# ---- mem_stage_ctrl_flat ----
mem_stage_ctrl_flat, placed cells, one color a class:
The bar under the picture is 20 um long.
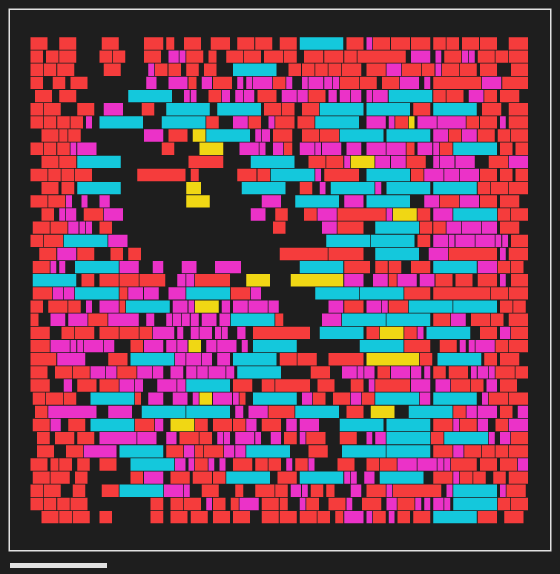
mem_stage_ctrl_flat, routed clock nets over the placement:
The bar under the picture is 20 um long.
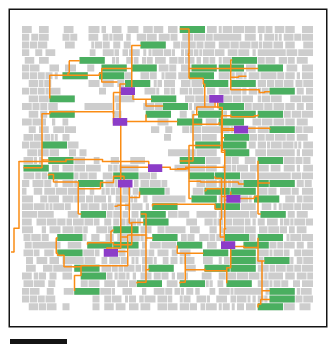
mem_stage_ctrl_flat, clock nets:
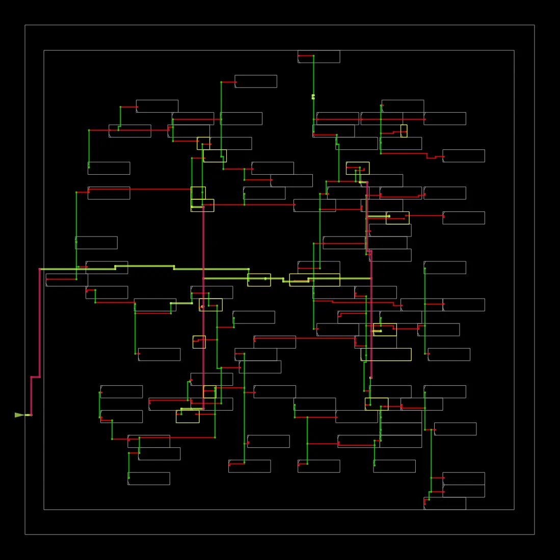
File: config.mk
export PLATFORM = sky130hd
export DESIGN_NAME = mem_stage_ctrl_flat
export DESIGN_NICKNAME = d
export VERILOG_FILES = /design/src/rtl/mem_stage_ctrl_if.sv /design/src/rtl/mem_stage_ctrl.sv /design/src/flat_wrapper.sv
export SDC_FILE = /design/constraint.sdc
export NUM_CORES = 1
export LEC_CHECK = 0
export CAP_MARGIN = 20
export CORE_MARGIN = 4
export CORE_UTILIZATION = 37
export CTS_CLUSTER_SIZE = 8
export DETAILED_ROUTE_END_ITERATION = 8
export GPL_TIMING_DRIVEN = 0
export PLACE_DENSITY = 0.89
export SETUP_SLACK_MARGIN = 0.4
export SLEW_MARGIN = 20
export SYNTH_ARGS = -nofsm -noshare
export SYNTH_HDL_FRONTEND = slang
export SYNTH_SLANG_ARGS = --single-unit
File: constraint.sdc
create_clock -name clock -period 2 [get_ports clock]
set_input_delay 0.4 -clock clock [delete_from_list [all_inputs] [get_ports clock]]
set_output_delay 0.4 -clock clock [all_outputs]
set_load 0.02 [all_outputs]
File: src/rtl/mem_stage_ctrl_if.sv
`default_nettype none
// ============================================================================
// Module      : mem_stage_ctrl_if
// Description : Data-memory handshake bundle between the MEM stage and memory.
// Revision    : 1.0 - initial release
// ============================================================================
interface mem_stage_ctrl_if;
    logic        mem_req;
    logic        mem_we;
    logic [10:0] mem_addr;
    logic [31:0] mem_wdata;
    logic [31:0] mem_rdata;
    logic        mem_ready;

    modport master (
        output mem_req,
        output mem_we,
        output mem_addr,
        output mem_wdata,
        input  mem_rdata,
        input  mem_ready
    );

    modport slave (
        input  mem_req,
        input  mem_we,
        input  mem_addr,
        input  mem_wdata,
        output mem_rdata,
        output mem_ready
    );
endinterface
`default_nettype wire

File: src/rtl/mem_stage_ctrl.sv
`default_nettype none
// ============================================================================
// Module      : mem_stage_ctrl
// Description : MEM pipeline stage: memory handshake, stall/timeout control,
//               branch redirect and the MEM/WB register (falling-edge clocked).
// Revision    : 1.0 - initial release
// ============================================================================
module mem_stage_ctrl #(
    parameter int unsigned TIMEOUT = 15
) (
    input  logic               clock,
    input  logic               reset_n,
    input  logic [31:0]        result_in,
    input  logic [31:0]        registro_2_in,
    input  logic [10:0]        jump_dest_addr_in,
    input  logic               zero_signal_in,
    input  logic [4:0]         reg_dest_in,
    input  logic               MemToReg_in,
    input  logic               RegWrite_in,
    input  logic               MemRead_in,
    input  logic               MemWrite_in,
    input  logic               Branch_in,
    mem_stage_ctrl_if.master   mem,
    output logic               stall,
    output logic               PCSrc_out,
    output logic [10:0]        branch_target_out,
    output logic [31:0]        read_data_out,
    output logic [31:0]        result_out,
    output logic [4:0]         reg_dest_out,
    output logic               MemToReg_out,
    output logic               RegWrite_out,
    output logic               align_err,
    output logic               bus_err
);

    localparam logic [1:0] c_IDLE  = 2'd0;
    localparam logic [1:0] c_WAIT  = 2'd1;
    localparam logic [1:0] c_ABORT = 2'd2;

    localparam logic [7:0] c_WAIT_LAST = 8'(TIMEOUT - 1);

    logic [1:0]  r_state;
    logic [1:0]  w_state_next;
    logic [7:0]  r_wait_cnt;
    logic [7:0]  w_wait_cnt_next;
    logic [7:0]  w_wait_cnt_inc;

    logic        w_mem_op;
    logic        w_access;
    logic        w_bad_access;
    logic        w_abort;
    logic        w_stall_raw;
    logic        w_bubble;

    logic [31:0] r_read_data;
    logic [31:0] r_result;
    logic [4:0]  r_reg_dest;
    logic        r_mem_to_reg;
    logic        r_reg_write;

    // Upper address bits lie outside the 2K-word data memory window.
    logic        w_unused;
    assign w_unused = &{1'b0, result_in[31:13]};

    // ------------------------------------------------------------------------
    // Access qualification
    // ------------------------------------------------------------------------
    assign w_mem_op     = MemRead_in | MemWrite_in;
    assign w_access     = w_mem_op & (result_in[1:0] == 2'b00) & ~(MemRead_in & MemWrite_in);
    assign w_bad_access = w_mem_op & ~w_access;
    assign w_abort      = (r_state == c_ABORT);
    assign w_stall_raw  = w_access & ~mem.mem_ready & ~w_abort;
    assign w_bubble     = w_stall_raw | w_abort | w_bad_access;

    // Control outputs are forced low while reset is held, independent of inputs.
    assign mem.mem_req   = w_access & ~w_abort & reset_n;
    assign mem.mem_we    = MemWrite_in & w_access & reset_n;
    assign mem.mem_addr  = result_in[12:2];
    assign mem.mem_wdata = registro_2_in;

    assign stall             = w_stall_raw & reset_n;
    assign PCSrc_out         = Branch_in & zero_signal_in & ~w_stall_raw & reset_n;
    assign branch_target_out = jump_dest_addr_in;
    assign align_err         = w_bad_access & reset_n;
    assign bus_err           = w_abort;

    // ------------------------------------------------------------------------
    // Wait / timeout state machine
    // ------------------------------------------------------------------------
    assign w_wait_cnt_inc = (r_wait_cnt == 8'hFF) ? r_wait_cnt : r_wait_cnt + 8'd1;

    always_comb begin
        w_state_next    = r_state;
        w_wait_cnt_next = r_wait_cnt;
        case (r_state)
            c_IDLE: begin
                if (w_access && !mem.mem_ready) begin
                    w_state_next    = c_WAIT;
                    w_wait_cnt_next = 8'd0;
                end
            end
            c_WAIT: begin
                if (!w_access || mem.mem_ready) begin
                    w_state_next = c_IDLE;
                end else begin
                    w_wait_cnt_next = w_wait_cnt_inc;
                    if (w_wait_cnt_inc >= c_WAIT_LAST) begin
                        w_state_next = c_ABORT;
                    end
                end
            end
            c_ABORT: begin
                w_state_next = c_IDLE;
            end
            default: begin
                w_state_next = c_IDLE;
            end
        endcase
    end

    always_ff @(negedge clock or negedge reset_n) begin
        if (!reset_n) begin
            r_state    <= c_IDLE;
            r_wait_cnt <= 8'd0;
        end else begin
            r_state    <= w_state_next;
            r_wait_cnt <= w_wait_cnt_next;
        end
    end

    // ------------------------------------------------------------------------
    // MEM/WB register: stalls, aborts and rejected accesses retire as bubbles
    // ------------------------------------------------------------------------
    always_ff @(negedge clock or negedge reset_n) begin
        if (!reset_n) begin
            r_read_data  <= 32'd0;
            r_result     <= 32'd0;
            r_reg_dest   <= 5'd0;
            r_mem_to_reg <= 1'b0;
            r_reg_write  <= 1'b0;
        end else if (w_bubble) begin
            r_mem_to_reg <= 1'b0;
            r_reg_write  <= 1'b0;
        end else begin
            r_read_data  <= (MemRead_in && w_access) ? mem.mem_rdata : 32'd0;
            r_result     <= result_in;
            r_reg_dest   <= reg_dest_in;
            r_mem_to_reg <= MemToReg_in;
            r_reg_write  <= RegWrite_in;
        end
    end

    assign read_data_out = r_read_data;
    assign result_out    = r_result;
    assign reg_dest_out  = r_reg_dest;
    assign MemToReg_out  = r_mem_to_reg;
    assign RegWrite_out  = r_reg_write;

endmodule
`default_nettype wire

File: src/flat_wrapper.sv
// flat-port wrapper written by rule: the top's interface ports become plain ports
module mem_stage_ctrl_flat 
#(
    parameter int unsigned TIMEOUT = 15
)
  (clock, reset_n, result_in, registro_2_in, jump_dest_addr_in, zero_signal_in, reg_dest_in, MemToReg_in, RegWrite_in, MemRead_in, MemWrite_in, Branch_in, stall, PCSrc_out, branch_target_out, read_data_out, result_out, reg_dest_out, MemToReg_out, RegWrite_out, align_err, bus_err, mem_mem_req, mem_mem_we, mem_mem_addr, mem_mem_wdata, mem_mem_rdata, mem_mem_ready);
  mem_stage_ctrl_if mem_i ();
  input  logic clock;
  input  logic reset_n;
  input  logic [31:0] result_in;
  input  logic [31:0] registro_2_in;
  input  logic [10:0] jump_dest_addr_in;
  input  logic zero_signal_in;
  input  logic [4:0] reg_dest_in;
  input  logic MemToReg_in;
  input  logic RegWrite_in;
  input  logic MemRead_in;
  input  logic MemWrite_in;
  input  logic Branch_in;
  output logic stall;
  output logic PCSrc_out;
  output logic [10:0] branch_target_out;
  output logic [31:0] read_data_out;
  output logic [31:0] result_out;
  output logic [4:0] reg_dest_out;
  output logic MemToReg_out;
  output logic RegWrite_out;
  output logic align_err;
  output logic bus_err;
  output wire logic [$bits(mem_i.mem_req)-1:0] mem_mem_req;
  output wire logic [$bits(mem_i.mem_we)-1:0] mem_mem_we;
  output wire logic [$bits(mem_i.mem_addr)-1:0] mem_mem_addr;
  output wire logic [$bits(mem_i.mem_wdata)-1:0] mem_mem_wdata;
  input wire logic [$bits(mem_i.mem_rdata)-1:0] mem_mem_rdata;
  input wire logic [$bits(mem_i.mem_ready)-1:0] mem_mem_ready;
  assign mem_mem_req = mem_i.mem_req;
  assign mem_mem_we = mem_i.mem_we;
  assign mem_mem_addr = mem_i.mem_addr;
  assign mem_mem_wdata = mem_i.mem_wdata;
  assign mem_i.mem_rdata = mem_mem_rdata;
  assign mem_i.mem_ready = mem_mem_ready;
  mem_stage_ctrl #(.TIMEOUT(TIMEOUT)) u_core (.clock(clock), .reset_n(reset_n), .result_in(result_in), .registro_2_in(registro_2_in), .jump_dest_addr_in(jump_dest_addr_in), .zero_signal_in(zero_signal_in), .reg_dest_in(reg_dest_in), .MemToReg_in(MemToReg_in), .RegWrite_in(RegWrite_in), .MemRead_in(MemRead_in), .MemWrite_in(MemWrite_in), .Branch_in(Branch_in), .mem(mem_i), .stall(stall), .PCSrc_out(PCSrc_out), .branch_target_out(branch_target_out), .read_data_out(read_data_out), .result_out(result_out), .reg_dest_out(reg_dest_out), .MemToReg_out(MemToReg_out), .RegWrite_out(RegWrite_out), .align_err(align_err), .bus_err(bus_err));
endmodule
==> out/qor.rpt <==
=================================================================================
Result of the run .................................................. finished, violations left
Violated checks .................................................... setup timing
Cts-stage hold buffer count ........................................            0
Most common flop cell mapped by yosys ..............................      dfrtn_1
Worst Hold End ..................................................... u_core.result_out[8]
Worst setup path startpoint ........................................ u_core.r_state[1]
Worst Setup Path Type .............................................. flop to output port
Die X-Extent .......................................................       112 um
ANT cells ..........................................................            1
Top cells by count ................................................. 183 x nand2_1, 81 x dfrtn_1, 55 x buf_4, 20 x o21ai_2
Detailed placer's ending HPWL ......................................      9680 um
Number of fillers in the final layout ..............................          559
Sequential share of cell area ......................................        24.5%
Post-synth regs ....................................................           81
Wire length of the first global-routing pass .......................     25000 um
Final standard cell count with taps included and fillers excluded ..          908
Maximum buffer depth of the clock tree .............................            2
Number of cell rows ................................................           37
Placed instance area ...............................................   6320 sq um
Total global-route track usage .....................................        25.3%
Final-stage net count ..............................................          888
Nature of the critical path startpoint .............................         flop
Most instantiated logic cell after routing .........................        buf_4
M1 WL ..............................................................      6270 um
Number of non-clock buffers ........................................          390
Vias per cell ......................................................         4.98
Leading cell type by number of instances after synthesis ...........      nand2_1
CP bufs+invs .......................................................            1
Number of gates resized after cts ..................................          666
Vertical die dimension .............................................       112 um
Final setup violating endpoints ....................................          156
Utilization of the core after routing ..............................        79.9%
Combinational power ................................................    0.00189 W
Hold depth .........................................................            2
Simple-gate share of the synthesized area ..........................        23.2%
Fraction of synthesis flops using an asynchronous set or reset pin .         100%
Crit path setup slack, layout ......................................    -0.729 ns
Kind of end point of the critical path .............................  output port
Logic area .........................................................   2030 sq um
Number of violations of the max-capacitance limit ..................            0
Number of cells on the worst reg-to-reg path .......................            6
=================================================================================
Notes on 'placed cells, one color a class' of mem_stage_ctrl_flat above:
- remaining buffers and delay cells: red (cells 390; share of their area 47%)
- clock drivers and dummy loads: yellow (cells 16; share of their area 2.7%)
- combinational and other logic: magenta (cells 284; share of their area 25%)
- sequential cells: cyan (cells 81; share of their area 25%)

Notes on 'routed clock nets over the placement' of mem_stage_ctrl_flat above:
- clock drivers: purple (count 9)
- clock wires: orange (length 1100 um)
- flip-flops: green (count 81)
- flops lie: widely spread
later-pin clock latency in the skew report: 0.34 ns
share of power burned in the clock network: 26.4%
setup skew after layout: 0.00699 ns

Notes on 'clock nets' of mem_stage_ctrl_flat above:
registers: 81
# clk buffers: 10


# ---- uart_transmitter ----
[src/rtl/uart_transmitter.sv]
// uart_transmitter
//   8-bit asynchronous serial transmitter with a selectable baud rate.
//   Frame: start bit (0), 8 data bits LSB first, optional even-parity bit,
//   stop bit (1). Every bit lasts 16 sample ticks; one tick is produced
//   every N clk cycles, where N comes from the rate code latched with the byte.
//
//   Optional feature: define UART_TX_PARITY_EN to insert an even-parity bit
//   (XOR of the 8 data bits) between the last data bit and the stop bit,
//   giving an 11-bit frame. Without it the frame is 10 bits.
//
// Ports
//   clk          system clock (50 MHz), rising edge
//   reset        synchronous, active-high
//   Tx_DATA[7:0] byte to send, latched on acceptance
//   Tx_WR        one-cycle write strobe
//   Tx_EN        transmitter enable; dropping it aborts a frame in progress
//   baud_select  rate code, latched on acceptance
//   TxD          serial line, idles high
//   Tx_BUSY      high while a frame is in progress
module uart_transmitter (
  input  logic       clk,
  input  logic       reset,
  input  logic [7:0] Tx_DATA,
  input  logic       Tx_WR,
  input  logic       Tx_EN,
  input  logic [2:0] baud_select,
  output logic       TxD,
  output logic       Tx_BUSY
);

  typedef enum logic [2:0] {
    IDLE   = 3'd0,
    START  = 3'd1,
    DATA   = 3'd2,
`ifdef UART_TX_PARITY_EN
    PARITY = 3'd3,
`endif
    STOP   = 3'd4
  } state_t;

  state_t      state_reg, state_next;
  logic [13:0] div_cnt_reg, div_cnt_next;
  logic [3:0]  tick_cnt_reg, tick_cnt_next;
  logic [2:0]  bit_idx_reg, bit_idx_next;
  logic [7:0]  data_reg, data_next;
  logic [2:0]  baud_reg, baud_next;
  logic        txd_reg, txd_next;

  logic [13:0] div_value;
  logic        tick;
  logic        bit_done;

  // Divider for the 16x tick, taken from the rate latched with the current
  // byte so a live change of baud_select cannot disturb a frame.
  always_comb begin
    case (baud_reg)
      3'b000:  div_value = 14'd10417;
      3'b001:  div_value = 14'd2604;
      3'b010:  div_value = 14'd651;
      3'b011:  div_value = 14'd326;
      3'b100:  div_value = 14'd163;
      3'b101:  div_value = 14'd81;
      3'b110:  div_value = 14'd54;
      default: div_value = 14'd27;
    endcase
  end

  assign tick     = (div_cnt_reg == div_value - 14'd1);
  assign bit_done = tick && (tick_cnt_reg == 4'd15);

`ifdef UART_TX_PARITY_EN
  // Even parity as an explicit XOR chain over the latched byte.
  genvar gi;
  logic [8:0] par_chain;
  logic       parity_bit;
  assign par_chain[0] = 1'b0;
  generate
    for (gi = 0; gi < 8; gi++) begin : g_par
      assign par_chain[gi+1] = par_chain[gi] ^ data_reg[gi];
    end
  endgenerate
  assign parity_bit = par_chain[8];
`endif

  always_comb begin
    state_next    = state_reg;
    div_cnt_next  = div_cnt_reg;
    tick_cnt_next = tick_cnt_reg;
    bit_idx_next  = bit_idx_reg;
    data_next     = data_reg;
    baud_next     = baud_reg;
    txd_next      = 1'b1;

    if (state_reg == IDLE) begin
      // Counters held at zero so the start bit always gets its full length.
      div_cnt_next  = 14'd0;
      tick_cnt_next = 4'd0;
      bit_idx_next  = 3'd0;
      if (Tx_WR && Tx_EN) begin
        state_next = START;
        data_next  = Tx_DATA;
        baud_next  = baud_select;
      end
    end else if (!Tx_EN) begin
      // Abort: straight back to idle with everything cleared.
      state_next    = IDLE;
      div_cnt_next  = 14'd0;
      tick_cnt_next = 4'd0;
      bit_idx_next  = 3'd0;
    end else begin
      if (tick) begin
        div_cnt_next  = 14'd0;
        tick_cnt_next = tick_cnt_reg + 4'd1;
      end else begin
        div_cnt_next  = div_cnt_reg + 14'd1;
      end

      if (bit_done) begin
        case (state_reg)
          START: begin
            state_next   = DATA;
            bit_idx_next = 3'd0;
          end
          DATA: begin
            // Index only wraps by leaving DATA, so bit 0 is never resent.
            if (bit_idx_reg == 3'd7) begin
              bit_idx_next = 3'd0;
`ifdef UART_TX_PARITY_EN
              state_next   = PARITY;
`else
              state_next   = STOP;
`endif
            end else begin
              bit_idx_next = bit_idx_reg + 3'd1;
            end
          end
`ifdef UART_TX_PARITY_EN
          PARITY: state_next = STOP;
`endif
          STOP:    state_next = IDLE;
          default: state_next = IDLE;
        endcase
      end
    end

    // Line level is decoded from the next state and registered, so TxD
    // comes straight from a flop and cannot glitch.
    case (state_next)
      START:   txd_next = 1'b0;
      DATA:    txd_next = data_next[bit_idx_next];
`ifdef UART_TX_PARITY_EN
      PARITY:  txd_next = parity_bit;
`endif
      default: txd_next = 1'b1;
    endcase
  end

  always_ff @(posedge clk) begin
    if (reset) begin
      state_reg    <= IDLE;
      div_cnt_reg  <= 14'd0;
      tick_cnt_reg <= 4'd0;
      bit_idx_reg  <= 3'd0;
      data_reg     <= 8'd0;
      baud_reg     <= 3'd0;
      txd_reg      <= 1'b1;
    end else begin
      state_reg    <= state_next;
      div_cnt_reg  <= div_cnt_next;
      tick_cnt_reg <= tick_cnt_next;
      bit_idx_reg  <= bit_idx_next;
      data_reg     <= data_next;
      baud_reg     <= baud_next;
      txd_reg      <= txd_next;
    end
  end

  assign TxD     = txd_reg;
  assign Tx_BUSY = (state_reg != IDLE);

endmodule

[config.mk]
export PLATFORM = sky130hd
export DESIGN_NAME = uart_transmitter
export DESIGN_NICKNAME = d
export VERILOG_FILES = /design/src/rtl/uart_transmitter.sv
export SDC_FILE = /design/constraint.sdc
export NUM_CORES = 1
export LEC_CHECK = 0
export CORE_MARGIN = 2
export CORE_UTILIZATION = 58
export DETAILED_ROUTE_END_ITERATION = 10
export PLACE_DENSITY = 0.79
export SLEW_MARGIN = 15
export SYNTH_ARGS = -nofsm -noshare
export SYNTH_HDL_FRONTEND = slang
export SYNTH_SLANG_ARGS = --single-unit
[constraint.sdc]
create_clock -name clk -period 3.75 [get_ports clk]
set_input_delay 0.9375 -clock clk [delete_from_list [all_inputs] [get_ports clk]]
set_output_delay 0.9375 -clock clk [all_outputs]
set_load 0.03 [all_outputs]
uart_transmitter, routed clock nets over the placement:
The bar under the picture is 20 um long.
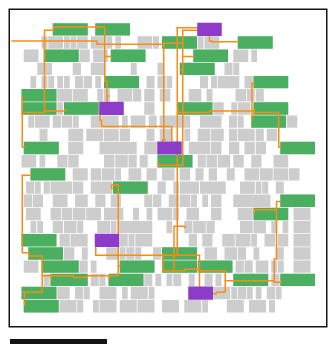
- flip-flops: green (count 36)
- clock drivers: purple (count 5)
- clock wires: orange (length 482 um)
- flops lie: widely spread
- routed clock nets: 6

==> out/qor.rpt <==
=================================================================
Capture point of the critical path .................          TxD
Commonest cells after routing, fill and taps aside . 35 x nand2_1, 34 x dfxtp_1, 33 x nor2_1
Top cell area share ................................        33.2%
Worst Path Required ................................      3.91 ns
Max power group ....................................    registers
Crit path setup slack, layout ......................     0.225 ns
Number of gates resized after cts ..................            0
Cell total after placement .........................          337
Ratio of final minimum period to clock period ......        94.0%
Result of the run ..................................    completed
Worst slew margin ..................................        60.4%
Most common flop cell mapped by yosys ..............      dfxtp_1
Wire length of the first global-routing pass .......      8340 um
FA/HA/MAJ Cells, Area Fraction .....................        2.88%
Final-stage net count ..............................          316
Number of buffers inserted by port buffering .......           16
Cell-internal power ................................   0.000558 W
Sum Neg Setup Slack ................................         0 ns
Placed instance area ...............................   2370 sq um
Register area share after synthesis ................        33.2%
Routed wire length on met2 .........................      2240 um
Worst setup path startpoint ........................  baud_reg[0]
Worst Hold End .....................................  data_reg[3]
Utilization of the core after routing ..............        68.4%
=================================================================

# ---- fifo_rd_scheduler ----
**config.mk**
```make
export PLATFORM = sky130hd
export DESIGN_NAME = fifo_rd_scheduler
export DESIGN_NICKNAME = d
export VERILOG_FILES = /design/src/rtl/fifo_sched_pkg.sv /design/src/rtl/rr_arbiter.sv /design/src/rtl/fifo_rd_scheduler.sv
export SDC_FILE = /design/constraint.sdc
export NUM_CORES = 1
export LEC_CHECK = 0
export CORE_UTILIZATION = 45
export CTS_BUF_LIST = sky130_fd_sc_hd__clkbuf_2
export CTS_CLUSTER_DIAMETER = 40
export CTS_CLUSTER_SIZE = 25
export DETAILED_ROUTE_END_ITERATION = 6
export PLACE_DENSITY = 0.82
export SYNTH_ARGS = -nofsm -noshare
export SYNTH_HDL_FRONTEND = slang
export SYNTH_SLANG_ARGS = --single-unit
```
**constraint.sdc**
```tcl
create_clock -name clk -period 2.65 [get_ports clk]
set_input_delay 0.265 -clock clk [delete_from_list [all_inputs] [get_ports clk]]
set_output_delay 0.265 -clock clk [all_outputs]
set_load 0.005 [all_outputs]
```
**src/rtl/fifo_sched_pkg.sv**
```systemverilog
// Shared types and the rotating-priority pick used by the FIFO read scheduler.
// Latency: n/a (types and a combinational function only).
// Backpressure: n/a.
// Contents: sched_state_t (IDLE/READ), rr_pick_t result, rr_pick(req, ptr, n).
package fifo_sched_pkg;

  typedef enum logic {
    IDLE = 1'b0,
    READ = 1'b1
  } sched_state_t;

  // The pick function is sized for the largest supported source count; callers
  // zero-extend their request vector and narrow the returned index.
  localparam int RR_MAX_N = 16;
  localparam int RR_IDX_W = 4;

  typedef struct packed {
    logic                found;
    logic [RR_IDX_W-1:0] idx;
  } rr_pick_t;

  // First requester found searching ptr+1, ptr+2, ... modulo n. Walking the
  // offsets from far to near lets the nearest requester overwrite the result,
  // which keeps the loop bound static and free of early exits.
  function automatic rr_pick_t rr_pick(input logic [RR_MAX_N-1:0] req,
                                       input logic [RR_IDX_W-1:0] ptr,
                                       input int                  n);
    rr_pick_t r;
    int       j;
    r = '0;
    for (int off = RR_MAX_N; off >= 1; off--) begin
      j = int'(ptr) + off;
      if (j >= n) j = j - n;
      if (off <= n && req[RR_IDX_W'(j)]) begin
        r.found = 1'b1;
        r.idx   = RR_IDX_W'(j);
      end
    end
    return r;
  endfunction

endpackage

```
**src/rtl/rr_arbiter.sv**
```systemverilog
// Purely combinational rotating-priority arbiter: picks the first set req after ptr.
// Latency: 0 cycles (combinational).
// Backpressure: none; the caller decides when to accept idx.
// Ports: req[N] request vector, ptr last-served index, idx chosen index, valid any request.
module rr_arbiter
  import fifo_sched_pkg::*;
#(
  parameter int N = 4,
  parameter int W = (N > 1) ? $clog2(N) : 1
) (
  input  logic [N-1:0] req,
  input  logic [W-1:0] ptr,
  output logic [W-1:0] idx,
  output logic         valid
);

  rr_pick_t pick;

  always_comb begin
    pick  = rr_pick(RR_MAX_N'(req), RR_IDX_W'(ptr), N);
    idx   = W'(pick.idx);
    valid = pick.found;
  end

endmodule

```
**src/rtl/fifo_rd_scheduler.sv**
```systemverilog
// Round-robin read scheduler draining N_SRC source FIFOs into one tagged stream.
// Latency: read issued in cycle k, source data in k+1, out_dv/out_data/out_src_id in k+2.
// Backpressure: out_full stalls reads (no rotation); up to 2 in-flight words still emerge.
// Ports: clk/rst (sync, active high), enable, src_empty/src_dv/src_data from the
//        sources, src_rd_en to the sources, out_full from the consumer,
//        out_data/out_dv/out_src_id to the consumer, busy status.
module fifo_rd_scheduler
  import fifo_sched_pkg::*;
#(
  parameter  int N_SRC      = 4,
  parameter  int DATA_WIDTH = 8,
  parameter  int BURST      = 4,
  localparam int ID_W       = (N_SRC > 1) ? $clog2(N_SRC) : 1
) (
  input  logic                        clk,
  input  logic                        rst,
  input  logic                        enable,
  input  logic [N_SRC-1:0]            src_empty,
  input  logic [N_SRC-1:0]            src_dv,
  input  logic [N_SRC*DATA_WIDTH-1:0] src_data,
  output logic [N_SRC-1:0]            src_rd_en,
  input  logic                        out_full,
  output logic [DATA_WIDTH-1:0]       out_data,
  output logic                        out_dv,
  output logic [ID_W-1:0]             out_src_id,
  output logic                        busy
);

  localparam int              CNT_W    = 8;
  localparam logic [CNT_W-1:0] LAST_CNT = CNT_W'(BURST - 1);

  sched_state_t     state;
  logic [ID_W-1:0]  grant;
  logic [ID_W-1:0]  rr_ptr;
  logic [ID_W-1:0]  id_q;
  logic [CNT_W-1:0] burst_cnt;
  logic             pend;

  logic [ID_W-1:0]  arb_idx;
  logic             arb_vld;
  logic             rd_fire;
  logic             rd_exit;
  logic             fwd;

  rr_arbiter #(
    .N (N_SRC),
    .W (ID_W)
  ) u_arb (
    .req   (~src_empty),
    .ptr   (rr_ptr),
    .idx   (arb_idx),
    .valid (arb_vld)
  );

  // A read needs the granted source to have data and the consumer to have room.
  // enable is included so that dropping it stops new reads in the same cycle;
  // rst is included so no read strobe leaks out while the block is held in reset.
  always_comb begin
    rd_fire = !rst && (state == READ) && enable && !src_empty[grant] && !out_full;
    rd_exit = src_empty[grant] || !enable || (rd_fire && (burst_cnt == LAST_CNT));
  end

  assign src_rd_en = rd_fire ? (N_SRC'(1) << grant) : '0;

  // The word read two cycles ago is forwarded only if its source flagged it valid.
  assign fwd  = pend && src_dv[id_q];
  assign busy = (state == READ) || pend || out_dv;

  always_ff @(posedge clk) begin
    if (rst) begin
      state      <= IDLE;
      grant      <= '0;
      burst_cnt  <= '0;
      rr_ptr     <= ID_W'(N_SRC - 1);
      pend       <= 1'b0;
      id_q       <= '0;
      out_dv     <= 1'b0;
      out_data   <= '0;
      out_src_id <= '0;
    end else begin
      pend <= rd_fire;
      if (rd_fire) begin
        burst_cnt <= burst_cnt + 1'b1;
        id_q      <= grant;
      end

      case (state)
        IDLE: begin
          if (enable && arb_vld) begin
            grant     <= arb_idx;
            burst_cnt <= '0;
            state     <= READ;
          end
        end
        READ: begin
          // Exiting through IDLE costs one arbitration cycle; the next search
          // starts just after the source that was served.
          if (rd_exit) begin
            state  <= IDLE;
            rr_ptr <= grant;
          end
        end
        default: state <= IDLE;
      endcase

      out_dv     <= fwd;
      out_src_id <= id_q;
      if (fwd) out_data <= src_data[id_q*DATA_WIDTH +: DATA_WIDTH];
    end
  end

endmodule

```
fifo_rd_scheduler, gate-type map:
The bar under the picture is 20 um long.
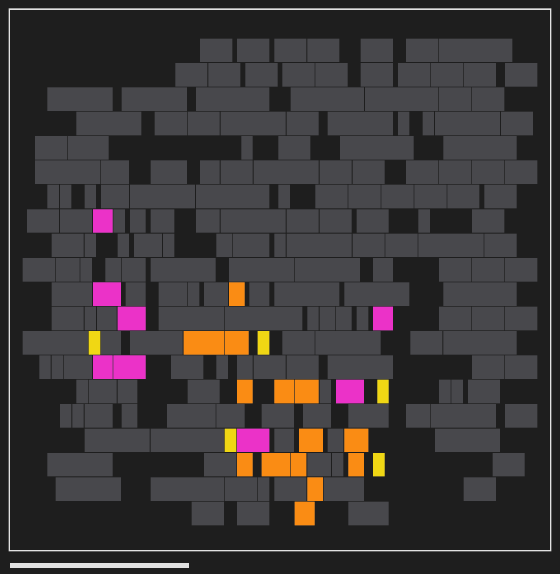
- inv cells: yellow (cells 5; most used inv_1)
- aoi and oai cells: orange (cells 14; where south)
- and/or cells: magenta (cells 8; most used and3_1)

fifo_rd_scheduler, floorplan with the power grid:
Pins as bars on the die edge. Tap cells in gray.
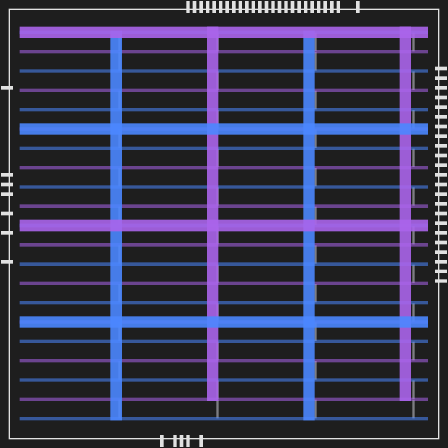
- VDD: purple
- VSS: blue
- rows: 20
- met5 straps: 4
- tap cells: 44
core area: 3130 sq um
vertical die dimension: 60.3 um

fifo_rd_scheduler, clock nets:
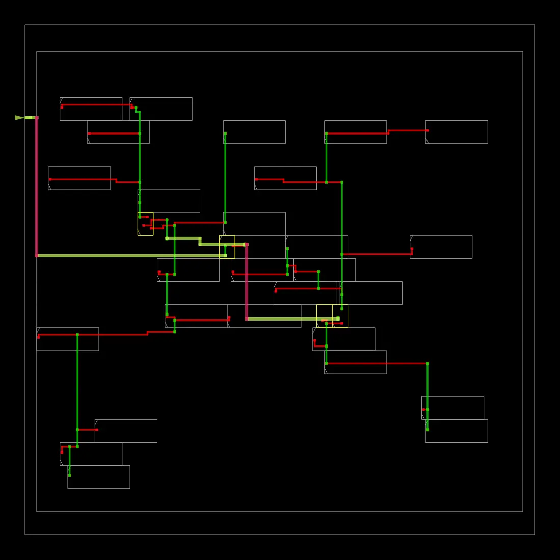
clock sink total: 27
Clock group: 0.000159 W
# clk buffers: 4
setup skew after layout: 0.00807 ns
later-pin clock latency in the skew report: 0.36 ns

==> out/qor.rpt <==
================================================================================
HP Class .......................................................... flop to flop
Shortest clock period the worst path allows after layout ..........      2.52 ns
Sum Neg Setup Slack ...............................................         0 ns
Design Area, Final ................................................   2200 sq um
Number of tapcells ................................................           44
Vias per cell .....................................................         5.51
Cells along the critical path ..................................... mux4_2 -> nor3_4 -> nor3b_1 -> clkdlybuf4s50_1
Final standard cell count with taps included and fillers excluded .          252
Number of violations of the max-capacitance limit .................            0
Crit path setup slack, layout .....................................     0.130 ns
CP bufs+invs ......................................................            1
Number of buffers inserted by port buffering ......................           59
M1 WL .............................................................      1550 um
Areal power density over the cells ................................  368 nW/um^2
Lkg Pwr ...........................................................     0.935 nW
Sequential share of cell area .....................................        24.7%
Number of multi-input logic gates .................................          108
Yosys stat chip area ..............................................   1530 sq um
Number of fillers in the final layout .............................          221
Placed instance area ..............................................   2170 sq um
Count of warnings emitted by yosys ................................            0
Global Route met3 Usage ...........................................        5.41%
Most heavily used metal layer in global routing ...................         met2
Worst ir drop on vdd ..............................................       260 uV
Count of antenna-violating nets left after detailed routing .......            0
Biggest area consumer among synthesized cells .....................      dfxtp_1
Capture point of the critical path ................................ src_rd_en[0]
Wire length per cell ..............................................      15.3 um
Result of the run .................................................    completed
Maximum buffer depth of the clock tree ............................            2
CTS clk-pin slew, worst paths .....................................      0.24 ns
Maximum number of pins on one net before global-route repair ......           16
Registers .........................................................           27
Vias in the first global route ....................................         1343
Switching share of total power ....................................        27.5%
Initial DRC Count .................................................           31
Worst setup path startpoint .......................................     grant[1]
Share of power burned in the clock network ........................        19.6%
Total overflow reported by the global router ......................            0
DRC errors left ...................................................            0
Nature of the critical path startpoint ............................         flop
Simple-gate share of the synthesized area .........................        17.5%
Hold depth ........................................................            2
Non-Clock Inverter Count ..........................................            5
RSZ-0062 raised after global routing ..............................           no
Main area contributors ............................................ dfxtp_1 35%, mux4_2 16%, mux2i_1 8.5%, nor2_1 5.2%, xor2_1 3.4%
Worst Setup Slack post-DPL ........................................     0.144 ns
Uppermost signal routing layer after detailed routing .............         met4
Synth unique cells ................................................           44
Synthesis-to-finish area growth ...................................        44.1%
================================================================================

# ---- aidc_comp_sel_ctrl ----
aidc_comp_sel_ctrl, routed clock nets over the placement:
The bar under the picture is 20 um long.
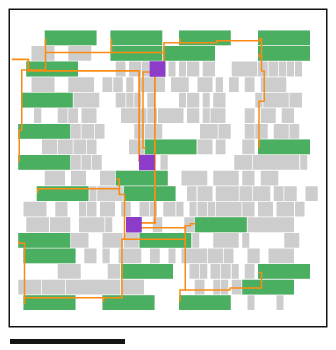
aidc_comp_sel_ctrl, floorplan with the power grid:
Pins as bars on the die edge. Tap cells in gray.
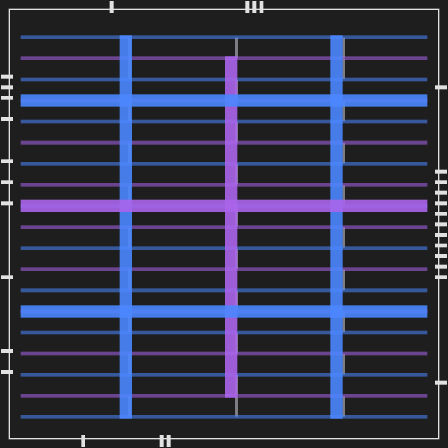
**src/rtl/aidc_comp_sel_ctrl.sv**
```systemverilog
// Per-burst compression source scheduler: collects engine size reports, picks the
// smallest useful compressed packet (or raw), streams it to memory and drops the rest.
module aidc_comp_sel_ctrl #(
  parameter int NUM_ENG   = 3,
  parameter int BURST_LEN = 4,
  parameter int SIZE_W    = 3,
  parameter int SEL_W     = 2
) (
  input  logic                      clk,
  input  logic                      rst_n,
  input  logic [NUM_ENG-1:0]        size_valid_i,
  input  logic [NUM_ENG*SIZE_W-1:0] size_i,
  output logic                      size_ready_o,
  input  logic [NUM_ENG:0]          fifo_valid_i,
  output logic [NUM_ENG:0]          fifo_pop_o,
  output logic                      mem_wvalid_o,
  input  logic                      mem_wready_i,
  output logic                      mem_wlast_o,
  output logic [SEL_W-1:0]          sel_o,
  output logic                      comp_flag_o,
  output logic                      pkt_done_o
);

  localparam logic [1:0] IDLE   = 2'd0;
  localparam logic [1:0] DECIDE = 2'd1;
  localparam logic [1:0] DRAIN  = 2'd2;

  logic [1:0]        state;
  logic [SIZE_W-1:0] size_q [NUM_ENG];
  logic [SIZE_W-1:0] cnt    [NUM_ENG+1];
  logic [SEL_W-1:0]  sel_q;
  logic              comp_q;
  logic [SEL_W-1:0]  best_sel;
  logic [SIZE_W-1:0] best_size;
  logic              all_zero;

  // Strict '<' keeps the lowest index on ties; starting at BURST_LEN excludes sizes >= BURST_LEN.
  always_comb begin
    best_sel  = SEL_W'(NUM_ENG);
    best_size = SIZE_W'(BURST_LEN);
    for (int k = 0; k < NUM_ENG; k++) begin
      if (size_q[k] != '0 && size_q[k] < best_size) begin
        best_sel  = SEL_W'(k);
        best_size = size_q[k];
      end
    end
  end

  // Selected source obeys mem backpressure; every other source discards freely.
  always_comb begin
    fifo_pop_o   = '0;
    mem_wvalid_o = 1'b0;
    mem_wlast_o  = 1'b0;
    all_zero     = 1'b1;
    for (int i = 0; i < NUM_ENG + 1; i++) begin
      if (cnt[i] != '0) all_zero = 1'b0;
      if (state == DRAIN && fifo_valid_i[i] && cnt[i] != '0) begin
        if (SEL_W'(i) == sel_q) begin
          mem_wvalid_o  = 1'b1;
          mem_wlast_o   = (cnt[i] == SIZE_W'(1));
          fifo_pop_o[i] = mem_wready_i;
        end else begin
          fifo_pop_o[i] = 1'b1;
        end
      end
    end
  end

  assign size_ready_o = (state == IDLE) && (&size_valid_i);
  assign pkt_done_o   = (state == DRAIN) && all_zero;
  assign sel_o        = sel_q;
  assign comp_flag_o  = comp_q;

  always_ff @(posedge clk or negedge rst_n) begin
    if (!rst_n) begin
      state  <= IDLE;
      sel_q  <= '0;
      comp_q <= 1'b0;
      for (int k = 0; k < NUM_ENG; k++) size_q[k] <= '0;
      for (int i = 0; i < NUM_ENG + 1; i++) cnt[i] <= '0;
    end else begin
      case (state)
        IDLE: begin
          if (&size_valid_i) begin
            for (int k = 0; k < NUM_ENG; k++) size_q[k] <= size_i[k*SIZE_W +: SIZE_W];
            state <= DECIDE;
          end
        end
        DECIDE: begin
          sel_q  <= best_sel;
          comp_q <= (best_sel != SEL_W'(NUM_ENG));
          for (int k = 0; k < NUM_ENG; k++) cnt[k] <= size_q[k];
          cnt[NUM_ENG] <= SIZE_W'(BURST_LEN);
          state        <= DRAIN;
        end
        DRAIN: begin
          for (int i = 0; i < NUM_ENG + 1; i++) begin
            if (fifo_pop_o[i]) cnt[i] <= cnt[i] - SIZE_W'(1);
          end
          // The done pulse doubles as the DONE step: one cycle, then back to IDLE.
          if (all_zero) begin
            comp_q <= 1'b0;
            state  <= IDLE;
          end
        end
        default: state <= IDLE;
      endcase
    end
  end

endmodule
```
**config.mk**
```make
export PLATFORM = sky130hd
export DESIGN_NAME = aidc_comp_sel_ctrl
export DESIGN_NICKNAME = d
export VERILOG_FILES = /design/src/rtl/aidc_comp_sel_ctrl.sv
export SDC_FILE = /design/constraint.sdc
export NUM_CORES = 1
export LEC_CHECK = 0
export CAP_MARGIN = 20
export CORE_UTILIZATION = 61
export DETAILED_ROUTE_END_ITERATION = 6
export DONT_BUFFER_PORTS = 1
export GPL_TIMING_DRIVEN = 0
export HOLD_SLACK_MARGIN = 0.08
export PLACE_DENSITY = 0.77
export RECOVER_POWER = 100
export SLEW_MARGIN = 10
export SYNTH_ARGS = -nofsm -noshare
export SYNTH_HDL_FRONTEND = slang
export SYNTH_SLANG_ARGS = --single-unit
```
**constraint.sdc**
```tcl
create_clock -name clk -period 3.2 [get_ports clk]
set_input_delay 0.64 -clock clk [delete_from_list [all_inputs] [get_ports clk]]
set_output_delay 0.64 -clock clk [all_outputs]
set_load 0.005 [all_outputs]
```
==> out/qor.rpt <==
=================================================================================
Result of the run ..................................................    completed
Wire length per cell ...............................................      16.3 um
Initial Util .......................................................        67.2%
Synth Net Count ....................................................          214
Switching power summed over all nets ...............................   0.000813 W
Cts-stage hold buffer count ........................................            1
Wirelength, routed .................................................      3500 um
Sequential share of cell area ......................................        36.1%
CTS clk-pin slew, worst paths ......................................      0.14 ns
DRC errors left ....................................................            0
Post-Synthesis Mean Instance Area ..................................   9.64 sq um
Max power group .................................................... combinational logic
Clock tree root driver cell ........................................     clkbuf_4
Maximum number of pins on one net before global-route repair .......           27
Top reg by flops ...................................................          cnt
Clock tree from TritonCTS ..........................................         done
Synthesis-to-finish area growth ....................................        4.57%
Regs by FF count ................................................... cnt (12), size_q (9)
RSZ-0062 raised after global routing ...............................           no
Top-Level Pins .....................................................           30
Commonest cells after routing, fill and taps aside ................. 26 x dfrtp_1, 16 x ha_1, 15 x o21ai_0
Later-pin clock latency in the skew report .........................      0.32 ns
MUX area fraction ..................................................        9.06%
Capture point of the critical path .................................  comp_flag_o
Area of the mapped netlist .........................................   1730 sq um
Clock group ........................................................   0.000137 W
Logic share of the area ............................................        56.0%
Wire length of the first global-routing pass .......................      5400 um
Data arrival time of the critical path .............................      3.20 ns
Non-Clock Inverter Count ...........................................           13
Worst slew margin ..................................................        6.65%
Ratio of final minimum period to clock period ......................        93.0%
Logic depth of the worst path, buffers included ....................           13
Leading cell type by number of instances after synthesis ...........      dfrtp_1
Cell total after placement .........................................          209
ANT cells ..........................................................            0
Most area-hungry cell class in the final design .................... combinational gates
Fraction of met1 tracks used by global routing .....................        30.5%
Final standard cell count with taps included and fillers excluded ..          215
AND-OR/OR-AND Cells, Area Fraction .................................        14.1%
Flip-flop and latch power ..........................................   0.000667 W
Most common flop cell mapped by yosys ..............................      dfrtp_1
Final hold viol count ..............................................            0
Crit path max fanout ...............................................            9
Slowest cell on the critical path ..................................      dfrtp_1
Number of gates resized after cts ..................................            0
Design Area, Final .................................................   1800 sq um
Global Route met3 Usage ............................................        4.92%
Count of warnings emitted by yosys .................................            0
Fraction of synthesis flops using an asynchronous set or reset pin .         100%
Number of non-clock buffers ........................................            7
Initial antenna violation count ....................................            0
Final setup violating endpoints ....................................            0
FA/HA/MAJ Cells, Area Fraction .....................................        11.6%
Relative area of clock buffers and inverters in the final design ...        1.25%
Hold_sp ............................................................    size_i[3]
CP bufs+invs .......................................................            2
Yosys stat chip area ...............................................   1730 sq um
Number of violations of the max-capacitance limit ..................            0
Nature of the critical path startpoint .............................         flop
Dominant delay contributor by cell family on the critical path ..... AND-OR/OR-AND gates
Worst Setup Slack post-DPL .........................................     0.205 ns
Number of cells in Yosys stat ......................................          179
Kind of end point of the critical path .............................         flop
Routed wire length on met3 .........................................       201 um
Areal power density over the cells .................................  999 nW/um^2
Comb pwr share .....................................................        55.4%
Cells along the critical path ...................................... nor2_1 -> or2_1 -> inv_1 -> ha_1 -> a21o_1 -> a311oi_4 -> buf_4 -> nor2_1 -> a21oi_1 -> ha_1 -> a21oi_1 -> a21oi_1 -> a211oi_1
Worst Setup Path Type .............................................. flop to flop
=================================================================================
About 'routed clock nets over the placement' of aidc_comp_sel_ctrl:
- clock drivers: purple (count 3)
- flip-flops: green (count 26)
- clock wires: orange (length 302 um)
- flops lie: widely spread
- routed clock nets: 4

About 'floorplan with the power grid' of aidc_comp_sel_ctrl:
- VDD: purple
- VSS: blue
- met1 rails: 19
- signal pins: 30
- rows: 18
core area: 2570 sq um
Die X-Extent: 55.2 um
worst ir drop on vdd: 871 uV


# ---- usc_rv_fetch ----
usc_rv_fetch, floorplan with the power grid:
Pins as bars on the die edge. Tap cells in gray.
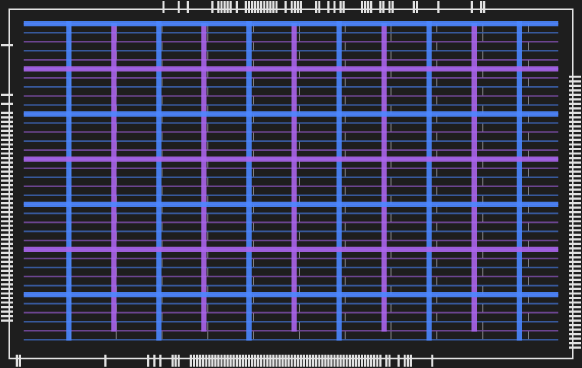
--- src/rtl/usc_rv_fetch.sv ---
`default_nettype none
// ============================================================================
// Module   : usc_rv_fetch
// Brief    : Single-outstanding instruction fetch unit delivering 8-byte packets.
// Revision : 1.0 - initial release
// ============================================================================
module usc_rv_fetch #(
  parameter logic [31:0] RESET_PC = 32'h0000_0000
) (
  input  logic        clk_i,
  input  logic        rstn_i,
  input  logic        branch_req_i,
  input  logic [31:0] branch_pc_i,
  output logic        icache_rd_o,
  output logic [31:0] icache_pc_o,
  input  logic        icache_accept_i,
  input  logic        icache_valid_i,
  input  logic [63:0] icache_inst_i,
  input  logic        icache_error_i,
  output logic        fetch_valid_o,
  output logic [63:0] fetch_instr_o,
  output logic [31:0] fetch_pc_o,
  output logic [1:0]  fetch_slot_vld_o,
  output logic        fetch_fault_o,
  input  logic        fetch_accept_i
);

  typedef enum logic [2:0] {
    ST_REQ   = 3'd0,
    ST_WAIT  = 3'd1,
    ST_FULL  = 3'd2,
    ST_DRAIN = 3'd3,
    ST_HALT  = 3'd4
  } state_t;

  state_t      state_q, state_d;
  logic [31:0] pc_q, pc_d;
  logic        valid_q, valid_d;
  logic [63:0] instr_q, instr_d;
  logic [31:0] fpc_q, fpc_d;
  logic [1:0]  slot_q, slot_d;
  logic        fault_q, fault_d;
  logic        unused_pc_bits;

  always_comb begin
    state_d = state_q;
    pc_d    = pc_q;
    valid_d = valid_q;
    instr_d = instr_q;
    fpc_d   = fpc_q;
    slot_d  = slot_q;
    fault_d = fault_q;

    if (branch_req_i) begin
      pc_d    = branch_pc_i;
      valid_d = 1'b0;
      // A request still in flight must have its response swallowed in DRAIN.
      if ((state_q == ST_WAIT  && !icache_valid_i) ||
          (state_q == ST_REQ   &&  icache_accept_i) ||
          (state_q == ST_DRAIN && !icache_valid_i)) begin
        state_d = ST_DRAIN;
      end else begin
        state_d = ST_REQ;
      end
    end else begin
      case (state_q)
        ST_REQ: begin
          if (icache_accept_i) state_d = ST_WAIT;
        end
        ST_WAIT: begin
          if (icache_valid_i) begin
            valid_d = 1'b1;
            fpc_d   = {pc_q[31:3], 3'b000};
            fault_d = icache_error_i;
            instr_d = icache_error_i ? 64'd0 : icache_inst_i;
            slot_d  = icache_error_i ? 2'b01 : {1'b1, ~pc_q[2]};
            pc_d    = {pc_q[31:3] + 29'd1, 3'b000};
            state_d = ST_FULL;
          end
        end
        ST_FULL: begin
          if (valid_q && fetch_accept_i) begin
            valid_d = 1'b0;
            state_d = fault_q ? ST_HALT : ST_REQ;
          end
        end
        ST_DRAIN: begin
          if (icache_valid_i) state_d = ST_REQ;
        end
        ST_HALT: begin
          state_d = ST_HALT;
        end
        default: begin
          state_d = ST_REQ;
        end
      endcase
    end
  end

  always_ff @(posedge clk_i or negedge rstn_i) begin
    if (!rstn_i) begin
      state_q <= ST_REQ;
      pc_q    <= {RESET_PC[31:3], 3'b000};
      valid_q <= 1'b0;
      instr_q <= 64'd0;
      fpc_q   <= 32'd0;
      slot_q  <= 2'b00;
      fault_q <= 1'b0;
    end else begin
      state_q <= state_d;
      pc_q    <= pc_d;
      valid_q <= valid_d;
      instr_q <= instr_d;
      fpc_q   <= fpc_d;
      slot_q  <= slot_d;
      fault_q <= fault_d;
    end
  end

  assign icache_rd_o      = (state_q == ST_REQ);
  assign icache_pc_o      = {pc_q[31:3], 3'b000};
  assign fetch_valid_o    = valid_q;
  assign fetch_instr_o    = instr_q;
  assign fetch_pc_o       = fpc_q;
  assign fetch_slot_vld_o = slot_q;
  assign fetch_fault_o    = fault_q;

  // Byte-offset bits below the slot select never influence fetching.
  assign unused_pc_bits = ^pc_q[1:0];

endmodule
`default_nettype wire

--- config.mk ---
export PLATFORM = sky130hd
export DESIGN_NAME = usc_rv_fetch
export DESIGN_NICKNAME = d
export VERILOG_FILES = /design/src/rtl/usc_rv_fetch.sv
export SDC_FILE = /design/constraint.sdc
export NUM_CORES = 1
export LEC_CHECK = 0
export ABC_AREA = 1
export CAP_MARGIN = 30
export CORE_ASPECT_RATIO = 0.6
export CORE_MARGIN = 4
export CORE_UTILIZATION = 39
export CTS_CLUSTER_DIAMETER = 40
export CTS_CLUSTER_SIZE = 20
export DETAILED_ROUTE_END_ITERATION = 12
export PLACE_DENSITY = 0.82
export REMOVE_ABC_BUFFERS = 1
export SYNTH_ARGS = -nofsm -noshare
export SYNTH_HDL_FRONTEND = slang
export SYNTH_SLANG_ARGS = --single-unit
--- constraint.sdc ---
create_clock -name clk_i -period 2.1 [get_ports clk_i]
set_clock_uncertainty 0.15 [all_clocks]
set_input_delay 0.525 -clock clk_i [delete_from_list [all_inputs] [get_ports clk_i]]
set_output_delay 0.525 -clock clk_i [all_outputs]
set_load 0.05 [all_outputs]
==> out/qor.rpt <==
=================================================================================
Result of the run ..................................................    completed
Fmax ...............................................................      503 MHz
Max power group .................................................... combinational logic
First-pass iteration count of the detailed router ..................            7
Area of the mapped netlist .........................................   6090 sq um
Initial antenna violation count ....................................            0
Count of antenna-violating nets left after detailed routing ........            0
Non-Clock Inverter Count ...........................................           46
Synth unique cells .................................................           32
Max reg flops ......................................................           64
Logic area .........................................................   2190 sq um
Total overflow reported by the global router .......................            0
Simple-gate share of the synthesized area ..........................        20.0%
Flip-flop and latch power ..........................................    0.00446 W
Most instantiated logic cell after routing .........................      nand2_1
Largest stage delay on the critical path ...........................      0.40 ns
Dominant delay contributor by cell family on the critical path .....   flip-flops
Registers ..........................................................          130
Flip-flops with a built-in enable ..................................            0
Fraction of synthesis flops using an asynchronous set or reset pin .         100%
HP Class ........................................................... flop to flop
Cells along the critical path ...................................... inv_1 -> nand2_1 -> nor2_4 -> buf_12
Max-slew violation total from the final report .....................            0
Number of clock buffers inserted by TritonCTS ......................           17
Number of fillers in the final layout ..............................         1355
Yosys stat chip area ...............................................   6090 sq um
Final-stage net count ..............................................          989
FF-to-FF setup slack ...............................................      0.21 ns
AND-OR/OR-AND Cells, Area Fraction .................................        14.9%
Number of multi-input logic gates ..................................          423
Crit path setup slack, layout ......................................     0.112 ns
Main area contributors ............................................. dfrtp_1 53%, nand2_1 10%, a22o_1 9.4%, buf_4 4.7%, nor2_1 3.7%
Part of the power in registers .....................................        28.6%
Maximum buffer depth of the clock tree .............................            2
Routed wire length on met3 .........................................      1900 um
Design Area, Final .................................................   8890 sq um
H-tree depth .......................................................            4
Number of non-clock buffers ........................................          267
Relative area of clock buffers and inverters in the final design ...        6.40%
Placed instance area ...............................................   8300 sq um
Final standard cell count with taps included and fillers excluded ..         1101
Sum of internal, switching and leakage power .......................     0.0156 W
FA/HA/MAJ Cells, Area Fraction .....................................       0.206%
Commonest cells after routing, fill and taps aside ................. 168 x nand2_1, 151 x buf_4, 130 x dfrtp_1
Clock tree from TritonCTS ..........................................         done
=================================================================================
## Picture notes: 'floorplan with the power grid' of usc_rv_fetch
- VDD: purple
- VSS: blue
- tap cells: 203
- met4 straps: 11
- met1 rails: 36
- rows: 35


# ---- register_file ----
register_file, floorplan with the power grid:
Pins as bars on the die edge. Tap cells in gray.
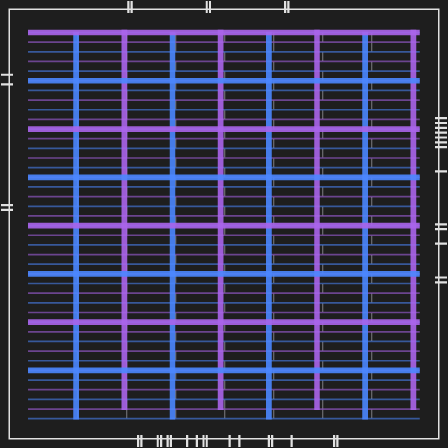
register_file, routed clock nets over the placement:
The bar under the picture is 20 um long.
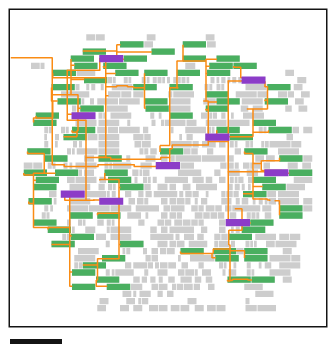
==> config.mk <==
export PLATFORM = sky130hd
export DESIGN_NAME = register_file
export DESIGN_NICKNAME = d
export VERILOG_FILES = /design/src/rtl/register_file.sv
export SDC_FILE = /design/constraint.sdc
export NUM_CORES = 1
export LEC_CHECK = 0
export CORE_MARGIN = 5
export CORE_UTILIZATION = 39
export CTS_CLUSTER_SIZE = 28
export DETAILED_ROUTE_END_ITERATION = 6
export SLEW_MARGIN = 20
export SYNTH_ARGS = -nofsm -noshare
export SYNTH_HDL_FRONTEND = slang
export SYNTH_SLANG_ARGS = --single-unit
export TNS_END_PERCENT = 30
==> constraint.sdc <==
create_clock -name Clk -period 2.97 [get_ports Clk]
set_input_delay 0.594 -clock Clk [delete_from_list [all_inputs] [get_ports Clk]]
set_output_delay 0.594 -clock Clk [all_outputs]
set_load 0.03 [all_outputs]
==> src/rtl/register_file.sv <==
// register_file: Depth x DataWidth register file with one load/inc/dec/clear port and two registered read ports.
// Define REGFILE_BYPASS_EN to forward a same-cycle modify result to the read ports; default returns the old value.
module register_file #(
    parameter int DataWidth = 8,
    parameter int Depth = 8,
    localparam int AddrWidth = $clog2(Depth)
) (
    input  logic                 Clk,
    input  logic                 Reset,
    input  logic                 LD,
    input  logic [1:0]           Op,
    input  logic [AddrWidth-1:0] WAddr,
    input  logic [DataWidth-1:0] DIn,
    input  logic [AddrWidth-1:0] RAddrA,
    input  logic [AddrWidth-1:0] RAddrB,
    output logic [DataWidth-1:0] DOutA,
    output logic [DataWidth-1:0] DOutB,
    output logic                 Wrap,
    output logic                 Zero
);

    typedef enum logic [1:0] {
        OP_LOAD = 2'b00,
        OP_INC  = 2'b01,
        OP_DEC  = 2'b10,
        OP_CLR  = 2'b11
    } op_t;

    localparam logic [DataWidth-1:0] ONE = DataWidth'(1);

    logic [DataWidth-1:0] entries [Depth];
    logic [DataWidth-1:0] cur_val;
    logic [DataWidth-1:0] new_val;
    logic                 wrap_next;
    logic [DataWidth-1:0] val_a;
    logic [DataWidth-1:0] val_b;

    always_comb begin
        cur_val   = entries[WAddr];
        new_val   = cur_val;
        wrap_next = 1'b0;
        case (op_t'(Op))
            OP_LOAD: new_val = DIn;
            OP_INC: begin
                new_val   = cur_val + ONE;
                wrap_next = &cur_val;
            end
            OP_DEC: begin
                new_val   = cur_val - ONE;
                wrap_next = ~|cur_val;
            end
            OP_CLR:  new_val = '0;
            default: new_val = cur_val;
        endcase
    end

`ifdef REGFILE_BYPASS_EN
    // A read that collides with this cycle's modify sees the value being written.
    assign val_a = (!LD && (WAddr == RAddrA)) ? new_val : entries[RAddrA];
    assign val_b = (!LD && (WAddr == RAddrB)) ? new_val : entries[RAddrB];
`else
    assign val_a = entries[RAddrA];
    assign val_b = entries[RAddrB];
`endif

    always_ff @(posedge Clk or posedge Reset) begin
        if (Reset) begin
            for (int i = 0; i < Depth; i++) begin
                entries[i] <= '0;
            end
            DOutA <= '0;
            DOutB <= '0;
            Wrap  <= 1'b0;
            Zero  <= 1'b0;
        end else begin
            DOutA <= val_a;
            DOutB <= val_b;
            if (!LD) begin
                entries[WAddr] <= new_val;
                Wrap           <= wrap_next;
                Zero           <= ~|new_val;
            end else begin
                Wrap <= 1'b0;
            end
        end
    end

endmodule

==> out/qor.rpt <==
=================================================================================
Result of the run .................................................. finished, violations left
Violated checks .................................................... setup timing
Clock tree root driver cell ........................................    clkbuf_16
Number of cells on the worst reg-to-reg path .......................           11
Most common flop cell mapped by yosys ..............................      dfrtp_1
Vias per cell ......................................................         5.65
AND-OR/OR-AND Cells, Area Fraction .................................        10.8%
Maximum number of pins on one net before global-route repair .......           47
Commonest cells after routing, fill and taps aside ................. 82 x dfrtp_1, 73 x buf_4, 60 x nor2_1
Main area contributors ............................................. dfrtp_1 43%, mux4_2 21%, a21oi_1 6.3%, mux2_2 5.0%, nor2_1 4.7%
Vias in the first global route .....................................         3904
Setup skew after layout ............................................   0.00805 ns
Top cells by count ................................................. 82 x dfrtp_1, 60 x a21oi_1, 60 x nor2_1, 45 x mux4_2, 21 x mux2_2
Placed instance area ...............................................   5880 sq um
Kind of end point of the critical path .............................         flop
Areal power density over the cells .................................  767 nW/um^2
CTS clk-pin slew, worst paths ......................................      0.06 ns
RSZ-0062 raised after global routing ...............................          yes
M1 WL ..............................................................      5360 um
Synth unique cells .................................................           45
Clock sink total ...................................................           82
Count of warnings emitted by yosys .................................            0
Routability cong. ..................................................        0.871
Switching share of total power .....................................        33.0%
Hold depth .........................................................            2
Largest family of logic cells by area .............................. multiplexers
Design Area, Final .................................................   6490 sq um
Simple-gate share of the synthesized area ..........................        11.2%
Number of cell rows ................................................           40
Slew @ Worst Pin ...................................................     0.684 ns
Post-synth regs ....................................................           82
FF-to-FF End .......................................................   entries[7]
First-pass iteration count of the detailed router ..................            4
Dominant delay contributor by cell family on the critical path ..... multiplexers
Wirelength, routed .................................................     13500 um
Max reg flops ......................................................           64
Most area-hungry cell class in the final design .................... combinational gates
Yosys stat chip area ...............................................   4770 sq um
H-tree depth .......................................................            3
Number of gates resized after cts ..................................           18
Most heavily used metal layer in global routing ....................         met2
Relative area of clock buffers and inverters in the final design ...        5.21%
DRC errors left ....................................................            0
Number of non-clock buffers ........................................          124
Ratio of final minimum period to clock period ......................         103%
Sum of internal, switching and leakage power .......................    0.00498 W
Fraction of synthesis flops using an asynchronous set or reset pin .         100%
Final-stage net count ..............................................          546
Detailed placer's ending HPWL ......................................      9430 um
Hold slack final ...................................................     0.534 ns
Worst Setup Slack post-DPL .........................................    -0.846 ns
Flip-flops with a built-in enable ..................................            0
Number of buffers inserted by port buffering .......................           39
Crit path setup slack, layout ......................................   -0.0918 ns
Total die size .....................................................  14500 sq um
Synth Net Count ....................................................          441
Final setup violating endpoints ....................................            8
Comb pwr share .....................................................        40.5%
Cts-stage hold buffer count ........................................            0
Routed wire length on met3 .........................................       822 um
Worst setup path startpoint ........................................     WAddr[0]
Number of fillers in the final layout ..............................         1033
Number of multi-input logic gates ..................................          293
Signal buffers share of area .......................................        18.1%
Core area ..........................................................  12000 sq um
Flip-flop and latch power ..........................................    0.00172 W
Logic share of the area ............................................        42.0%
Biggest area consumer among synthesized cells ......................      dfrtp_1
=================================================================================
About 'floorplan with the power grid' of register_file:
- VDD: purple
- VSS: blue
- met5 straps: 8
- met1 rails: 41
Die X-Extent: 121 um
worst ir drop on vdd: 368 uV

About 'routed clock nets over the placement' of register_file:
- clock wires: orange (length 1070 um)
- clock drivers: purple (count 9)
- flip-flops: green (count 82)
- flops lie: widely spread
- routed clock nets: 10


# ---- alsu_arbiter ----
## config.mk

```make
export PLATFORM = sky130hd
export DESIGN_NAME = alsu_arbiter
export DESIGN_NICKNAME = d
export VERILOG_FILES = /design/src/rtl/alsu_arbiter.sv
export SDC_FILE = /design/constraint.sdc
export NUM_CORES = 1
export LEC_CHECK = 0
export ABC_AREA = 1
export CAP_MARGIN = 20
export CORE_MARGIN = 8
export CORE_UTILIZATION = 39
export CTS_BUF_LIST = sky130_fd_sc_hd__clkbuf_2
export DETAILED_ROUTE_END_ITERATION = 10
export GPL_ROUTABILITY_DRIVEN = 0
export PLACE_DENSITY = 0.76
export SYNTH_ARGS = -nofsm -noshare
export SYNTH_HDL_FRONTEND = slang
export SYNTH_SLANG_ARGS = --single-unit
```

## constraint.sdc

```tcl
create_clock -name clk -period 1.61 [get_ports clk]
set_clock_uncertainty 0.2 [all_clocks]
set_input_delay 0.322 -clock clk [delete_from_list [all_inputs] [get_ports clk]]
set_output_delay 0.322 -clock clk [all_outputs]
set_load 0.05 [all_outputs]
```

## src/rtl/alsu_arbiter.sv

```systemverilog
// Two-requester arbiter in front of a shared, pipelined ALSU.
//
// An accepted command is registered onto the alsu_* outputs. A tag travels down a
// LAT+1 stage pipeline next to it and steers the ALSU result back to the requester
// that issued the command. Grant is round-robin. A requester can hold the grant
// across several commands with its lock bit.
//
// Parameters:
//   LAT            ALSU input-to-output latency in cycles (legal 1..4)
// Ports:
//   clk, rst       clock, synchronous active-high reset
//   rN_valid/ready command handshake per requester (accept = valid & ready)
//   rN_cmd         {opcode, A, B, cin, serial_in, red_op_A, red_op_B,
//                   bypass_A, bypass_B, direction}
//   rN_lock        keep the grant for the next command
//   alsu_*         registered command fields to the ALSU; idle (all 0) when nothing accepted
//   alsu_out       ALSU result
//   rN_resp_valid  one-cycle response pulse
//   resp_data/err  shared response payload; held between responses
//   err_cnt        saturating count of accepted invalid commands
module alsu_arbiter #(
  parameter int unsigned LAT = 2
) (
  input  logic              clk,
  input  logic              rst,
  input  logic              r0_valid,
  input  logic              r1_valid,
  output logic              r0_ready,
  output logic              r1_ready,
  input  logic [15:0]       r0_cmd,
  input  logic [15:0]       r1_cmd,
  input  logic              r0_lock,
  input  logic              r1_lock,
  output logic [2:0]        alsu_opcode,
  output logic signed [2:0] alsu_A,
  output logic signed [2:0] alsu_B,
  output logic              alsu_cin,
  output logic              alsu_serial_in,
  output logic              alsu_red_op_A,
  output logic              alsu_red_op_B,
  output logic              alsu_bypass_A,
  output logic              alsu_bypass_B,
  output logic              alsu_direction,
  input  logic [5:0]        alsu_out,
  output logic              r0_resp_valid,
  output logic              r1_resp_valid,
  output logic [5:0]        resp_data,
  output logic              resp_err,
  output logic [7:0]        err_cnt
);

  typedef enum logic {StRr, StLocked} state_e;

  state_e      state_q, state_d;
  logic        owner_q, owner_d;
  logic        prio_q;  // requester that wins the next tie

  logic        acc;
  logic        acc_id;
  logic        acc_lock;
  logic        acc_inv;
  logic [15:0] acc_cmd;

  logic [LAT:0] tag_v_q, tag_id_q, tag_inv_q;

  always_comb begin
    state_d  = state_q;
    owner_d  = owner_q;
    r0_ready = 1'b0;
    r1_ready = 1'b0;
    if (!rst) begin
      unique case (state_q)
        StRr: begin
          if (r0_valid && (!r1_valid || !prio_q)) r0_ready = 1'b1;
          else if (r1_valid)                      r1_ready = 1'b1;
        end
        StLocked: begin
          // Only the owner is served; an idle owner leaves the ALSU idle.
          if (owner_q) r1_ready = r1_valid;
          else         r0_ready = r0_valid;
        end
      endcase
    end
    acc      = (r0_valid & r0_ready) | (r1_valid & r1_ready);
    acc_id   = r1_ready;
    acc_cmd  = acc_id ? r1_cmd : r0_cmd;
    acc_lock = acc_id ? r1_lock : r0_lock;
    if (acc) begin
      state_d = acc_lock ? StLocked : StRr;
      owner_d = acc_id;
    end
  end

  // Bypass makes any command legal; otherwise opcodes 6/7 are reserved, and reduction
  // is defined only for AND/XOR (opcodes 0/1).
  assign acc_inv = ~(acc_cmd[2] | acc_cmd[1]) &
                   ((acc_cmd[15:14] == 2'b11) |
                    ((acc_cmd[4] | acc_cmd[3]) & (acc_cmd[15:14] != 2'b00)));

  always_ff @(posedge clk) begin
    if (rst) begin
      state_q       <= StRr;
      owner_q       <= 1'b0;
      prio_q        <= 1'b0;
      {alsu_opcode, alsu_A, alsu_B, alsu_cin, alsu_serial_in, alsu_red_op_A, alsu_red_op_B,
       alsu_bypass_A, alsu_bypass_B, alsu_direction} <= '0;
      tag_v_q       <= '0;
      tag_id_q      <= '0;
      tag_inv_q     <= '0;
      r0_resp_valid <= 1'b0;
      r1_resp_valid <= 1'b0;
      resp_data     <= '0;
      resp_err      <= 1'b0;
      err_cnt       <= '0;
    end else begin
      state_q <= state_d;
      owner_q <= owner_d;
      if (acc) prio_q <= ~acc_id;

      {alsu_opcode, alsu_A, alsu_B, alsu_cin, alsu_serial_in, alsu_red_op_A, alsu_red_op_B,
       alsu_bypass_A, alsu_bypass_B, alsu_direction} <= acc ? acc_cmd : 16'h0000;

      tag_v_q   <= {tag_v_q[LAT-1:0], acc};
      tag_id_q  <= {tag_id_q[LAT-1:0], acc_id};
      tag_inv_q <= {tag_inv_q[LAT-1:0], acc_inv};

      r0_resp_valid <= tag_v_q[LAT] & ~tag_id_q[LAT];
      r1_resp_valid <= tag_v_q[LAT] & tag_id_q[LAT];
      if (tag_v_q[LAT]) begin
        resp_err  <= tag_inv_q[LAT];
        resp_data <= tag_inv_q[LAT] ? 6'd0 : alsu_out;
      end

      if (acc && acc_inv && (err_cnt != 8'hFF)) err_cnt <= err_cnt + 8'd1;
    end
  end

endmodule
```

alsu_arbiter, routed clock nets over the placement:
The bar under the picture is 20 um long.
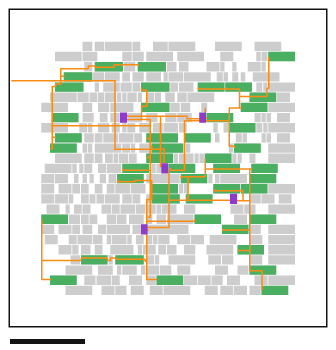
- clock wires: orange (length 552 um)
- clock drivers: purple (count 5)
- flip-flops: green (count 45)
- routed clock nets: 6
share of power burned in the clock network: 22.7%
later-pin clock latency in the skew report: 0.41 ns
Clock group: 0.000619 W

alsu_arbiter, gate-type map:
The bar under the picture is 20 um long.
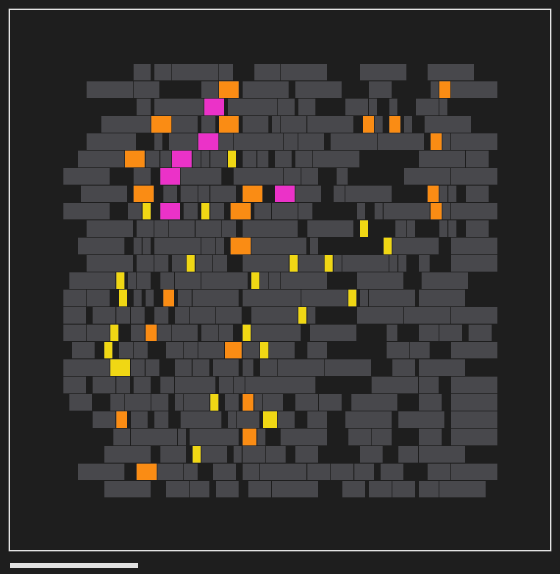
- aoi and oai cells: orange (cells 21; most used a21oi_1)
- inv cells: yellow (cells 21; most used inv_1)
- xor and xnor cells: magenta (cells 6; most used xor2_1)

==> out/qor.rpt <==
=============================================================================
Result of the run .............................................. finished, violations left
Combinational power ............................................   0.000879 W
Clock tree root driver cell ....................................     clkbuf_2
Yosys stat chip area ...........................................   1830 sq um
Flip-flop and latch power ......................................    0.00123 W
HP Class ....................................................... flop to flop
Global Route met3 Usage ........................................        5.46%
Final setup violating endpoints ................................           12
Most heavily used metal layer in global routing ................         met2
Critical Path Most Common Cell .................................       nor2_1
Number of clock buffers inserted by TritonCTS ..................            5
Total overflow reported by the global router ...................            0
Vias in the first global route .................................         1853
ANT cells ......................................................            0
Number of cells in Yosys stat ..................................          203
Final hold viol count ..........................................            0
Cts-stage hold buffer count ....................................            0
Violated checks ................................................ setup timing
Logic depth of the worst path, buffers included ................            7
Worst flop-to-flop path startpoint .............................       prio_q
Utilization of the core after routing ..........................        76.7%
Number of multi-input logic gates ..............................          132
Most common flop cell mapped by yosys ..........................      dfxtp_1
Share of post-route cells with drive strength above 1 ..........        45.6%
Slowest cell on the critical path .............................. clkdlybuf4s50_1
CTS clk-pin slew, worst paths ..................................      0.20 ns
Via total after detailed routing ...............................         1807
Comb pwr share .................................................        32.2%
Dominant delay contributor by cell family on the critical path . buffers and inverters
Sum Neg Setup Slack ............................................     -2.62 ns
Core area ......................................................   4630 sq um
Synth unique cells .............................................           25
Wire length of the first global-routing pass ...................      8710 um
Hold slack final ...............................................     0.211 ns
Cell-internal power ............................................    0.00190 W
Initial Util ...................................................        39.6%
Number of cells on the worst reg-to-reg path ...................           11
Crit path max fanout ...........................................            2
Lkg Pwr ........................................................      1.48 nW
Clock tree from TritonCTS ......................................         done
Kind of end point of the critical path .........................  output port
Xor/xnor share of the synthesized area .........................        2.87%
Crit path setup slack, layout ..................................    -0.338 ns
Switching power summed over all nets ...........................   0.000826 W
CP bufs+invs ...................................................            4
FA/HA/MAJ Cells, Area Fraction .................................       0.683%
GRT met2 Usage .................................................        26.1%
Max reg flops ..................................................            8
Sequential share of cell area ..................................        25.9%
Number of buffers inserted by port buffering ...................           78
Signal buffers share of area ...................................        43.1%
Top cells by count ............................................. 45 x dfxtp_1, 30 x nand2_1, 19 x inv_1, 18 x nor2_1, 17 x nand2_2
Worst slew margin ..............................................        71.5%
Capture point of the critical path .............................     r0_ready
Total global-route track usage .................................        14.9%
Largest stage delay on the critical path .......................      0.53 ns
=============================================================================
alsu_arbiter, placed cells, one color a class:
The bar under the picture is 20 um long.
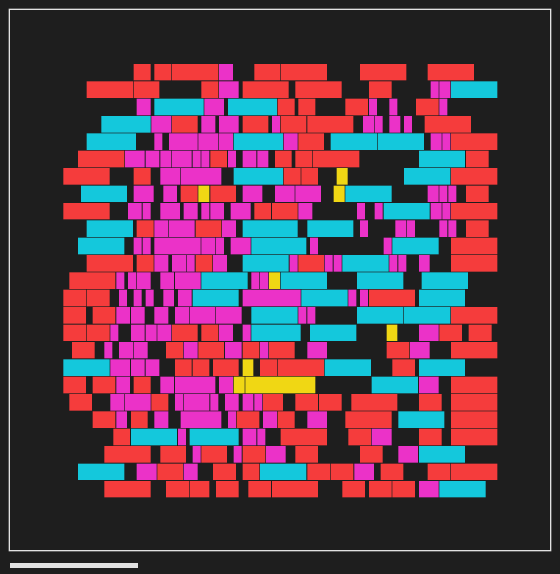
- sequential cells: cyan (cells 45; share of their area 26%)
- clock drivers and dummy loads: yellow (cells 8; share of their area 1.9%)
- combinational and other logic: magenta (cells 153; share of their area 28%)
- remaining buffers and delay cells: red (cells 123; share of their area 44%)


# ---- imm_pack ----
imm_pack, placed cells, one color a class:
The bar under the picture is 20 um long.
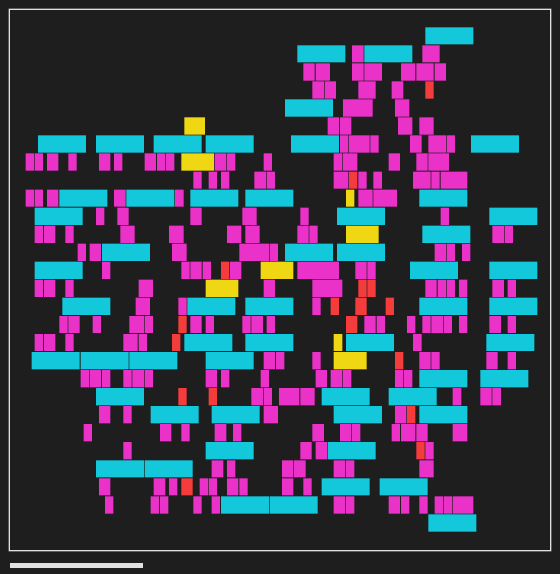
imm_pack, routed clock nets over the placement:
The bar under the picture is 20 um long.
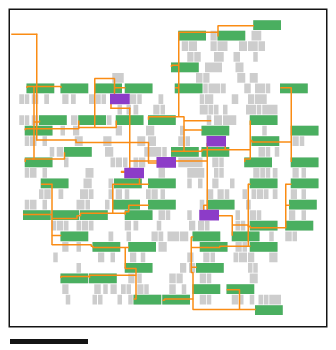
===== config.mk =====
export PLATFORM = sky130hd
export DESIGN_NAME = imm_pack
export DESIGN_NICKNAME = d
export VERILOG_FILES = /design/src/rtl/imm_pack_pkg.sv /design/src/rtl/imm_fit_check.sv /design/src/rtl/imm_pack.sv
export SDC_FILE = /design/constraint.sdc
export NUM_CORES = 1
export LEC_CHECK = 0
export CORE_UTILIZATION = 35
export DETAILED_ROUTE_END_ITERATION = 6
export DONT_BUFFER_PORTS = 1
export GPL_TIMING_DRIVEN = 0
export PLACE_DENSITY = 0.54
export SLEW_MARGIN = 25
export SYNTH_ARGS = -nofsm -noshare
export SYNTH_HDL_FRONTEND = slang
export SYNTH_SLANG_ARGS = --single-unit

===== constraint.sdc =====
create_clock -name clock -period 2.15 [get_ports clock]
set_input_delay 0.43 -clock clock [delete_from_list [all_inputs] [get_ports clock]]
set_output_delay 0.43 -clock clock [all_outputs]
set_load 0.02 [all_outputs]

===== src/rtl/imm_pack_pkg.sv =====
// Shared immediate-field constants for imm_pack and imm_gen.
// Field widths, Gen encodings, signed field ranges and the packed result type.
package imm_pack_pkg;

  localparam int IMM_W12 = 12;
  localparam int IMM_W6  = 6;

  localparam logic GEN_12 = 1'b1;
  localparam logic GEN_6  = 1'b0;

  localparam int IMM12_MAX = 2047;
  localparam int IMM12_MIN = -2048;
  localparam int IMM6_MAX  = 31;
  localparam int IMM6_MIN  = -32;

  typedef struct packed {
    logic               fits;
    logic [IMM_W12-1:0] field;
  } pack_res_t;

endpackage


===== src/rtl/imm_fit_check.sv =====
// Combinational fit check and field packing for a 32-bit signed value.
// Build option IMM_PACK_SATURATE_EN clamps non-fitting values instead of truncating.
module imm_fit_check
  import imm_pack_pkg::*;
(
  input  logic [31:0] value_i,
  input  logic        gen_i,
  output pack_res_t   res_o
);

  always_comb begin
    res_o = '0;
    if (gen_i == GEN_12) begin
      // Fits when the bits above the field all match the field's sign bit.
      res_o.fits  = (&value_i[31:11]) | ~(|value_i[31:11]);
      res_o.field = value_i[11:0];
    end else begin
      res_o.fits  = (&value_i[31:5]) | ~(|value_i[31:5]);
      res_o.field = {6'b0, value_i[5:0]};
    end
`ifdef IMM_PACK_SATURATE_EN
    if (!res_o.fits) begin
      if (gen_i == GEN_12) begin
        res_o.field = value_i[31] ? IMM12_MIN[11:0] : IMM12_MAX[11:0];
      end else begin
        res_o.field = {6'b0, (value_i[31] ? IMM6_MIN[5:0] : IMM6_MAX[5:0])};
      end
    end
`else
`endif
  end

endmodule


===== src/rtl/imm_pack.sv =====
// Two-stage valid/ready immediate packer with a saturating overflow counter.
// Optional build macro IMM_PACK_SATURATE_EN selects clamping in imm_fit_check.
module imm_pack
  import imm_pack_pkg::*;
#(
  parameter int CNT_W = 8
) (
  input  logic               clock,
  input  logic               reset,
  input  logic               in_valid,
  output logic               in_ready,
  input  logic [31:0]        value,
  input  logic               Gen,
  output logic               out_valid,
  input  logic               out_ready,
  output logic [IMM_W12-1:0] const_out,
  output logic               fits,
  output logic [CNT_W-1:0]   ovf_count,
  input  logic               cnt_clr
);

  // Handshake: a transfer happens on a rising edge where valid and ready are both 1;
  // data and valid hold stable while valid is 1 and ready is 0.

  logic               s1_valid_q, s1_valid_d;
  logic [31:0]        s1_value_q, s1_value_d;
  logic               s1_gen_q,   s1_gen_d;
  logic               s2_valid_q, s2_valid_d;
  logic [IMM_W12-1:0] s2_const_q, s2_const_d;
  logic               s2_fits_q,  s2_fits_d;
  logic [CNT_W-1:0]   ovf_q,      ovf_d;
  logic               s1_adv, s2_adv;
  pack_res_t          res;

  imm_fit_check u_fit (
    .value_i (s1_value_q),
    .gen_i   (s1_gen_q),
    .res_o   (res)
  );

  always_comb begin
    s2_adv = !s2_valid_q || out_ready;
    s1_adv = !s1_valid_q || s2_adv;
  end

  always_comb begin
    s1_valid_d = s1_valid_q;
    s1_value_d = s1_value_q;
    s1_gen_d   = s1_gen_q;
    s2_valid_d = s2_valid_q;
    s2_const_d = s2_const_q;
    s2_fits_d  = s2_fits_q;
    ovf_d      = ovf_q;

    if (s1_adv) begin
      s1_valid_d = in_valid;
      if (in_valid) begin
        s1_value_d = value;
        s1_gen_d   = Gen;
      end
    end

    if (s2_adv) begin
      s2_valid_d = s1_valid_q;
      if (s1_valid_q) begin
        s2_const_d = res.field;
        s2_fits_d  = res.fits;
      end
    end

    // Clear beats a same-cycle increment; the count sticks at all-ones.
    if (cnt_clr) begin
      ovf_d = '0;
    end else if (s2_adv && s1_valid_q && !res.fits && (ovf_q != {CNT_W{1'b1}})) begin
      ovf_d = ovf_q + {{(CNT_W-1){1'b0}}, 1'b1};
    end
  end

  always_ff @(posedge clock) begin
    if (reset) begin
      s1_valid_q <= 1'b0;
      s1_value_q <= '0;
      s1_gen_q   <= 1'b0;
      s2_valid_q <= 1'b0;
      s2_const_q <= '0;
      s2_fits_q  <= 1'b0;
      ovf_q      <= '0;
    end else begin
      s1_valid_q <= s1_valid_d;
      s1_value_q <= s1_value_d;
      s1_gen_q   <= s1_gen_d;
      s2_valid_q <= s2_valid_d;
      s2_const_q <= s2_const_d;
      s2_fits_q  <= s2_fits_d;
      ovf_q      <= ovf_d;
    end
  end

  assign in_ready  = s1_adv;
  assign out_valid = s2_valid_q;
  assign const_out = s2_const_q;
  assign fits      = s2_fits_q;
  assign ovf_count = ovf_q;

endmodule

==> out/qor.rpt <==
===============================================================================
FA/HA/MAJ Cells, Area Fraction ...................................       0.567%
# clk buffers ....................................................            7
Clock tree from TritonCTS ........................................         done
Part of the power in registers ...................................        61.3%
Number of setup buffers added after CTS ..........................            0
Worst Setup Path Type ............................................ flop to flop
Largest stage delay on the critical path .........................      0.51 ns
Top cell area share ..............................................        50.8%
Area of the mapped netlist .......................................   2210 sq um
DRC errors left ..................................................            0
Total overflow reported by the global router .....................            0
Register area share after synthesis ..............................        50.8%
FF-to-FF setup slack .............................................      0.18 ns
Relative area of clock buffers and inverters in the final design .        3.55%
Areal power density over the cells ...............................  761 nW/um^2
Routed wire length on met3 .......................................       286 um
CP bufs+invs .....................................................            0
Initial antenna violation count ..................................            0
First-pass iteration count of the detailed router ................            4
Count of warnings emitted by yosys ...............................            0
Capture point of the critical path ............................... ovf_count[3]
Crit path max fanout .............................................           10
Cells along the critical path .................................... nor2b_2 -> nand2b_1 -> a211o_4 -> or4_1 -> a21oi_1
Wire length per cell .............................................      14.1 um
Most area-hungry cell class in the final design ..................    registers
Vias in the first global route ...................................         1766
Global Route met3 Usage ..........................................        4.78%
Result of the run ................................................    completed
Count of antenna-violating nets left after detailed routing ......            0
Flip-flop and latch power ........................................    0.00112 W
Placed instance area .............................................   2300 sq um
H-tree depth .....................................................            2
Sequential share of cell area ....................................        46.8%
Vertical die dimension ...........................................      81.4 um
Wire length of the first global-routing pass .....................      8180 um
Data arrival time of the critical path ...........................      2.21 ns
Logic depth of the worst path, buffers included ..................            5
Top-Level Pins ...................................................           61
Shortest clock period the worst path allows after layout .........      1.97 ns
Final hold viol count ............................................            0
Maximum buffer depth of the clock tree ...........................            2
Fmax .............................................................      507 MHz
Most instantiated logic cell after routing .......................      nand2_1
Via total after detailed routing .................................         1879
AND-OR/OR-AND Cells, Area Fraction ...............................        15.8%
Crit path setup slack, layout ....................................     0.178 ns
Yosys stat chip area .............................................   2210 sq um
Logic share of the area ..........................................        42.8%
Number of cells on the worst reg-to-reg path .....................            5
Vias per cell ....................................................         5.13
Detailed placer's ending HPWL ....................................      3820 um
Combinational power ..............................................   0.000143 W
Number of gates resized after cts ................................            0
Number of cells in Yosys stat ....................................          283
Leading cell type by number of instances after synthesis .........      nand2_1
Number of multi-input logic gates ................................          209
===============================================================================
## Picture notes: 'placed cells, one color a class' of imm_pack
- remaining buffers and delay cells: red (cells 17; share of their area 2.9%)
- sequential cells: cyan (cells 56; share of their area 49%)
- combinational and other logic: magenta (cells 210; share of their area 45%)
- clock drivers and dummy loads: yellow (cells 8; share of their area 3.7%)
core area: 5990 sq um
utilization of the core after routing: 40.0%
number of cell rows: 28
Design Area, Final: 2400 sq um

## Picture notes: 'routed clock nets over the placement' of imm_pack
- clock drivers: purple (count 5)
- flip-flops: green (count 56)
- clock wires: orange (length 643 um)
- routed clock nets: 6
later-pin clock latency in the skew report: 0.30 ns
share of power burned in the clock network: 30.8%
Clock group: 0.000562 W
setup skew after layout: 0.00800 ns


# ---- game_timer ----
==> src/rtl/game_timer.sv <==
// Frame-clocked M:SS game timer: counts frames into seconds, either up from 0:00
// or down from a clamped preset, and drives the BCD digits shown by the color mapper.
module game_timer #(
    parameter int FRAMES_PER_SEC = 60,
    parameter int FC_W           = $clog2(FRAMES_PER_SEC)
) (
    input  logic            frame_clk,
    input  logic            reset,
    input  logic            start,
    input  logic            stop,
    input  logic            pause,
    input  logic            count_down,
    input  logic [2:0][3:0] preset,
    output logic [2:0][3:0] game_clock,
    output logic            sec_tick,
    output logic            running,
    output logic            expired
);

    typedef enum logic [1:0] {
        IDLE  = 2'd0,
        RUN   = 2'd1,
        PAUSE = 2'd2,
        DONE  = 2'd3
    } state_t;

    localparam logic [2:0][3:0] MAX_TIME  = 12'h959;
    localparam logic [2:0][3:0] ZERO_TIME = 12'h000;
    localparam logic [FC_W-1:0] LAST_FRAME = FC_W'(FRAMES_PER_SEC - 1);

    state_t          state, state_nxt;
    logic            mode_down, mode_down_nxt;
    logic [FC_W-1:0] frame_cnt, frame_cnt_nxt;
    logic [2:0][3:0] digits_nxt;
    logic            sec_tick_nxt;
    logic            running_nxt;
    logic            expired_nxt;

    logic [2:0][3:0] preset_clamped;
    logic [2:0][3:0] digits_up;
    logic [2:0][3:0] digits_down;
    logic            last_frame;
    logic            at_max;

    // Out-of-range preset digits saturate to the largest legal BCD value.
    function automatic logic [2:0][3:0] clamp_preset(input logic [2:0][3:0] p);
        logic [2:0][3:0] r;
        r[2] = (p[2] > 4'd9) ? 4'd9 : p[2];
        r[1] = (p[1] > 4'd5) ? 4'd5 : p[1];
        r[0] = (p[0] > 4'd9) ? 4'd9 : p[0];
        return r;
    endfunction

    function automatic logic [2:0][3:0] step_up(input logic [2:0][3:0] d);
        logic [2:0][3:0] r;
        r = d;
        if (d[0] == 4'd9) begin
            r[0] = 4'd0;
            if (d[1] == 4'd5) begin
                r[1] = 4'd0;
                r[2] = d[2] + 4'd1;
            end else begin
                r[1] = d[1] + 4'd1;
            end
        end else begin
            r[0] = d[0] + 4'd1;
        end
        return r;
    endfunction

    function automatic logic [2:0][3:0] step_down(input logic [2:0][3:0] d);
        logic [2:0][3:0] r;
        r = d;
        if (d[0] == 4'd0) begin
            r[0] = 4'd9;
            if (d[1] == 4'd0) begin
                r[1] = 4'd5;
                r[2] = d[2] - 4'd1;
            end else begin
                r[1] = d[1] - 4'd1;
            end
        end else begin
            r[0] = d[0] - 4'd1;
        end
        return r;
    endfunction

    assign preset_clamped = clamp_preset(preset);
    assign digits_up      = step_up(game_clock);
    assign digits_down    = step_down(game_clock);
    assign last_frame     = (frame_cnt == LAST_FRAME);
    assign at_max         = (game_clock == MAX_TIME);

    // State register; reset is synchronous and clears every output.
    always_ff @(posedge frame_clk) begin
        // NOTE: non-blocking assignments so every register samples pre-edge values.
        if (reset) begin
            state      <= IDLE;
            mode_down  <= 1'b0;
            frame_cnt  <= '0;
            game_clock <= ZERO_TIME;
            sec_tick   <= 1'b0;
            running    <= 1'b0;
            expired    <= 1'b0;
        end else begin
            state      <= state_nxt;
            mode_down  <= mode_down_nxt;
            frame_cnt  <= frame_cnt_nxt;
            game_clock <= digits_nxt;
            sec_tick   <= sec_tick_nxt;
            running    <= running_nxt;
            expired    <= expired_nxt;
        end
    end

    // Next state and datapath; stop outranks start, start outranks pause.
    always_comb begin
        // NOTE: defaults first so no path leaves a variable unassigned (no latches).
        state_nxt     = state;
        mode_down_nxt = mode_down;
        frame_cnt_nxt = frame_cnt;
        digits_nxt    = game_clock;
        sec_tick_nxt  = 1'b0;

        if (stop) begin
            state_nxt     = IDLE;
            frame_cnt_nxt = '0;
        end else if (start) begin
            frame_cnt_nxt = '0;
            mode_down_nxt = count_down;
            if (count_down) begin
                digits_nxt = preset_clamped;
                state_nxt  = (preset_clamped == ZERO_TIME) ? DONE : RUN;
            end else begin
                digits_nxt = ZERO_TIME;
                state_nxt  = RUN;
            end
        end else begin
            unique case (state)
                RUN: begin
                    if (pause) begin
                        state_nxt = PAUSE;
                    end else if (!last_frame) begin
                        frame_cnt_nxt = frame_cnt + FC_W'(1);
                    end else begin
                        frame_cnt_nxt = '0;
                        if (!mode_down) begin
                            // Saturate at 9:59 instead of wrapping.
                            if (at_max) begin
                                state_nxt = DONE;
                            end else begin
                                digits_nxt   = digits_up;
                                sec_tick_nxt = 1'b1;
                            end
                        end else begin
                            digits_nxt   = digits_down;
                            sec_tick_nxt = 1'b1;
                            if (digits_down == ZERO_TIME) begin
                                state_nxt = DONE;
                            end
                        end
                    end
                end
                PAUSE: begin
                    if (!pause) begin
                        state_nxt = RUN;
                    end
                end
                default: ;
            endcase
        end
    end

    // Status flags follow the state being entered so they register with it.
    always_comb begin
        running_nxt = (state_nxt == RUN);
        expired_nxt = (state_nxt == DONE);
    end

endmodule

==> config.mk <==
export PLATFORM = sky130hd
export DESIGN_NAME = game_timer
export DESIGN_NICKNAME = d
export VERILOG_FILES = /design/src/rtl/game_timer.sv
export SDC_FILE = /design/constraint.sdc
export NUM_CORES = 1
export LEC_CHECK = 0
export ABC_AREA = 1
export ABC_CLOCK_PERIOD_IN_PS = 1900
export CAP_MARGIN = 15
export CORE_MARGIN = 2
export CORE_UTILIZATION = 54
export CTS_BUF_LIST = sky130_fd_sc_hd__clkbuf_8
export DETAILED_ROUTE_END_ITERATION = 8
export PLACE_DENSITY = 0.9
export REMOVE_ABC_BUFFERS = 1
export SLEW_MARGIN = 20
export SYNTH_ARGS = -nofsm -noshare
export SYNTH_HDL_FRONTEND = slang
export SYNTH_SLANG_ARGS = --single-unit
==> constraint.sdc <==
create_clock -name frame_clk -period 1.9 [get_ports frame_clk]
set_input_delay 0.475 -clock frame_clk [delete_from_list [all_inputs] [get_ports frame_clk]]
set_output_delay 0.475 -clock frame_clk [all_outputs]
set_load 0.05 [all_outputs]
==> out/qor.rpt <==
=================================================================================
Result of the run .................................................. finished, violations left
Violated checks .................................................... setup timing
Initial Util .......................................................        56.8%
# clk buffers ......................................................            3
FF-to-FF setup slack ...............................................     -0.07 ns
Number of violations of the max-capacitance limit ..................            0
Critical Path Most Common Cell .....................................      nand2_1
Xor/xnor share of the synthesized area .............................        2.02%
Top reg by flops ...................................................   game_clock
Clock tree root driver cell ........................................     clkbuf_8
Biggest area consumer among synthesized cells ......................      dfxtp_1
Cells after Synth ..................................................          263
Vias per cell ......................................................         5.69
Sum of internal, switching and leakage power .......................    0.00137 W
Largest family of logic cells by area .............................. simple AND/OR/NAND/NOR gates
Comb pwr share .....................................................        37.3%
Number of non-clock buffers ........................................           74
Number of fillers in the final layout ..............................          210
Part of the power in registers .....................................        39.9%
Number of cells in Yosys stat ......................................          263
Fraction of synthesis flops using an asynchronous set or reset pin .           0%
CTS clk-pin slew, worst paths ......................................      0.09 ns
Logic area .........................................................   1150 sq um
Final standard cell count with taps included and fillers excluded ..          382
Vias in the first global route .....................................         1998
Sequential share of cell area ......................................        19.6%
Final setup violating endpoints ....................................            4
MUX area fraction ..................................................           0%
Number of warnings in the stage logs ...............................           29
Switching power summed over all nets ...............................   0.000497 W
Slew @ Worst Pin ...................................................     0.427 ns
Routability cong. ..................................................         1.00
Wire length of the first global-routing pass .......................      8630 um
Crit path setup slack, layout ......................................    -0.130 ns
Clock group ........................................................   0.000313 W
Ratio of final minimum period to clock period ......................         107%
RSZ-0062 raised after global routing ...............................          yes
=================================================================================
game_timer, placed cells, one color a class:
The bar under the picture is 20 um long.
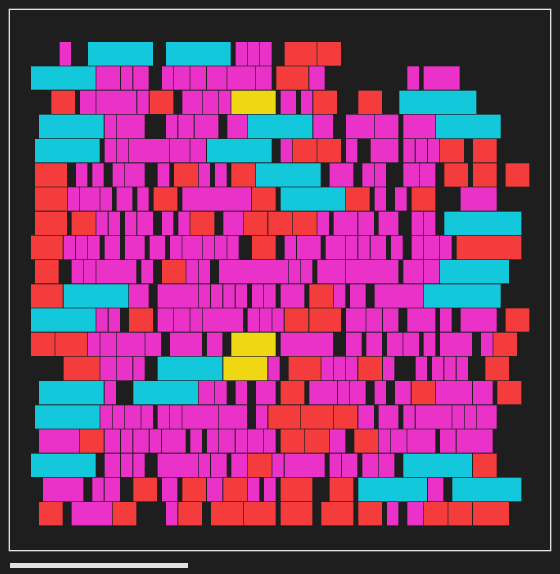
- remaining buffers and delay cells: red (cells 74; share of their area 25%)
- clock drivers: yellow (cells 3; share of their area 1.7%)
- sequential cells: cyan (cells 24; share of their area 20%)
- combinational and other logic: magenta (cells 237; share of their area 53%)

game_timer, floorplan with the power grid:
Pins as bars on the die edge. Tap cells in gray.
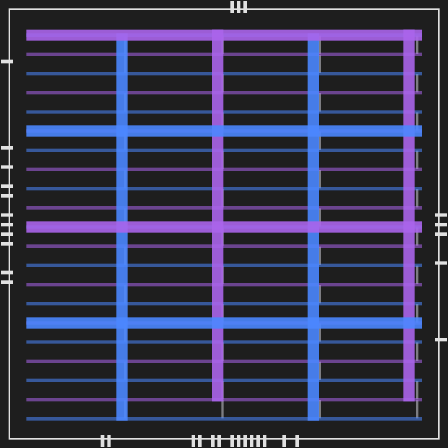
- VSS: blue
- VDD: purple
- signal pins: 33
- tap cells: 44
- met5 straps: 4


# ---- mux2to1_stream_flat ----
**src/rtl/mux_pkg.sv**
```systemverilog
// Shared constants for the 2:1 stream mux and the 1:2 demux that splits the stream back out.
// Both ends of the link use the same SEL_* tag values.
package mux_pkg;

  localparam logic [1:0] ST_IDLE   = 2'd0;
  localparam logic [1:0] ST_LOCK_A = 2'd1;
  localparam logic [1:0] ST_LOCK_B = 2'd2;

  localparam logic SEL_A = 1'b0;
  localparam logic SEL_B = 1'b1;

  typedef enum logic [1:0] {
    IDLE   = ST_IDLE,
    LOCK_A = ST_LOCK_A,
    LOCK_B = ST_LOCK_B
  } arb_state_t;

endpackage

```
**src/rtl/mux2to1_stream_if.sv**
```systemverilog
// Bundle of the two input streams and the tagged output stream of mux2to1_stream.
// The slave modport is the mux itself; master is whoever drives the sources and sinks the output.
interface mux2to1_stream_if #(
  parameter int WIDTH = 8
);

  logic             a_valid;
  logic [WIDTH-1:0] a_data;
  logic             a_last;
  logic             a_ready;

  logic             b_valid;
  logic [WIDTH-1:0] b_data;
  logic             b_last;
  logic             b_ready;

  logic             y_valid;
  logic [WIDTH-1:0] y_data;
  logic             y_last;
  logic             y_sel;
  logic             y_ready;

  modport slave (
    input  a_valid, a_data, a_last,
    output a_ready,
    input  b_valid, b_data, b_last,
    output b_ready,
    output y_valid, y_data, y_last, y_sel,
    input  y_ready
  );

  modport master (
    output a_valid, a_data, a_last,
    input  a_ready,
    output b_valid, b_data, b_last,
    input  b_ready,
    input  y_valid, y_data, y_last, y_sel,
    output y_ready
  );

endinterface

```
**src/rtl/rr_arb2.sv**
```systemverilog
// Two-way round-robin packet arbiter: once a source wins it keeps the grant until its last beat,
// then priority passes to the other source.
module rr_arb2
  import mux_pkg::*;
(
  input  logic clk,
  input  logic rst_n,
  input  logic a_valid,
  input  logic a_last,
  input  logic a_fire,
  input  logic b_valid,
  input  logic b_last,
  input  logic b_fire,
  output logic grant_a,
  output logic grant_b
);

  arb_state_t state, state_nxt;
  logic       prio, prio_nxt;

  always_ff @(posedge clk or negedge rst_n) begin
    if (!rst_n) begin
      state <= IDLE;
      prio  <= SEL_A;
    end else begin
      state <= state_nxt;
      prio  <= prio_nxt;
    end
  end

  // Grant is kept apart from next-state so the fire feedback from the top never forms a comb loop.
  always_comb begin
    grant_a = 1'b0;
    grant_b = 1'b0;
    unique case (state)
      IDLE: begin
        if (a_valid && (!b_valid || prio == SEL_A)) grant_a = 1'b1;
        else if (b_valid)                           grant_b = 1'b1;
      end
      LOCK_A:  grant_a = a_valid;
      LOCK_B:  grant_b = b_valid;
      default: ;
    endcase
  end

  always_comb begin
    state_nxt = state;
    prio_nxt  = prio;
    unique case (state)
      IDLE: begin
        if (a_fire) begin
          if (a_last) prio_nxt  = SEL_B;
          else        state_nxt = LOCK_A;
        end else if (b_fire) begin
          if (b_last) prio_nxt  = SEL_A;
          else        state_nxt = LOCK_B;
        end
      end
      LOCK_A: begin
        if (a_fire && a_last) begin
          state_nxt = IDLE;
          prio_nxt  = SEL_B;
        end
      end
      LOCK_B: begin
        if (b_fire && b_last) begin
          state_nxt = IDLE;
          prio_nxt  = SEL_A;
        end
      end
      default: state_nxt = IDLE;
    endcase
  end

endmodule

```
**src/rtl/mux2to1_stream.sv**
```systemverilog
// Round-robin, packet-atomic 2:1 stream mux with a registered output tagged by source (y_sel).
// The output register accepts a new beat whenever it is empty or being drained this cycle.
module mux2to1_stream
  import mux_pkg::*;
#(
  parameter int WIDTH = 8
) (
  input logic             clk,
  input logic             rst_n,
  mux2to1_stream_if.slave bus
);

  logic load;
  logic grant_a, grant_b;
  logic a_fire, b_fire;

  assign load = !bus.y_valid || bus.y_ready;

  // rst_n gates the readies so nothing is accepted while reset is held.
  assign bus.a_ready = rst_n && grant_a && load;
  assign bus.b_ready = rst_n && grant_b && load;

  assign a_fire = bus.a_valid && bus.a_ready;
  assign b_fire = bus.b_valid && bus.b_ready;

  rr_arb2 u_arb (
    .clk     (clk),
    .rst_n   (rst_n),
    .a_valid (bus.a_valid),
    .a_last  (bus.a_last),
    .a_fire  (a_fire),
    .b_valid (bus.b_valid),
    .b_last  (bus.b_last),
    .b_fire  (b_fire),
    .grant_a (grant_a),
    .grant_b (grant_b)
  );

  always_ff @(posedge clk or negedge rst_n) begin
    if (!rst_n) begin
      bus.y_valid <= 1'b0;
      bus.y_data  <= {WIDTH{1'b0}};
      bus.y_last  <= 1'b0;
      bus.y_sel   <= SEL_A;
    end else if (load) begin
      if (a_fire) begin
        bus.y_valid <= 1'b1;
        bus.y_data  <= bus.a_data;
        bus.y_last  <= bus.a_last;
        bus.y_sel   <= SEL_A;
      end else if (b_fire) begin
        bus.y_valid <= 1'b1;
        bus.y_data  <= bus.b_data;
        bus.y_last  <= bus.b_last;
        bus.y_sel   <= SEL_B;
      end else begin
        bus.y_valid <= 1'b0;
      end
    end
  end

endmodule

```
**src/flat_wrapper.sv**
```systemverilog
// flat-port wrapper written by rule: the top's interface ports become plain ports
module mux2to1_stream_flat import mux_pkg::*;
#(
  parameter int WIDTH = 8
)
  (clk, rst_n, bus_a_valid, bus_a_data, bus_a_last, bus_a_ready, bus_b_valid, bus_b_data, bus_b_last, bus_b_ready, bus_y_valid, bus_y_data, bus_y_last, bus_y_sel, bus_y_ready);
  mux2to1_stream_if #(.WIDTH(WIDTH)) bus_i ();
  input logic clk;
  input logic rst_n;
  input wire logic [$bits(bus_i.a_valid)-1:0] bus_a_valid;
  input wire logic [$bits(bus_i.a_data)-1:0] bus_a_data;
  input wire logic [$bits(bus_i.a_last)-1:0] bus_a_last;
  output wire logic [$bits(bus_i.a_ready)-1:0] bus_a_ready;
  input wire logic [$bits(bus_i.b_valid)-1:0] bus_b_valid;
  input wire logic [$bits(bus_i.b_data)-1:0] bus_b_data;
  input wire logic [$bits(bus_i.b_last)-1:0] bus_b_last;
  output wire logic [$bits(bus_i.b_ready)-1:0] bus_b_ready;
  output wire logic [$bits(bus_i.y_valid)-1:0] bus_y_valid;
  output wire logic [$bits(bus_i.y_data)-1:0] bus_y_data;
  output wire logic [$bits(bus_i.y_last)-1:0] bus_y_last;
  output wire logic [$bits(bus_i.y_sel)-1:0] bus_y_sel;
  input wire logic [$bits(bus_i.y_ready)-1:0] bus_y_ready;
  assign bus_i.a_valid = bus_a_valid;
  assign bus_i.a_data = bus_a_data;
  assign bus_i.a_last = bus_a_last;
  assign bus_a_ready = bus_i.a_ready;
  assign bus_i.b_valid = bus_b_valid;
  assign bus_i.b_data = bus_b_data;
  assign bus_i.b_last = bus_b_last;
  assign bus_b_ready = bus_i.b_ready;
  assign bus_y_valid = bus_i.y_valid;
  assign bus_y_data = bus_i.y_data;
  assign bus_y_last = bus_i.y_last;
  assign bus_y_sel = bus_i.y_sel;
  assign bus_i.y_ready = bus_y_ready;
  mux2to1_stream #(.WIDTH(WIDTH)) u_core (.clk(clk), .rst_n(rst_n), .bus(bus_i));
endmodule
```
**config.mk**
```make
export PLATFORM = sky130hd
export DESIGN_NAME = mux2to1_stream_flat
export DESIGN_NICKNAME = d
export VERILOG_FILES = /design/src/rtl/mux_pkg.sv /design/src/rtl/mux2to1_stream_if.sv /design/src/rtl/rr_arb2.sv /design/src/rtl/mux2to1_stream.sv /design/src/flat_wrapper.sv
export SDC_FILE = /design/constraint.sdc
export NUM_CORES = 1
export LEC_CHECK = 0
export ABC_AREA = 1
export CORE_ASPECT_RATIO = 1.1
export CORE_MARGIN = 2
export CORE_UTILIZATION = 38
export DETAILED_ROUTE_END_ITERATION = 7
export PLACE_DENSITY = 0.74
export SYNTH_ARGS = -nofsm -noshare
export SYNTH_HDL_FRONTEND = slang
export SYNTH_SLANG_ARGS = --single-unit
```
**constraint.sdc**
```tcl
create_clock -name clk -period 1.7 [get_ports clk]
set_input_delay 0.51 -clock clk [delete_from_list [all_inputs] [get_ports clk]]
set_output_delay 0.51 -clock clk [all_outputs]
set_load 0.05 [all_outputs]
```
==> out/qor.rpt <==
=============================================================================
Largest stage delay on the critical path .......................      0.26 ns
Comb pwr share .................................................        72.4%
Clock group ....................................................   0.000207 W
M1 WL ..........................................................      1080 um
Top reg by flops ............................................... u_core.bus.y_data
Total area of sequential cells .................................    353 sq um
Wire length per cell ...........................................      13.7 um
Regs by FF count ............................................... u_core.bus.y_data (8), u_core.u_arb.state (2)
Violated checks ................................................ setup timing
Share of power burned in the clock network .....................         6.4%
Number of cell rows ............................................           18
Crit path max fanout ...........................................            3
Hold slack final ...............................................     0.402 ns
Register area share after synthesis ............................        38.9%
Worst Setup Path Type .......................................... primary input to output port
Most heavily used metal layer in global routing ................         met2
Crit path setup slack, layout ..................................    -0.220 ns
Leading cell type by number of instances after synthesis .......      nand2_1
Number of buffers inserted by port buffering ...................           35
Uppermost signal routing layer after detailed routing ..........         met4
Final setup violating endpoints ................................            5
Largest family of logic cells by area .......................... simple AND/OR/NAND/NOR gates
Dominant delay contributor by cell family on the critical path . buffers and inverters
Xor/xnor share of the synthesized area .........................           0%
Worst setup path startpoint ....................................  bus_b_valid
Cells along the critical path .................................. dlygate4sd2_1 -> nand2_2 -> nand2_1 -> nand2_2 -> nand2_2 -> nand2_2 -> clkinvlp_4 -> buf_12
Core area ......................................................   2250 sq um
Total global-route track usage .................................        19.6%
Number of warnings in the stage logs ...........................           31
Share of post-route cells with drive strength above 1 ..........        38.2%
Global Route met3 Usage ........................................        4.57%
Cell-internal power ............................................    0.00168 W
Routability cong. ..............................................        0.784
Number of cells on the worst reg-to-reg path ...................           12
Wirelength, routed .............................................      2860 um
Number of setup buffers added after CTS ........................            8
Critical Path Most Common Cell .................................      nand2_2
Clock sink total ...............................................           14
Synth Net Count ................................................          143
Synth unique cells .............................................           24
Fraction of met1 tracks used by global routing .................        20.6%
CP bufs+invs ...................................................            3
RSZ-0062 raised after global routing ...........................          yes
Combinational power ............................................    0.00233 W
Result of the run .............................................. finished, violations left
Slew @ Worst Pin ...............................................     0.268 ns
Count of antenna-violating nets left after detailed routing ....            0
=============================================================================
mux2to1_stream_flat, gate-type map:
The bar under the picture is 20 um long.
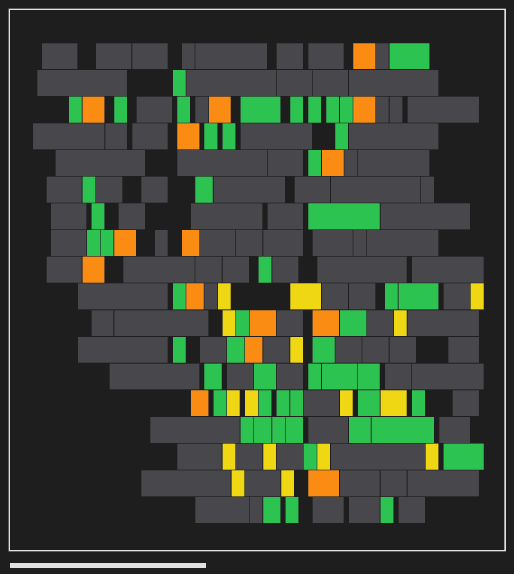
- nand cells: green (cells 51; most used nand2_1)
- inv cells: yellow (cells 16; most used inv_1)
- aoi and oai cells: orange (cells 15; most used a31oi_1)
final standard cell count with taps included and fillers excluded: 208
most instantiated logic cell after routing: nand2_1
logic share of the area: 31.9%

mux2to1_stream_flat, clock nets:
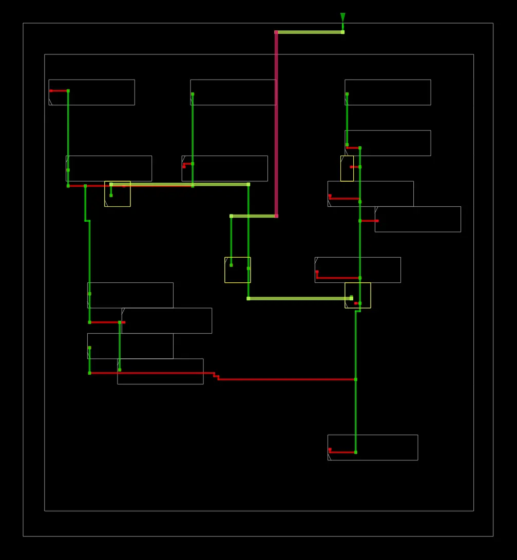
# clk buffers: 4
setup skew after layout: 0.0154 ns

mux2to1_stream_flat, routed clock nets over the placement:
The bar under the picture is 20 um long.
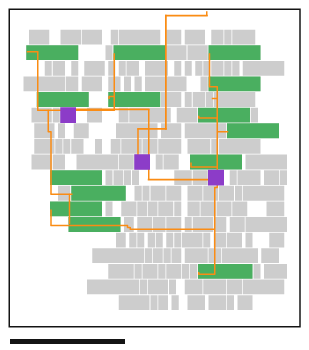
- clock drivers: purple (count 3)
- clock wires: orange (length 225 um)
- flip-flops: green (count 14)
- routed clock nets: 4


# ---- clk_transmitter ----
clk_transmitter, floorplan with the power grid:
Pins as bars on the die edge. Tap cells in gray.
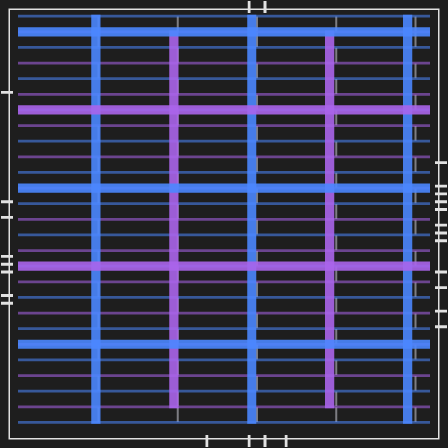
clk_transmitter, clock nets:
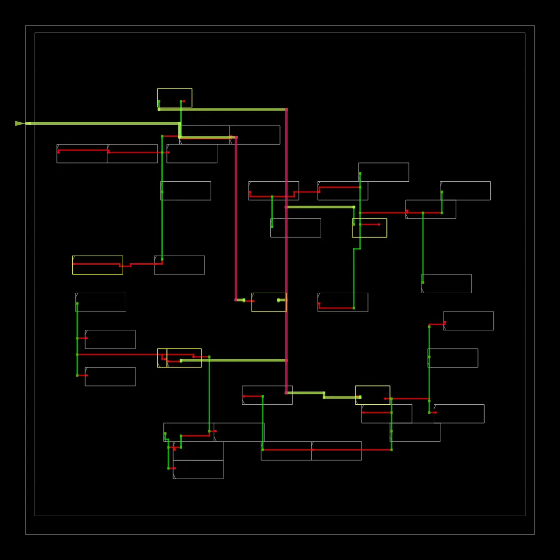
clk_transmitter, routed clock nets over the placement:
The bar under the picture is 20 um long.
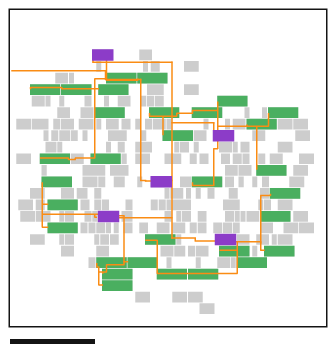
===== src/rtl/clk_tx_pkg.sv =====
// Shared types and constants for the link test clock transmitter.
package clk_tx_pkg;

  // Width of the per-phase cycle counter; phase lengths are limited to 255.
  localparam int unsigned CNT_W = 8;

  // Waveform selection presented on the mode input.
  typedef enum logic [1:0] {
    MODE_NORMAL     = 2'd0,
    MODE_SHORT_HIGH = 2'd1,
    MODE_SHORT_LOW  = 2'd2,
    MODE_STOP       = 2'd3
  } tx_mode_t;

  // Transmitter FSM states.
  typedef enum logic [1:0] {
    S_IDLE = 2'd0,
    S_HIGH = 2'd1,
    S_LOW  = 2'd2,
    S_STOP = 2'd3
  } tx_state_t;

endpackage


===== src/rtl/clk_transmitter.sv =====
// Link test clock transmitter: divides clk_fpga into a square wave and can
// deliberately shorten one phase or stop the clock. Mode changes are taken
// only at period boundaries so no runt pulses are produced.
module clk_transmitter
  import clk_tx_pkg::*;
#(
  parameter int unsigned HALF_PERIOD = 50,
  parameter int unsigned SHORT_HALF  = 30
) (
  input  logic        clk_fpga,
  input  logic        rst,
  input  logic        enable,
  input  logic [1:0]  mode,
  output logic        clk_out,
  output logic        period_done,
  output logic        running,
  output logic [1:0]  cur_mode,
  output logic [15:0] period_cnt
);

  localparam logic [CNT_W-1:0] HALF_LAST  = CNT_W'(HALF_PERIOD - 1);
  localparam logic [CNT_W-1:0] SHORT_LAST = CNT_W'(SHORT_HALF - 1);

  tx_state_t        state_q, state_d;
  logic [CNT_W-1:0] cnt_q, cnt_d;
  tx_mode_t         cur_mode_q, cur_mode_d;
  logic [15:0]      period_cnt_q, period_cnt_d;
  logic             clk_out_q, period_done_q, running_q;
  logic             period_done_d;
  logic [CNT_W-1:0] high_last, low_last;
  tx_mode_t         mode_in;

  assign mode_in = tx_mode_t'(mode);

  // Last counter value of each phase for the mode latched for this period.
  always_comb begin
    high_last = (cur_mode_q == MODE_SHORT_HIGH) ? SHORT_LAST : HALF_LAST;
    low_last  = (cur_mode_q == MODE_SHORT_LOW)  ? SHORT_LAST : HALF_LAST;
  end

  // Next-state logic: phase counting and boundary-only mode latching.
  always_comb begin
    state_d      = state_q;
    cnt_d        = cnt_q;
    cur_mode_d   = cur_mode_q;
    period_cnt_d = period_cnt_q;
    unique case (state_q)
      S_IDLE: begin
        cnt_d = '0;
        if (enable) begin
          cur_mode_d = mode_in;
          state_d    = (mode_in == MODE_STOP) ? S_STOP : S_HIGH;
        end
      end
      S_HIGH: begin
        if (cnt_q == high_last) begin
          state_d = S_LOW;
          cnt_d   = '0;
        end else begin
          cnt_d = cnt_q + 1'b1;
        end
      end
      S_LOW: begin
        if (cnt_q == low_last) begin
          period_cnt_d = period_cnt_q + 16'd1;
          cnt_d        = '0;
          if (!enable) begin
            state_d = S_IDLE;
          end else begin
            cur_mode_d = mode_in;
            state_d    = (mode_in == MODE_STOP) ? S_STOP : S_HIGH;
          end
        end else begin
          cnt_d = cnt_q + 1'b1;
        end
      end
      S_STOP: begin
        cnt_d = '0;
        if (!enable) begin
          state_d = S_IDLE;
        end else if (mode_in != MODE_STOP) begin
          cur_mode_d = mode_in;
          state_d    = S_HIGH;
        end
      end
      default: begin
        state_d = S_IDLE;
        cnt_d   = '0;
      end
    endcase
  end

  // Outputs are decoded from the next state so they come straight off flops
  // yet line up with the state they describe.
  always_comb begin
    period_done_d = (state_d == S_LOW) && (cnt_d == low_last);
  end

  // State, counters and registered outputs with synchronous reset.
  always_ff @(posedge clk_fpga) begin
    if (rst) begin
      state_q       <= S_IDLE;
      cnt_q         <= '0;
      cur_mode_q    <= MODE_NORMAL;
      period_cnt_q  <= '0;
      clk_out_q     <= 1'b0;
      period_done_q <= 1'b0;
      running_q     <= 1'b0;
    end else begin
      state_q       <= state_d;
      cnt_q         <= cnt_d;
      cur_mode_q    <= cur_mode_d;
      period_cnt_q  <= period_cnt_d;
      clk_out_q     <= (state_d == S_HIGH);
      period_done_q <= period_done_d;
      running_q     <= (state_d != S_IDLE);
    end
  end

  assign clk_out     = clk_out_q;
  assign period_done = period_done_q;
  assign running     = running_q;
  assign cur_mode    = cur_mode_q;
  assign period_cnt  = period_cnt_q;

endmodule


===== config.mk =====
export PLATFORM = sky130hd
export DESIGN_NAME = clk_transmitter
export DESIGN_NICKNAME = d
export VERILOG_FILES = /design/src/rtl/clk_tx_pkg.sv /design/src/rtl/clk_transmitter.sv
export SDC_FILE = /design/constraint.sdc
export NUM_CORES = 1
export LEC_CHECK = 0
export ABC_CLOCK_PERIOD_IN_PS = 3300
export CORE_MARGIN = 1
export CORE_UTILIZATION = 30
export CTS_CLUSTER_SIZE = 25
export DETAILED_ROUTE_END_ITERATION = 10
export PLACE_DENSITY = 0.62
export RECOVER_POWER = 25
export SYNTH_ARGS = -nofsm -noshare
export SYNTH_HDL_FRONTEND = slang
export SYNTH_SLANG_ARGS = --single-unit

===== constraint.sdc =====
create_clock -name clk_fpga -period 3.3 [get_ports clk_fpga]
set_clock_uncertainty 0.05 [all_clocks]
set_input_delay 0.66 -clock clk_fpga [delete_from_list [all_inputs] [get_ports clk_fpga]]
set_output_delay 0.66 -clock clk_fpga [all_outputs]
set_load 0.01 [all_outputs]

==> out/qor.rpt <==
===========================================================================
Result of the run ............................................    completed
Data arrival time of the critical path .......................      2.66 ns
Initial antenna violation count ..............................            0
Nature of the critical path startpoint .......................         flop
Switching share of total power ...............................        22.7%
Xor/xnor share of the synthesized area .......................        10.5%
Cells after Synth ............................................          186
Count of antenna-violating nets left after detailed routing ..            0
Slowest cell on the critical path ............................     nor4bb_1
Wirelength, routed ...........................................      3450 um
H-tree depth .................................................            2
Number of fillers in the final layout ........................          544
DRC errors left ..............................................            0
Worst flop-to-flop path startpoint ...........................     cnt_q[0]
Final hold viol count ........................................            0
Logic share of the area ......................................        45.7%
Area of the mapped netlist ...................................   1580 sq um
Hold depth ...................................................            1
Placed instance area .........................................   1890 sq um
Fmax .........................................................      395 MHz
CTS clk-pin slew, worst paths ................................      0.06 ns
Flip-flop and latch power ....................................   0.000388 W
Routed wire length on met2 ...................................      1460 um
Number of tapcells ...........................................           70
Number of cell rows ..........................................           26
Largest family of logic cells by area ........................ simple AND/OR/NAND/NOR gates
Hold_sp ......................................................     cnt_q[0]
Capture point of the critical path ........................... period_cnt[15]
Number of non-clock buffers ..................................           26
Maximum number of pins on one net before global-route repair .           18
Wire length per cell .........................................      12.3 um
Via total after detailed routing .............................         1376
Logic depth of the worst path, buffers included ..............            6
Clock sink total .............................................           31
Register area share after synthesis ..........................        39.3%
Detailed placer's ending HPWL ................................      2520 um
Hold slack final .............................................     0.440 ns
Commonest cells after routing, fill and taps aside ........... 31 x dfxtp_1, 28 x nor2_1, 17 x xnor2_1
===========================================================================
Notes on 'floorplan with the power grid' of clk_transmitter above:
- VDD: purple
- VSS: blue
- met1 rails: 27
- met5 straps: 5
- tap cells: 70
- rows: 26
core area: 5070 sq um
vertical die dimension: 74.5 um
Die X-Extent: 74.5 um
worst ir drop on vdd: 183 uV

Notes on 'clock nets' of clk_transmitter above:
# clk buffers: 6
number of clock buffers inserted by TritonCTS: 5
later-pin clock latency in the skew report: 0.28 ns

Notes on 'routed clock nets over the placement' of clk_transmitter above:
- clock wires: orange (length 432 um)
- clock drivers: purple (count 5)
- flip-flops: green (count 31)
- routed clock nets: 6


# ---- packetizer_2_sub ----
<file path="config.mk">
export PLATFORM = sky130hd
export DESIGN_NAME = packetizer_2_sub
export DESIGN_NICKNAME = d
export VERILOG_FILES = /design/src/rtl/packetizer_2_sub.sv
export SDC_FILE = /design/constraint.sdc
export NUM_CORES = 1
export LEC_CHECK = 0
export ABC_CLOCK_PERIOD_IN_PS = 2280
export CORE_MARGIN = 4
export CORE_UTILIZATION = 55
export CTS_CLUSTER_SIZE = 14
export DETAILED_ROUTE_END_ITERATION = 10
export DONT_BUFFER_PORTS = 1
export PLACE_DENSITY = 0.7
export SLEW_MARGIN = 20
export SYNTH_ARGS = -nofsm -noshare
export SYNTH_HDL_FRONTEND = slang
export SYNTH_SLANG_ARGS = --single-unit
</file>
<file path="constraint.sdc">
create_clock -name clk -period 2.28 [get_ports clk]
set_clock_uncertainty 0.15 [all_clocks]
set_input_delay 0.342 -clock clk [delete_from_list [all_inputs] [get_ports clk]]
set_output_delay 0.342 -clock clk [all_outputs]
set_load 0.005 [all_outputs]
</file>
<file path="src/rtl/packetizer_2_sub.sv">
// packetizer_2_sub: formats a data word with its destination and VC into a
// two-flit NoC packet (head + tail) and presents it through a two-entry
// output skid buffer.
//
// Handshake (both sides): a transfer happens on a rising clk edge where
// valid and ready are both high. Once a source raises valid it holds valid
// and its payload steady until that transfer. ready may move freely and is
// never derived combinationally from valid on the same side.
//
// Packet layout, MSB first:
//   head flit: {valid=1, head=1, tail=0, vc, dest, full_data[upper HEAD_DATA_W]}
//   tail flit: {valid=1, head=0, tail=1, vc, full_data[lower TAIL_DATA_W]}
// full_data is the user data MSB-aligned in WIDTH_DATA_IDL bits, zero-padded.
// This layout matches what the receive-side depacketizer strips.
module packetizer_2_sub #(
    parameter int WIDTH_PKT        = 36,
    parameter int WIDTH_DATA       = 12,
    parameter int VC_ADDRESS_WIDTH = 1,
    parameter int ADDRESS_WIDTH    = 4
) (
    input  logic                        clk,
    input  logic                        rst_n,
    input  logic [WIDTH_DATA-1:0]       data_in,
    input  logic [ADDRESS_WIDTH-1:0]    dest_in,
    input  logic [VC_ADDRESS_WIDTH-1:0] vc_in,
    input  logic                        valid_in,
    output logic                        ready_out,
    output logic [WIDTH_PKT-1:0]        data_out,
    output logic                        valid_out,
    input  logic                        ready_in
);

    // Derived geometry; these follow from the packet format and are not
    // meant to be overridden.
    localparam int WIDTH_FLIT     = WIDTH_PKT / 2;
    localparam int WIDTH_DATA_IDL = WIDTH_PKT - 6 - 2 * VC_ADDRESS_WIDTH - ADDRESS_WIDTH;
    localparam int HEAD_DATA_W    = WIDTH_FLIT - 3 - VC_ADDRESS_WIDTH - ADDRESS_WIDTH;
    localparam int TAIL_DATA_W    = WIDTH_FLIT - 3 - VC_ADDRESS_WIDTH;
    localparam int PAD_W          = WIDTH_DATA_IDL - WIDTH_DATA;

    // Flit control codes: {valid, head, tail}
    localparam logic [2:0] CTRL_HEAD = 3'b110;
    localparam logic [2:0] CTRL_TAIL = 3'b101;

    // Buffer occupancy: EMPTY (nothing held), ONE (main only),
    // FULL (main and skid). Kept as a named signal so checkers can bind to it.
    typedef enum logic [1:0] {
        ST_EMPTY = 2'd0,
        ST_ONE   = 2'd1,
        ST_FULL  = 2'd2
    } state_t;

    state_t                    state_q;
    logic [WIDTH_PKT-1:0]      main_pkt;
    logic [WIDTH_PKT-1:0]      skid_pkt;

    logic [WIDTH_DATA_IDL-1:0] full_data;
    logic [WIDTH_FLIT-1:0]     head_flit;
    logic [WIDTH_FLIT-1:0]     tail_flit;
    logic [WIDTH_PKT-1:0]      fmt_pkt;
    logic                      accept;
    logic                      send;

    // Data is MSB-aligned; a shift (rather than a replication) also covers
    // the case where the data exactly fills the idle field and PAD_W is 0.
    assign full_data = WIDTH_DATA_IDL'(data_in) << PAD_W;

    // Purely combinational formatting of the incoming word
    assign head_flit = {CTRL_HEAD, vc_in, dest_in,
                        full_data[WIDTH_DATA_IDL-1 -: HEAD_DATA_W]};
    assign tail_flit = {CTRL_TAIL, vc_in, full_data[TAIL_DATA_W-1:0]};
    assign fmt_pkt   = {head_flit, tail_flit};

    assign accept = valid_in & ready_out;
    assign send   = valid_out & ready_in;

    // Only a held packet is shown; otherwise the bus is forced to zero so the
    // flit valid bits read as a clean 0.
    assign data_out = valid_out ? main_pkt : '0;

    // Occupancy FSM with registered valid_out/ready_out and packet storage
    always_ff @(posedge clk or negedge rst_n) begin
        if (!rst_n) begin
            state_q   <= ST_EMPTY;
            main_pkt  <= '0;
            skid_pkt  <= '0;
            valid_out <= 1'b0;
            ready_out <= 1'b1;
        end else begin
            case (state_q)
                ST_EMPTY: begin
                    if (accept) begin
                        main_pkt  <= fmt_pkt;
                        state_q   <= ST_ONE;
                        valid_out <= 1'b1;
                        ready_out <= 1'b1;
                    end
                end
                ST_ONE: begin
                    if (accept && send) begin
                        // Replace the departing packet on the same edge: no bubble
                        main_pkt <= fmt_pkt;
                    end else if (accept) begin
                        // Downstream stalled: park the new packet in skid and
                        // close the input for the next cycle
                        skid_pkt  <= fmt_pkt;
                        state_q   <= ST_FULL;
                        ready_out <= 1'b0;
                    end else if (send) begin
                        main_pkt  <= '0;
                        state_q   <= ST_EMPTY;
                        valid_out <= 1'b0;
                    end
                end
                ST_FULL: begin
                    // ready_out is low here, so nothing can be accepted
                    if (send) begin
                        main_pkt  <= skid_pkt;
                        skid_pkt  <= '0;
                        state_q   <= ST_ONE;
                        ready_out <= 1'b1;
                    end
                end
                default: begin
                    main_pkt  <= '0;
                    skid_pkt  <= '0;
                    state_q   <= ST_EMPTY;
                    valid_out <= 1'b0;
                    ready_out <= 1'b1;
                end
            endcase
        end
    end

endmodule

</file>
packetizer_2_sub, placed cells, one color a class:
The bar under the picture is 20 um long.
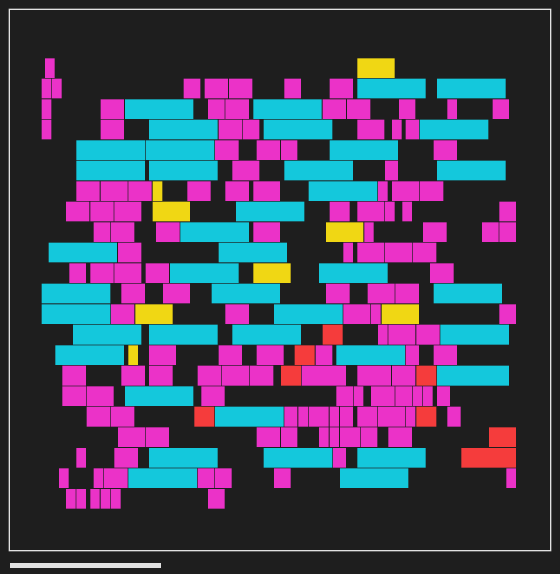
- remaining buffers and delay cells: red (cells 8; share of their area 3.4%)
- clock drivers and dummy loads: yellow (cells 8; share of their area 4.1%)
- sequential cells: cyan (cells 40; share of their area 46%)
- combinational and other logic: magenta (cells 139; share of their area 46%)
utilization of the core after routing: 59.3%
Design Area, Final: 2240 sq um
core area: 3770 sq um
sequential share of cell area: 44.8%
number of cell rows: 22

==> out/qor.rpt <==
====================================================================
Final-stage net count .................................          215
Number of non-clock buffers ...........................            8
Clock sink total ......................................           40
Post-synth regs .......................................           40
Uppermost signal routing layer after detailed routing .         met4
Worst slew margin .....................................        40.7%
Combinational power ...................................  0.0000441 W
DRC errors left .......................................            0
Regs by FF count ...................................... main_pkt (18), skid_pkt (18), state_q (2)
Part of the power in registers ........................        57.8%
Result of the run .....................................    completed
Lkg Pwr ...............................................      1.04 nW
Final hold viol count .................................            0
Number of warnings in the stage logs ..................           26
Clock tree from TritonCTS .............................         done
GRT met2 Usage ........................................        29.0%
====================================================================
packetizer_2_sub, routed clock nets over the placement:
The bar under the picture is 20 um long.
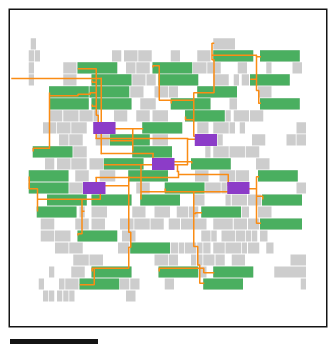
- flip-flops: green (count 40)
- clock drivers: purple (count 5)
- clock wires: orange (length 460 um)
- flops lie: widely spread


# ---- ipl_irq_scheduler ----
`config.mk`:
```
export PLATFORM = sky130hd
export DESIGN_NAME = ipl_irq_scheduler
export DESIGN_NICKNAME = d
export VERILOG_FILES = /design/src/rtl/ipl_irq_scheduler.sv
export SDC_FILE = /design/constraint.sdc
export NUM_CORES = 1
export LEC_CHECK = 0
export ABC_CLOCK_PERIOD_IN_PS = 3800
export CAP_MARGIN = 40
export CORE_ASPECT_RATIO = 1.4
export CORE_MARGIN = 8
export CORE_UTILIZATION = 57
export DETAILED_ROUTE_END_ITERATION = 6
export MAX_ROUTING_LAYER = met4
export PLACE_DENSITY = 0.91
export SLEW_MARGIN = 20
export SYNTH_ARGS = -nofsm -noshare
export SYNTH_HDL_FRONTEND = slang
export SYNTH_SLANG_ARGS = --single-unit
```
`constraint.sdc`:
```
create_clock -name CLK -period 3.8 [get_ports CLK]
set_input_delay 0.76 -clock CLK [delete_from_list [all_inputs] [get_ports CLK]]
set_output_delay 0.76 -clock CLK [all_outputs]
set_load 0.01 [all_outputs]
```
`src/rtl/ipl_irq_scheduler.sv`:
```
// Interrupt-level scheduler: turns synchronized 68000 IPL changes into a
// request/acknowledge handshake with hold-off, coalescing, NMI edge latch and timeout.
module ipl_irq_scheduler #(
  parameter int MIN_GAP = 4,
  parameter int TIMEOUT = 1024,
  parameter int TO_W    = 11
) (
  input  logic       CLK,
  input  logic       RESET,
  input  logic       ENABLE,
  input  logic [2:0] IPL,
  input  logic       ACK,
  input  logic       NMI_CLR,
  output logic       IRQ_OUT,
  output logic [2:0] IRQ_LEVEL,
  output logic       NMI_PENDING,
  output logic       STALE,
  output logic       TIMEOUT_FLAG
);

  localparam int GAP_W    = (MIN_GAP > 2) ? $clog2(MIN_GAP) : 1;
  localparam int GAP_INIT = (MIN_GAP > 0) ? MIN_GAP - 1 : 0;
  localparam logic [GAP_W-1:0] GAP_LOAD = GAP_W'(GAP_INIT);
  localparam logic [TO_W-1:0]  TO_MAX   = TO_W'(TIMEOUT);
  localparam logic [TO_W-1:0]  TO_LAST  = TO_W'(TIMEOUT - 1);

  typedef enum logic [1:0] {S_IDLE, S_PEND, S_GAP} state_t;

  state_t           state_q, state_d;
  logic             irq_out_q, irq_out_d;
  logic [2:0]       irq_level_q, irq_level_d;
  logic [2:0]       prev_level_q, prev_level_d;
  logic             nmi_q, nmi_d;
  logic             stale_q, stale_d;
  logic             tof_q, tof_d;
  logic [TO_W-1:0]  to_cnt_q, to_cnt_d;
  logic [GAP_W-1:0] gap_q, gap_d;
  logic [2:0]       lvl;

  assign lvl = ~IPL;

  always_comb begin
    state_d      = state_q;
    irq_out_d    = irq_out_q;
    irq_level_d  = irq_level_q;
    prev_level_d = lvl;
    nmi_d        = nmi_q;
    stale_d      = stale_q;
    tof_d        = tof_q;
    to_cnt_d     = to_cnt_q;
    gap_d        = gap_q;

    // NMI edge detect runs regardless of ENABLE; a new edge beats a same-cycle clear
    if (prev_level_q != 3'd7 && lvl == 3'd7) begin
      nmi_d = 1'b1;
    end else if (NMI_CLR) begin
      nmi_d = 1'b0;
    end

    if (!ENABLE) begin
      state_d   = S_IDLE;
      irq_out_d = 1'b0;
      to_cnt_d  = '0;
      gap_d     = '0;
    end else begin
      case (state_q)
        S_IDLE: begin
          if (lvl != irq_level_q) begin
            irq_level_d = lvl;
            irq_out_d   = 1'b1;
            stale_d     = 1'b0;
            to_cnt_d    = '0;
            state_d     = S_PEND;
          end
        end
        S_PEND: begin
          if (lvl != irq_level_q) stale_d = 1'b1;
          if (ACK) begin
            irq_out_d = 1'b0;
            to_cnt_d  = '0;
            if (MIN_GAP == 0) begin
              state_d = S_IDLE;
            end else begin
              gap_d   = GAP_LOAD;
              state_d = S_GAP;
            end
          end else if (to_cnt_q != TO_MAX) begin
            to_cnt_d = to_cnt_q + TO_W'(1);
            if (to_cnt_q == TO_LAST) tof_d = 1'b1;
          end
        end
        S_GAP: begin
          // Level changes here are not tracked; IDLE reports whatever is live then
          if (gap_q == '0) begin
            state_d = S_IDLE;
          end else begin
            gap_d = gap_q - GAP_W'(1);
          end
        end
        default: state_d = S_IDLE;
      endcase
    end
  end

  always_ff @(posedge CLK) begin
    if (RESET) begin
      state_q      <= S_IDLE;
      irq_out_q    <= 1'b0;
      irq_level_q  <= 3'd0;
      prev_level_q <= 3'd0;
      nmi_q        <= 1'b0;
      stale_q      <= 1'b0;
      tof_q        <= 1'b0;
      to_cnt_q     <= '0;
      gap_q        <= '0;
    end else begin
      state_q      <= state_d;
      irq_out_q    <= irq_out_d;
      irq_level_q  <= irq_level_d;
      prev_level_q <= prev_level_d;
      nmi_q        <= nmi_d;
      stale_q      <= stale_d;
      tof_q        <= tof_d;
      to_cnt_q     <= to_cnt_d;
      gap_q        <= gap_d;
    end
  end

  assign IRQ_OUT      = irq_out_q;
  assign IRQ_LEVEL    = irq_level_q;
  assign NMI_PENDING  = nmi_q;
  assign STALE        = stale_q;
  assign TIMEOUT_FLAG = tof_q;

endmodule

```
ipl_irq_scheduler, floorplan with the power grid:
Pins as bars on the die edge. Tap cells in gray.
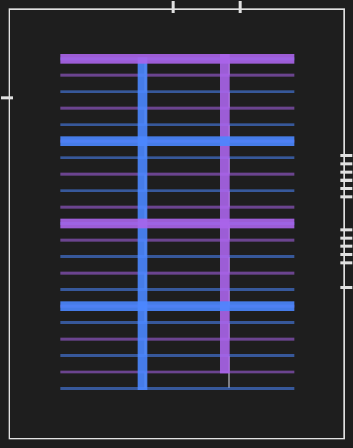
- VSS: blue
- VDD: purple
- met5 straps: 4
- rows: 20
- signal pins: 15
- tap cells: 22

==> out/qor.rpt <==
================================================================================
Hold_sp ........................................................... TIMEOUT_FLAG
Wire length per cell ..............................................      15.6 um
Simple-gate share of the synthesized area .........................        25.5%
Initial antenna violation count ...................................            0
Result of the run .................................................    completed
H-tree depth ......................................................            1
Final hold viol count .............................................            0
Worst setup path startpoint .......................................       IPL[2]
Share of post-route cells with drive strength above 1 .............        7.33%
Sum of internal, switching and leakage power ......................   0.000452 W
Vertical die dimension ............................................      70.6 um
Worst Setup Slack post-DPL ........................................      1.34 ns
Global Route met3 Usage ...........................................        3.98%
FF-to-FF End ...................................................... TIMEOUT_FLAG
Number of cells on the worst reg-to-reg path ......................            5
Clock group .......................................................   0.000116 W
Kind of end point of the critical path ............................         flop
AND-OR/OR-AND Cells, Area Fraction ................................        21.8%
Sequential share of cell area .....................................        36.1%
Final setup violating endpoints ...................................            0
Relative area of clock buffers and inverters in the final design ..        1.90%
Maximum number of pins on one net before global-route repair ......           14
HP Class .......................................................... flop to flop
Cell total after placement ........................................          168
First-pass iteration count of the detailed router .................            4
Final standard cell count with taps included and fillers excluded .          172
Commonest cells after routing, fill and taps aside ................ 25 x dfxtp_1, 14 x clkdlybuf4s50_1, 12 x nor2_1
Most heavily used metal layer in global routing ...................         met2
Post-synth regs ...................................................           25
Routed wire length on met2 ........................................      1370 um
Max-slew violation total from the final report ....................            0
Count of warnings emitted by yosys ................................            0
Biggest area consumer among synthesized cells .....................      dfxtp_1
Final-stage net count .............................................          162
Largest family of logic cells by area ............................. simple AND/OR/NAND/NOR gates
Hold depth ........................................................            2
Design Area, Final ................................................   1390 sq um
FF-to-FF setup slack ..............................................      1.99 ns
Utilization of the core after routing .............................        66.0%
Number of setup buffers added after CTS ...........................            0
Leading cell type by number of instances after synthesis ..........      dfxtp_1
Dominant delay contributor by cell family on the critical path .... simple AND/OR/NAND/NOR gates
Vias per cell .....................................................         6.22
Crit path max fanout ..............................................            7
Number of tapcells ................................................           22
Capture point of the critical path ................................  to_cnt_q[4]
Switching power summed over all nets ..............................   0.000112 W
Xor/xnor share of the synthesized area ............................        2.16%
Fmax ..............................................................      467 MHz
Maximum buffer depth of the clock tree ............................            2
Most instantiated logic cell after routing ........................      dfxtp_1
ANT cells .........................................................            0
Max reg flops .....................................................           11
Top cell area share ...............................................        41.2%
Number of gates resized after cts .................................            0
Worst slew margin .................................................        54.7%
Slowest cell on the critical path ................................. clkdlybuf4s50_1
FA/HA/MAJ Cells, Area Fraction ....................................        3.09%
Number of warnings in the stage logs ..............................           27
================================================================================

# ---- dpwm_controller ----
## config.mk

```make
export PLATFORM = sky130hd
export DESIGN_NAME = dpwm_controller
export DESIGN_NICKNAME = d
export VERILOG_FILES = /design/src/rtl/dpwm_controller.sv
export SDC_FILE = /design/constraint.sdc
export NUM_CORES = 1
export LEC_CHECK = 0
export CAP_MARGIN = 0
export CORE_MARGIN = 1.5
export CORE_UTILIZATION = 45
export DETAILED_ROUTE_END_ITERATION = 8
export PLACE_DENSITY = 0.69
export SYNTH_ARGS = -nofsm -noshare
export SYNTH_HDL_FRONTEND = slang
export SYNTH_SLANG_ARGS = --single-unit
export TNS_END_PERCENT = 30
```

## constraint.sdc

```tcl
create_clock -name clk -period 4.31 [get_ports clk]
set_input_delay 0.6465 -clock clk [delete_from_list [all_inputs] [get_ports clk]]
set_output_delay 0.6465 -clock clk [all_outputs]
set_load 0.05 [all_outputs]
```

## src/rtl/dpwm_controller.sv

```systemverilog
// dpwm_controller: double-buffered DPWM sequencer with deadtime and graceful start/stop
// Ports: clk, rst_n (async active-low); enable run request; cfg_valid/cfg_ready load
// handshake for san_dc/san_fs/san_dt1/san_dt2; pwm_hi/pwm_lo complementary gates;
// period_start pulse at cnt 0; cnt period counter; running high in RUN or DRAIN.
module dpwm_controller #(
  parameter int RESOLUTION = 12
) (
  input  logic                  clk,
  input  logic                  rst_n,
  input  logic                  enable,
  input  logic                  cfg_valid,
  output logic                  cfg_ready,
  input  logic [RESOLUTION-1:0] san_dc,
  input  logic [RESOLUTION-1:0] san_fs,
  input  logic [RESOLUTION-1:0] san_dt1,
  input  logic [RESOLUTION-1:0] san_dt2,
  output logic                  pwm_hi,
  output logic                  pwm_lo,
  output logic                  period_start,
  output logic [RESOLUTION-1:0] cnt,
  output logic                  running
);
  localparam int W = RESOLUTION;
  typedef enum logic [1:0] {IDLE, RUN, DRAIN} state_t;
  state_t state, state_n;
  logic [W-1:0] fs_a, dc_a, dt1_a, dt2_a;
  logic [W-1:0] fs_p, dc_p, dt1_p, dt2_p;
  logic [W-1:0] fs_n, dc_n, dt1_n, dt2_n, cnt_n;
  logic [W:0] lo_start;
  logic wrap, xfer, commit, restart, run_n, hi_n, lo_n;
  assign running = state != IDLE;
  assign wrap    = running && cnt == fs_a;
  assign xfer    = cfg_valid && cfg_ready;
  // cfg_ready low means the pending buffer holds an uncommitted config
  assign commit  = !cfg_ready && (!running || wrap);
  assign restart = !running || wrap;
  always_comb begin
    state_n  = enable ? RUN : restart ? IDLE : DRAIN;
    cnt_n    = restart ? '0 : cnt + W'(1);
    run_n    = state_n != IDLE;
    {fs_n, dc_n, dt1_n, dt2_n} = commit ? {fs_p, dc_p, dt1_p, dt2_p} : {fs_a, dc_a, dt1_a, dt2_a};
    // widened so out-of-contract dc+dt2 cannot wrap into the on-interval
    lo_start = {1'b0, dc_n} + {1'b0, dt2_n};
    hi_n     = run_n && dt1_n <= cnt_n && cnt_n < dc_n;
    lo_n     = run_n && !hi_n && lo_start <= {1'b0, cnt_n} && cnt_n <= fs_n;
  end
  always_ff @(posedge clk or negedge rst_n) begin
    if (!rst_n) begin
      state        <= IDLE;
      cnt          <= '0;
      pwm_hi       <= 1'b0;
      pwm_lo       <= 1'b0;
      period_start <= 1'b0;
      cfg_ready    <= 1'b1;
      fs_a         <= W'(2);
      dc_a         <= '0;
      dt1_a        <= '0;
      dt2_a        <= '0;
      fs_p         <= '0;
      dc_p         <= '0;
      dt1_p        <= '0;
      dt2_p        <= '0;
    end else begin
      state        <= state_n;
      cnt          <= cnt_n;
      pwm_hi       <= hi_n;
      pwm_lo       <= lo_n;
      period_start <= run_n && cnt_n == '0;
      cfg_ready    <= xfer ? 1'b0 : commit ? 1'b1 : cfg_ready;
      fs_a         <= fs_n;
      dc_a         <= dc_n;
      dt1_a        <= dt1_n;
      dt2_a        <= dt2_n;
      if (xfer) {fs_p, dc_p, dt1_p, dt2_p} <= {san_fs, san_dc, san_dt1, san_dt2};
    end
  end
endmodule

```

dpwm_controller, floorplan with the power grid:
Pins as bars on the die edge. Tap cells in gray.
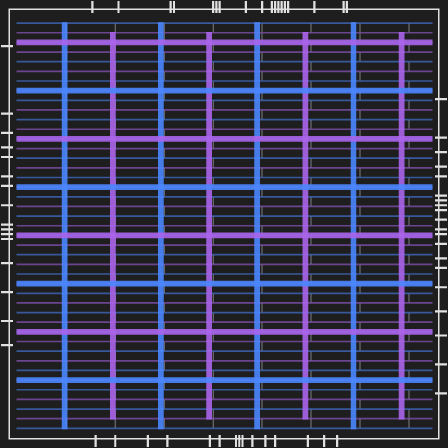
- VSS: blue
- VDD: purple
- signal pins: 69
- met5 straps: 8

dpwm_controller, gate-type map:
The bar under the picture is 20 um long.
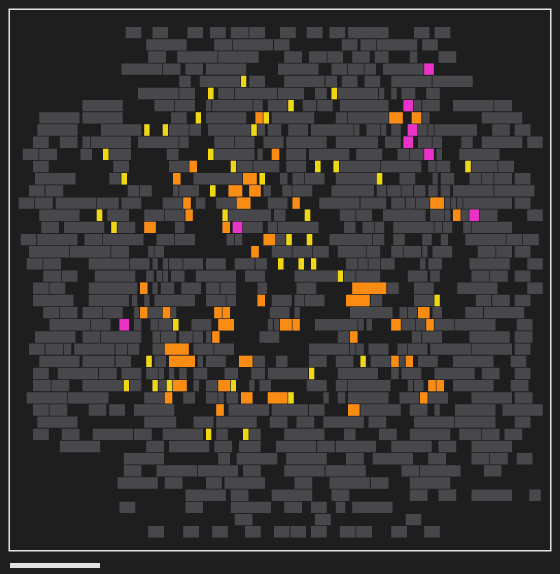
- aoi and oai cells: orange (cells 50; most used a21oi_1)
- inv cells: yellow (cells 41; most used inv_1)
- and/or cells: magenta (cells 8; most used and3_1)
logic share of the area: 39.6%
final standard cell count with taps included and fillers excluded: 828
most instantiated logic cell after routing: dfrtp_1

dpwm_controller, routed clock nets over the placement:
The bar under the picture is 20 um long.
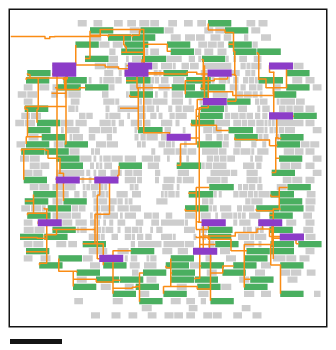
- clock wires: orange (length 1550 um)
- clock drivers: purple (count 17)
- flip-flops: green (count 114)
- flops lie: widely spread
- routed clock nets: 18
setup skew after layout: 0.00986 ns
later-pin clock latency in the skew report: 0.42 ns
Clock group: 0.00146 W
share of power burned in the clock network: 23.1%

==> out/qor.rpt <==
=============================================================================
Total overflow reported by the global router ...................            0
Clock tree from TritonCTS ......................................         done
Largest stage delay on the critical path .......................      0.40 ns
Sequential share of cell area ..................................        35.5%
Result of the run ..............................................    completed
Final-stage net count ..........................................          752
Part of the power in registers .................................        27.2%
Routability cong. ..............................................        0.885
Fraction of met1 tracks used by global routing .................        26.5%
Most heavily used metal layer in global routing ................         met2
Fmax ...........................................................      232 MHz
M1 WL ..........................................................      6100 um
Logic depth of the worst path, buffers included ................           20
Dominant delay contributor by cell family on the critical path . AND-OR/OR-AND gates
ANT cells ......................................................            0
Number of fillers in the final layout ..........................         1108
Cells along the critical path .................................. xnor2_1 -> nand4_1 -> o31a_4 -> nor2_4 -> buf_6 -> buf_12 -> buf_12 -> mux2i_2 -> inv_1 -> ha_1 -> and3_1 -> a21oi_1 -> o21ai_1 -> o41a_1 -> xor2_1 -> ha_1 -> nand4_1 -> o32a_1 -> o31a_1 -> nor4_2
Top cell area share ............................................        45.0%
Routed wire length on met3 .....................................       735 um
Cts-stage hold buffer count ....................................            0
Xor/xnor share of the synthesized area .........................        4.48%
Worst slew margin ..............................................        23.8%
Synth unique cells .............................................           55
Number of gates resized after cts ..............................           10
Detailed placer's ending HPWL ..................................     10600 um
Worst setup path startpoint ....................................      fs_a[4]
Placed instance area ...........................................   7400 sq um
Non-Clock Inverter Count .......................................           41
Sum of internal, switching and leakage power ...................    0.00634 W
Utilization of the core after routing ..........................        60.3%
Hold slack final ...............................................     0.188 ns
=============================================================================

# ---- uart_bram_streamer ----
==> config.mk <==
export PLATFORM = sky130hd
export DESIGN_NAME = uart_bram_streamer
export DESIGN_NICKNAME = d
export VERILOG_FILES = /design/src/rtl/uart_bram_streamer.sv
export SDC_FILE = /design/constraint.sdc
export NUM_CORES = 1
export LEC_CHECK = 0
export ABC_AREA = 1
export ABC_CLOCK_PERIOD_IN_PS = 3450
export CORE_MARGIN = 1
export CORE_UTILIZATION = 53
export CTS_CLUSTER_SIZE = 28
export DETAILED_ROUTE_END_ITERATION = 10
export GPL_ROUTABILITY_DRIVEN = 0
export PLACE_DENSITY = 0.77
export SYNTH_ARGS = -nofsm -noshare
export SYNTH_HDL_FRONTEND = slang
export SYNTH_SLANG_ARGS = --single-unit
==> constraint.sdc <==
create_clock -name clk -period 3.45 [get_ports clk]
set_input_delay 0.345 -clock clk [delete_from_list [all_inputs] [get_ports clk]]
set_output_delay 0.345 -clock clk [all_outputs]
set_load 0.005 [all_outputs]
==> src/rtl/uart_bram_streamer.sv <==
// uart_bram_streamer: reads a run of signed words from BRAM and streams them
// to a UART transmitter, least-significant byte first, with the top byte
// sign-extended. Supports run-time base/length, abort and completion status.
module uart_bram_streamer #(
    parameter int DATA_W = 9,
    parameter int UART_W = 8,
    parameter int ADDR_W = 16,
    parameter int RD_LAT = 2
) (
    input  logic              clk,
    input  logic              reset,
    input  logic              start,
    input  logic              abort,
    input  logic [ADDR_W-1:0] base_addr,
    input  logic [ADDR_W-1:0] length,
    output logic              bram_en,
    output logic [ADDR_W-1:0] bram_addr,
    input  logic [DATA_W-1:0] bram_dout,
    input  logic              busy,
    output logic              send,
    output logic [UART_W-1:0] tx_data,
    output logic              active,
    output logic [ADDR_W-1:0] words_sent,
    output logic              bram_read_complete,
    output logic              done
);

    localparam int NBYTES = (DATA_W + UART_W - 1) / UART_W;
    localparam int EXT_W  = NBYTES * UART_W;
    localparam int IDX_W  = (NBYTES > 1) ? $clog2(NBYTES) : 1;
    localparam int CNT_W  = (RD_LAT > 2) ? $clog2(RD_LAT) : 1;
    localparam logic [IDX_W-1:0] IDX_LAST = IDX_W'(NBYTES - 1);
    localparam logic [CNT_W-1:0] LAT_LAST = CNT_W'((RD_LAT > 1) ? RD_LAT - 2 : 0);

    typedef enum logic [2:0] {
        S_IDLE, S_ADDR, S_RDWAIT, S_LOAD, S_TX, S_GUARD, S_WAITB, S_DONE
    } state_t;

    state_t             state, state_next;
    logic [ADDR_W-1:0]  base_reg, length_reg;
    logic [DATA_W-1:0]  word_reg;
    logic [IDX_W-1:0]   byte_idx;
    logic [CNT_W-1:0]   lat_cnt;
    logic [EXT_W-1:0]   word_ext;
    logic [UART_W-1:0]  cur_byte;
    logic [ADDR_W-1:0]  words_inc, addr_next;
    logic               accept, fire, byte_adv, word_done;

    assign active    = (state != S_IDLE) && (state != S_DONE);
    assign words_inc = words_sent + ADDR_W'(1);
    // A fresh run addresses base_addr directly since base_reg is loaded on the same edge.
    assign addr_next = accept ? base_addr : base_reg + words_inc;

    // Sign-extend the captured word and pick the byte under the current index.
    always_comb begin
        word_ext = {EXT_W{word_reg[DATA_W-1]}};
        word_ext[DATA_W-1:0] = word_reg;
        cur_byte = '0;
        for (int unsigned k = 0; k < NBYTES; k++) begin
            if (byte_idx == IDX_W'(k)) cur_byte = word_ext[k*UART_W +: UART_W];
        end
    end

    // State register.
    always_ff @(posedge clk) begin
        if (reset) state <= S_IDLE;
        else       state <= state_next;
    end

    // Next-state decode plus the one-cycle action strobes; abort overrides everything.
    always_comb begin
        state_next = state;
        accept     = 1'b0;
        fire       = 1'b0;
        byte_adv   = 1'b0;
        word_done  = 1'b0;
        case (state)
            S_IDLE: begin
                if (start) begin
                    accept     = 1'b1;
                    state_next = (length == '0) ? S_DONE : S_ADDR;
                end
            end
            S_ADDR:   state_next = (RD_LAT == 1) ? S_LOAD : S_RDWAIT;
            S_RDWAIT: if (lat_cnt == LAT_LAST) state_next = S_LOAD;
            S_LOAD:   state_next = S_TX;
            S_TX: begin
                if (!busy) begin
                    fire       = 1'b1;
                    state_next = S_GUARD;
                end
            end
            S_GUARD:  state_next = S_WAITB;
            S_WAITB: begin
                if (!busy) begin
                    if (byte_idx != IDX_LAST) begin
                        byte_adv   = 1'b1;
                        state_next = S_TX;
                    end else begin
                        word_done  = 1'b1;
                        state_next = (words_inc == length_reg) ? S_DONE : S_ADDR;
                    end
                end
            end
            S_DONE:   state_next = S_IDLE;
            default:  state_next = S_IDLE;
        endcase
        if (abort && state != S_IDLE) begin
            state_next = S_IDLE;
            fire       = 1'b0;
            byte_adv   = 1'b0;
            word_done  = 1'b0;
        end
    end

    // Datapath and registered outputs, driven from the next-state decode so
    // each strobe lines up with the cycle spent in its state.
    always_ff @(posedge clk) begin
        if (reset) begin
            bram_en            <= 1'b0;
            bram_addr          <= '0;
            send               <= 1'b0;
            tx_data            <= '0;
            words_sent         <= '0;
            bram_read_complete <= 1'b0;
            done               <= 1'b0;
            base_reg           <= '0;
            length_reg         <= '0;
            word_reg           <= '0;
            byte_idx           <= '0;
            lat_cnt            <= '0;
        end else begin
            bram_en <= (state_next == S_ADDR);
            send    <= fire;
            done    <= (state_next == S_DONE);
            if (accept) begin
                base_reg           <= base_addr;
                length_reg         <= length;
                words_sent         <= '0;
                byte_idx           <= '0;
                bram_read_complete <= 1'b0;
            end
            if (state_next == S_DONE) bram_read_complete <= 1'b1;
            if (state_next == S_ADDR) bram_addr <= addr_next;
            if (state == S_ADDR)        lat_cnt <= '0;
            else if (state == S_RDWAIT) lat_cnt <= lat_cnt + CNT_W'(1);
            if (state == S_LOAD) begin
                word_reg <= bram_dout;
                byte_idx <= '0;
            end
            if (byte_adv)  byte_idx   <= byte_idx + IDX_W'(1);
            if (fire)      tx_data    <= cur_byte;
            if (word_done) words_sent <= words_inc;
        end
    end

endmodule

==> out/qor.rpt <==
===============================================================================
Synth Net Count ..................................................          827
FA/HA/MAJ Cells, Area Fraction ...................................        4.36%
Clock group ......................................................   0.000694 W
CP bufs+invs .....................................................            2
Final hold viol count ............................................            0
# clk buffers ....................................................            9
Most heavily used metal layer in global routing ..................         met2
Simple-gate share of the synthesized area ........................        35.0%
RSZ-0062 raised after global routing .............................           no
Most area-hungry cell class in the final design .................. combinational gates
Biggest area consumer among synthesized cells ....................      dfxtp_1
Initial Util .....................................................        54.6%
Lkg Pwr ..........................................................      2.67 nW
Slowest cell on the critical path ................................      dfxtp_1
Kind of end point of the critical path ...........................         flop
Clock tree root driver cell ......................................     clkbuf_8
Count of warnings emitted by yosys ...............................            0
GRT met2 Usage ...................................................        46.4%
Uppermost signal routing layer after detailed routing ............         met4
Leading cell type by number of instances after synthesis .........      nand2_1
Vias per cell ....................................................         5.34
Non-Clock Inverter Count .........................................           82
Detailed placer's ending HPWL ....................................     10100 um
DRC errors left ..................................................            0
Maximum number of pins on one net before global-route repair .....           61
Xor/xnor share of the synthesized area ...........................       0.694%
ANT cells ........................................................            0
Setup skew after layout ..........................................    0.0105 ns
Total area of sequential cells ...................................   1800 sq um
Nature of the critical path startpoint ...........................         flop
Registers ........................................................           90
Number of buffers inserted by port buffering .....................           90
Core area ........................................................   9240 sq um
Global Route met3 Usage ..........................................        6.39%
Top cells by count ............................................... 227 x nand2_1, 90 x dfxtp_1, 78 x a21oi_1, 77 x inv_1, 67 x nor2_1
Logic area .......................................................   2810 sq um
Worst flop-to-flop path startpoint ............................... words_sent[0]
Top-Level Pins ...................................................           91
Clock tree from TritonCTS ........................................         done
Relative area of clock buffers and inverters in the final design .        2.94%
Result of the run ................................................    completed
Areal power density over the cells ...............................  365 nW/um^2
Synth unique cells ...............................................           41
Share of post-route cells with drive strength above 1 ............        6.94%
CTS clk-pin slew, worst paths ....................................      0.10 ns
Total global-route track usage ...................................        28.4%
Number of clock buffers inserted by TritonCTS ....................            9
Hold slack final .................................................     0.452 ns
Die X-Extent .....................................................      99.6 um
Routed wire length on met3 .......................................       888 um
Largest stage delay on the critical path .........................      0.44 ns
===============================================================================
uart_bram_streamer, placed cells, one color a class:
The bar under the picture is 20 um long.
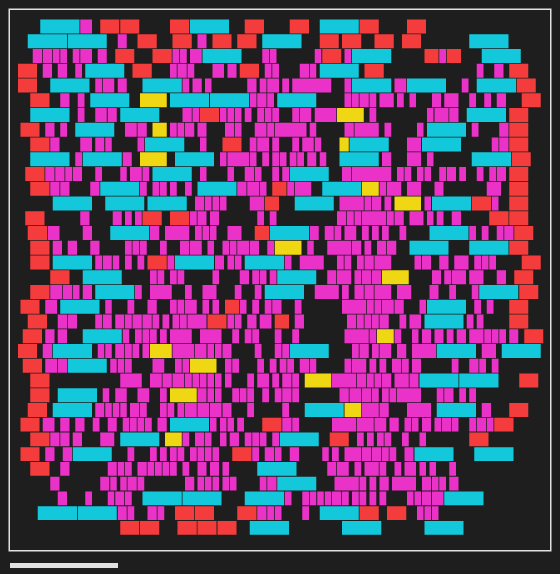
- sequential cells: cyan (cells 90; share of their area 30%)
- combinational and other logic: magenta (cells 647; share of their area 51%)
- remaining buffers and delay cells: red (cells 97; share of their area 16%)
- clock drivers and dummy loads: yellow (cells 16; share of their area 3.0%)
utilization of the core after routing: 67.2%
number of cell rows: 35


# ---- subframe_sequencer_flat ----
$ cat src/rtl/subframe_sequencer_if.sv
// rtl/subframe_sequencer_if.sv - decoder-side bus between the sequencer and the subframe decoder
interface subframe_sequencer_if #(
  parameter int DATA_W = 16,
  parameter int ADDR_W = 16
);
  logic              oDecReset;
  logic              oDecEnable;
  logic [ADDR_W-1:0] oRamReadAddr;
  logic              iDecFrameDone;
  logic              iDecSampleValid;
  logic [DATA_W-1:0] iDecSample;
  logic [ADDR_W-1:0] iDecReadAddr;

  // sequencer side
  modport master (
    output oDecReset, oDecEnable, oRamReadAddr,
    input  iDecFrameDone, iDecSampleValid, iDecSample, iDecReadAddr
  );

  // decoder side
  modport slave (
    input  oDecReset, oDecEnable, oRamReadAddr,
    output iDecFrameDone, iDecSampleValid, iDecSample, iDecReadAddr
  );
endinterface

$ cat src/rtl/subframe_sequencer.sv
// rtl/subframe_sequencer.sv - walks a subframe decoder through every channel of one frame
module subframe_sequencer #(
  parameter int DATA_W = 16,
  parameter int ADDR_W = 16,
  parameter int MAX_CH = 8
) (
  input  logic                iClock,
  input  logic                iReset,
  input  logic                iStart,
  input  logic                iAbort,
  input  logic [3:0]          iChannels,
  input  logic [15:0]         iBlockSize,
  input  logic [ADDR_W-1:0]   iFrameBase,
  subframe_sequencer_if.master dec,
  output logic [DATA_W-1:0]   oSample,
  output logic                oSampleValid,
  output logic [2:0]          oChannel,
  output logic [15:0]         oSampleIndex,
  output logic                oBusy,
  output logic                oDone,
  output logic                oError
);

  typedef enum logic [2:0] {S_IDLE, S_DEC_RST, S_RUN, S_NEXT, S_DONE} state_t;

  state_t            r_state;
  logic              r_rst_cnt;
  logic [3:0]        r_channels;
  logic [2:0]        r_chan;
  logic [15:0]       r_blk;
  logic [15:0]       r_count;
  logic [ADDR_W-1:0] r_base;
  logic [ADDR_W-1:0] r_next_base;
  logic              r_dec_reset;
  logic              r_dec_enable;

  logic [3:0]        w_ch_clamped;
  logic              w_accept;
  logic [15:0]       w_count_after;
  logic [ADDR_W-1:0] w_abs_addr;
  logic              w_last_chan;

  // channel count sanitising and per-cycle datapath helpers
  always_comb begin
    w_ch_clamped = iChannels;
    if (iChannels == 4'd0) begin
      w_ch_clamped = 4'd1;
    end else if (int'(iChannels) > MAX_CH) begin
      w_ch_clamped = 4'(MAX_CH);
    end
    w_accept      = dec.iDecSampleValid && (r_count != r_blk);
    w_count_after = r_count + {15'd0, w_accept};
    w_abs_addr    = r_base + dec.iDecReadAddr;
    w_last_chan   = ({1'b0, r_chan} == (r_channels - 4'd1));
  end

  assign dec.oRamReadAddr = w_abs_addr;
  assign dec.oDecReset    = r_dec_reset;
  assign dec.oDecEnable   = r_dec_enable;

  // frame sequencing FSM with registered outputs; abort outranks decoder events
  always_ff @(posedge iClock) begin
    if (iReset) begin
      r_state      <= S_IDLE;
      r_rst_cnt    <= 1'b0;
      r_channels   <= 4'd1;
      r_chan       <= 3'd0;
      r_blk        <= 16'd0;
      r_count      <= 16'd0;
      r_base       <= '0;
      r_next_base  <= '0;
      r_dec_reset  <= 1'b1;
      r_dec_enable <= 1'b0;
      oSample      <= '0;
      oSampleValid <= 1'b0;
      oChannel     <= 3'd0;
      oSampleIndex <= 16'd0;
      oBusy        <= 1'b0;
      oDone        <= 1'b0;
      oError       <= 1'b0;
    end else begin
      oSampleValid <= 1'b0;
      oDone        <= 1'b0;
      if (iAbort && (r_state != S_IDLE)) begin
        r_state      <= S_IDLE;
        r_dec_reset  <= 1'b1;
        r_dec_enable <= 1'b0;
        oBusy        <= 1'b0;
      end else begin
        case (r_state)
          S_IDLE: begin
            if (iStart) begin
              r_state    <= S_DEC_RST;
              r_channels <= w_ch_clamped;
              r_blk      <= iBlockSize;
              r_base     <= iFrameBase;
              r_chan     <= 3'd0;
              r_count    <= 16'd0;
              r_rst_cnt  <= 1'b0;
              oError     <= 1'b0;
              oBusy      <= 1'b1;
            end
          end
          S_DEC_RST: begin
            r_rst_cnt <= 1'b1;
            if (r_rst_cnt) begin
              r_state      <= S_RUN;
              r_dec_reset  <= 1'b0;
              r_dec_enable <= 1'b1;
            end
          end
          S_RUN: begin
            if (dec.iDecSampleValid) begin
              if (w_accept) begin
                oSampleValid <= 1'b1;
                oSample      <= dec.iDecSample;
                oChannel     <= r_chan;
                oSampleIndex <= r_count;
              end else begin
                oError <= 1'b1;
              end
            end
            r_count <= w_count_after;
            if (dec.iDecFrameDone) begin
              r_next_base  <= w_abs_addr + ADDR_W'(1);
              r_state      <= S_NEXT;
              r_dec_reset  <= 1'b1;
              r_dec_enable <= 1'b0;
              if (w_count_after != r_blk) begin
                oError <= 1'b1;
              end
            end
          end
          S_NEXT: begin
            r_base <= r_next_base;
            if (w_last_chan) begin
              r_state <= S_DONE;
              oDone   <= 1'b1;
            end else begin
              r_chan    <= r_chan + 3'd1;
              r_count   <= 16'd0;
              r_rst_cnt <= 1'b0;
              r_state   <= S_DEC_RST;
            end
          end
          S_DONE: begin
            r_state <= S_IDLE;
            oBusy   <= 1'b0;
          end
          default: begin
            r_state <= S_IDLE;
            oBusy   <= 1'b0;
          end
        endcase
      end
    end
  end

endmodule

$ cat src/flat_wrapper.sv
// flat-port wrapper written by rule: the top's interface ports become plain ports
module subframe_sequencer_flat 
#(
  parameter int DATA_W = 16,
  parameter int ADDR_W = 16,
  parameter int MAX_CH = 8
)
  (iClock, iReset, iStart, iAbort, iChannels, iBlockSize, iFrameBase, oSample, oSampleValid, oChannel, oSampleIndex, oBusy, oDone, oError, dec_oDecReset, dec_oDecEnable, dec_oRamReadAddr, dec_iDecFrameDone, dec_iDecSampleValid, dec_iDecSample, dec_iDecReadAddr);
  subframe_sequencer_if #(.DATA_W(DATA_W), .ADDR_W(ADDR_W)) dec_i ();
  input  logic iClock;
  input  logic iReset;
  input  logic iStart;
  input  logic iAbort;
  input  logic [3:0] iChannels;
  input  logic [15:0] iBlockSize;
  input  logic [ADDR_W-1:0] iFrameBase;
  output logic [DATA_W-1:0] oSample;
  output logic oSampleValid;
  output logic [2:0] oChannel;
  output logic [15:0] oSampleIndex;
  output logic oBusy;
  output logic oDone;
  output logic oError;
  output wire logic [$bits(dec_i.oDecReset)-1:0] dec_oDecReset;
  output wire logic [$bits(dec_i.oDecEnable)-1:0] dec_oDecEnable;
  output wire logic [$bits(dec_i.oRamReadAddr)-1:0] dec_oRamReadAddr;
  input wire logic [$bits(dec_i.iDecFrameDone)-1:0] dec_iDecFrameDone;
  input wire logic [$bits(dec_i.iDecSampleValid)-1:0] dec_iDecSampleValid;
  input wire logic [$bits(dec_i.iDecSample)-1:0] dec_iDecSample;
  input wire logic [$bits(dec_i.iDecReadAddr)-1:0] dec_iDecReadAddr;
  assign dec_oDecReset = dec_i.oDecReset;
  assign dec_oDecEnable = dec_i.oDecEnable;
  assign dec_oRamReadAddr = dec_i.oRamReadAddr;
  assign dec_i.iDecFrameDone = dec_iDecFrameDone;
  assign dec_i.iDecSampleValid = dec_iDecSampleValid;
  assign dec_i.iDecSample = dec_iDecSample;
  assign dec_i.iDecReadAddr = dec_iDecReadAddr;
  subframe_sequencer #(.DATA_W(DATA_W), .ADDR_W(ADDR_W), .MAX_CH(MAX_CH)) u_core (.iClock(iClock), .iReset(iReset), .iStart(iStart), .iAbort(iAbort), .iChannels(iChannels), .iBlockSize(iBlockSize), .iFrameBase(iFrameBase), .dec(dec_i), .oSample(oSample), .oSampleValid(oSampleValid), .oChannel(oChannel), .oSampleIndex(oSampleIndex), .oBusy(oBusy), .oDone(oDone), .oError(oError));
endmodule
$ cat config.mk
export PLATFORM = sky130hd
export DESIGN_NAME = subframe_sequencer_flat
export DESIGN_NICKNAME = d
export VERILOG_FILES = /design/src/rtl/subframe_sequencer_if.sv /design/src/rtl/subframe_sequencer.sv /design/src/flat_wrapper.sv
export SDC_FILE = /design/constraint.sdc
export NUM_CORES = 1
export LEC_CHECK = 0
export CORE_MARGIN = 3
export CORE_UTILIZATION = 45
export DETAILED_ROUTE_END_ITERATION = 8
export PLACE_DENSITY = 0.77
export SLEW_MARGIN = 5
export SYNTH_ARGS = -nofsm -noshare
export SYNTH_HDL_FRONTEND = slang
export SYNTH_SLANG_ARGS = --single-unit
$ cat constraint.sdc
create_clock -name iClock -period 6.9 [get_ports iClock]
set_clock_uncertainty 0.1 [all_clocks]
set_input_delay 0.69 -clock iClock [delete_from_list [all_inputs] [get_ports iClock]]
set_output_delay 0.69 -clock iClock [all_outputs]
set_load 0.02 [all_outputs]
subframe_sequencer_flat, routed clock nets over the placement:
The bar under the picture is 20 um long.
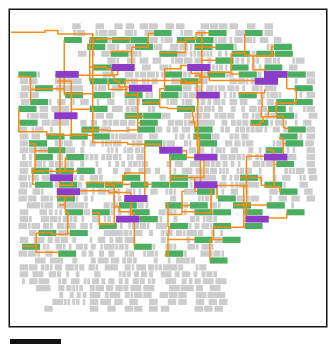
- clock drivers: purple (count 17)
- clock wires: orange (length 1550 um)
- flip-flops: green (count 116)
- routed clock nets: 18
later-pin clock latency in the skew report: 0.41 ns
Clock group: 0.000978 W

subframe_sequencer_flat, clock nets:
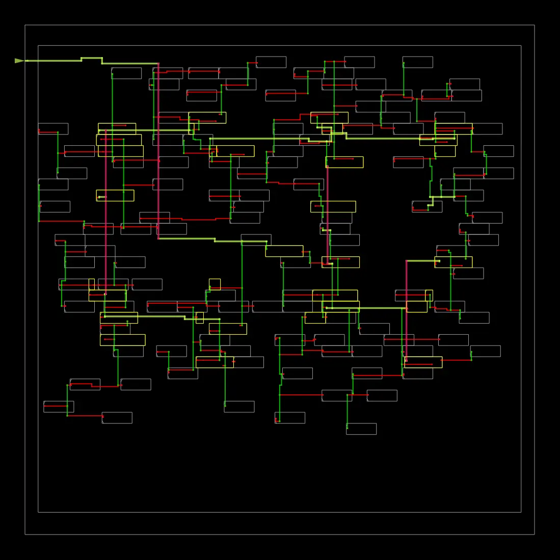
number of clock buffers inserted by TritonCTS: 17
# clk buffers: 23
clock sink total: 116

==> out/qor.rpt <==
=================================================================================
Signal buffers share of area .......................................        16.0%
Kind of end point of the critical path .............................  output port
Worst Hold End ..................................................... u_core.r_next_base[2]
DRC errors left ....................................................            0
Part of the power in registers .....................................        33.7%
Fraction of synthesis flops using an asynchronous set or reset pin .           0%
Hold_sp ............................................................ u_core.r_next_base[2]
Routed wire length on met3 .........................................       892 um
Cells after Synth ..................................................          765
Synth unique cells .................................................           69
Synthesis-to-finish area growth ....................................        31.7%
Synth Net Count ....................................................          860
Cells along the critical path ...................................... clkdlybuf4s50_1 -> ha_1 -> a21o_1 -> a311o_1 -> a21o_1 -> a2111oi_0 -> a21oi_1 -> xnor2_1 -> inv_1 -> clkdlybuf4s50_1
Hold slack final ...................................................     0.357 ns
Vias in the first global route .....................................         5344
Largest stage delay on the critical path ...........................      0.54 ns
M1 WL ..............................................................      7620 um
Number of cell rows ................................................           42
Result of the run ..................................................    completed
AND-OR/OR-AND Cells, Area Fraction .................................        16.6%
FF-to-FF End ....................................................... u_core.oError
Dominant delay contributor by cell family on the critical path ..... AND-OR/OR-AND gates
Biggest area consumer among synthesized cells ......................      dfxtp_1
Flip-flop and latch power ..........................................   0.000709 W
Flip-flops with a built-in enable ..................................            0
Slowest cell on the critical path .................................. clkdlybuf4s50_1
Final setup violating endpoints ....................................            0
Wire length of the first global-routing pass .......................     26600 um
=================================================================================

# ---- fir_tap_sequencer ----
fir_tap_sequencer, placed cells, one color a class:
The bar under the picture is 50 um long.
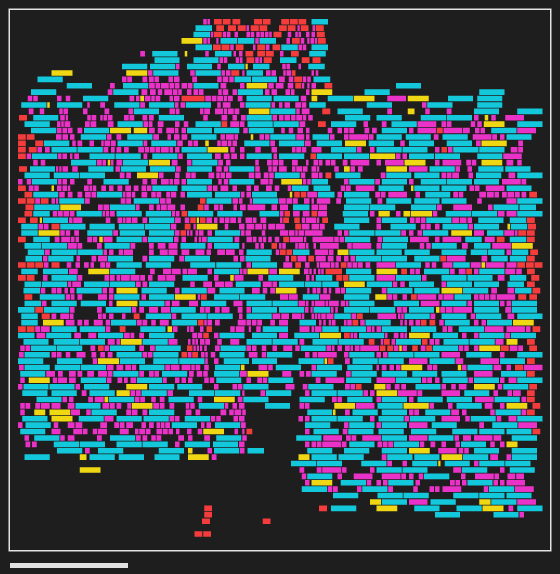
### src/rtl/fir_pkg.sv
// Shared widths, FSM state type and accumulator scaling for the FIR tap sequencer.
// Optional macro FIR_ROUND_EN: round half up before scaling instead of truncating.
package fir_pkg;

  localparam int unsigned NTAPS_DEF   = 16;
  localparam int unsigned DW_DEF      = 16;
  localparam int unsigned ACCW_DEF    = 33;
  localparam int unsigned MAC_LAT_DEF = 1;
  localparam int unsigned SAT_W       = ACCW_DEF + 1;

  typedef enum logic [2:0] {IDLE, CLEAR, RUN, WAIT, OUT} fir_state_t;
  typedef logic signed [DW_DEF-1:0] sample_t;

  localparam sample_t SAMPLE_MAX = sample_t'({1'b0, {(DW_DEF-1){1'b1}}});
  localparam sample_t SAMPLE_MIN = sample_t'({1'b1, {(DW_DEF-1){1'b0}}});

  // Scale a Q2.30-style accumulator back to Q1.15 with saturation.
  function automatic sample_t sat_shift(input logic signed [ACCW_DEF-1:0] acc);
    logic signed [SAT_W-1:0] wide;
    wide = SAT_W'(acc);
`ifdef FIR_ROUND_EN
    wide = wide + $signed(SAT_W'(1) << (DW_DEF - 2));
`endif
    wide = wide >>> (DW_DEF - 1);
    if (wide > SAT_W'(SAMPLE_MAX)) return SAMPLE_MAX;
    if (wide < SAT_W'(SAMPLE_MIN)) return SAMPLE_MIN;
    return sample_t'(wide);
  endfunction

endpackage

### src/rtl/fir_delay_line.sv
// Circular sample delay line: one write port advancing wr_ptr, one indexed read.
module fir_delay_line
  import fir_pkg::*;
#(
  parameter int unsigned DEPTH = NTAPS_DEF,
  parameter int unsigned W     = DW_DEF
) (
  input  logic                     clk,
  input  logic                     rst,
  input  logic                     we,
  input  logic [W-1:0]             wr_data,
  input  logic [$clog2(DEPTH)-1:0] rd_idx,
  output logic [$clog2(DEPTH)-1:0] wr_ptr,
  output logic [W-1:0]             rd_data_c
);

  localparam int unsigned PW = $clog2(DEPTH);

  logic [W-1:0] mem [DEPTH];

  // Store the new sample at the write pointer and advance it (wraps naturally).
  always_ff @(posedge clk) begin
    if (rst) begin
      for (int unsigned i = 0; i < DEPTH; i++) mem[i] <= '0;
      wr_ptr <= '0;
    end else if (we) begin
      mem[wr_ptr] <= wr_data;
      wr_ptr      <= wr_ptr + PW'(1);
    end
  end

  assign rd_data_c = mem[rd_idx];

endmodule

### src/rtl/fir_tap_sequencer.sv
// FIR tap sequencer: buffers samples/coefficients and steps an external MAC
// through all taps, then saturates the accumulator into one filtered sample.
// Optional macro FIR_ROUND_EN selects rounding in the final scaling.
module fir_tap_sequencer
  import fir_pkg::*;
#(
  parameter int unsigned NTAPS   = NTAPS_DEF,
  parameter int unsigned DW      = DW_DEF,
  parameter int unsigned ACCW    = ACCW_DEF,
  parameter int unsigned MAC_LAT = MAC_LAT_DEF
) (
  input  logic                     clk_i,
  input  logic                     rst_i,
  input  logic                     sample_valid_i,
  input  logic [DW-1:0]            sample_i,
  output logic                     sample_ready_o,
  input  logic                     coef_we_i,
  input  logic [$clog2(NTAPS)-1:0] coef_addr_i,
  input  logic [DW-1:0]            coef_data_i,
  output logic                     mac_clk_en_o,
  output logic                     mac_rst_o,
  output logic [DW-1:0]            mac_a_o,
  output logic [DW-1:0]            mac_b_o,
  input  logic [ACCW-1:0]          mac_result_i,
  output logic                     filt_valid_o,
  output logic [DW-1:0]            filt_o,
  output logic                     overrun_o
);

  localparam int unsigned TW  = $clog2(NTAPS);
  localparam int unsigned WCW = (MAC_LAT > 1) ? $clog2(MAC_LAT) : 1;

  fir_state_t     state_q, state_d;
  logic [TW-1:0]  k_q, k_d;
  logic [TW-1:0]  base_q, base_d;
  logic [TW-1:0]  rd_idx, wr_ptr;
  logic [WCW-1:0] wcnt_q, wcnt_d;
  logic [DW-1:0]  coef_q [NTAPS];
  logic [DW-1:0]  tap_data_c;
  logic           accept, coef_wr;
  logic           ready_d, mac_rst_d, mac_en_d;
  logic [DW-1:0]  mac_a_d, mac_b_d;

  fir_delay_line #(.DEPTH(NTAPS), .W(DW)) u_delay (
    .clk      (clk_i),
    .rst      (rst_i),
    .we       (accept),
    .wr_data  (sample_i),
    .rd_idx   (rd_idx),
    .wr_ptr   (wr_ptr),
    .rd_data_c(tap_data_c)
  );

  // Next state, tap/wait counters and next values of the registered outputs.
  always_comb begin
    state_d = state_q;
    k_d     = k_q;
    base_d  = base_q;
    wcnt_d  = wcnt_q;
    accept  = 1'b0;
    coef_wr = 1'b0;
    unique case (state_q)
      IDLE: begin
        coef_wr = coef_we_i;
        if (sample_valid_i) begin
          accept  = 1'b1;
          base_d  = wr_ptr;
          state_d = CLEAR;
        end
      end
      CLEAR: begin
        k_d     = '0;
        state_d = RUN;
      end
      RUN: begin
        if (k_q == TW'(NTAPS - 1)) begin
          wcnt_d  = '0;
          state_d = WAIT;
        end else begin
          k_d = k_q + TW'(1);
        end
      end
      WAIT: begin
        if (wcnt_q == WCW'(MAC_LAT - 1)) state_d = OUT;
        else wcnt_d = wcnt_q + WCW'(1);
      end
      OUT:     state_d = IDLE;
      default: state_d = IDLE;
    endcase

    // Newest sample sits at base; older taps walk backwards around the ring.
    rd_idx    = base_q - k_d;
    ready_d   = (state_d == IDLE);
    mac_rst_d = (state_d == CLEAR);
    mac_en_d  = (state_d == RUN);
    mac_a_d   = mac_en_d ? tap_data_c : '0;
    mac_b_d   = mac_en_d ? coef_q[k_d] : '0;
  end

  // FSM state and sequencing counters.
  always_ff @(posedge clk_i) begin
    if (rst_i) begin
      state_q <= IDLE;
      k_q     <= '0;
      base_q  <= '0;
      wcnt_q  <= '0;
    end else begin
      state_q <= state_d;
      k_q     <= k_d;
      base_q  <= base_d;
      wcnt_q  <= wcnt_d;
    end
  end

  // Coefficient bank; writes only land while idle.
  always_ff @(posedge clk_i) begin
    if (rst_i) begin
      for (int unsigned i = 0; i < NTAPS; i++) coef_q[i] <= '0;
    end else if (coef_wr) begin
      coef_q[coef_addr_i] <= coef_data_i;
    end
  end

  // Registered MAC drive, result capture and status flags.
  always_ff @(posedge clk_i) begin
    if (rst_i) begin
      sample_ready_o <= 1'b1;
      mac_clk_en_o   <= 1'b0;
      mac_rst_o      <= 1'b0;
      mac_a_o        <= '0;
      mac_b_o        <= '0;
      filt_valid_o   <= 1'b0;
      filt_o         <= '0;
      overrun_o      <= 1'b0;
    end else begin
      sample_ready_o <= ready_d;
      mac_clk_en_o   <= mac_en_d;
      mac_rst_o      <= mac_rst_d;
      mac_a_o        <= mac_a_d;
      mac_b_o        <= mac_b_d;
      filt_valid_o   <= (state_q == OUT);
      if (state_q == OUT) filt_o <= sat_shift(mac_result_i);
      if (sample_valid_i && (state_q != IDLE)) overrun_o <= 1'b1;
    end
  end

endmodule

### config.mk
export PLATFORM = sky130hd
export DESIGN_NAME = fir_tap_sequencer
export DESIGN_NICKNAME = d
export VERILOG_FILES = /design/src/rtl/fir_pkg.sv /design/src/rtl/fir_delay_line.sv /design/src/rtl/fir_tap_sequencer.sv
export SDC_FILE = /design/constraint.sdc
export NUM_CORES = 1
export LEC_CHECK = 0
export CAP_MARGIN = 20
export CORE_MARGIN = 3
export CORE_UTILIZATION = 55
export CTS_CLUSTER_DIAMETER = 80
export DETAILED_ROUTE_END_ITERATION = 16
export PLACE_DENSITY = 0.83
export SLEW_MARGIN = 15
export SYNTH_ARGS = -nofsm -noshare
export SYNTH_HDL_FRONTEND = slang
export SYNTH_SLANG_ARGS = --single-unit
export TNS_END_PERCENT = 100
### constraint.sdc
create_clock -name clk_i -period 5.2 [get_ports clk_i]
set_clock_uncertainty 0.1 [all_clocks]
set_input_delay 1.04 -clock clk_i [delete_from_list [all_inputs] [get_ports clk_i]]
set_output_delay 1.04 -clock clk_i [all_outputs]
set_load 0.005 [all_outputs]
==> out/qor.rpt <==
=================================================================================
Wire length per cell ...............................................      25.0 um
Largest stage delay on the critical path ...........................      0.71 ns
Most heavily used metal layer in global routing ....................         met2
FA/HA/MAJ Cells, Area Fraction .....................................       0.438%
Number of tapcells .................................................          664
Number of violations of the max-capacitance limit ..................            0
Hold_sp ............................................................   filt_o[13]
Synth Net Count ....................................................         2207
Comb pwr share .....................................................        13.4%
Most instantiated logic cell after routing .........................       and2_1
Number of clock buffers inserted by TritonCTS ......................           57
Lkg Pwr ............................................................      11.2 nW
Worst Setup Slack post-DPL .........................................     0.768 ns
Post-synth regs ....................................................          580
Total global-route track usage .....................................        27.0%
Final setup violating endpoints ....................................            0
Biggest area consumer among synthesized cells ......................     edfxtp_1
Core area ..........................................................  49200 sq um
Regs by FF count ................................................... coef_q (256), u_delay.mem (256)
CP bufs+invs .......................................................            1
Synth unique cells .................................................           63
Leading cell type by number of instances after synthesis ...........       and2_1
Wire length of the first global-routing pass .......................    109000 um
Ratio of final minimum period to clock period ......................        86.1%
Number of cells in Yosys stat ......................................         2125
Sum of internal, switching and leakage power .......................     0.0111 W
Count of antenna-violating nets left after detailed routing ........            0
Clock group ........................................................    0.00425 W
Count of warnings emitted by yosys .................................            0
Worst flop-to-flop path startpoint .................................       k_q[0]
Final standard cell count with taps included and fillers excluded ..         2880
Fmax ...............................................................      223 MHz
Total area of sequential cells .....................................  16700 sq um
Part of the power in registers .....................................        48.2%
Number of non-clock buffers ........................................          172
MUX area fraction ..................................................        8.45%
Max power group ....................................................    registers
Die X-Extent .......................................................       229 um
Number of setup buffers added after CTS ............................            0
Number of fillers in the final layout ..............................         3476
GRT met2 Usage .....................................................        45.7%
Vertical die dimension .............................................       229 um
Post-Synthesis Mean Instance Area ..................................   12.9 sq um
Uppermost signal routing layer after detailed routing ..............         met4
Combinational power ................................................    0.00148 W
Routed wire length on met3 .........................................      6640 um
Flip-flop and latch power ..........................................    0.00533 W
Cells after Synth ..................................................         2125
Commonest cells after routing, fill and taps aside ................. 514 x and2_1, 512 x edfxtp_1, 109 x clkdlybuf4s50_1
Max-slew violation total from the final report .....................            0
Vias per cell ......................................................         6.43
Shortest clock period the worst path allows after layout ...........      4.48 ns
Crit path setup slack, layout ......................................     0.722 ns
Slowest cell on the critical path ..................................        or2_1
Logic area .........................................................   9990 sq um
Register area share after synthesis ................................        61.0%
Fraction of synthesis flops using an asynchronous set or reset pin .           0%
M1 WL ..............................................................     26400 um
Synthesis-to-finish area growth ....................................        13.5%
Result of the run ..................................................    completed
=================================================================================
About 'placed cells, one color a class' of fir_tap_sequencer:
- clock drivers and dummy loads: yellow (cells 108; share of their area 6.4%)
- combinational and other logic: magenta (cells 1356; share of their area 33%)
- sequential cells: cyan (cells 580; share of their area 55%)
- remaining buffers and delay cells: red (cells 172; share of their area 5.3%)
Design Area, Final: 31100 sq um
utilization of the core after routing: 63.3%
sequential share of cell area: 53.8%
number of cell rows: 81


# ---- alu_div ----
==> src/rtl/alu_div_pkg.sv <==
// Shared types for the alu_div restoring divider.
// DIV_SIGNED_EN (optional) enables signed DIV support in alu_div.
package alu_div_pkg;

    typedef enum logic [1:0] {
        IDLE  = 2'd0,
        PREP  = 2'd1,
        ITER  = 2'd2,
        FIXUP = 2'd3
    } div_state_e;

    localparam logic [4:0] DIV_ITER_WIDE   = 5'd16;
    localparam logic [4:0] DIV_ITER_NARROW = 5'd8;

endpackage

==> src/rtl/div_step.sv <==
// One restoring shift-subtract step of the alu_div divider.
// Narrow mode treats the partial remainder as 8 bits.
module div_step
    import alu_div_pkg::*;
(
    input  logic [15:0] rem_i,
    input  logic        bit_i,
    input  logic [15:0] dvsr_i,
    input  logic        wide_i,
    output logic [15:0] rem_o,
    output logic        qbit_o
);

    logic [16:0] shf;
    logic [16:0] diff;

    always_comb begin
        shf    = wide_i ? {rem_i, bit_i} : {8'd0, rem_i[7:0], bit_i};
        diff   = shf - {1'b0, dvsr_i};
        qbit_o = (shf >= {1'b0, dvsr_i});
        rem_o  = qbit_o ? diff[15:0] : shf[15:0];
    end

endmodule

==> src/rtl/alu_div.sv <==
// Multi-cycle 32/16 and 16/8 restoring divider (DIVU, and DIV when
// DIV_SIGNED_EN is defined); IDLE -> PREP -> ITER x N -> FIXUP.
module alu_div
    import alu_div_pkg::*;
(
    input  logic        clk,
    input  logic        reset,
    input  logic        start,
    input  logic        signed_op,
    input  logic        wide,
    input  logic [31:0] dividend,
    input  logic [15:0] divisor,
    output logic        busy,
    output logic        done,
    output logic [15:0] quotient,
    output logic [15:0] remainder,
    output logic        div_error
);

    div_state_e  state_q, state_d;
    logic        wide_q;
    logic [31:0] dvd_q;
    logic [15:0] dvs_q;
    logic [15:0] prem_q, pquo_q;
    logic [4:0]  cnt_q;
    logic [15:0] res_quo_q, res_rem_q;
    logic        err_q, done_q;

    logic [31:0] dvd_mag;
    logic [15:0] dvs_mag;
    logic        prep_err;
    logic        accept;
    logic [15:0] step_rem;
    logic        step_q;
    logic [15:0] fx_q, fx_r;
    logic        fx_err;

`ifdef DIV_SIGNED_EN
    logic        sgn_q;
    logic        dvd_neg, dvs_neg, qneg;
    logic [15:0] lim;

    always_comb begin
        dvd_neg = sgn_q & (wide_q ? dvd_q[31] : dvd_q[15]);
        dvs_neg = sgn_q & (wide_q ? dvs_q[15] : dvs_q[7]);
        qneg    = dvd_neg ^ dvs_neg;
        lim     = wide_q ? 16'h7FFF : 16'h007F;
        dvd_mag = dvd_neg ? (32'd0 - dvd_q) : dvd_q;
        dvs_mag = dvs_neg ? (16'd0 - dvs_q) : dvs_q;
        if (!wide_q) begin
            dvd_mag[31:16] = 16'd0;
            dvs_mag[15:8]  = 8'd0;
        end
    end
`else
    logic unused_sgn;
    assign unused_sgn = signed_op;
    assign dvd_mag = wide_q ? dvd_q : {16'd0, dvd_q[15:0]};
    assign dvs_mag = wide_q ? dvs_q : {8'd0, dvs_q[7:0]};
`endif

    // Quotient must fit the result width, so the high half must be below the divisor.
    assign prep_err = (dvs_mag == 16'd0) ||
                      (wide_q ? (dvd_mag[31:16] >= dvs_mag)
                              : (dvd_mag[15:8] >= dvs_mag[7:0]));

    assign accept = start && !done_q;

    div_step u_step (
        .rem_i  (prem_q),
        .bit_i  (wide_q ? pquo_q[15] : pquo_q[7]),
        .dvsr_i (dvs_mag),
        .wide_i (wide_q),
        .rem_o  (step_rem),
        .qbit_o (step_q)
    );

    always_comb begin
        fx_q   = wide_q ? pquo_q : {8'd0, pquo_q[7:0]};
        fx_r   = prem_q;
        fx_err = 1'b0;
`ifdef DIV_SIGNED_EN
        if (sgn_q) begin
            fx_err = qneg ? (fx_q > (lim + 16'd1)) : (fx_q > lim);
            if (qneg)
                fx_q = 16'd0 - fx_q;
            if (dvd_neg)
                fx_r = 16'd0 - fx_r;
            if (!wide_q) begin
                fx_q[15:8] = 8'd0;
                fx_r[15:8] = 8'd0;
            end
        end
`endif
    end

    always_comb begin
        state_d = state_q;
        unique case (state_q)
            IDLE:    if (accept) state_d = PREP;
            PREP:    state_d = prep_err ? IDLE : ITER;
            ITER:    if (cnt_q == 5'd1) state_d = FIXUP;
            FIXUP:   state_d = IDLE;
            default: state_d = IDLE;
        endcase
    end

    always_ff @(posedge clk or posedge reset) begin
        if (reset) begin
            state_q   <= IDLE;
            wide_q    <= 1'b0;
            dvd_q     <= 32'd0;
            dvs_q     <= 16'd0;
            prem_q    <= 16'd0;
            pquo_q    <= 16'd0;
            cnt_q     <= 5'd0;
            res_quo_q <= 16'd0;
            res_rem_q <= 16'd0;
            err_q     <= 1'b0;
            done_q    <= 1'b0;
`ifdef DIV_SIGNED_EN
            sgn_q     <= 1'b0;
`endif
        end else begin
            state_q <= state_d;
            done_q  <= 1'b0;
            unique case (state_q)
                IDLE: if (accept) begin
                    wide_q <= wide;
                    dvd_q  <= dividend;
                    dvs_q  <= divisor;
`ifdef DIV_SIGNED_EN
                    sgn_q  <= signed_op;
`endif
                end
                PREP: if (prep_err) begin
                    err_q  <= 1'b1;
                    done_q <= 1'b1;
                end else begin
                    prem_q <= wide_q ? dvd_mag[31:16] : {8'd0, dvd_mag[15:8]};
                    pquo_q <= wide_q ? dvd_mag[15:0] : {8'd0, dvd_mag[7:0]};
                    cnt_q  <= wide_q ? DIV_ITER_WIDE : DIV_ITER_NARROW;
                end
                ITER: begin
                    prem_q <= step_rem;
                    pquo_q <= {pquo_q[14:0], step_q};
                    cnt_q  <= cnt_q - 5'd1;
                end
                FIXUP: begin
                    err_q <= fx_err;
                    if (!fx_err) begin
                        res_quo_q <= fx_q;
                        res_rem_q <= fx_r;
                    end
                end
                default: ;
            endcase
        end
    end

    // FIXUP results are shown combinationally so done lands N+2 cycles after start.
    assign busy      = (state_q != IDLE);
    assign done      = done_q | (state_q == FIXUP);
    assign quotient  = ((state_q == FIXUP) && !fx_err) ? fx_q : res_quo_q;
    assign remainder = ((state_q == FIXUP) && !fx_err) ? fx_r : res_rem_q;
    assign div_error = (state_q == FIXUP) ? fx_err : err_q;

endmodule

==> config.mk <==
export PLATFORM = sky130hd
export DESIGN_NAME = alu_div
export DESIGN_NICKNAME = d
export VERILOG_FILES = /design/src/rtl/alu_div_pkg.sv /design/src/rtl/div_step.sv /design/src/rtl/alu_div.sv
export SDC_FILE = /design/constraint.sdc
export NUM_CORES = 1
export LEC_CHECK = 0
export ABC_AREA = 1
export CAP_MARGIN = 20
export CORE_MARGIN = 3
export CORE_UTILIZATION = 55
export DETAILED_ROUTE_END_ITERATION = 8
export PLACE_DENSITY = 0.86
export SYNTH_ARGS = -nofsm -noshare
export SYNTH_HDL_FRONTEND = slang
export SYNTH_SLANG_ARGS = --single-unit
==> constraint.sdc <==
create_clock -name clk -period 4.4 [get_ports clk]
set_input_delay 0.88 -clock clk [delete_from_list [all_inputs] [get_ports clk]]
set_output_delay 0.88 -clock clk [all_outputs]
set_load 0.005 [all_outputs]
alu_div, floorplan with the power grid:
Pins as bars on the die edge. Tap cells in gray.
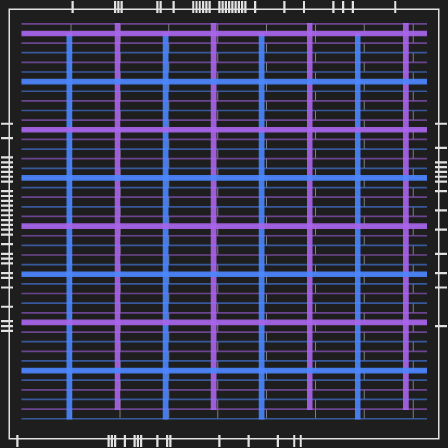
- VDD: purple
- VSS: blue
- rows: 41
- met4 straps: 8
- met1 rails: 42
- tap cells: 172
- met5 straps: 8

alu_div, clock nets:
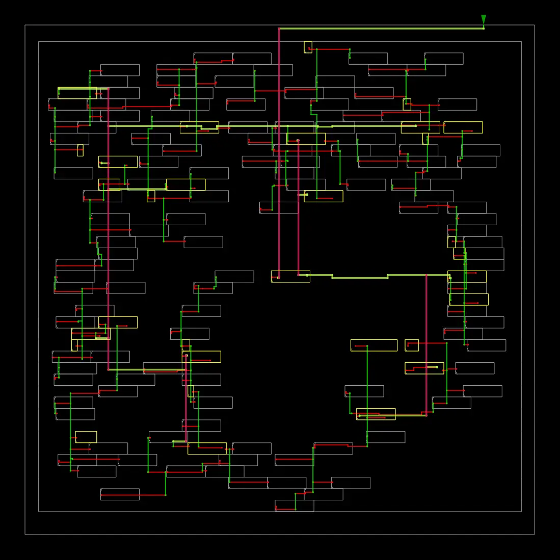
number of clock buffers inserted by TritonCTS: 17
setup skew after layout: 0.0131 ns
Clock group: 0.00128 W

==> out/qor.rpt <==
===============================================================================
First-pass iteration count of the detailed router ................            5
Ratio of final minimum period to clock period ....................        83.0%
Result of the run ................................................    completed
Cts-stage hold buffer count ......................................            0
Cell total after placement .......................................         1184
Wire length per cell .............................................      15.4 um
Relative area of clock buffers and inverters in the final design .        6.16%
Crit path setup slack, layout ....................................     0.748 ns
Routed wire length on met2 .......................................      8730 um
Top reg by flops .................................................        dvd_q
Switching share of total power ...................................        45.9%
Top-Level Pins ...................................................           88
Signal buffers share of area .....................................        10.9%
Count of antenna-violating nets left after detailed routing ......            0
Sum of internal, switching and leakage power .....................    0.00775 W
Clock tree root driver cell ......................................    clkbuf_16
===============================================================================

# ---- double_divide_arbiter_flat ----
double_divide_arbiter_flat, placed cells, one color a class:
The bar under the picture is 100 um long.
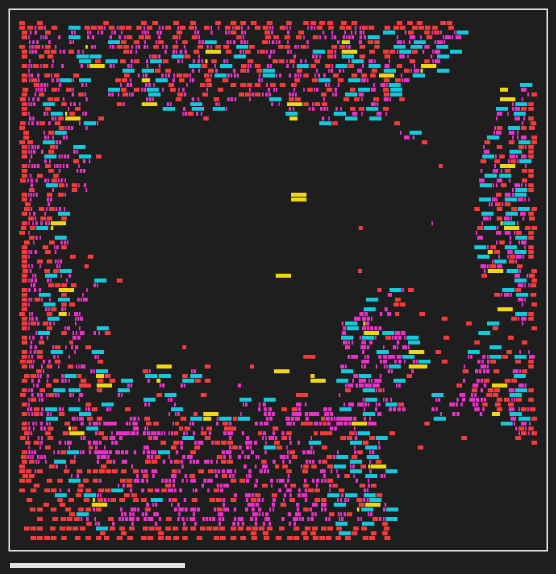
`src/rtl/double_divide_arbiter_if.sv`:
```
// Bundle shared by the arbiter, its requesters and the shared divider.
// The arbiter uses the master modport; the requesters and the divider use slave.
interface double_divide_arbiter_if #(
    parameter int N_REQ = 4
) ();
    localparam int IDW = $clog2(N_REQ);

    logic [N_REQ-1:0] req;
    logic [63:0]      req_dividend [N_REQ];
    logic [63:0]      req_divisor  [N_REQ];
    logic [N_REQ-1:0] ack;
    logic [63:0]      result;
    logic             result_valid;
    logic [IDW-1:0]   result_id;
    logic [1:0]       result_err;
    logic             busy;
    logic             div_start;
    logic [63:0]      div_dividend;
    logic [63:0]      div_divisor;
    logic [63:0]      div_quotient;
    logic             div_valid;

    modport master (
        input  req, req_dividend, req_divisor, div_quotient, div_valid,
        output ack, result, result_valid, result_id, result_err, busy,
               div_start, div_dividend, div_divisor
    );

    modport slave (
        output req, req_dividend, req_divisor, div_quotient, div_valid,
        input  ack, result, result_valid, result_id, result_err, busy,
               div_start, div_dividend, div_divisor
    );
endinterface

```
`src/rtl/double_divide_arbiter.sv`:
```
// Round-robin front end that shares one double-precision divider between N_REQ
// requesters; zero divisors are answered locally with a signed infinity.
module double_divide_arbiter #(
    parameter int N_REQ   = 4,
    parameter int TIMEOUT = 64
) (
    input  logic                    clk,
    input  logic                    reset,
    double_divide_arbiter_if.master bus
);
    localparam int IDW = $clog2(N_REQ);
    localparam int CW  = (TIMEOUT > 1) ? $clog2(TIMEOUT) : 1;

    typedef enum logic [1:0] {S_IDLE, S_ISSUE, S_WAIT, S_RESPOND} state_t;

    state_t           state_q;
    logic [IDW-1:0]   last_grant_q;
    logic [IDW-1:0]   cur_id_q;
    logic [63:0]      dividend_q;
    logic [63:0]      divisor_q;
    logic [N_REQ-1:0] ack_q;
    logic             div_start_q;
    logic [63:0]      result_q;
    logic             result_valid_q;
    logic [IDW-1:0]   result_id_q;
    logic [1:0]       result_err_q;
    logic             busy_q;
    logic [CW-1:0]    cnt_q;

    logic             grant_found_d;
    logic [IDW-1:0]   grant_id_d;
    logic [IDW:0]     cand;
    logic [N_REQ-1:0] grant_onehot_d;
    logic [63:0]      sel_dividend;
    logic [63:0]      sel_divisor;
    logic             sel_div_zero;

    // Scan downward in distance so the nearest requester after last_grant wins;
    // last_grant itself is considered last.
    always_comb begin
        grant_found_d = 1'b0;
        grant_id_d    = '0;
        cand          = '0;
        for (int k = N_REQ; k >= 1; k--) begin
            cand = {1'b0, last_grant_q} + (IDW+1)'(k);
            if (cand >= (IDW+1)'(N_REQ)) begin
                cand = cand - (IDW+1)'(N_REQ);
            end
            if (bus.req[cand[IDW-1:0]]) begin
                grant_found_d = 1'b1;
                grant_id_d    = cand[IDW-1:0];
            end
        end
    end

    generate
        for (genvar gi = 0; gi < N_REQ; gi++) begin : g_onehot
            assign grant_onehot_d[gi] = (grant_id_d == IDW'(gi));
        end
    endgenerate

    assign sel_dividend = bus.req_dividend[grant_id_d];
    assign sel_divisor  = bus.req_divisor[grant_id_d];
    assign sel_div_zero = (sel_divisor[62:0] == 63'h0);

    always_ff @(posedge clk) begin
        if (reset) begin
            state_q        <= S_IDLE;
            last_grant_q   <= IDW'(N_REQ - 1);
            cur_id_q       <= '0;
            dividend_q     <= '0;
            divisor_q      <= '0;
            ack_q          <= '0;
            div_start_q    <= 1'b0;
            result_q       <= '0;
            result_valid_q <= 1'b0;
            result_id_q    <= '0;
            result_err_q   <= 2'b00;
            busy_q         <= 1'b0;
            cnt_q          <= '0;
        end else begin
            ack_q          <= '0;
            div_start_q    <= 1'b0;
            result_valid_q <= 1'b0;
            case (state_q)
                S_IDLE: begin
                    if (grant_found_d) begin
                        cur_id_q   <= grant_id_d;
                        dividend_q <= sel_dividend;
                        divisor_q  <= sel_divisor;
                        ack_q      <= grant_onehot_d;
                        busy_q     <= 1'b1;
                        if (sel_div_zero) begin
                            result_q       <= {sel_dividend[63] ^ sel_divisor[63], 11'h7FF, 52'h0};
                            result_err_q   <= 2'b01;
                            result_valid_q <= 1'b1;
                            result_id_q    <= grant_id_d;
                            state_q        <= S_RESPOND;
                        end else begin
                            div_start_q <= 1'b1;
                            state_q     <= S_ISSUE;
                        end
                    end
                end
                S_ISSUE: begin
                    cnt_q   <= '0;
                    state_q <= S_WAIT;
                end
                S_WAIT: begin
                    if (bus.div_valid) begin
                        result_q       <= bus.div_quotient;
                        result_err_q   <= 2'b00;
                        result_valid_q <= 1'b1;
                        result_id_q    <= cur_id_q;
                        state_q        <= S_RESPOND;
                    end else if (cnt_q == CW'(TIMEOUT - 1)) begin
                        result_q       <= '0;
                        result_err_q   <= 2'b10;
                        result_valid_q <= 1'b1;
                        result_id_q    <= cur_id_q;
                        state_q        <= S_RESPOND;
                    end else begin
                        cnt_q <= cnt_q + CW'(1);
                    end
                end
                S_RESPOND: begin
                    last_grant_q <= cur_id_q;
                    busy_q       <= 1'b0;
                    state_q      <= S_IDLE;
                end
                default: state_q <= S_IDLE;
            endcase
        end
    end

    assign bus.ack          = ack_q;
    assign bus.result       = result_q;
    assign bus.result_valid = result_valid_q;
    assign bus.result_id    = result_id_q;
    assign bus.result_err   = result_err_q;
    assign bus.busy         = busy_q;
    assign bus.div_start    = div_start_q;
    assign bus.div_dividend = dividend_q;
    assign bus.div_divisor  = divisor_q;
endmodule
```
`src/flat_wrapper.sv`:
```
// flat-port wrapper written by rule: the top's interface ports become plain ports
module double_divide_arbiter_flat 
#(
    parameter int N_REQ   = 4,
    parameter int TIMEOUT = 64
)
  (clk, reset, bus_req, bus_req_dividend, bus_req_divisor, bus_div_quotient, bus_div_valid, bus_ack, bus_result, bus_result_valid, bus_result_id, bus_result_err, bus_busy, bus_div_start, bus_div_dividend, bus_div_divisor);
  double_divide_arbiter_if #(.N_REQ(N_REQ)) bus_i ();
  input  logic clk;
  input  logic reset;
  input wire logic [$bits(bus_i.req)-1:0] bus_req;
  input wire logic [$bits(bus_i.req_dividend)-1:0] bus_req_dividend;
  input wire logic [$bits(bus_i.req_divisor)-1:0] bus_req_divisor;
  input wire logic [$bits(bus_i.div_quotient)-1:0] bus_div_quotient;
  input wire logic [$bits(bus_i.div_valid)-1:0] bus_div_valid;
  output wire logic [$bits(bus_i.ack)-1:0] bus_ack;
  output wire logic [$bits(bus_i.result)-1:0] bus_result;
  output wire logic [$bits(bus_i.result_valid)-1:0] bus_result_valid;
  output wire logic [$bits(bus_i.result_id)-1:0] bus_result_id;
  output wire logic [$bits(bus_i.result_err)-1:0] bus_result_err;
  output wire logic [$bits(bus_i.busy)-1:0] bus_busy;
  output wire logic [$bits(bus_i.div_start)-1:0] bus_div_start;
  output wire logic [$bits(bus_i.div_dividend)-1:0] bus_div_dividend;
  output wire logic [$bits(bus_i.div_divisor)-1:0] bus_div_divisor;
  assign bus_i.req = bus_req;
  assign bus_i.req_dividend = {>>{bus_req_dividend}};
  assign bus_i.req_divisor = {>>{bus_req_divisor}};
  assign bus_i.div_quotient = bus_div_quotient;
  assign bus_i.div_valid = bus_div_valid;
  assign bus_ack = bus_i.ack;
  assign bus_result = bus_i.result;
  assign bus_result_valid = bus_i.result_valid;
  assign bus_result_id = bus_i.result_id;
  assign bus_result_err = bus_i.result_err;
  assign bus_busy = bus_i.busy;
  assign bus_div_start = bus_i.div_start;
  assign bus_div_dividend = bus_i.div_dividend;
  assign bus_div_divisor = bus_i.div_divisor;
  double_divide_arbiter #(.N_REQ(N_REQ), .TIMEOUT(TIMEOUT)) u_core (.clk(clk), .reset(reset), .bus(bus_i));
endmodule
```
`config.mk`:
```
export PLATFORM = sky130hd
export DESIGN_NAME = double_divide_arbiter_flat
export DESIGN_NICKNAME = d
export VERILOG_FILES = /design/src/rtl/double_divide_arbiter_if.sv /design/src/rtl/double_divide_arbiter.sv /design/src/flat_wrapper.sv
export SDC_FILE = /design/constraint.sdc
export NUM_CORES = 1
export LEC_CHECK = 0
export CAP_MARGIN = 20
export CORE_AREA = 5 5 301 303
export DETAILED_ROUTE_END_ITERATION = 8
export DIE_AREA = 0 0 306 308
export PLACE_DENSITY = 0.5
export SLEW_MARGIN = 20
export SYNTH_ARGS = -nofsm -noshare
export SYNTH_HDL_FRONTEND = slang
export SYNTH_SLANG_ARGS = --single-unit
```
`constraint.sdc`:
```
create_clock -name clk -period 6.3 [get_ports clk]
set_clock_uncertainty 0.2 [all_clocks]
set_input_delay 0.945 -clock clk [delete_from_list [all_inputs] [get_ports clk]]
set_output_delay 0.945 -clock clk [all_outputs]
set_load 0.02 [all_outputs]
```
==> out/qor.rpt <==
===============================================================================
Result of the run ................................................    completed
Total area of sequential cells ...................................   4300 sq um
Top-Level Pins ...................................................          786
Clock tree from TritonCTS ........................................         done
DRC errors left ..................................................            0
Initial DRC Count ................................................         1441
Worst Hold End ................................................... u_core.bus.div_dividend[53]
Number of clock buffers inserted by TritonCTS ....................           30
MUX area fraction ................................................        5.19%
Fmax .............................................................      202 MHz
Largest stage delay on the critical path .........................      0.56 ns
Final setup violating endpoints ..................................            0
Routability cong. ................................................        0.933
# clk buffers ....................................................           46
ANT cells ........................................................            6
RSZ-0062 raised after global routing .............................           no
H-tree depth .....................................................            1
Signal buffers share of area .....................................        36.4%
Final-stage net count ............................................         3088
Data arrival time of the critical path ...........................      5.16 ns
Total global-route track usage ...................................        16.2%
Max-slew violation total from the final report ...................            0
Logic depth of the worst path, buffers included ..................           11
FF-to-FF setup slack .............................................      1.88 ns
Synth Net Count ..................................................         2407
Ratio of final minimum period to clock period ....................        78.4%
Die X-Extent .....................................................       306 um
Top cells by count ............................................... 489 x nand2_1, 361 x nand3_1, 215 x dfxtp_1, 138 x a21oi_1, 132 x nor2_1
Top cell area share ..............................................        34.5%
Dominant delay contributor by cell family on the critical path ... simple AND/OR/NAND/NOR gates
Relative area of clock buffers and inverters in the final design .        4.40%
Number of cells on the worst reg-to-reg path .....................           10
Worst setup path startpoint ......................................   bus_req[1]
Number of non-clock buffers ......................................          815
Placed instance area .............................................  21400 sq um
Clock sink total .................................................          215
Vias in the first global route ...................................        15500
Number of multi-input logic gates ................................         1432
Synth unique cells ...............................................           54
Capture point of the critical path ............................... u_core.bus.result[1]
Post-Synthesis Mean Instance Area ................................   6.86 sq um
Number of setup buffers added after CTS ..........................            0
===============================================================================
## Picture notes: 'placed cells, one color a class' of double_divide_arbiter_flat
- sequential cells: cyan (cells 215; share of their area 21%)
- clock drivers and dummy loads: yellow (cells 54; share of their area 4.7%)
- remaining buffers and delay cells: red (cells 815; share of their area 39%)
- combinational and other logic: magenta (cells 1438; share of their area 36%)
Design Area, Final: 22400 sq um
number of cell rows: 109
sequential share of cell area: 19.2%
utilization of the core after routing: 25.6%
core area: 87700 sq um


# ---- shift_register_arb ----
shift_register_arb, gate-type map:
The bar under the picture is 20 um long.
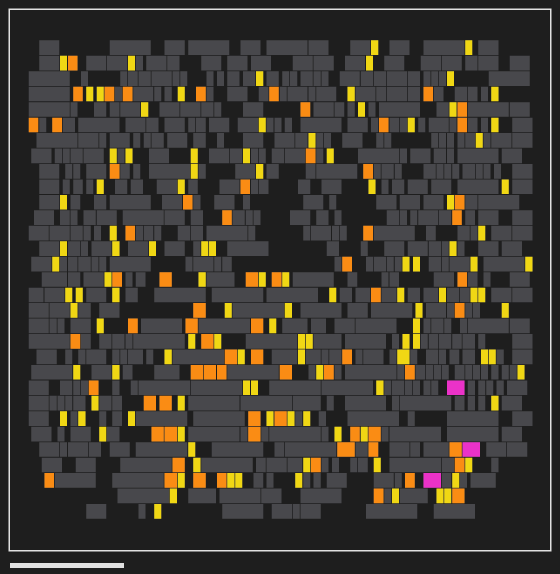
shift_register_arb, routed clock nets over the placement:
The bar under the picture is 20 um long.
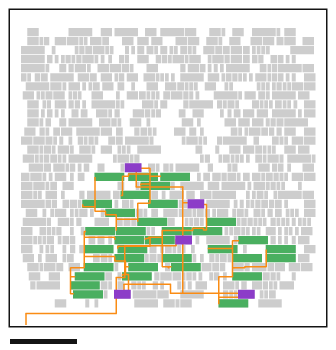
**src/rtl/shift_register_arb.sv**
```systemverilog
// Round-robin arbiter feeding an external shift_register delay line.
// Tracks {valid, requester} per stage so the line's output word can be identified.
//
// Ports:
//   iClk, iRstN            clock, async active-low reset
//   iReq[NREQ]             per-requester request
//   iData[NREQ*BITWIDTH]   requester words, slice k = requester k
//   iStall                 freezes the delay line
//   iFlush                 discard all in-flight words
//   oGnt[NREQ]             one-hot grant (combinational)
//   oSrEn/oSrClr/oSrData   drive shift_register iEn/iClr/iData
//   oOutValid/oOutTag      shift_register oData carries an accepted word / its requester
//   oCount                 accepted words still in flight
//   oBusy                  FSM not in IDLE
module shift_register_arb #(
    parameter int BITWIDTH = 32,
    parameter int DEPTH    = 8,
    parameter int NREQ     = 4,
    localparam int TW      = (NREQ > 1) ? $clog2(NREQ) : 1,
    localparam int CW      = $clog2(DEPTH + 1)
) (
    input  logic                     iClk,
    input  logic                     iRstN,
    input  logic [NREQ-1:0]          iReq,
    input  logic [NREQ*BITWIDTH-1:0] iData,
    input  logic                     iStall,
    input  logic                     iFlush,
    output logic [NREQ-1:0]          oGnt,
    output logic                     oSrEn,
    output logic                     oSrClr,
    output logic [BITWIDTH-1:0]      oSrData,
    output logic                     oOutValid,
    output logic [TW-1:0]            oOutTag,
    output logic [CW-1:0]            oCount,
    output logic                     oBusy
);

    typedef enum logic [1:0] {
        IDLE,
        RUN,
        FLUSH
    } state_t;

    state_t        state;
    logic          busy_q;
    logic          clr_q;

    logic [TW-1:0] ptr;
    logic [TW-1:0] gidx;
    logic [TW-1:0] cand;
    logic [TW-1:0] nxt_ptr;
    logic          found;
    logic          gnt_ok;
    logic          accept;
    logic          shift_out;
    logic          flush_start;
    logic          do_clear;

    logic          tag_v [DEPTH];
    logic [TW-1:0] tag_i [DEPTH];
    logic [CW-1:0] count;

    // Round-robin search: first requester at or after ptr, wrapping.
    always_comb begin
        found = 1'b0;
        gidx  = '0;
        cand  = '0;
        for (int i = 0; i < NREQ; i++) begin
            cand = TW'((int'(ptr) + i) % NREQ);
            if (!found && iReq[cand]) begin
                found = 1'b1;
                gidx  = cand;
            end
        end
    end

    always_comb begin
        if (int'(gidx) == NREQ - 1) begin
            nxt_ptr = '0;
        end else begin
            nxt_ptr = gidx + TW'(1);
        end
    end

    // Grants and line enable are gated by reset so they read zero while
    // iRstN is low, regardless of the request inputs.
    always_comb begin
        gnt_ok      = iRstN && (state != FLUSH) && !iStall && !iFlush;
        accept      = found && gnt_ok;
        oSrEn       = iRstN && (state != FLUSH) && !iStall;
        shift_out   = oSrEn && tag_v[DEPTH-1];
        flush_start = iFlush && (state != FLUSH);
        do_clear    = flush_start || (state == FLUSH);
    end

    always_comb begin
        oGnt = '0;
        if (accept) begin
            oGnt[gidx] = 1'b1;
        end
    end

    always_comb begin
        oSrData = '0;
        if (accept) begin
            oSrData = iData[int'(gidx)*BITWIDTH +: BITWIDTH];
        end
    end

    // Control FSM; oBusy and oSrClr are registered alongside the state.
    always_ff @(posedge iClk or negedge iRstN) begin
        if (!iRstN) begin
            state  <= IDLE;
            busy_q <= 1'b0;
            clr_q  <= 1'b0;
        end else begin
            unique case (state)
                IDLE: begin
                    if (iFlush) begin
                        state  <= FLUSH;
                        busy_q <= 1'b1;
                        clr_q  <= 1'b1;
                    end else if (|iReq) begin
                        state  <= RUN;
                        busy_q <= 1'b1;
                        clr_q  <= 1'b0;
                    end else begin
                        busy_q <= 1'b0;
                        clr_q  <= 1'b0;
                    end
                end
                RUN: begin
                    if (iFlush) begin
                        state  <= FLUSH;
                        busy_q <= 1'b1;
                        clr_q  <= 1'b1;
                    end else if (count == '0 && !accept) begin
                        state  <= IDLE;
                        busy_q <= 1'b0;
                        clr_q  <= 1'b0;
                    end else begin
                        busy_q <= 1'b1;
                        clr_q  <= 1'b0;
                    end
                end
                FLUSH: begin
                    state  <= IDLE;
                    busy_q <= 1'b0;
                    clr_q  <= 1'b0;
                end
                default: begin
                    state  <= IDLE;
                    busy_q <= 1'b0;
                    clr_q  <= 1'b0;
                end
            endcase
        end
    end

    // Tag line mirrors the external delay line stage for stage. It is
    // cleared on the edge entering FLUSH so the tags are already empty
    // while the external line is being cleared.
    always_ff @(posedge iClk or negedge iRstN) begin
        if (!iRstN) begin
            ptr   <= '0;
            count <= '0;
            for (int i = 0; i < DEPTH; i++) begin
                tag_v[i] <= 1'b0;
                tag_i[i] <= '0;
            end
        end else begin
            if (accept) begin
                ptr <= nxt_ptr;
            end
            if (do_clear) begin
                count <= '0;
                for (int i = 0; i < DEPTH; i++) begin
                    tag_v[i] <= 1'b0;
                    tag_i[i] <= '0;
                end
            end else if (oSrEn) begin
                tag_v[0] <= accept;
                tag_i[0] <= accept ? gidx : '0;
                for (int i = 1; i < DEPTH; i++) begin
                    tag_v[i] <= tag_v[i-1];
                    tag_i[i] <= tag_i[i-1];
                end
                // A full line always shifts a valid word out as it
                // accepts, so count cannot pass DEPTH.
                if (accept && !shift_out) begin
                    count <= count + CW'(1);
                end else if (!accept && shift_out) begin
                    count <= count - CW'(1);
                end
            end
        end
    end

    always_comb begin
        oOutValid = tag_v[DEPTH-1];
        oOutTag   = tag_i[DEPTH-1];
        oCount    = count;
        oBusy     = busy_q;
        oSrClr    = clr_q;
    end

endmodule

```
**config.mk**
```make
export PLATFORM = sky130hd
export DESIGN_NAME = shift_register_arb
export DESIGN_NICKNAME = d
export VERILOG_FILES = /design/src/rtl/shift_register_arb.sv
export SDC_FILE = /design/constraint.sdc
export NUM_CORES = 1
export LEC_CHECK = 0
export ABC_AREA = 1
export CAP_MARGIN = 15
export CORE_MARGIN = 3
export CORE_UTILIZATION = 43
export CTS_CLUSTER_DIAMETER = 60
export DETAILED_ROUTE_END_ITERATION = 8
export HOLD_SLACK_MARGIN = 0.02
export PLACE_DENSITY_LB_ADDON = 0.12
export RECOVER_POWER = 25
export SLEW_MARGIN = 20
export SYNTH_ARGS = -nofsm -noshare
export SYNTH_HDL_FRONTEND = slang
export SYNTH_SLANG_ARGS = --single-unit
```
**constraint.sdc**
```tcl
create_clock -name iClk -period 3.95 [get_ports iClk]
set_input_delay 0.79 -clock iClk [delete_from_list [all_inputs] [get_ports iClk]]
set_output_delay 0.79 -clock iClk [all_outputs]
set_load 0.05 [all_outputs]
```
==> out/qor.rpt <==
================================================================================
Result of the run ................................................. finished, violations left
Violated checks ................................................... capacitance limit, slew limit
Clock tree root driver cell .......................................     clkbuf_8
Count of warnings emitted by yosys ................................            0
Switching power summed over all nets ..............................    0.00192 W
Most instantiated logic cell after routing ........................      nand2_1
Non-Clock Inverter Count ..........................................          113
Uppermost signal routing layer after detailed routing .............         met4
MUX area fraction .................................................           0%
Worst flop-to-flop path startpoint ................................     state[1]
Detailed placer's ending HPWL .....................................      9020 um
Top cell area share ...............................................        25.0%
Initial antenna violation count ...................................            0
GRT met2 Usage ....................................................        43.3%
Max power group ................................................... combinational logic
Synth unique cells ................................................           26
Number of tapcells ................................................           99
Slowest cell on the critical path ................................. clkdlybuf4s50_1
Top cells by count ................................................ 179 x nand2_1, 109 x inv_1, 67 x nand4_1, 42 x nand3_1
Cts-stage hold buffer count .......................................            0
Flip-flop and latch power .........................................   0.000396 W
Routed wire length on met3 ........................................      1270 um
Design Area, Final ................................................   5660 sq um
Die X-Extent ......................................................      95.0 um
Initial DRC Count .................................................          315
Shortest clock period the worst path allows after layout ..........      3.74 ns
Critical Path Most Common Cell ....................................      nand3_1
Final hold viol count .............................................            0
Core area .........................................................   7490 sq um
Share of power burned in the clock network ........................         6.8%
Top-Level Pins ....................................................          182
Cell total after placement ........................................          819
Maximum buffer depth of the clock tree ............................            2
Final standard cell count with taps included and fillers excluded .          826
CTS clk-pin slew, worst paths .....................................      0.06 ns
Routability cong. .................................................        0.932
Cell-internal power ...............................................    0.00153 W
Utilization of the core after routing .............................        75.6%
Fmax ..............................................................      267 MHz
Total die size ....................................................   9030 sq um
RSZ-0062 raised after global routing ..............................           no
AND-OR/OR-AND Cells, Area Fraction ................................        11.1%
M1 WL .............................................................      4630 um
Hold slack final ..................................................     0.524 ns
Most area-hungry cell class in the final design ...................      buffers
Yosys stat chip area ..............................................   3410 sq um
Number of multi-input logic gates .................................          380
Slew @ Worst Pin ..................................................      1.69 ns
Number of violations of the max-capacitance limit .................            1
Worst Setup Path Type ............................................. primary input to output port
Simple-gate share of the synthesized area .........................        40.3%
Total overflow reported by the global router ......................            0
Vertical die dimension ............................................      95.0 um
Signal buffers share of area ......................................        40.7%
Number of non-clock buffers .......................................          193
Switching share of total power ....................................        55.7%
Part of the power in registers ....................................        11.5%
Worst Hold End ....................................................   oOutTag[1]
Biggest area consumer among synthesized cells .....................      dfrtp_1
First-pass iteration count of the detailed router .................            5
Post-synth regs ...................................................           34
Worst Setup Slack post-DPL ........................................     0.246 ns
Cells along the critical path ..................................... clkdlybuf4s50_1 -> inv_1 -> nand2_1 -> nand3_1 -> nand2_1 -> nor2_2 -> nand3_1 -> nand3_1 -> nand2_2 -> inv_2 -> buf_12 -> ha_1 -> inv_1 -> nor2_1 -> buf_4
Max-slew violation total from the final report ....................           35
================================================================================
About 'gate-type map' of shift_register_arb:
- aoi and oai cells: orange (cells 69; most used a21oi_1; where widely spread)
- inv cells: yellow (cells 113; most used inv_1; where widely spread)
- xor and xnor cells: magenta (cells 3; most used xor2_1)

About 'routed clock nets over the placement' of shift_register_arb:
- clock drivers: purple (count 5)
- clock wires: orange (length 427 um)
- flip-flops: green (count 34)
- routed clock nets: 6
setup skew after layout: 0.00516 ns
later-pin clock latency in the skew report: 0.29 ns


# ---- wb_mem_sequencer ----
wb_mem_sequencer, placed cells, one color a class:
The bar under the picture is 20 um long.
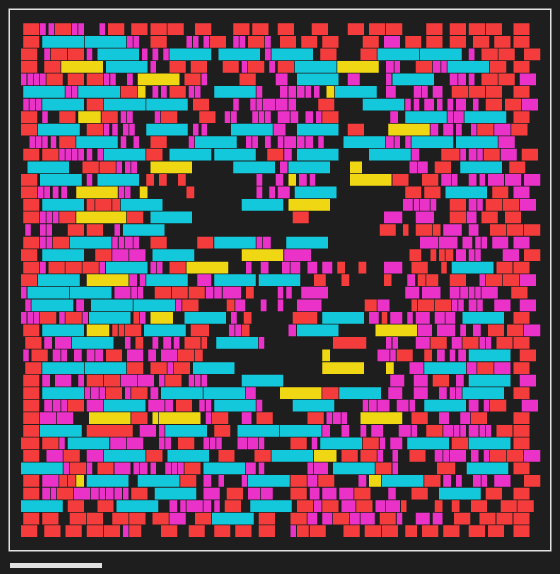
wb_mem_sequencer, floorplan with the power grid:
Pins as bars on the die edge. Tap cells in gray.
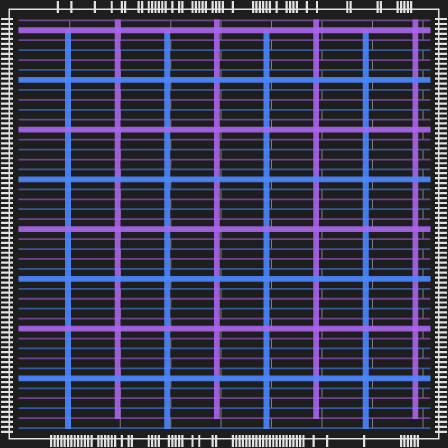
==> src/rtl/wb_mem_sequencer.sv <==
// rtl/wb_mem_sequencer.sv - writeback-stage load/store sequencer owning the register-file write port (optional MEM_TIMEOUT_EN bus timeout)
module wb_mem_sequencer #(
    parameter int TIMEOUT_CYCLES = 255
) (
    input  logic        clk,
    input  logic        nRst,
    input  logic        instr_valid,
    input  logic        is_load,
    input  logic        is_store,
    input  logic        load_byte,
    input  logic        read_pc_4,
    input  logic [4:0]  rd,
    input  logic [31:0] addr,
    input  logic [31:0] store_data,
    input  logic [31:0] alu_value,
    input  logic [31:0] pc_4_value,
    output logic        bus_req,
    output logic        bus_we,
    output logic [31:0] bus_addr,
    output logic [31:0] bus_wdata,
    output logic [3:0]  bus_sel,
    input  logic        bus_ack,
    input  logic [31:0] bus_rdata,
    output logic        stall,
    output logic        rf_we,
    output logic [4:0]  rf_rd,
    output logic [31:0] rf_wdata,
    output logic        mem_err
);

    typedef enum logic [1:0] {
        IDLE = 2'd0,
        REQ  = 2'd1,
        WB   = 2'd2
    } state_t;

    state_t      state_q, state_d;
    logic        bus_req_q, bus_req_d;
    logic        bus_we_q, bus_we_d;
    logic [31:0] bus_addr_q, bus_addr_d;
    logic [31:0] bus_wdata_q, bus_wdata_d;
    logic [3:0]  bus_sel_q, bus_sel_d;
    logic        rf_we_q, rf_we_d;
    logic [4:0]  rf_rd_q, rf_rd_d;
    logic [31:0] rf_wdata_q, rf_wdata_d;
    logic [4:0]  rd_q, rd_d;
    logic [1:0]  off_q, off_d;
    logic        byte_q, byte_d;

    logic        accept;
    logic        mem_op;
    logic        expire;
    logic [31:0] load_result;

    assign accept = ((state_q == IDLE) || (state_q == WB)) && instr_valid;
    assign mem_op = is_load | is_store;
    assign stall  = (state_q == REQ) | (accept & mem_op);

    // Byte loads return the lane selected by the captured low address bits, zero-extended
    assign load_result = byte_q ? {24'b0, bus_rdata[{off_q, 3'b000} +: 8]} : bus_rdata;

    assign bus_req  = bus_req_q;
    assign bus_we   = bus_we_q;
    assign bus_addr = bus_addr_q;
    assign bus_wdata = bus_wdata_q;
    assign bus_sel  = bus_sel_q;
    assign rf_we    = rf_we_q;
    assign rf_rd    = rf_rd_q;
    assign rf_wdata = rf_wdata_q;

`ifdef MEM_TIMEOUT_EN
    localparam int CW = $clog2(TIMEOUT_CYCLES + 1);

    logic [CW-1:0] cnt_q, cnt_d;
    logic          mem_err_q, mem_err_d;

    // Expiry is the TIMEOUT_CYCLES-th REQ cycle without ack; an ack in that cycle completes normally
    assign expire  = (state_q == REQ) && !bus_ack && (cnt_q == CW'(TIMEOUT_CYCLES - 1));
    assign mem_err = mem_err_q;

    // Wait counter: cleared when a transaction is launched, counts unacknowledged REQ cycles
    always_comb begin
        cnt_d     = cnt_q;
        mem_err_d = expire;
        if (accept && mem_op) begin
            cnt_d = '0;
        end else if ((state_q == REQ) && !bus_ack) begin
            cnt_d = cnt_q + 1'b1;
        end
    end

    // Timeout counter and error pulse registers
    always_ff @(posedge clk or negedge nRst) begin
        if (!nRst) begin
            cnt_q     <= '0;
            mem_err_q <= 1'b0;
        end else begin
            cnt_q     <= cnt_d;
            mem_err_q <= mem_err_d;
        end
    end
`else
    assign expire  = 1'b0;
    assign mem_err = 1'b0;
`endif

    // State and registered outputs; reset drops any outstanding transaction
    always_ff @(posedge clk or negedge nRst) begin
        if (!nRst) begin
            state_q     <= IDLE;
            bus_req_q   <= 1'b0;
            bus_we_q    <= 1'b0;
            bus_addr_q  <= 32'b0;
            bus_wdata_q <= 32'b0;
            bus_sel_q   <= 4'b0;
            rf_we_q     <= 1'b0;
            rf_rd_q     <= 5'b0;
            rf_wdata_q  <= 32'b0;
            rd_q        <= 5'b0;
            off_q       <= 2'b0;
            byte_q      <= 1'b0;
        end else begin
            state_q     <= state_d;
            bus_req_q   <= bus_req_d;
            bus_we_q    <= bus_we_d;
            bus_addr_q  <= bus_addr_d;
            bus_wdata_q <= bus_wdata_d;
            bus_sel_q   <= bus_sel_d;
            rf_we_q     <= rf_we_d;
            rf_rd_q     <= rf_rd_d;
            rf_wdata_q  <= rf_wdata_d;
            rd_q        <= rd_d;
            off_q       <= off_d;
            byte_q      <= byte_d;
        end
    end

    // Next state: launch on memory accept, leave REQ on ack (load goes through WB) or expiry
    always_comb begin
        state_d = state_q;
        case (state_q)
            IDLE, WB: begin
                state_d = (accept && mem_op) ? REQ : IDLE;
            end
            REQ: begin
                if (bus_ack) begin
                    state_d = bus_we_q ? IDLE : WB;
                end else if (expire) begin
                    state_d = IDLE;
                end
            end
            default: state_d = IDLE;
        endcase
    end

    // Output next-values: bus setup on memory accept, single rf write per retired instruction
    always_comb begin
        bus_req_d   = bus_req_q;
        bus_we_d    = bus_we_q;
        bus_addr_d  = bus_addr_q;
        bus_wdata_d = bus_wdata_q;
        bus_sel_d   = bus_sel_q;
        rf_we_d     = 1'b0;
        rf_rd_d     = rf_rd_q;
        rf_wdata_d  = rf_wdata_q;
        rd_d        = rd_q;
        off_d       = off_q;
        byte_d      = byte_q;
        case (state_q)
            IDLE, WB: begin
                if (accept && mem_op) begin
                    bus_req_d   = 1'b1;
                    bus_we_d    = is_store & ~is_load;
                    bus_addr_d  = {addr[31:2], 2'b00};
                    bus_sel_d   = load_byte ? (4'b0001 << addr[1:0]) : 4'b1111;
                    bus_wdata_d = load_byte ? {4{store_data[7:0]}} : store_data;
                    rd_d        = rd;
                    off_d       = addr[1:0];
                    byte_d      = load_byte;
                end else if (accept) begin
                    rf_we_d    = (rd != 5'd0);
                    rf_rd_d    = rd;
                    rf_wdata_d = read_pc_4 ? pc_4_value : alu_value;
                end
            end
            REQ: begin
                if (bus_ack) begin
                    bus_req_d = 1'b0;
                    if (!bus_we_q) begin
                        rf_we_d    = (rd_q != 5'd0);
                        rf_rd_d    = rd_q;
                        rf_wdata_d = load_result;
                    end
                end else if (expire) begin
                    bus_req_d = 1'b0;
                end
            end
            default: ;
        endcase
    end

endmodule
==> config.mk <==
export PLATFORM = sky130hd
export DESIGN_NAME = wb_mem_sequencer
export DESIGN_NICKNAME = d
export VERILOG_FILES = /design/src/rtl/wb_mem_sequencer.sv
export SDC_FILE = /design/constraint.sdc
export NUM_CORES = 1
export LEC_CHECK = 0
export CAP_MARGIN = 20
export CORE_MARGIN = 2
export CORE_UTILIZATION = 44
export CTS_CLUSTER_DIAMETER = 150
export DETAILED_ROUTE_END_ITERATION = 12
export GPL_TIMING_DRIVEN = 0
export PLACE_DENSITY = 0.87
export SYNTH_ARGS = -nofsm -noshare
export SYNTH_HDL_FRONTEND = slang
export SYNTH_SLANG_ARGS = --single-unit
==> constraint.sdc <==
create_clock -name clk -period 2.4 [get_ports clk]
set_input_delay 0.48 -clock clk [delete_from_list [all_inputs] [get_ports clk]]
set_output_delay 0.48 -clock clk [all_outputs]
set_load 0.03 [all_outputs]
==> out/qor.rpt <==
==========================================================================
Result of the run ...........................................    completed
Number of gates resized after cts ...........................            7
Count of antenna-violating nets left after detailed routing .            0
Fraction of met1 tracks used by global routing ..............        32.5%
Number of setup buffers added after CTS .....................            0
M1 WL .......................................................      7510 um
FF-to-FF setup slack ........................................      0.69 ns
Flip-flop and latch power ...................................    0.00295 W
Max-slew violation total from the final report ..............            0
Sum of internal, switching and leakage power ................    0.00940 W
Leading cell type by number of instances after synthesis ....      nand2_1
Worst flop-to-flop path startpoint ..........................   state_q[0]
Number of buffers inserted by port buffering ................          277
Post-Synthesis Mean Instance Area ...........................   9.19 sq um
Clock tree root driver cell .................................    clkbuf_16
Max power group ............................................. combinational logic
# clk buffers ...............................................           22
Cell-internal power .........................................    0.00578 W
Part of the power in registers ..............................        31.4%
Hold depth ..................................................            2
Synthesis-to-finish area growth .............................        63.9%
Worst ir drop on vdd ........................................       749 uV
Vias in the first global route ..............................         5784
Fmax ........................................................      436 MHz
Top cells by count .......................................... 188 x nand2_1, 116 x dfrtp_1, 49 x mux2i_1, 48 x nor2_1, 46 x o21ai_0
Logic share of the area .....................................        26.6%
Final hold viol count .......................................            0
Top cell area share .........................................        51.6%
Number of clock buffers inserted by TritonCTS ...............           17
Vertical die dimension ......................................       117 um
Number of cells on the worst reg-to-reg path ................            5
Nature of the critical path startpoint ...................... primary input
Crit path setup slack, layout ...............................     0.108 ns
Number of warnings in the stage logs ........................           27
Yosys stat chip area ........................................   5620 sq um
Xor/xnor share of the synthesized area ......................           0%
Kind of end point of the critical path ......................  output port
Worst Path Required .........................................      1.92 ns
First-pass iteration count of the detailed router ...........            5
FF-to-FF End ................................................  rf_wdata[6]
Via total after detailed routing ............................         5676
DRC errors left .............................................            0
Worst Setup Slack post-DPL ..................................    -0.649 ns
Comb pwr share ..............................................        42.9%
Setup skew after layout .....................................   0.00460 ns
Global Route met3 Usage .....................................        12.8%
Switching power summed over all nets ........................    0.00362 W
==========================================================================
About 'placed cells, one color a class' of wb_mem_sequencer:
- sequential cells: cyan (cells 116; share of their area 32%)
- clock drivers and dummy loads: yellow (cells 32; share of their area 6.3%)
- remaining buffers and delay cells: red (cells 325; share of their area 34%)
- combinational and other logic: magenta (cells 451; share of their area 27%)
number of cell rows: 41
sequential share of cell area: 31.5%
Design Area, Final: 9220 sq um
utilization of the core after routing: 73.3%
core area: 12600 sq um

About 'floorplan with the power grid' of wb_mem_sequencer:
- VSS: blue
- VDD: purple
- rows: 41
- signal pins: 283
- met1 rails: 42
- met5 straps: 8
- met4 straps: 8


# ---- sysid_regs ----
===== src/rtl/sysid_regs.sv =====
// System identification register block on an Avalon-MM slave port: constant IDs,
// a scratch word, control bits and a 64-bit uptime counter read LO-then-HI.
module sysid_regs #(
    parameter logic [31:0] ID        = 32'h0270_1AAA,
    parameter logic [31:0] TIMESTAMP = 32'h0,
    parameter int unsigned NUM_USER  = 2,
    parameter logic [((NUM_USER > 0) ? NUM_USER : 1)*32-1:0] USER_WORDS = '0,
    parameter int unsigned ADDR_W    = 4
) (
    input  logic              clk,
    input  logic              reset,
    input  logic [ADDR_W-1:0] address,
    input  logic              read,
    input  logic              write,
    input  logic [31:0]       writedata,
    input  logic [3:0]        byteenable,
    output logic [31:0]       readdata,
    output logic              readdatavalid
);

    localparam logic [ADDR_W-1:0] A_ID      = ADDR_W'(0);
    localparam logic [ADDR_W-1:0] A_TSTAMP  = ADDR_W'(1);
    localparam logic [ADDR_W-1:0] A_CAPS    = ADDR_W'(2);
    localparam logic [ADDR_W-1:0] A_SCRATCH = ADDR_W'(3);
    localparam logic [ADDR_W-1:0] A_UP_LO   = ADDR_W'(4);
    localparam logic [ADDR_W-1:0] A_UP_HI   = ADDR_W'(5);
    localparam logic [ADDR_W-1:0] A_CTRL    = ADDR_W'(6);
    localparam int unsigned       A_USER    = 7;

    logic [63:0] uptime;
    logic [31:0] shadow;
    logic [31:0] scratch;
    logic        freeze;
    logic [31:0] rd_q;
    logic        rdv_q;

    logic        rd_en;
    logic        clear;
    logic [31:0] rd_mux;
    logic [31:0] user_word;
    logic        user_hit;

    // A simultaneous read and write is a write only.
    assign rd_en = read & ~write;
    assign clear = write && (address == A_CTRL) && byteenable[0] && writedata[1];

    if (NUM_USER > 0) begin : g_user
        always_comb begin
            user_hit  = 1'b0;
            user_word = '0;
            for (int k = 0; k < int'(NUM_USER); k++) begin
                if (address == ADDR_W'(int'(A_USER) + k)) begin
                    user_hit  = 1'b1;
                    user_word = USER_WORDS[32*k +: 32];
                end
            end
        end
    end else begin : g_no_user
        assign user_hit  = 1'b0;
        assign user_word = '0;
    end

    always_comb begin
        // NOTE: default assigned first so no path through the case infers a latch.
        rd_mux = '0;
        case (address)
            A_ID:      rd_mux = ID;
            A_TSTAMP:  rd_mux = TIMESTAMP;
            A_CAPS:    rd_mux = {16'h0001, 8'(ADDR_W), 8'(NUM_USER)};
            A_SCRATCH: rd_mux = scratch;
            A_UP_LO:   rd_mux = uptime[31:0];
            A_UP_HI:   rd_mux = shadow;
            A_CTRL:    rd_mux = {31'b0, freeze};
            default:   rd_mux = user_hit ? user_word : '0;
        endcase
    end

    always_ff @(posedge clk) begin
        if (reset) begin
            uptime  <= '0;
            shadow  <= '0;
            scratch <= '0;
            freeze  <= 1'b0;
            rd_q    <= '0;
            rdv_q   <= 1'b0;
        end else begin
            // NOTE: non-blocking, so the LO data, the HI shadow and the clear all
            // act on the same pre-edge counter value.
            rdv_q <= rd_en;
            if (rd_en) begin
                rd_q <= rd_mux;
            end
            if (rd_en && address == A_UP_LO) begin
                shadow <= uptime[63:32];
            end

            if (clear) begin
                uptime <= '0;
            end else if (!freeze) begin
                uptime <= uptime + 64'd1;
            end

            if (write && address == A_SCRATCH) begin
                for (int b = 0; b < 4; b++) begin
                    if (byteenable[b]) begin
                        scratch[8*b +: 8] <= writedata[8*b +: 8];
                    end
                end
            end
            if (write && address == A_CTRL && byteenable[0]) begin
                freeze <= writedata[0];
            end
        end
    end

    // Reset masks the outputs immediately so a read completing under reset is dropped.
    assign readdatavalid = rdv_q & ~reset;
    assign readdata      = reset ? 32'h0 : rd_q;

endmodule


===== config.mk =====
export PLATFORM = sky130hd
export DESIGN_NAME = sysid_regs
export DESIGN_NICKNAME = d
export VERILOG_FILES = /design/src/rtl/sysid_regs.sv
export SDC_FILE = /design/constraint.sdc
export NUM_CORES = 1
export LEC_CHECK = 0
export CORE_MARGIN = 8
export CORE_UTILIZATION = 35
export CTS_BUF_LIST = sky130_fd_sc_hd__clkbuf_4 sky130_fd_sc_hd__clkbuf_8
export DETAILED_ROUTE_END_ITERATION = 16
export PLACE_DENSITY_LB_ADDON = 0.25
export SLEW_MARGIN = 10
export SYNTH_ARGS = -nofsm -noshare
export SYNTH_HDL_FRONTEND = slang
export SYNTH_SLANG_ARGS = --single-unit

===== constraint.sdc =====
create_clock -name clk -period 2.84 [get_ports clk]
set_clock_uncertainty 0.1 [all_clocks]
set_input_delay 0.284 -clock clk [delete_from_list [all_inputs] [get_ports clk]]
set_output_delay 0.284 -clock clk [all_outputs]
set_load 0.02 [all_outputs]

sysid_regs, clock nets:
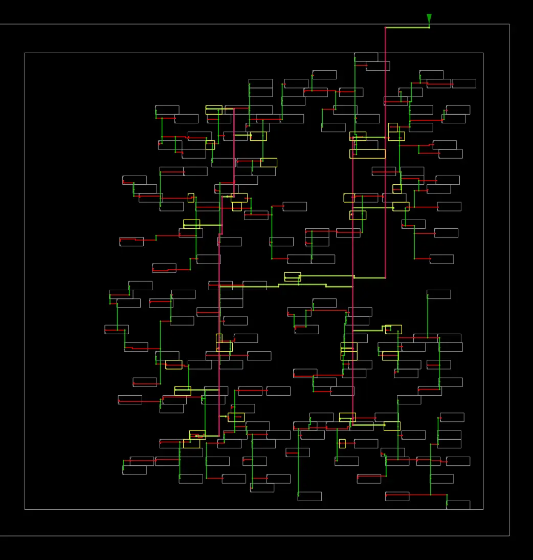
later-pin clock latency in the skew report: 0.45 ns
registers: 162
clock sink total: 162
number of clock buffers inserted by TritonCTS: 17

sysid_regs, gate-type map:
The bar under the picture is 50 um long.
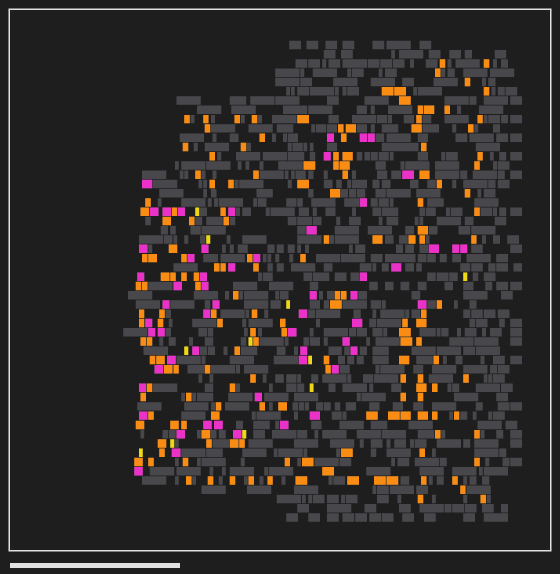
- aoi and oai cells: orange (cells 168; most used a21oi_1)
- inv cells: yellow (cells 11; most used inv_1)
- and/or cells: magenta (cells 57; most used or4_1)
most instantiated logic cell after routing: dfxtp_1
final standard cell count with taps included and fillers excluded: 1198
logic share of the area: 41.6%

==> out/qor.rpt <==
=================================================================================
Synth Net Count ....................................................          887
Cells along the critical path ...................................... ha_1 -> nand4b_1 -> nor4_1 -> buf_4 -> nand4bb_1 -> buf_4 -> or4_1 -> a21oi_1
Detailed placer's ending HPWL ......................................     14300 um
Largest family of logic cells by area .............................. simple AND/OR/NAND/NOR gates
Max reg flops ......................................................           64
Vertical die dimension .............................................       159 um
Routed wire length on met3 .........................................      1030 um
Comb pwr share .....................................................         5.4%
# clk buffers ......................................................           23
Fraction of met1 tracks used by global routing .....................        22.5%
Leading cell type by number of instances after synthesis ...........      dfxtp_1
Total die size .....................................................  25100 sq um
Routed wire length on met2 .........................................      8620 um
Dominant delay contributor by cell family on the critical path ..... simple AND/OR/NAND/NOR gates
Part of the power in registers .....................................        55.4%
Top cells by count ................................................. 162 x dfxtp_1, 120 x nand2_1, 74 x a21oi_1, 72 x nor2_1, 55 x clkbuf_1
Maximum buffer depth of the clock tree .............................            2
Vias in the first global route .....................................         5951
Yosys stat chip area ...............................................   7110 sq um
Top-Level Pins .....................................................           77
Top reg by flops ...................................................       uptime
Top cell area share ................................................        45.6%
Ratio of final minimum period to clock period ......................        91.9%
Final hold viol count ..............................................            0
Register area share after synthesis ................................        45.6%
Areal power density over the cells .................................  475 nW/um^2
H-tree depth .......................................................            4
Worst ir drop on vdd ...............................................       185 uV
CTS clk-pin slew, worst paths ......................................      0.08 ns
GRT met2 Usage .....................................................        24.8%
Relative area of clock buffers and inverters in the final design ...        4.45%
Worst Setup Path Type .............................................. flop to flop
First-pass iteration count of the detailed router ..................            8
Core area ..........................................................  20100 sq um
Total overflow reported by the global router .......................            0
Fraction of synthesis flops using an asynchronous set or reset pin .           0%
FF-to-FF End .......................................................   uptime[58]
Non-Clock Inverter Count ...........................................           11
Most area-hungry cell class in the final design .................... combinational gates
Kind of end point of the critical path .............................         flop
Worst Path Required ................................................      3.13 ns
Wirelength, routed .................................................     19600 um
Slew @ Worst Pin ...................................................     0.619 ns
Number of non-clock buffers ........................................          115
Result of the run ..................................................    completed
Initial antenna violation count ....................................            0
Crit path setup slack, layout ......................................     0.230 ns
Signal buffers share of area .......................................        12.2%
Xor/xnor share of the synthesized area .............................        3.82%
Area of the mapped netlist .........................................   7110 sq um
=================================================================================
sysid_regs, routed clock nets over the placement:
The bar under the picture is 50 um long.
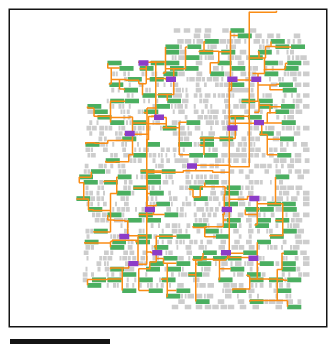
- clock wires: orange (length 1810 um)
- flip-flops: green (count 162)
- clock drivers: purple (count 17)
- routed clock nets: 18
share of power burned in the clock network: 39.2%
Clock group: 0.00162 W


# ---- hazard_scoreboard ----
hazard_scoreboard, placed cells, one color a class:
The bar under the picture is 20 um long.
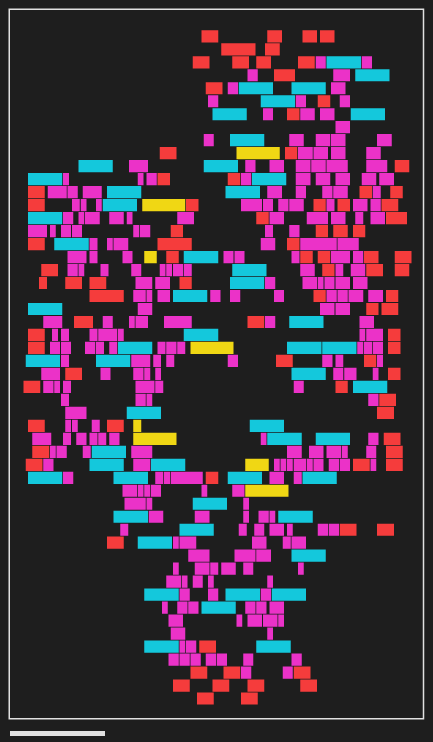
hazard_scoreboard, gate-type map:
The bar under the picture is 20 um long.
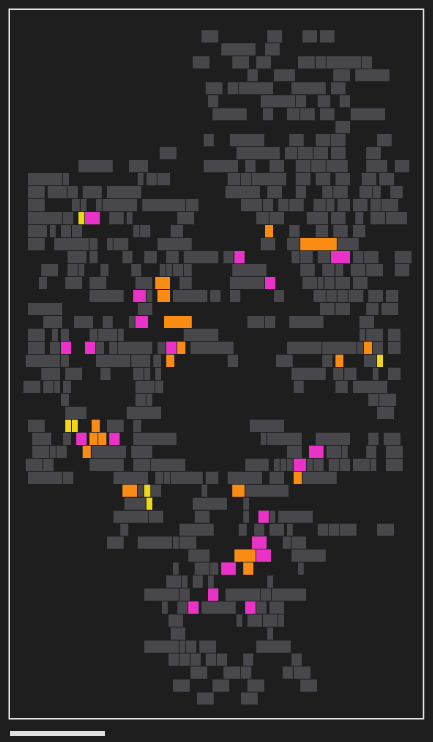
## src/rtl/hazard_scoreboard.sv

```systemverilog
// hazard_scoreboard: EX/MEM/WB destination scoreboard with per-operand
// forwarding selects. It also generates the load-use stall and the
// multi-cycle branch flush, and keeps saturating stall/flush counters.
// fwd_sel encoding per slot: 0=RF, 1=EX, 2=MEM, 3=WB.
module hazard_scoreboard #(
   parameter int NUM_SRC        = 3,
   parameter int REG_W          = 4,
   parameter int BRANCH_PENALTY = 1,
   parameter int CNT_W          = 16
) (
   input  logic                     clk,
   input  logic                     reset,
   input  logic                     id_valid,
   input  logic [NUM_SRC*REG_W-1:0] id_src_reg,
   input  logic [NUM_SRC-1:0]       id_src_used,
   input  logic [REG_W-1:0]         id_dst_reg,
   input  logic                     id_rf_enable,
   input  logic                     id_load,
   input  logic                     branch_taken,
   output logic [2*NUM_SRC-1:0]     fwd_sel,
   output logic                     stall,
   output logic                     flush_ifid,
   output logic                     bubble_ex,
   output logic [CNT_W-1:0]         perf_stalls,
   output logic [CNT_W-1:0]         perf_flushes
);

   // One in-flight destination per downstream stage.
   typedef struct packed {
      logic             v;
      logic [REG_W-1:0] rd;
      logic             we;
      logic             ld;
   } sb_entry_t;

   localparam logic [2:0] FLUSH_RELOAD = 3'(BRANCH_PENALTY - 1);

   sb_entry_t           ex_q, mem_q, wb_q;
   logic [2:0]          flush_cnt;
   logic [CNT_W-1:0]    stall_cnt, flush_tot;

   logic [NUM_SRC-1:0]   hit_ex, hit_mem, hit_wb;
   logic [2*NUM_SRC-1:0] fwd_raw;
   logic                 load_use;
   logic                 flush_active;
   logic                 stall_int;
   logic                 bubble_int;

   // Per-slot match against each stage and forwarding priority EX > MEM > WB > RF.
   always_comb begin
      // NOTE: every combinational output gets a default before the loop so no
      // path leaves it unassigned, which would otherwise infer a latch.
      hit_ex   = '0;
      hit_mem  = '0;
      hit_wb   = '0;
      fwd_raw  = '0;
      load_use = 1'b0;
      for (int i = 0; i < NUM_SRC; i++) begin
         hit_ex[i]  = id_src_used[i] & ex_q.v  & ex_q.we  & (ex_q.rd  == id_src_reg[i*REG_W +: REG_W]);
         hit_mem[i] = id_src_used[i] & mem_q.v & mem_q.we & (mem_q.rd == id_src_reg[i*REG_W +: REG_W]);
         hit_wb[i]  = id_src_used[i] & wb_q.v  & wb_q.we  & (wb_q.rd  == id_src_reg[i*REG_W +: REG_W]);
         // A load in EX has no data yet: it is never a forwarding source.
         if (hit_ex[i] & ex_q.ld) begin
            load_use = 1'b1;
         end
         if (hit_ex[i] & ~ex_q.ld) begin
            fwd_raw[2*i +: 2] = 2'd1;
         end else if (hit_mem[i]) begin
            fwd_raw[2*i +: 2] = 2'd2;
         end else if (hit_wb[i]) begin
            fwd_raw[2*i +: 2] = 2'd3;
         end
      end
   end

   // A taken branch (or a pending penalty) overrides the load-use stall.
   assign flush_active = branch_taken | (flush_cnt != 3'd0);
   assign stall_int    = id_valid & load_use & ~flush_active;
   assign bubble_int   = (id_valid & load_use) | flush_active;

   // Reset forces every output low regardless of register contents.
   assign fwd_sel      = reset ? '0 : fwd_raw;
   assign stall        = ~reset & stall_int;
   assign flush_ifid   = ~reset & flush_active;
   assign bubble_ex    = ~reset & bubble_int;
   assign perf_stalls  = reset ? '0 : stall_cnt;
   assign perf_flushes = reset ? '0 : flush_tot;

   // Advance the scoreboard, the flush penalty counter and the perf counters.
   always_ff @(posedge clk) begin
      // NOTE: state uses non-blocking assignments so WB<=MEM<=EX shifts
      // read the pre-edge values, independent of statement order.
      if (reset) begin
         ex_q      <= '0;
         mem_q     <= '0;
         wb_q      <= '0;
         flush_cnt <= 3'd0;
         stall_cnt <= '0;
         flush_tot <= '0;
      end else begin
         wb_q     <= mem_q;
         mem_q    <= ex_q;
         ex_q.v   <= id_valid & ~bubble_int;
         ex_q.rd  <= id_dst_reg;
         ex_q.we  <= id_rf_enable;
         ex_q.ld  <= id_load;

         if (branch_taken) begin
            flush_cnt <= FLUSH_RELOAD;
         end else if (flush_cnt != 3'd0) begin
            flush_cnt <= flush_cnt - 3'd1;
         end

         if (stall_int && (stall_cnt != '1)) begin
            stall_cnt <= stall_cnt + 1'b1;
         end
         if (flush_active && (flush_tot != '1)) begin
            flush_tot <= flush_tot + 1'b1;
         end
      end
   end

endmodule

```

## config.mk

```make
export PLATFORM = sky130hd
export DESIGN_NAME = hazard_scoreboard
export DESIGN_NICKNAME = d
export VERILOG_FILES = /design/src/rtl/hazard_scoreboard.sv
export SDC_FILE = /design/constraint.sdc
export NUM_CORES = 1
export LEC_CHECK = 0
export CORE_ASPECT_RATIO = 1.75
export CORE_MARGIN = 2
export CORE_UTILIZATION = 25
export DETAILED_ROUTE_END_ITERATION = 12
export PLACE_DENSITY = 0.52
export SLEW_MARGIN = 40
export SYNTH_ARGS = -nofsm -noshare
export SYNTH_HDL_FRONTEND = slang
export SYNTH_SLANG_ARGS = --single-unit
```

## constraint.sdc

```tcl
create_clock -name clk -period 4.15 [get_ports clk]
set_clock_uncertainty 0.05 [all_clocks]
set_input_delay 1.245 -clock clk [delete_from_list [all_inputs] [get_ports clk]]
set_output_delay 1.245 -clock clk [all_outputs]
set_load 0.03 [all_outputs]
```

==> out/qor.rpt <==
=======================================================================
Result of the run ........................................    completed
Worst Setup Path Type .................................... primary input to output port
Vertical die dimension ...................................       148 um
Maximum buffer depth of the clock tree ...................            2
Hold slack final .........................................     0.408 ns
Kind of end point of the critical path ...................  output port
Regs by FF count ......................................... flush_tot (16), stall_cnt (16), ex_q (7)
Lkg Pwr ..................................................      1.62 nW
Worst slew margin ........................................        68.6%
Shortest clock period the worst path allows after layout .      4.06 ns
CP bufs+invs .............................................            2
Number of cell rows ......................................           52
Global Route met3 Usage ..................................        2.39%
Yosys stat chip area .....................................   2980 sq um
Crit path max fanout .....................................            3
Switching power summed over all nets .....................   0.000269 W
=======================================================================
## Picture notes: 'placed cells, one color a class' of hazard_scoreboard
- remaining buffers and delay cells: red (cells 90; share of their area 21%)
- combinational and other logic: magenta (cells 277; share of their area 48%)
- clock drivers and dummy loads: yellow (cells 8; share of their area 3.8%)
- sequential cells: cyan (cells 54; share of their area 27%)
utilization of the core after routing: 35.8%
core area: 11600 sq um
sequential share of cell area: 26.1%

## Picture notes: 'gate-type map' of hazard_scoreboard
- aoi and oai cells: orange (cells 18; most used a21oi_1)
- and/or cells: magenta (cells 20; most used and3_1)
- inv cells: yellow (cells 6; most used inv_1)
most instantiated logic cell after routing: dfxtp_1
logic share of the area: 45.2%


# ---- itch_msg_framer ----
itch_msg_framer, gate-type map:
The bar under the picture is 20 um long.
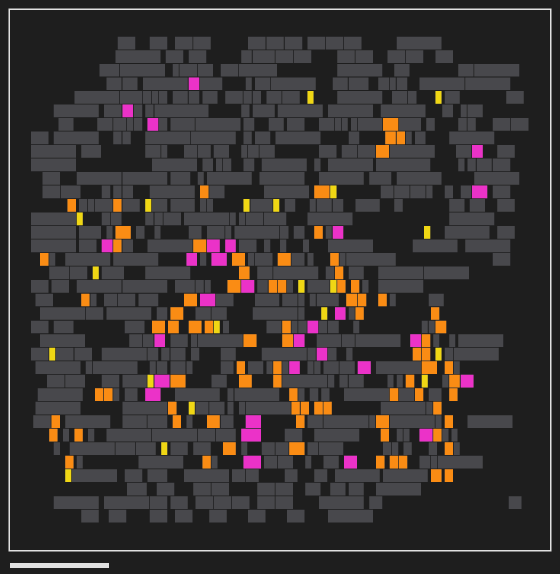
itch_msg_framer, floorplan with the power grid:
Pins as bars on the die edge. Tap cells in gray.
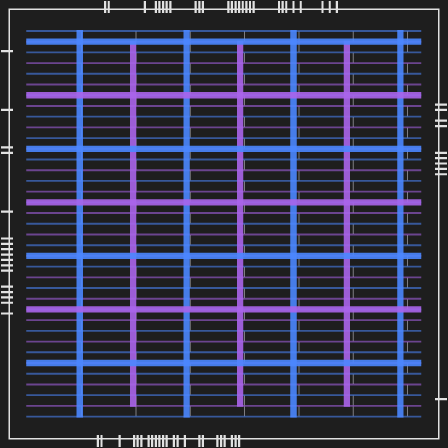
itch_msg_framer, routed clock nets over the placement:
The bar under the picture is 20 um long.
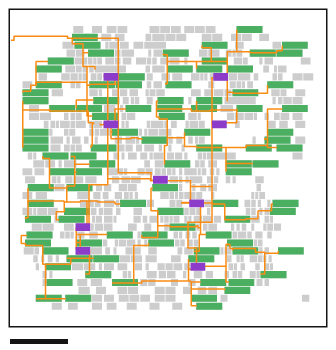
**src/rtl/itch_msg_framer.sv**
```systemverilog
// itch_msg_framer: splits a raw TCP payload byte stream of length-prefixed ITCH 5.0 messages
// (big-endian length field) into framed message bodies for the per-type decoders.
//
// Ports:
//   clk, rst_n          - rising-edge clock, asynchronous active-low reset
//   tcp_payload_in      - stream byte, qualified by tcp_byte_valid_in (low = idle, state held)
//   flush_in            - synchronous abort back to length-field hunt (wins over a valid byte)
//   payload_out         - forwarded body byte, qualified by payload_valid_out
//   start_flag/end_flag - pulses with the first / last body byte
//   byte_idx            - index of payload_out within its body (0 = type byte)
//   msg_type            - type byte of the current message, held until the next start_flag
//   expected_length     - table length for msg_type (0 for unknown types)
//   length_valid        - known type and received length equals table length
//   len_err             - pulse on a zero or oversize length field
//   msg_count/err_count - saturating statistics counters
// All outputs are registered; one cycle latency from accepted byte to output.
module itch_msg_framer #(
    parameter int unsigned LEN_FIELD_BYTES = 2,
    parameter int unsigned MAX_MSG_LEN     = 64,
    parameter int unsigned IDX_W           = 6,
    parameter int unsigned CNT_W           = 16
) (
    input  logic             clk,
    input  logic             rst_n,
    input  logic [7:0]       tcp_payload_in,
    input  logic             tcp_byte_valid_in,
    input  logic             flush_in,
    output logic [7:0]       payload_out,
    output logic             payload_valid_out,
    output logic             start_flag,
    output logic             end_flag,
    output logic [IDX_W-1:0] byte_idx,
    output logic [7:0]       msg_type,
    output logic [IDX_W-1:0] expected_length,
    output logic             length_valid,
    output logic             len_err,
    output logic [CNT_W-1:0] msg_count,
    output logic [CNT_W-1:0] err_count
);

    localparam int unsigned LW = 8 * LEN_FIELD_BYTES;

    typedef enum logic [1:0] {StLen, StBody, StDrop} state_e;

    function automatic logic [IDX_W-1:0] table_len(input logic [7:0] t);
        case (t)
            8'h53:   table_len = IDX_W'(12);  // S
            8'h52:   table_len = IDX_W'(39);  // R
            8'h41:   table_len = IDX_W'(36);  // A
            8'h46:   table_len = IDX_W'(40);  // F
            8'h45:   table_len = IDX_W'(31);  // E
            8'h43:   table_len = IDX_W'(36);  // C
            8'h58:   table_len = IDX_W'(23);  // X
            8'h44:   table_len = IDX_W'(19);  // D
            8'h55:   table_len = IDX_W'(35);  // U
            8'h50:   table_len = IDX_W'(44);  // P
            default: table_len = '0;
        endcase
    endfunction

    state_e           state_q, state_d;
    logic [1:0]       len_cnt_q, len_cnt_d;     // length bytes collected so far
    logic [LW-1:0]    len_acc_q, len_acc_d;     // partial length field
    logic [LW-1:0]    remain_q, remain_d;       // body/drop bytes still to come
    logic [IDX_W-1:0] idx_q, idx_d;             // index of the next body byte

    logic [7:0]       payload_q, payload_d;
    logic             valid_q, valid_d;
    logic             start_q, start_d;
    logic             end_q, end_d;
    logic [IDX_W-1:0] byte_idx_q, byte_idx_d;
    logic [7:0]       msg_type_q, msg_type_d;
    logic [IDX_W-1:0] exp_len_q, exp_len_d;
    logic             len_valid_q, len_valid_d;
    logic             len_err_q, len_err_d;
    logic [CNT_W-1:0] msg_cnt_q, msg_cnt_d;
    logic [CNT_W-1:0] err_cnt_q, err_cnt_d;

    logic [LW-1:0]    new_len;
    logic [IDX_W-1:0] type_len;
    logic             msg_inc, err_inc;

    // Length field arrives MSB first; shift the partial value up by one byte.
    assign new_len  = (len_acc_q << 8) | LW'(tcp_payload_in);
    assign type_len = table_len(tcp_payload_in);

    always_comb begin
        state_d     = state_q;
        len_cnt_d   = len_cnt_q;
        len_acc_d   = len_acc_q;
        remain_d    = remain_q;
        idx_d       = idx_q;
        payload_d   = payload_q;
        valid_d     = 1'b0;
        start_d     = 1'b0;
        end_d       = 1'b0;
        byte_idx_d  = byte_idx_q;
        msg_type_d  = msg_type_q;
        exp_len_d   = exp_len_q;
        len_valid_d = len_valid_q;
        len_err_d   = 1'b0;
        msg_inc     = 1'b0;
        err_inc     = 1'b0;

        if (flush_in) begin
            state_d   = StLen;
            len_cnt_d = '0;
            len_acc_d = '0;
        end else if (tcp_byte_valid_in) begin
            case (state_q)
                StLen: begin
                    if (len_cnt_q == 2'(LEN_FIELD_BYTES - 1)) begin
                        len_cnt_d = '0;
                        len_acc_d = '0;
                        if (new_len == '0) begin
                            len_err_d = 1'b1;
                            err_inc   = 1'b1;
                        end else if (new_len > LW'(MAX_MSG_LEN)) begin
                            len_err_d = 1'b1;
                            err_inc   = 1'b1;
                            state_d   = StDrop;
                            remain_d  = new_len;
                        end else begin
                            state_d  = StBody;
                            remain_d = new_len;
                            idx_d    = '0;
                        end
                    end else begin
                        len_cnt_d = len_cnt_q + 2'd1;
                        len_acc_d = new_len;
                    end
                end
                StBody: begin
                    payload_d  = tcp_payload_in;
                    valid_d    = 1'b1;
                    byte_idx_d = idx_q;
                    idx_d      = idx_q + IDX_W'(1);
                    remain_d   = remain_q - LW'(1);
                    if (idx_q == '0) begin
                        // remain_q still holds the full body length on the type byte.
                        start_d     = 1'b1;
                        msg_type_d  = tcp_payload_in;
                        exp_len_d   = type_len;
                        len_valid_d = (type_len != '0) && (LW'(type_len) == remain_q);
                        err_inc     = (type_len != '0) && (LW'(type_len) != remain_q);
                    end
                    if (remain_q == LW'(1)) begin
                        end_d   = 1'b1;
                        msg_inc = 1'b1;
                        state_d = StLen;
                    end
                end
                StDrop: begin
                    remain_d = remain_q - LW'(1);
                    if (remain_q == LW'(1)) begin
                        state_d = StLen;
                    end
                end
                default: state_d = StLen;
            endcase
        end

        msg_cnt_d = (msg_inc && (msg_cnt_q != '1)) ? msg_cnt_q + CNT_W'(1) : msg_cnt_q;
        err_cnt_d = (err_inc && (err_cnt_q != '1)) ? err_cnt_q + CNT_W'(1) : err_cnt_q;
    end

    always_ff @(posedge clk or negedge rst_n) begin
        if (!rst_n) begin
            state_q     <= StLen;
            len_cnt_q   <= '0;
            len_acc_q   <= '0;
            remain_q    <= '0;
            idx_q       <= '0;
            payload_q   <= '0;
            valid_q     <= 1'b0;
            start_q     <= 1'b0;
            end_q       <= 1'b0;
            byte_idx_q  <= '0;
            msg_type_q  <= '0;
            exp_len_q   <= '0;
            len_valid_q <= 1'b0;
            len_err_q   <= 1'b0;
            msg_cnt_q   <= '0;
            err_cnt_q   <= '0;
        end else begin
            state_q     <= state_d;
            len_cnt_q   <= len_cnt_d;
            len_acc_q   <= len_acc_d;
            remain_q    <= remain_d;
            idx_q       <= idx_d;
            payload_q   <= payload_d;
            valid_q     <= valid_d;
            start_q     <= start_d;
            end_q       <= end_d;
            byte_idx_q  <= byte_idx_d;
            msg_type_q  <= msg_type_d;
            exp_len_q   <= exp_len_d;
            len_valid_q <= len_valid_d;
            len_err_q   <= len_err_d;
            msg_cnt_q   <= msg_cnt_d;
            err_cnt_q   <= err_cnt_d;
        end
    end

    assign payload_out       = payload_q;
    assign payload_valid_out = valid_q;
    assign start_flag        = start_q;
    assign end_flag          = end_q;
    assign byte_idx          = byte_idx_q;
    assign msg_type          = msg_type_q;
    assign expected_length   = exp_len_q;
    assign length_valid      = len_valid_q;
    assign len_err           = len_err_q;
    assign msg_count         = msg_cnt_q;
    assign err_count         = err_cnt_q;

endmodule

```
**config.mk**
```make
export PLATFORM = sky130hd
export DESIGN_NAME = itch_msg_framer
export DESIGN_NICKNAME = d
export VERILOG_FILES = /design/src/rtl/itch_msg_framer.sv
export SDC_FILE = /design/constraint.sdc
export NUM_CORES = 1
export LEC_CHECK = 0
export CAP_MARGIN = 20
export CORE_MARGIN = 4
export CORE_UTILIZATION = 50
export CTS_CLUSTER_DIAMETER = 30
export DETAILED_ROUTE_END_ITERATION = 10
export PLACE_DENSITY = 0.75
export SLEW_MARGIN = 5
export SYNTH_ARGS = -nofsm -noshare
export SYNTH_HDL_FRONTEND = slang
export SYNTH_SLANG_ARGS = --single-unit
```
**constraint.sdc**
```tcl
create_clock -name clk -period 5 [get_ports clk]
set_input_delay 1.5 -clock clk [delete_from_list [all_inputs] [get_ports clk]]
set_output_delay 1.5 -clock clk [all_outputs]
set_load 0.005 [all_outputs]
```
==> out/qor.rpt <==
=================================================================================
Number of warnings in the stage logs ...............................           29
Initial Util .......................................................        51.6%
Commonest cells after routing, fill and taps aside ................. 98 x dfrtp_1, 75 x clkdlybuf4s50_1, 59 x nand2_1
Via total after detailed routing ...................................         4112
Switching share of total power .....................................        32.6%
MUX area fraction ..................................................        5.16%
AND-OR/OR-AND Cells, Area Fraction .................................        13.0%
Flip-flop and latch power ..........................................    0.00107 W
FF-to-FF setup slack ...............................................      2.08 ns
Largest stage delay on the critical path ...........................      0.80 ns
Final-stage net count ..............................................          607
Count of antenna-violating nets left after detailed routing ........            0
Part of the power in registers .....................................        49.7%
Number of clock buffers inserted by TritonCTS ......................            9
Total die size .....................................................  11800 sq um
Fraction of synthesis flops using an asynchronous set or reset pin .         100%
Wire length of the first global-routing pass .......................     20100 um
# clk buffers ......................................................            9
Cells after Synth ..................................................          518
Worst Setup Slack post-DPL .........................................     0.412 ns
Detailed placer's ending HPWL ......................................      8400 um
Hold slack final ...................................................     0.492 ns
Xor/xnor share of the synthesized area .............................        6.22%
Simple-gate share of the synthesized area ..........................        20.8%
Yosys stat chip area ...............................................   5070 sq um
Clock group ........................................................   0.000577 W
Non-Clock Inverter Count ...........................................           20
Result of the run ..................................................    completed
FF-to-FF End ....................................................... msg_count[10]
Die X-Extent .......................................................       109 um
Crit path setup slack, layout ......................................     0.782 ns
Max power group ....................................................    registers
Core area ..........................................................   9820 sq um
Placed instance area ...............................................   5930 sq um
Count of warnings emitted by yosys .................................            0
Initial DRC Count ..................................................          187
Switching power summed over all nets ...............................   0.000700 W
H-tree depth .......................................................            3
Wirelength, routed .................................................     11800 um
Registers ..........................................................           98
Total global-route track usage .....................................        21.5%
Maximum number of pins on one net before global-route repair .......           47
Sum Neg Setup Slack ................................................         0 ns
Kind of end point of the critical path .............................         flop
Worst Setup Path Type .............................................. primary input to flop
Initial antenna violation count ....................................            0
Share of power burned in the clock network .........................        26.9%
Ratio of final minimum period to clock period ......................        84.4%
Hold_sp ............................................................ err_count[4]
Leading cell type by number of instances after synthesis ...........      dfrtp_1
Number of cells in Yosys stat ......................................          518
Fmax ...............................................................      237 MHz
Worst flop-to-flop path startpoint ................................. remain_q[10]
Uppermost signal routing layer after detailed routing ..............         met4
RSZ-0062 raised after global routing ...............................           no
Worst Path Required ................................................      5.24 ns
Largest family of logic cells by area .............................. simple AND/OR/NAND/NOR gates
Synth Net Count ....................................................          538
Most area-hungry cell class in the final design ....................    registers
Most common flop cell mapped by yosys ..............................      dfrtp_1
Relative area of clock buffers and inverters in the final design ...        3.62%
Flip-flops with a built-in enable ..................................            0
Cell-internal power ................................................    0.00145 W
Utilization of the core after routing ..............................        62.9%
=================================================================================
About 'gate-type map' of itch_msg_framer:
- inv cells: yellow (cells 20; most used inv_1)
- and/or cells: magenta (cells 29; most used and3_1)
- aoi and oai cells: orange (cells 83; most used o21ai_0)
logic share of the area: 38.7%
final standard cell count with taps included and fillers excluded: 725
most instantiated logic cell after routing: dfrtp_1

About 'floorplan with the power grid' of itch_msg_framer:
- VSS: blue
- VDD: purple
- met5 straps: 7
- tap cells: 133
- signal pins: 77
- rows: 36

About 'routed clock nets over the placement' of itch_msg_framer:
- clock drivers: purple (count 9)
- flip-flops: green (count 98)
- clock wires: orange (length 1190 um)
- flops lie: widely spread


# ---- dly_cal_ctrl ----
dly_cal_ctrl, placed cells, one color a class:
The bar under the picture is 20 um long.
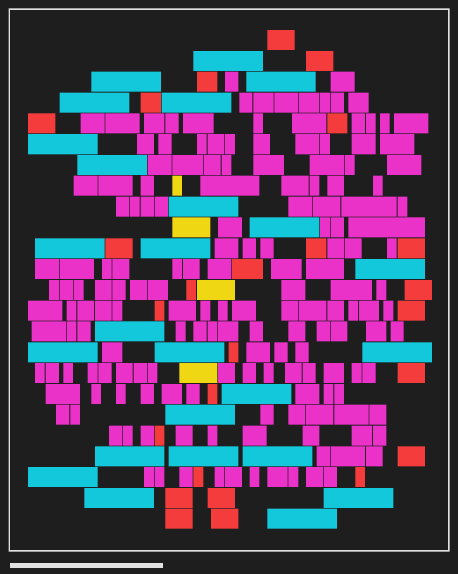
dly_cal_ctrl, routed clock nets over the placement:
The bar under the picture is 20 um long.
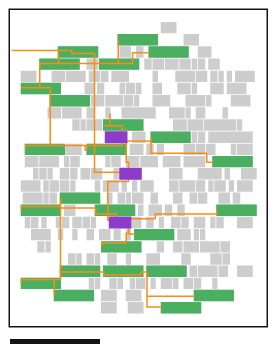
$ cat config.mk
export PLATFORM = sky130hd
export DESIGN_NAME = dly_cal_ctrl
export DESIGN_NICKNAME = d
export VERILOG_FILES = /design/src/rtl/dly_cal_pkg.sv /design/src/rtl/dly_sync2.sv /design/src/rtl/dly_cal_ctrl.sv
export SDC_FILE = /design/constraint.sdc
export NUM_CORES = 1
export LEC_CHECK = 0
export CORE_ASPECT_RATIO = 1.25
export CORE_MARGIN = 2
export CORE_UTILIZATION = 50
export CTS_CLUSTER_DIAMETER = 40
export DETAILED_ROUTE_END_ITERATION = 12
export GPL_TIMING_DRIVEN = 0
export PLACE_DENSITY = 0.73
export SYNTH_ARGS = -nofsm -noshare
export SYNTH_HDL_FRONTEND = slang
export SYNTH_HIERARCHICAL = 1
export SYNTH_SLANG_ARGS = --single-unit
$ cat constraint.sdc
create_clock -name clk_i -period 2.56 [get_ports clk_i]
set_clock_uncertainty 0.2 [all_clocks]
set_input_delay 0.64 -clock clk_i [delete_from_list [all_inputs] [get_ports clk_i]]
set_output_delay 0.64 -clock clk_i [all_outputs]
set_load 0.03 [all_outputs]
$ cat src/rtl/dly_cal_pkg.sv
// Shared types and helpers for the delay-line calibration controller.
//   state_e : FSM state encoding
//   clog2   : ceil(log2(v)) for sizing counters (constant-evaluable)
package dly_cal_pkg;

  typedef enum logic [2:0] {
    IDLE   = 3'd0,
    SETTLE = 3'd1,
    SAMPLE = 3'd2,
    DECIDE = 3'd3,
    TRACK  = 3'd4
  } state_e;

  function automatic int clog2(input int v);
    int r;
    r = 0;
    for (int i = 0; i < 31; i++) begin
      if ((1 << i) < v) r = i + 1;
    end
    return r;
  endfunction

endpackage

$ cat src/rtl/dly_sync2.sv
// Two-flop synchronizer for the asynchronous phase-detector output.
//   clk_i  : destination clock
//   rst_ni : asynchronous active-low reset (both flops clear to 0)
//   d_i    : asynchronous input
//   q_o    : synchronized output (2-cycle latency)
module dly_sync2 (
  input  logic clk_i,
  input  logic rst_ni,
  input  logic d_i,
  output logic q_o
);

  logic meta_q;
  logic sync_q;

  always_ff @(posedge clk_i or negedge rst_ni) begin
    if (!rst_ni) begin
      meta_q <= 1'b0;
      sync_q <= 1'b0;
    end else begin
      meta_q <= d_i;
      sync_q <= meta_q;
    end
  end

  assign q_o = sync_q;

endmodule

$ cat src/rtl/dly_cal_ctrl.sv
// Calibration controller for the tapped inverter delay line.
// Runs a SAR search on the tap code using an averaged phase-detector vote,
// then optionally tracks drift by +/-1 LSB per decision window.
//   clk_i      : clock, all state on rising edge
//   rst_ni     : asynchronous active-low reset
//   start_i    : 1-cycle pulse, begin (re)calibration (ignored while busy)
//   track_en_i : keep tracking +/-1 after lock
//   pd_early_i : async PD output, 1 = delay too short (raise code)
//   sel_o      : tap select to the delay-line mux
//   busy_o     : search in progress
//   locked_o   : search done, sel_o valid
//   err_o      : sticky, tracking tried to step past code 0 or max
module dly_cal_ctrl
  import dly_cal_pkg::*;
#(
  parameter int TAP_W      = 6,
  parameter int SETTLE_CYC = 4,
  parameter int AVG_N      = 8
) (
  input  logic             clk_i,
  input  logic             rst_ni,
  input  logic             start_i,
  input  logic             track_en_i,
  input  logic             pd_early_i,
  output logic [TAP_W-1:0] sel_o,
  output logic             busy_o,
  output logic             locked_o,
  output logic             err_o
);

  localparam int CNT_MAX = (SETTLE_CYC > AVG_N) ? SETTLE_CYC : AVG_N;
  localparam int CNT_W   = (clog2(CNT_MAX) < 1) ? 1 : clog2(CNT_MAX);
  localparam int ONES_W  = clog2(AVG_N) + 1;
  localparam int PTR_W   = (clog2(TAP_W) < 1) ? 1 : clog2(TAP_W);

  localparam logic [CNT_W-1:0]  SET_LAST = CNT_W'(SETTLE_CYC - 1);
  localparam logic [CNT_W-1:0]  SMP_LAST = CNT_W'(AVG_N - 1);
  localparam logic [ONES_W-1:0] HALF     = ONES_W'(AVG_N / 2);
  localparam logic [PTR_W-1:0]  PTR_TOP  = PTR_W'(TAP_W - 1);
  localparam logic [TAP_W-1:0]  SEL_MAX  = '1;

  logic pd_s;

  dly_sync2 u_pd_sync (
    .clk_i  (clk_i),
    .rst_ni (rst_ni),
    .d_i    (pd_early_i),
    .q_o    (pd_s)
  );

  state_e              state_q, state_d;
  logic [CNT_W-1:0]    cnt_q, cnt_d;
  logic [ONES_W-1:0]   ones_q, ones_d;
  logic [PTR_W-1:0]    ptr_q, ptr_d;
  logic [TAP_W-1:0]    sel_q, sel_d;
  logic                busy_q, busy_d;
  logic                locked_q, locked_d;
  logic                err_q, err_d;
  // Distinguishes a tracking decision from a search decision; SETTLE/SAMPLE/
  // DECIDE are shared by both loops.
  logic                trk_q, trk_d;

  always_ff @(posedge clk_i or negedge rst_ni) begin
    if (!rst_ni) begin
      state_q  <= IDLE;
      cnt_q    <= '0;
      ones_q   <= '0;
      ptr_q    <= '0;
      sel_q    <= '0;
      busy_q   <= 1'b0;
      locked_q <= 1'b0;
      err_q    <= 1'b0;
      trk_q    <= 1'b0;
    end else begin
      state_q  <= state_d;
      cnt_q    <= cnt_d;
      ones_q   <= ones_d;
      ptr_q    <= ptr_d;
      sel_q    <= sel_d;
      busy_q   <= busy_d;
      locked_q <= locked_d;
      err_q    <= err_d;
      trk_q    <= trk_d;
    end
  end

  always_comb begin
    state_d  = state_q;
    cnt_d    = cnt_q;
    ones_d   = ones_q;
    ptr_d    = ptr_q;
    sel_d    = sel_q;
    busy_d   = busy_q;
    locked_d = locked_q;
    err_d    = err_q;
    trk_d    = trk_q;

    // A start outside an active search restarts from any state, including
    // the tracking loop (busy is low there).
    if (start_i && !busy_q) begin
      sel_d          = '0;
      sel_d[TAP_W-1] = 1'b1;
      ptr_d          = PTR_TOP;
      cnt_d          = '0;
      err_d          = 1'b0;
      locked_d       = 1'b0;
      busy_d         = 1'b1;
      trk_d          = 1'b0;
      state_d        = SETTLE;
    end else begin
      unique case (state_q)
        IDLE: ;
        TRACK: begin
          cnt_d   = '0;
          state_d = SETTLE;
        end
        SETTLE: begin
          if (cnt_q == SET_LAST) begin
            cnt_d   = '0;
            ones_d  = '0;
            state_d = SAMPLE;
          end else begin
            cnt_d = cnt_q + 1'b1;
          end
        end
        SAMPLE: begin
          ones_d = ones_q + ONES_W'(pd_s);
          if (cnt_q == SMP_LAST) begin
            cnt_d   = '0;
            state_d = DECIDE;
          end else begin
            cnt_d = cnt_q + 1'b1;
          end
        end
        DECIDE: begin
          if (!trk_q) begin
            // Strict majority keeps the trial bit; a tie clears it.
            sel_d[ptr_q] = (ones_q > HALF);
            if (ptr_q != '0) begin
              ptr_d               = ptr_q - 1'b1;
              sel_d[ptr_q - 1'b1] = 1'b1;
              state_d             = SETTLE;
            end else begin
              busy_d   = 1'b0;
              locked_d = 1'b1;
              if (track_en_i) begin
                trk_d   = 1'b1;
                state_d = TRACK;
              end else begin
                state_d = IDLE;
              end
            end
          end else begin
            // Saturating step: a move past either end is dropped and flagged.
            if (ones_q > HALF) begin
              if (sel_q == SEL_MAX) err_d = 1'b1;
              else                  sel_d = sel_q + 1'b1;
            end else if (ones_q < HALF) begin
              if (sel_q == '0) err_d = 1'b1;
              else             sel_d = sel_q - 1'b1;
            end
            if (track_en_i) begin
              state_d = SETTLE;
            end else begin
              trk_d   = 1'b0;
              state_d = IDLE;
            end
          end
        end
        default: state_d = IDLE;
      endcase
    end
  end

  assign sel_o    = sel_q;
  assign busy_o   = busy_q;
  assign locked_o = locked_q;
  assign err_o    = err_q;

endmodule

==> out/qor.rpt <==
===============================================================================
M1 WL ............................................................      1850 um
Largest family of logic cells by area ............................ AND-OR/OR-AND gates
Count of warnings emitted by yosys ...............................            6
Core area ........................................................   3450 sq um
Largest stage delay on the critical path .........................      0.55 ns
Flip-flops with a built-in enable ................................            0
Number of warnings in the stage logs .............................           29
ANT cells ........................................................            0
Worst Hold End ................................................... u_pd_sync/q_o
Cts-stage hold buffer count ......................................            0
Number of fillers in the final layout ............................          328
Result of the run ................................................    completed
Simple-gate share of the synthesized area ........................        21.6%
Relative area of clock buffers and inverters in the final design .        2.19%
Combinational power ..............................................    0.00138 W
Cell-internal power ..............................................    0.00124 W
CP bufs+invs .....................................................            1
Most heavily used metal layer in global routing ..................         met2
Slowest cell on the critical path ................................      dfrtp_1
Total area of sequential cells ...................................    626 sq um
Non-Clock Inverter Count .........................................           14
Top cells by count ............................................... 25 x dfrtp_1, 22 x nor2_1, 13 x a21oi_1, 12 x ha_1, 12 x inv_1
Lkg Pwr ..........................................................     0.887 nW
===============================================================================
Notes on 'placed cells, one color a class' of dly_cal_ctrl above:
- clock drivers and dummy loads: yellow (cells 4; share of their area 2.2%)
- combinational and other logic: magenta (cells 169; share of their area 57%)
- sequential cells: cyan (cells 25; share of their area 31%)
- remaining buffers and delay cells: red (cells 25; share of their area 9.9%)

Notes on 'routed clock nets over the placement' of dly_cal_ctrl above:
- flip-flops: green (count 25)
- clock wires: orange (length 340 um)
- clock drivers: purple (count 3)
- routed clock nets: 4
Clock group: 0.000239 W
share of power burned in the clock network: 10.4%



==> gallery <==
Routed clock nets over the placement.
Plate I
The bar under the picture is 20 um long.
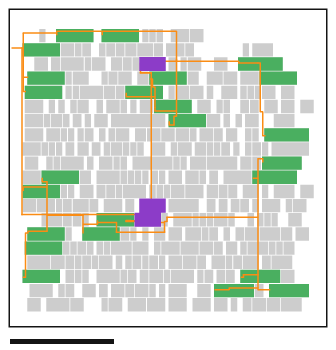
Plate II
The bar under the picture is 20 um long.
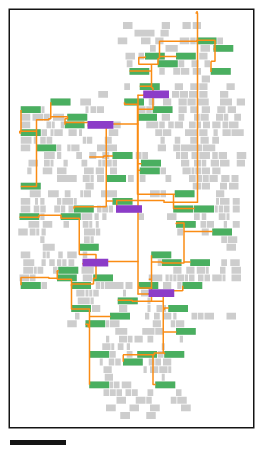
Plate III
The bar under the picture is 20 um long.
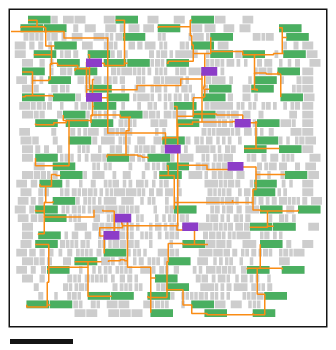
Plate IV
The bar under the picture is 50 um long.
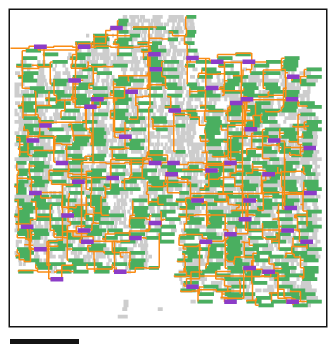
Plate V
The bar under the picture is 50 um long.
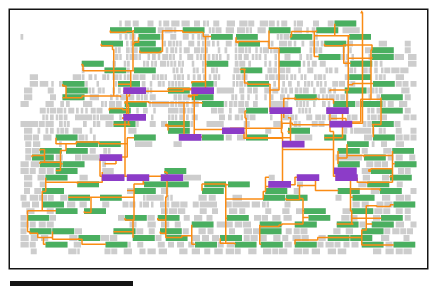
Plate VI
The bar under the picture is 20 um long.
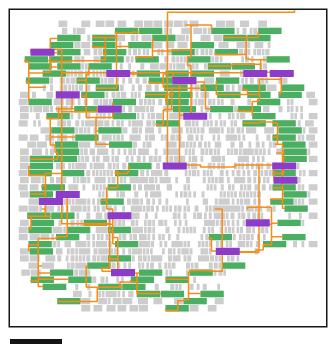
Plate VI is alu_div.
Plate I is game_timer.
Plate V is usc_rv_fetch.
Plate IV is fir_tap_sequencer.
Plate III is uart_bram_streamer.
Plate II is hazard_scoreboard.
Of these, most sequential cells: Plate IV
Of these, fewest sequential cells: Plate I

Key to Plate I:
- flip-flops: green (count 24)
- clock drivers: purple (count 3)
- clock wires: orange (length 341 um)
- routed clock nets: 4
- flops lie: widely spread


==> gallery <==
Floorplan with the power grid.
Pins as bars on the die edge. Tap cells in gray.
shot_01.png
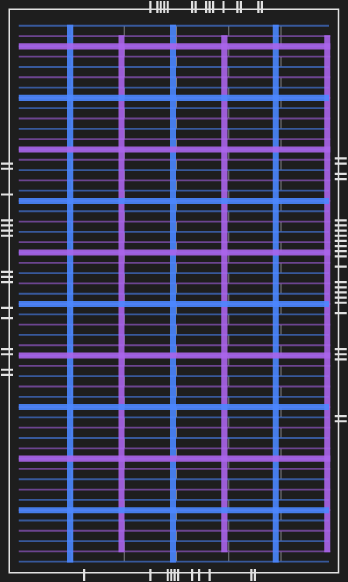
shot_02.png
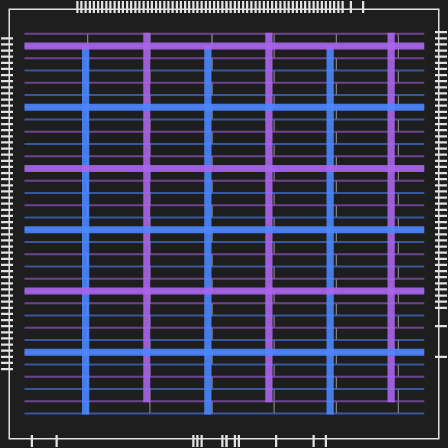
shot_03.png
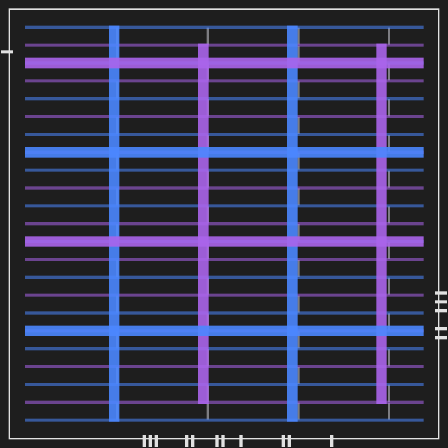
shot_04.png
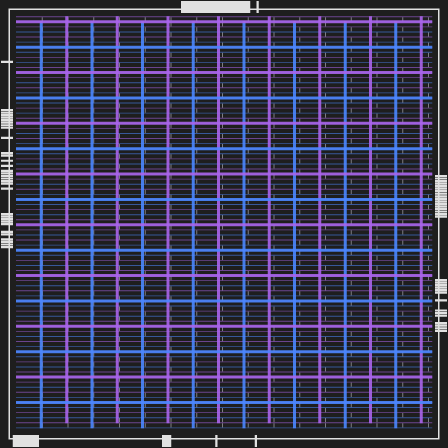
shot_05.png
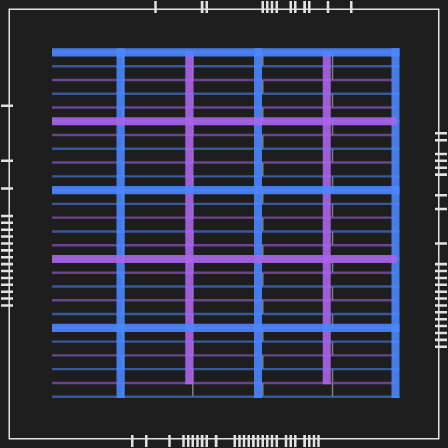
shot_06.png
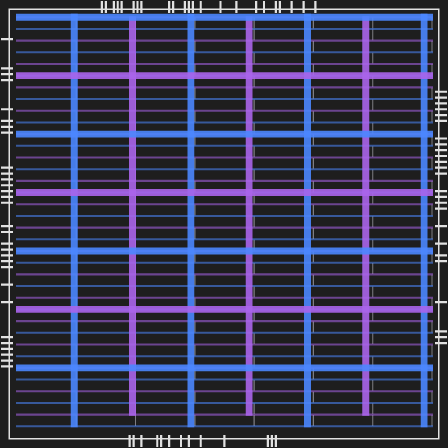
shot_01.png comes from hazard_scoreboard.
shot_02.png comes from shift_register_arb.
shot_06.png comes from uart_bram_streamer.
shot_05.png comes from alsu_arbiter.
shot_03.png comes from uart_transmitter.
shot_04.png comes from fir_tap_sequencer.

Power is estimated from default activity; no workload was simulated.
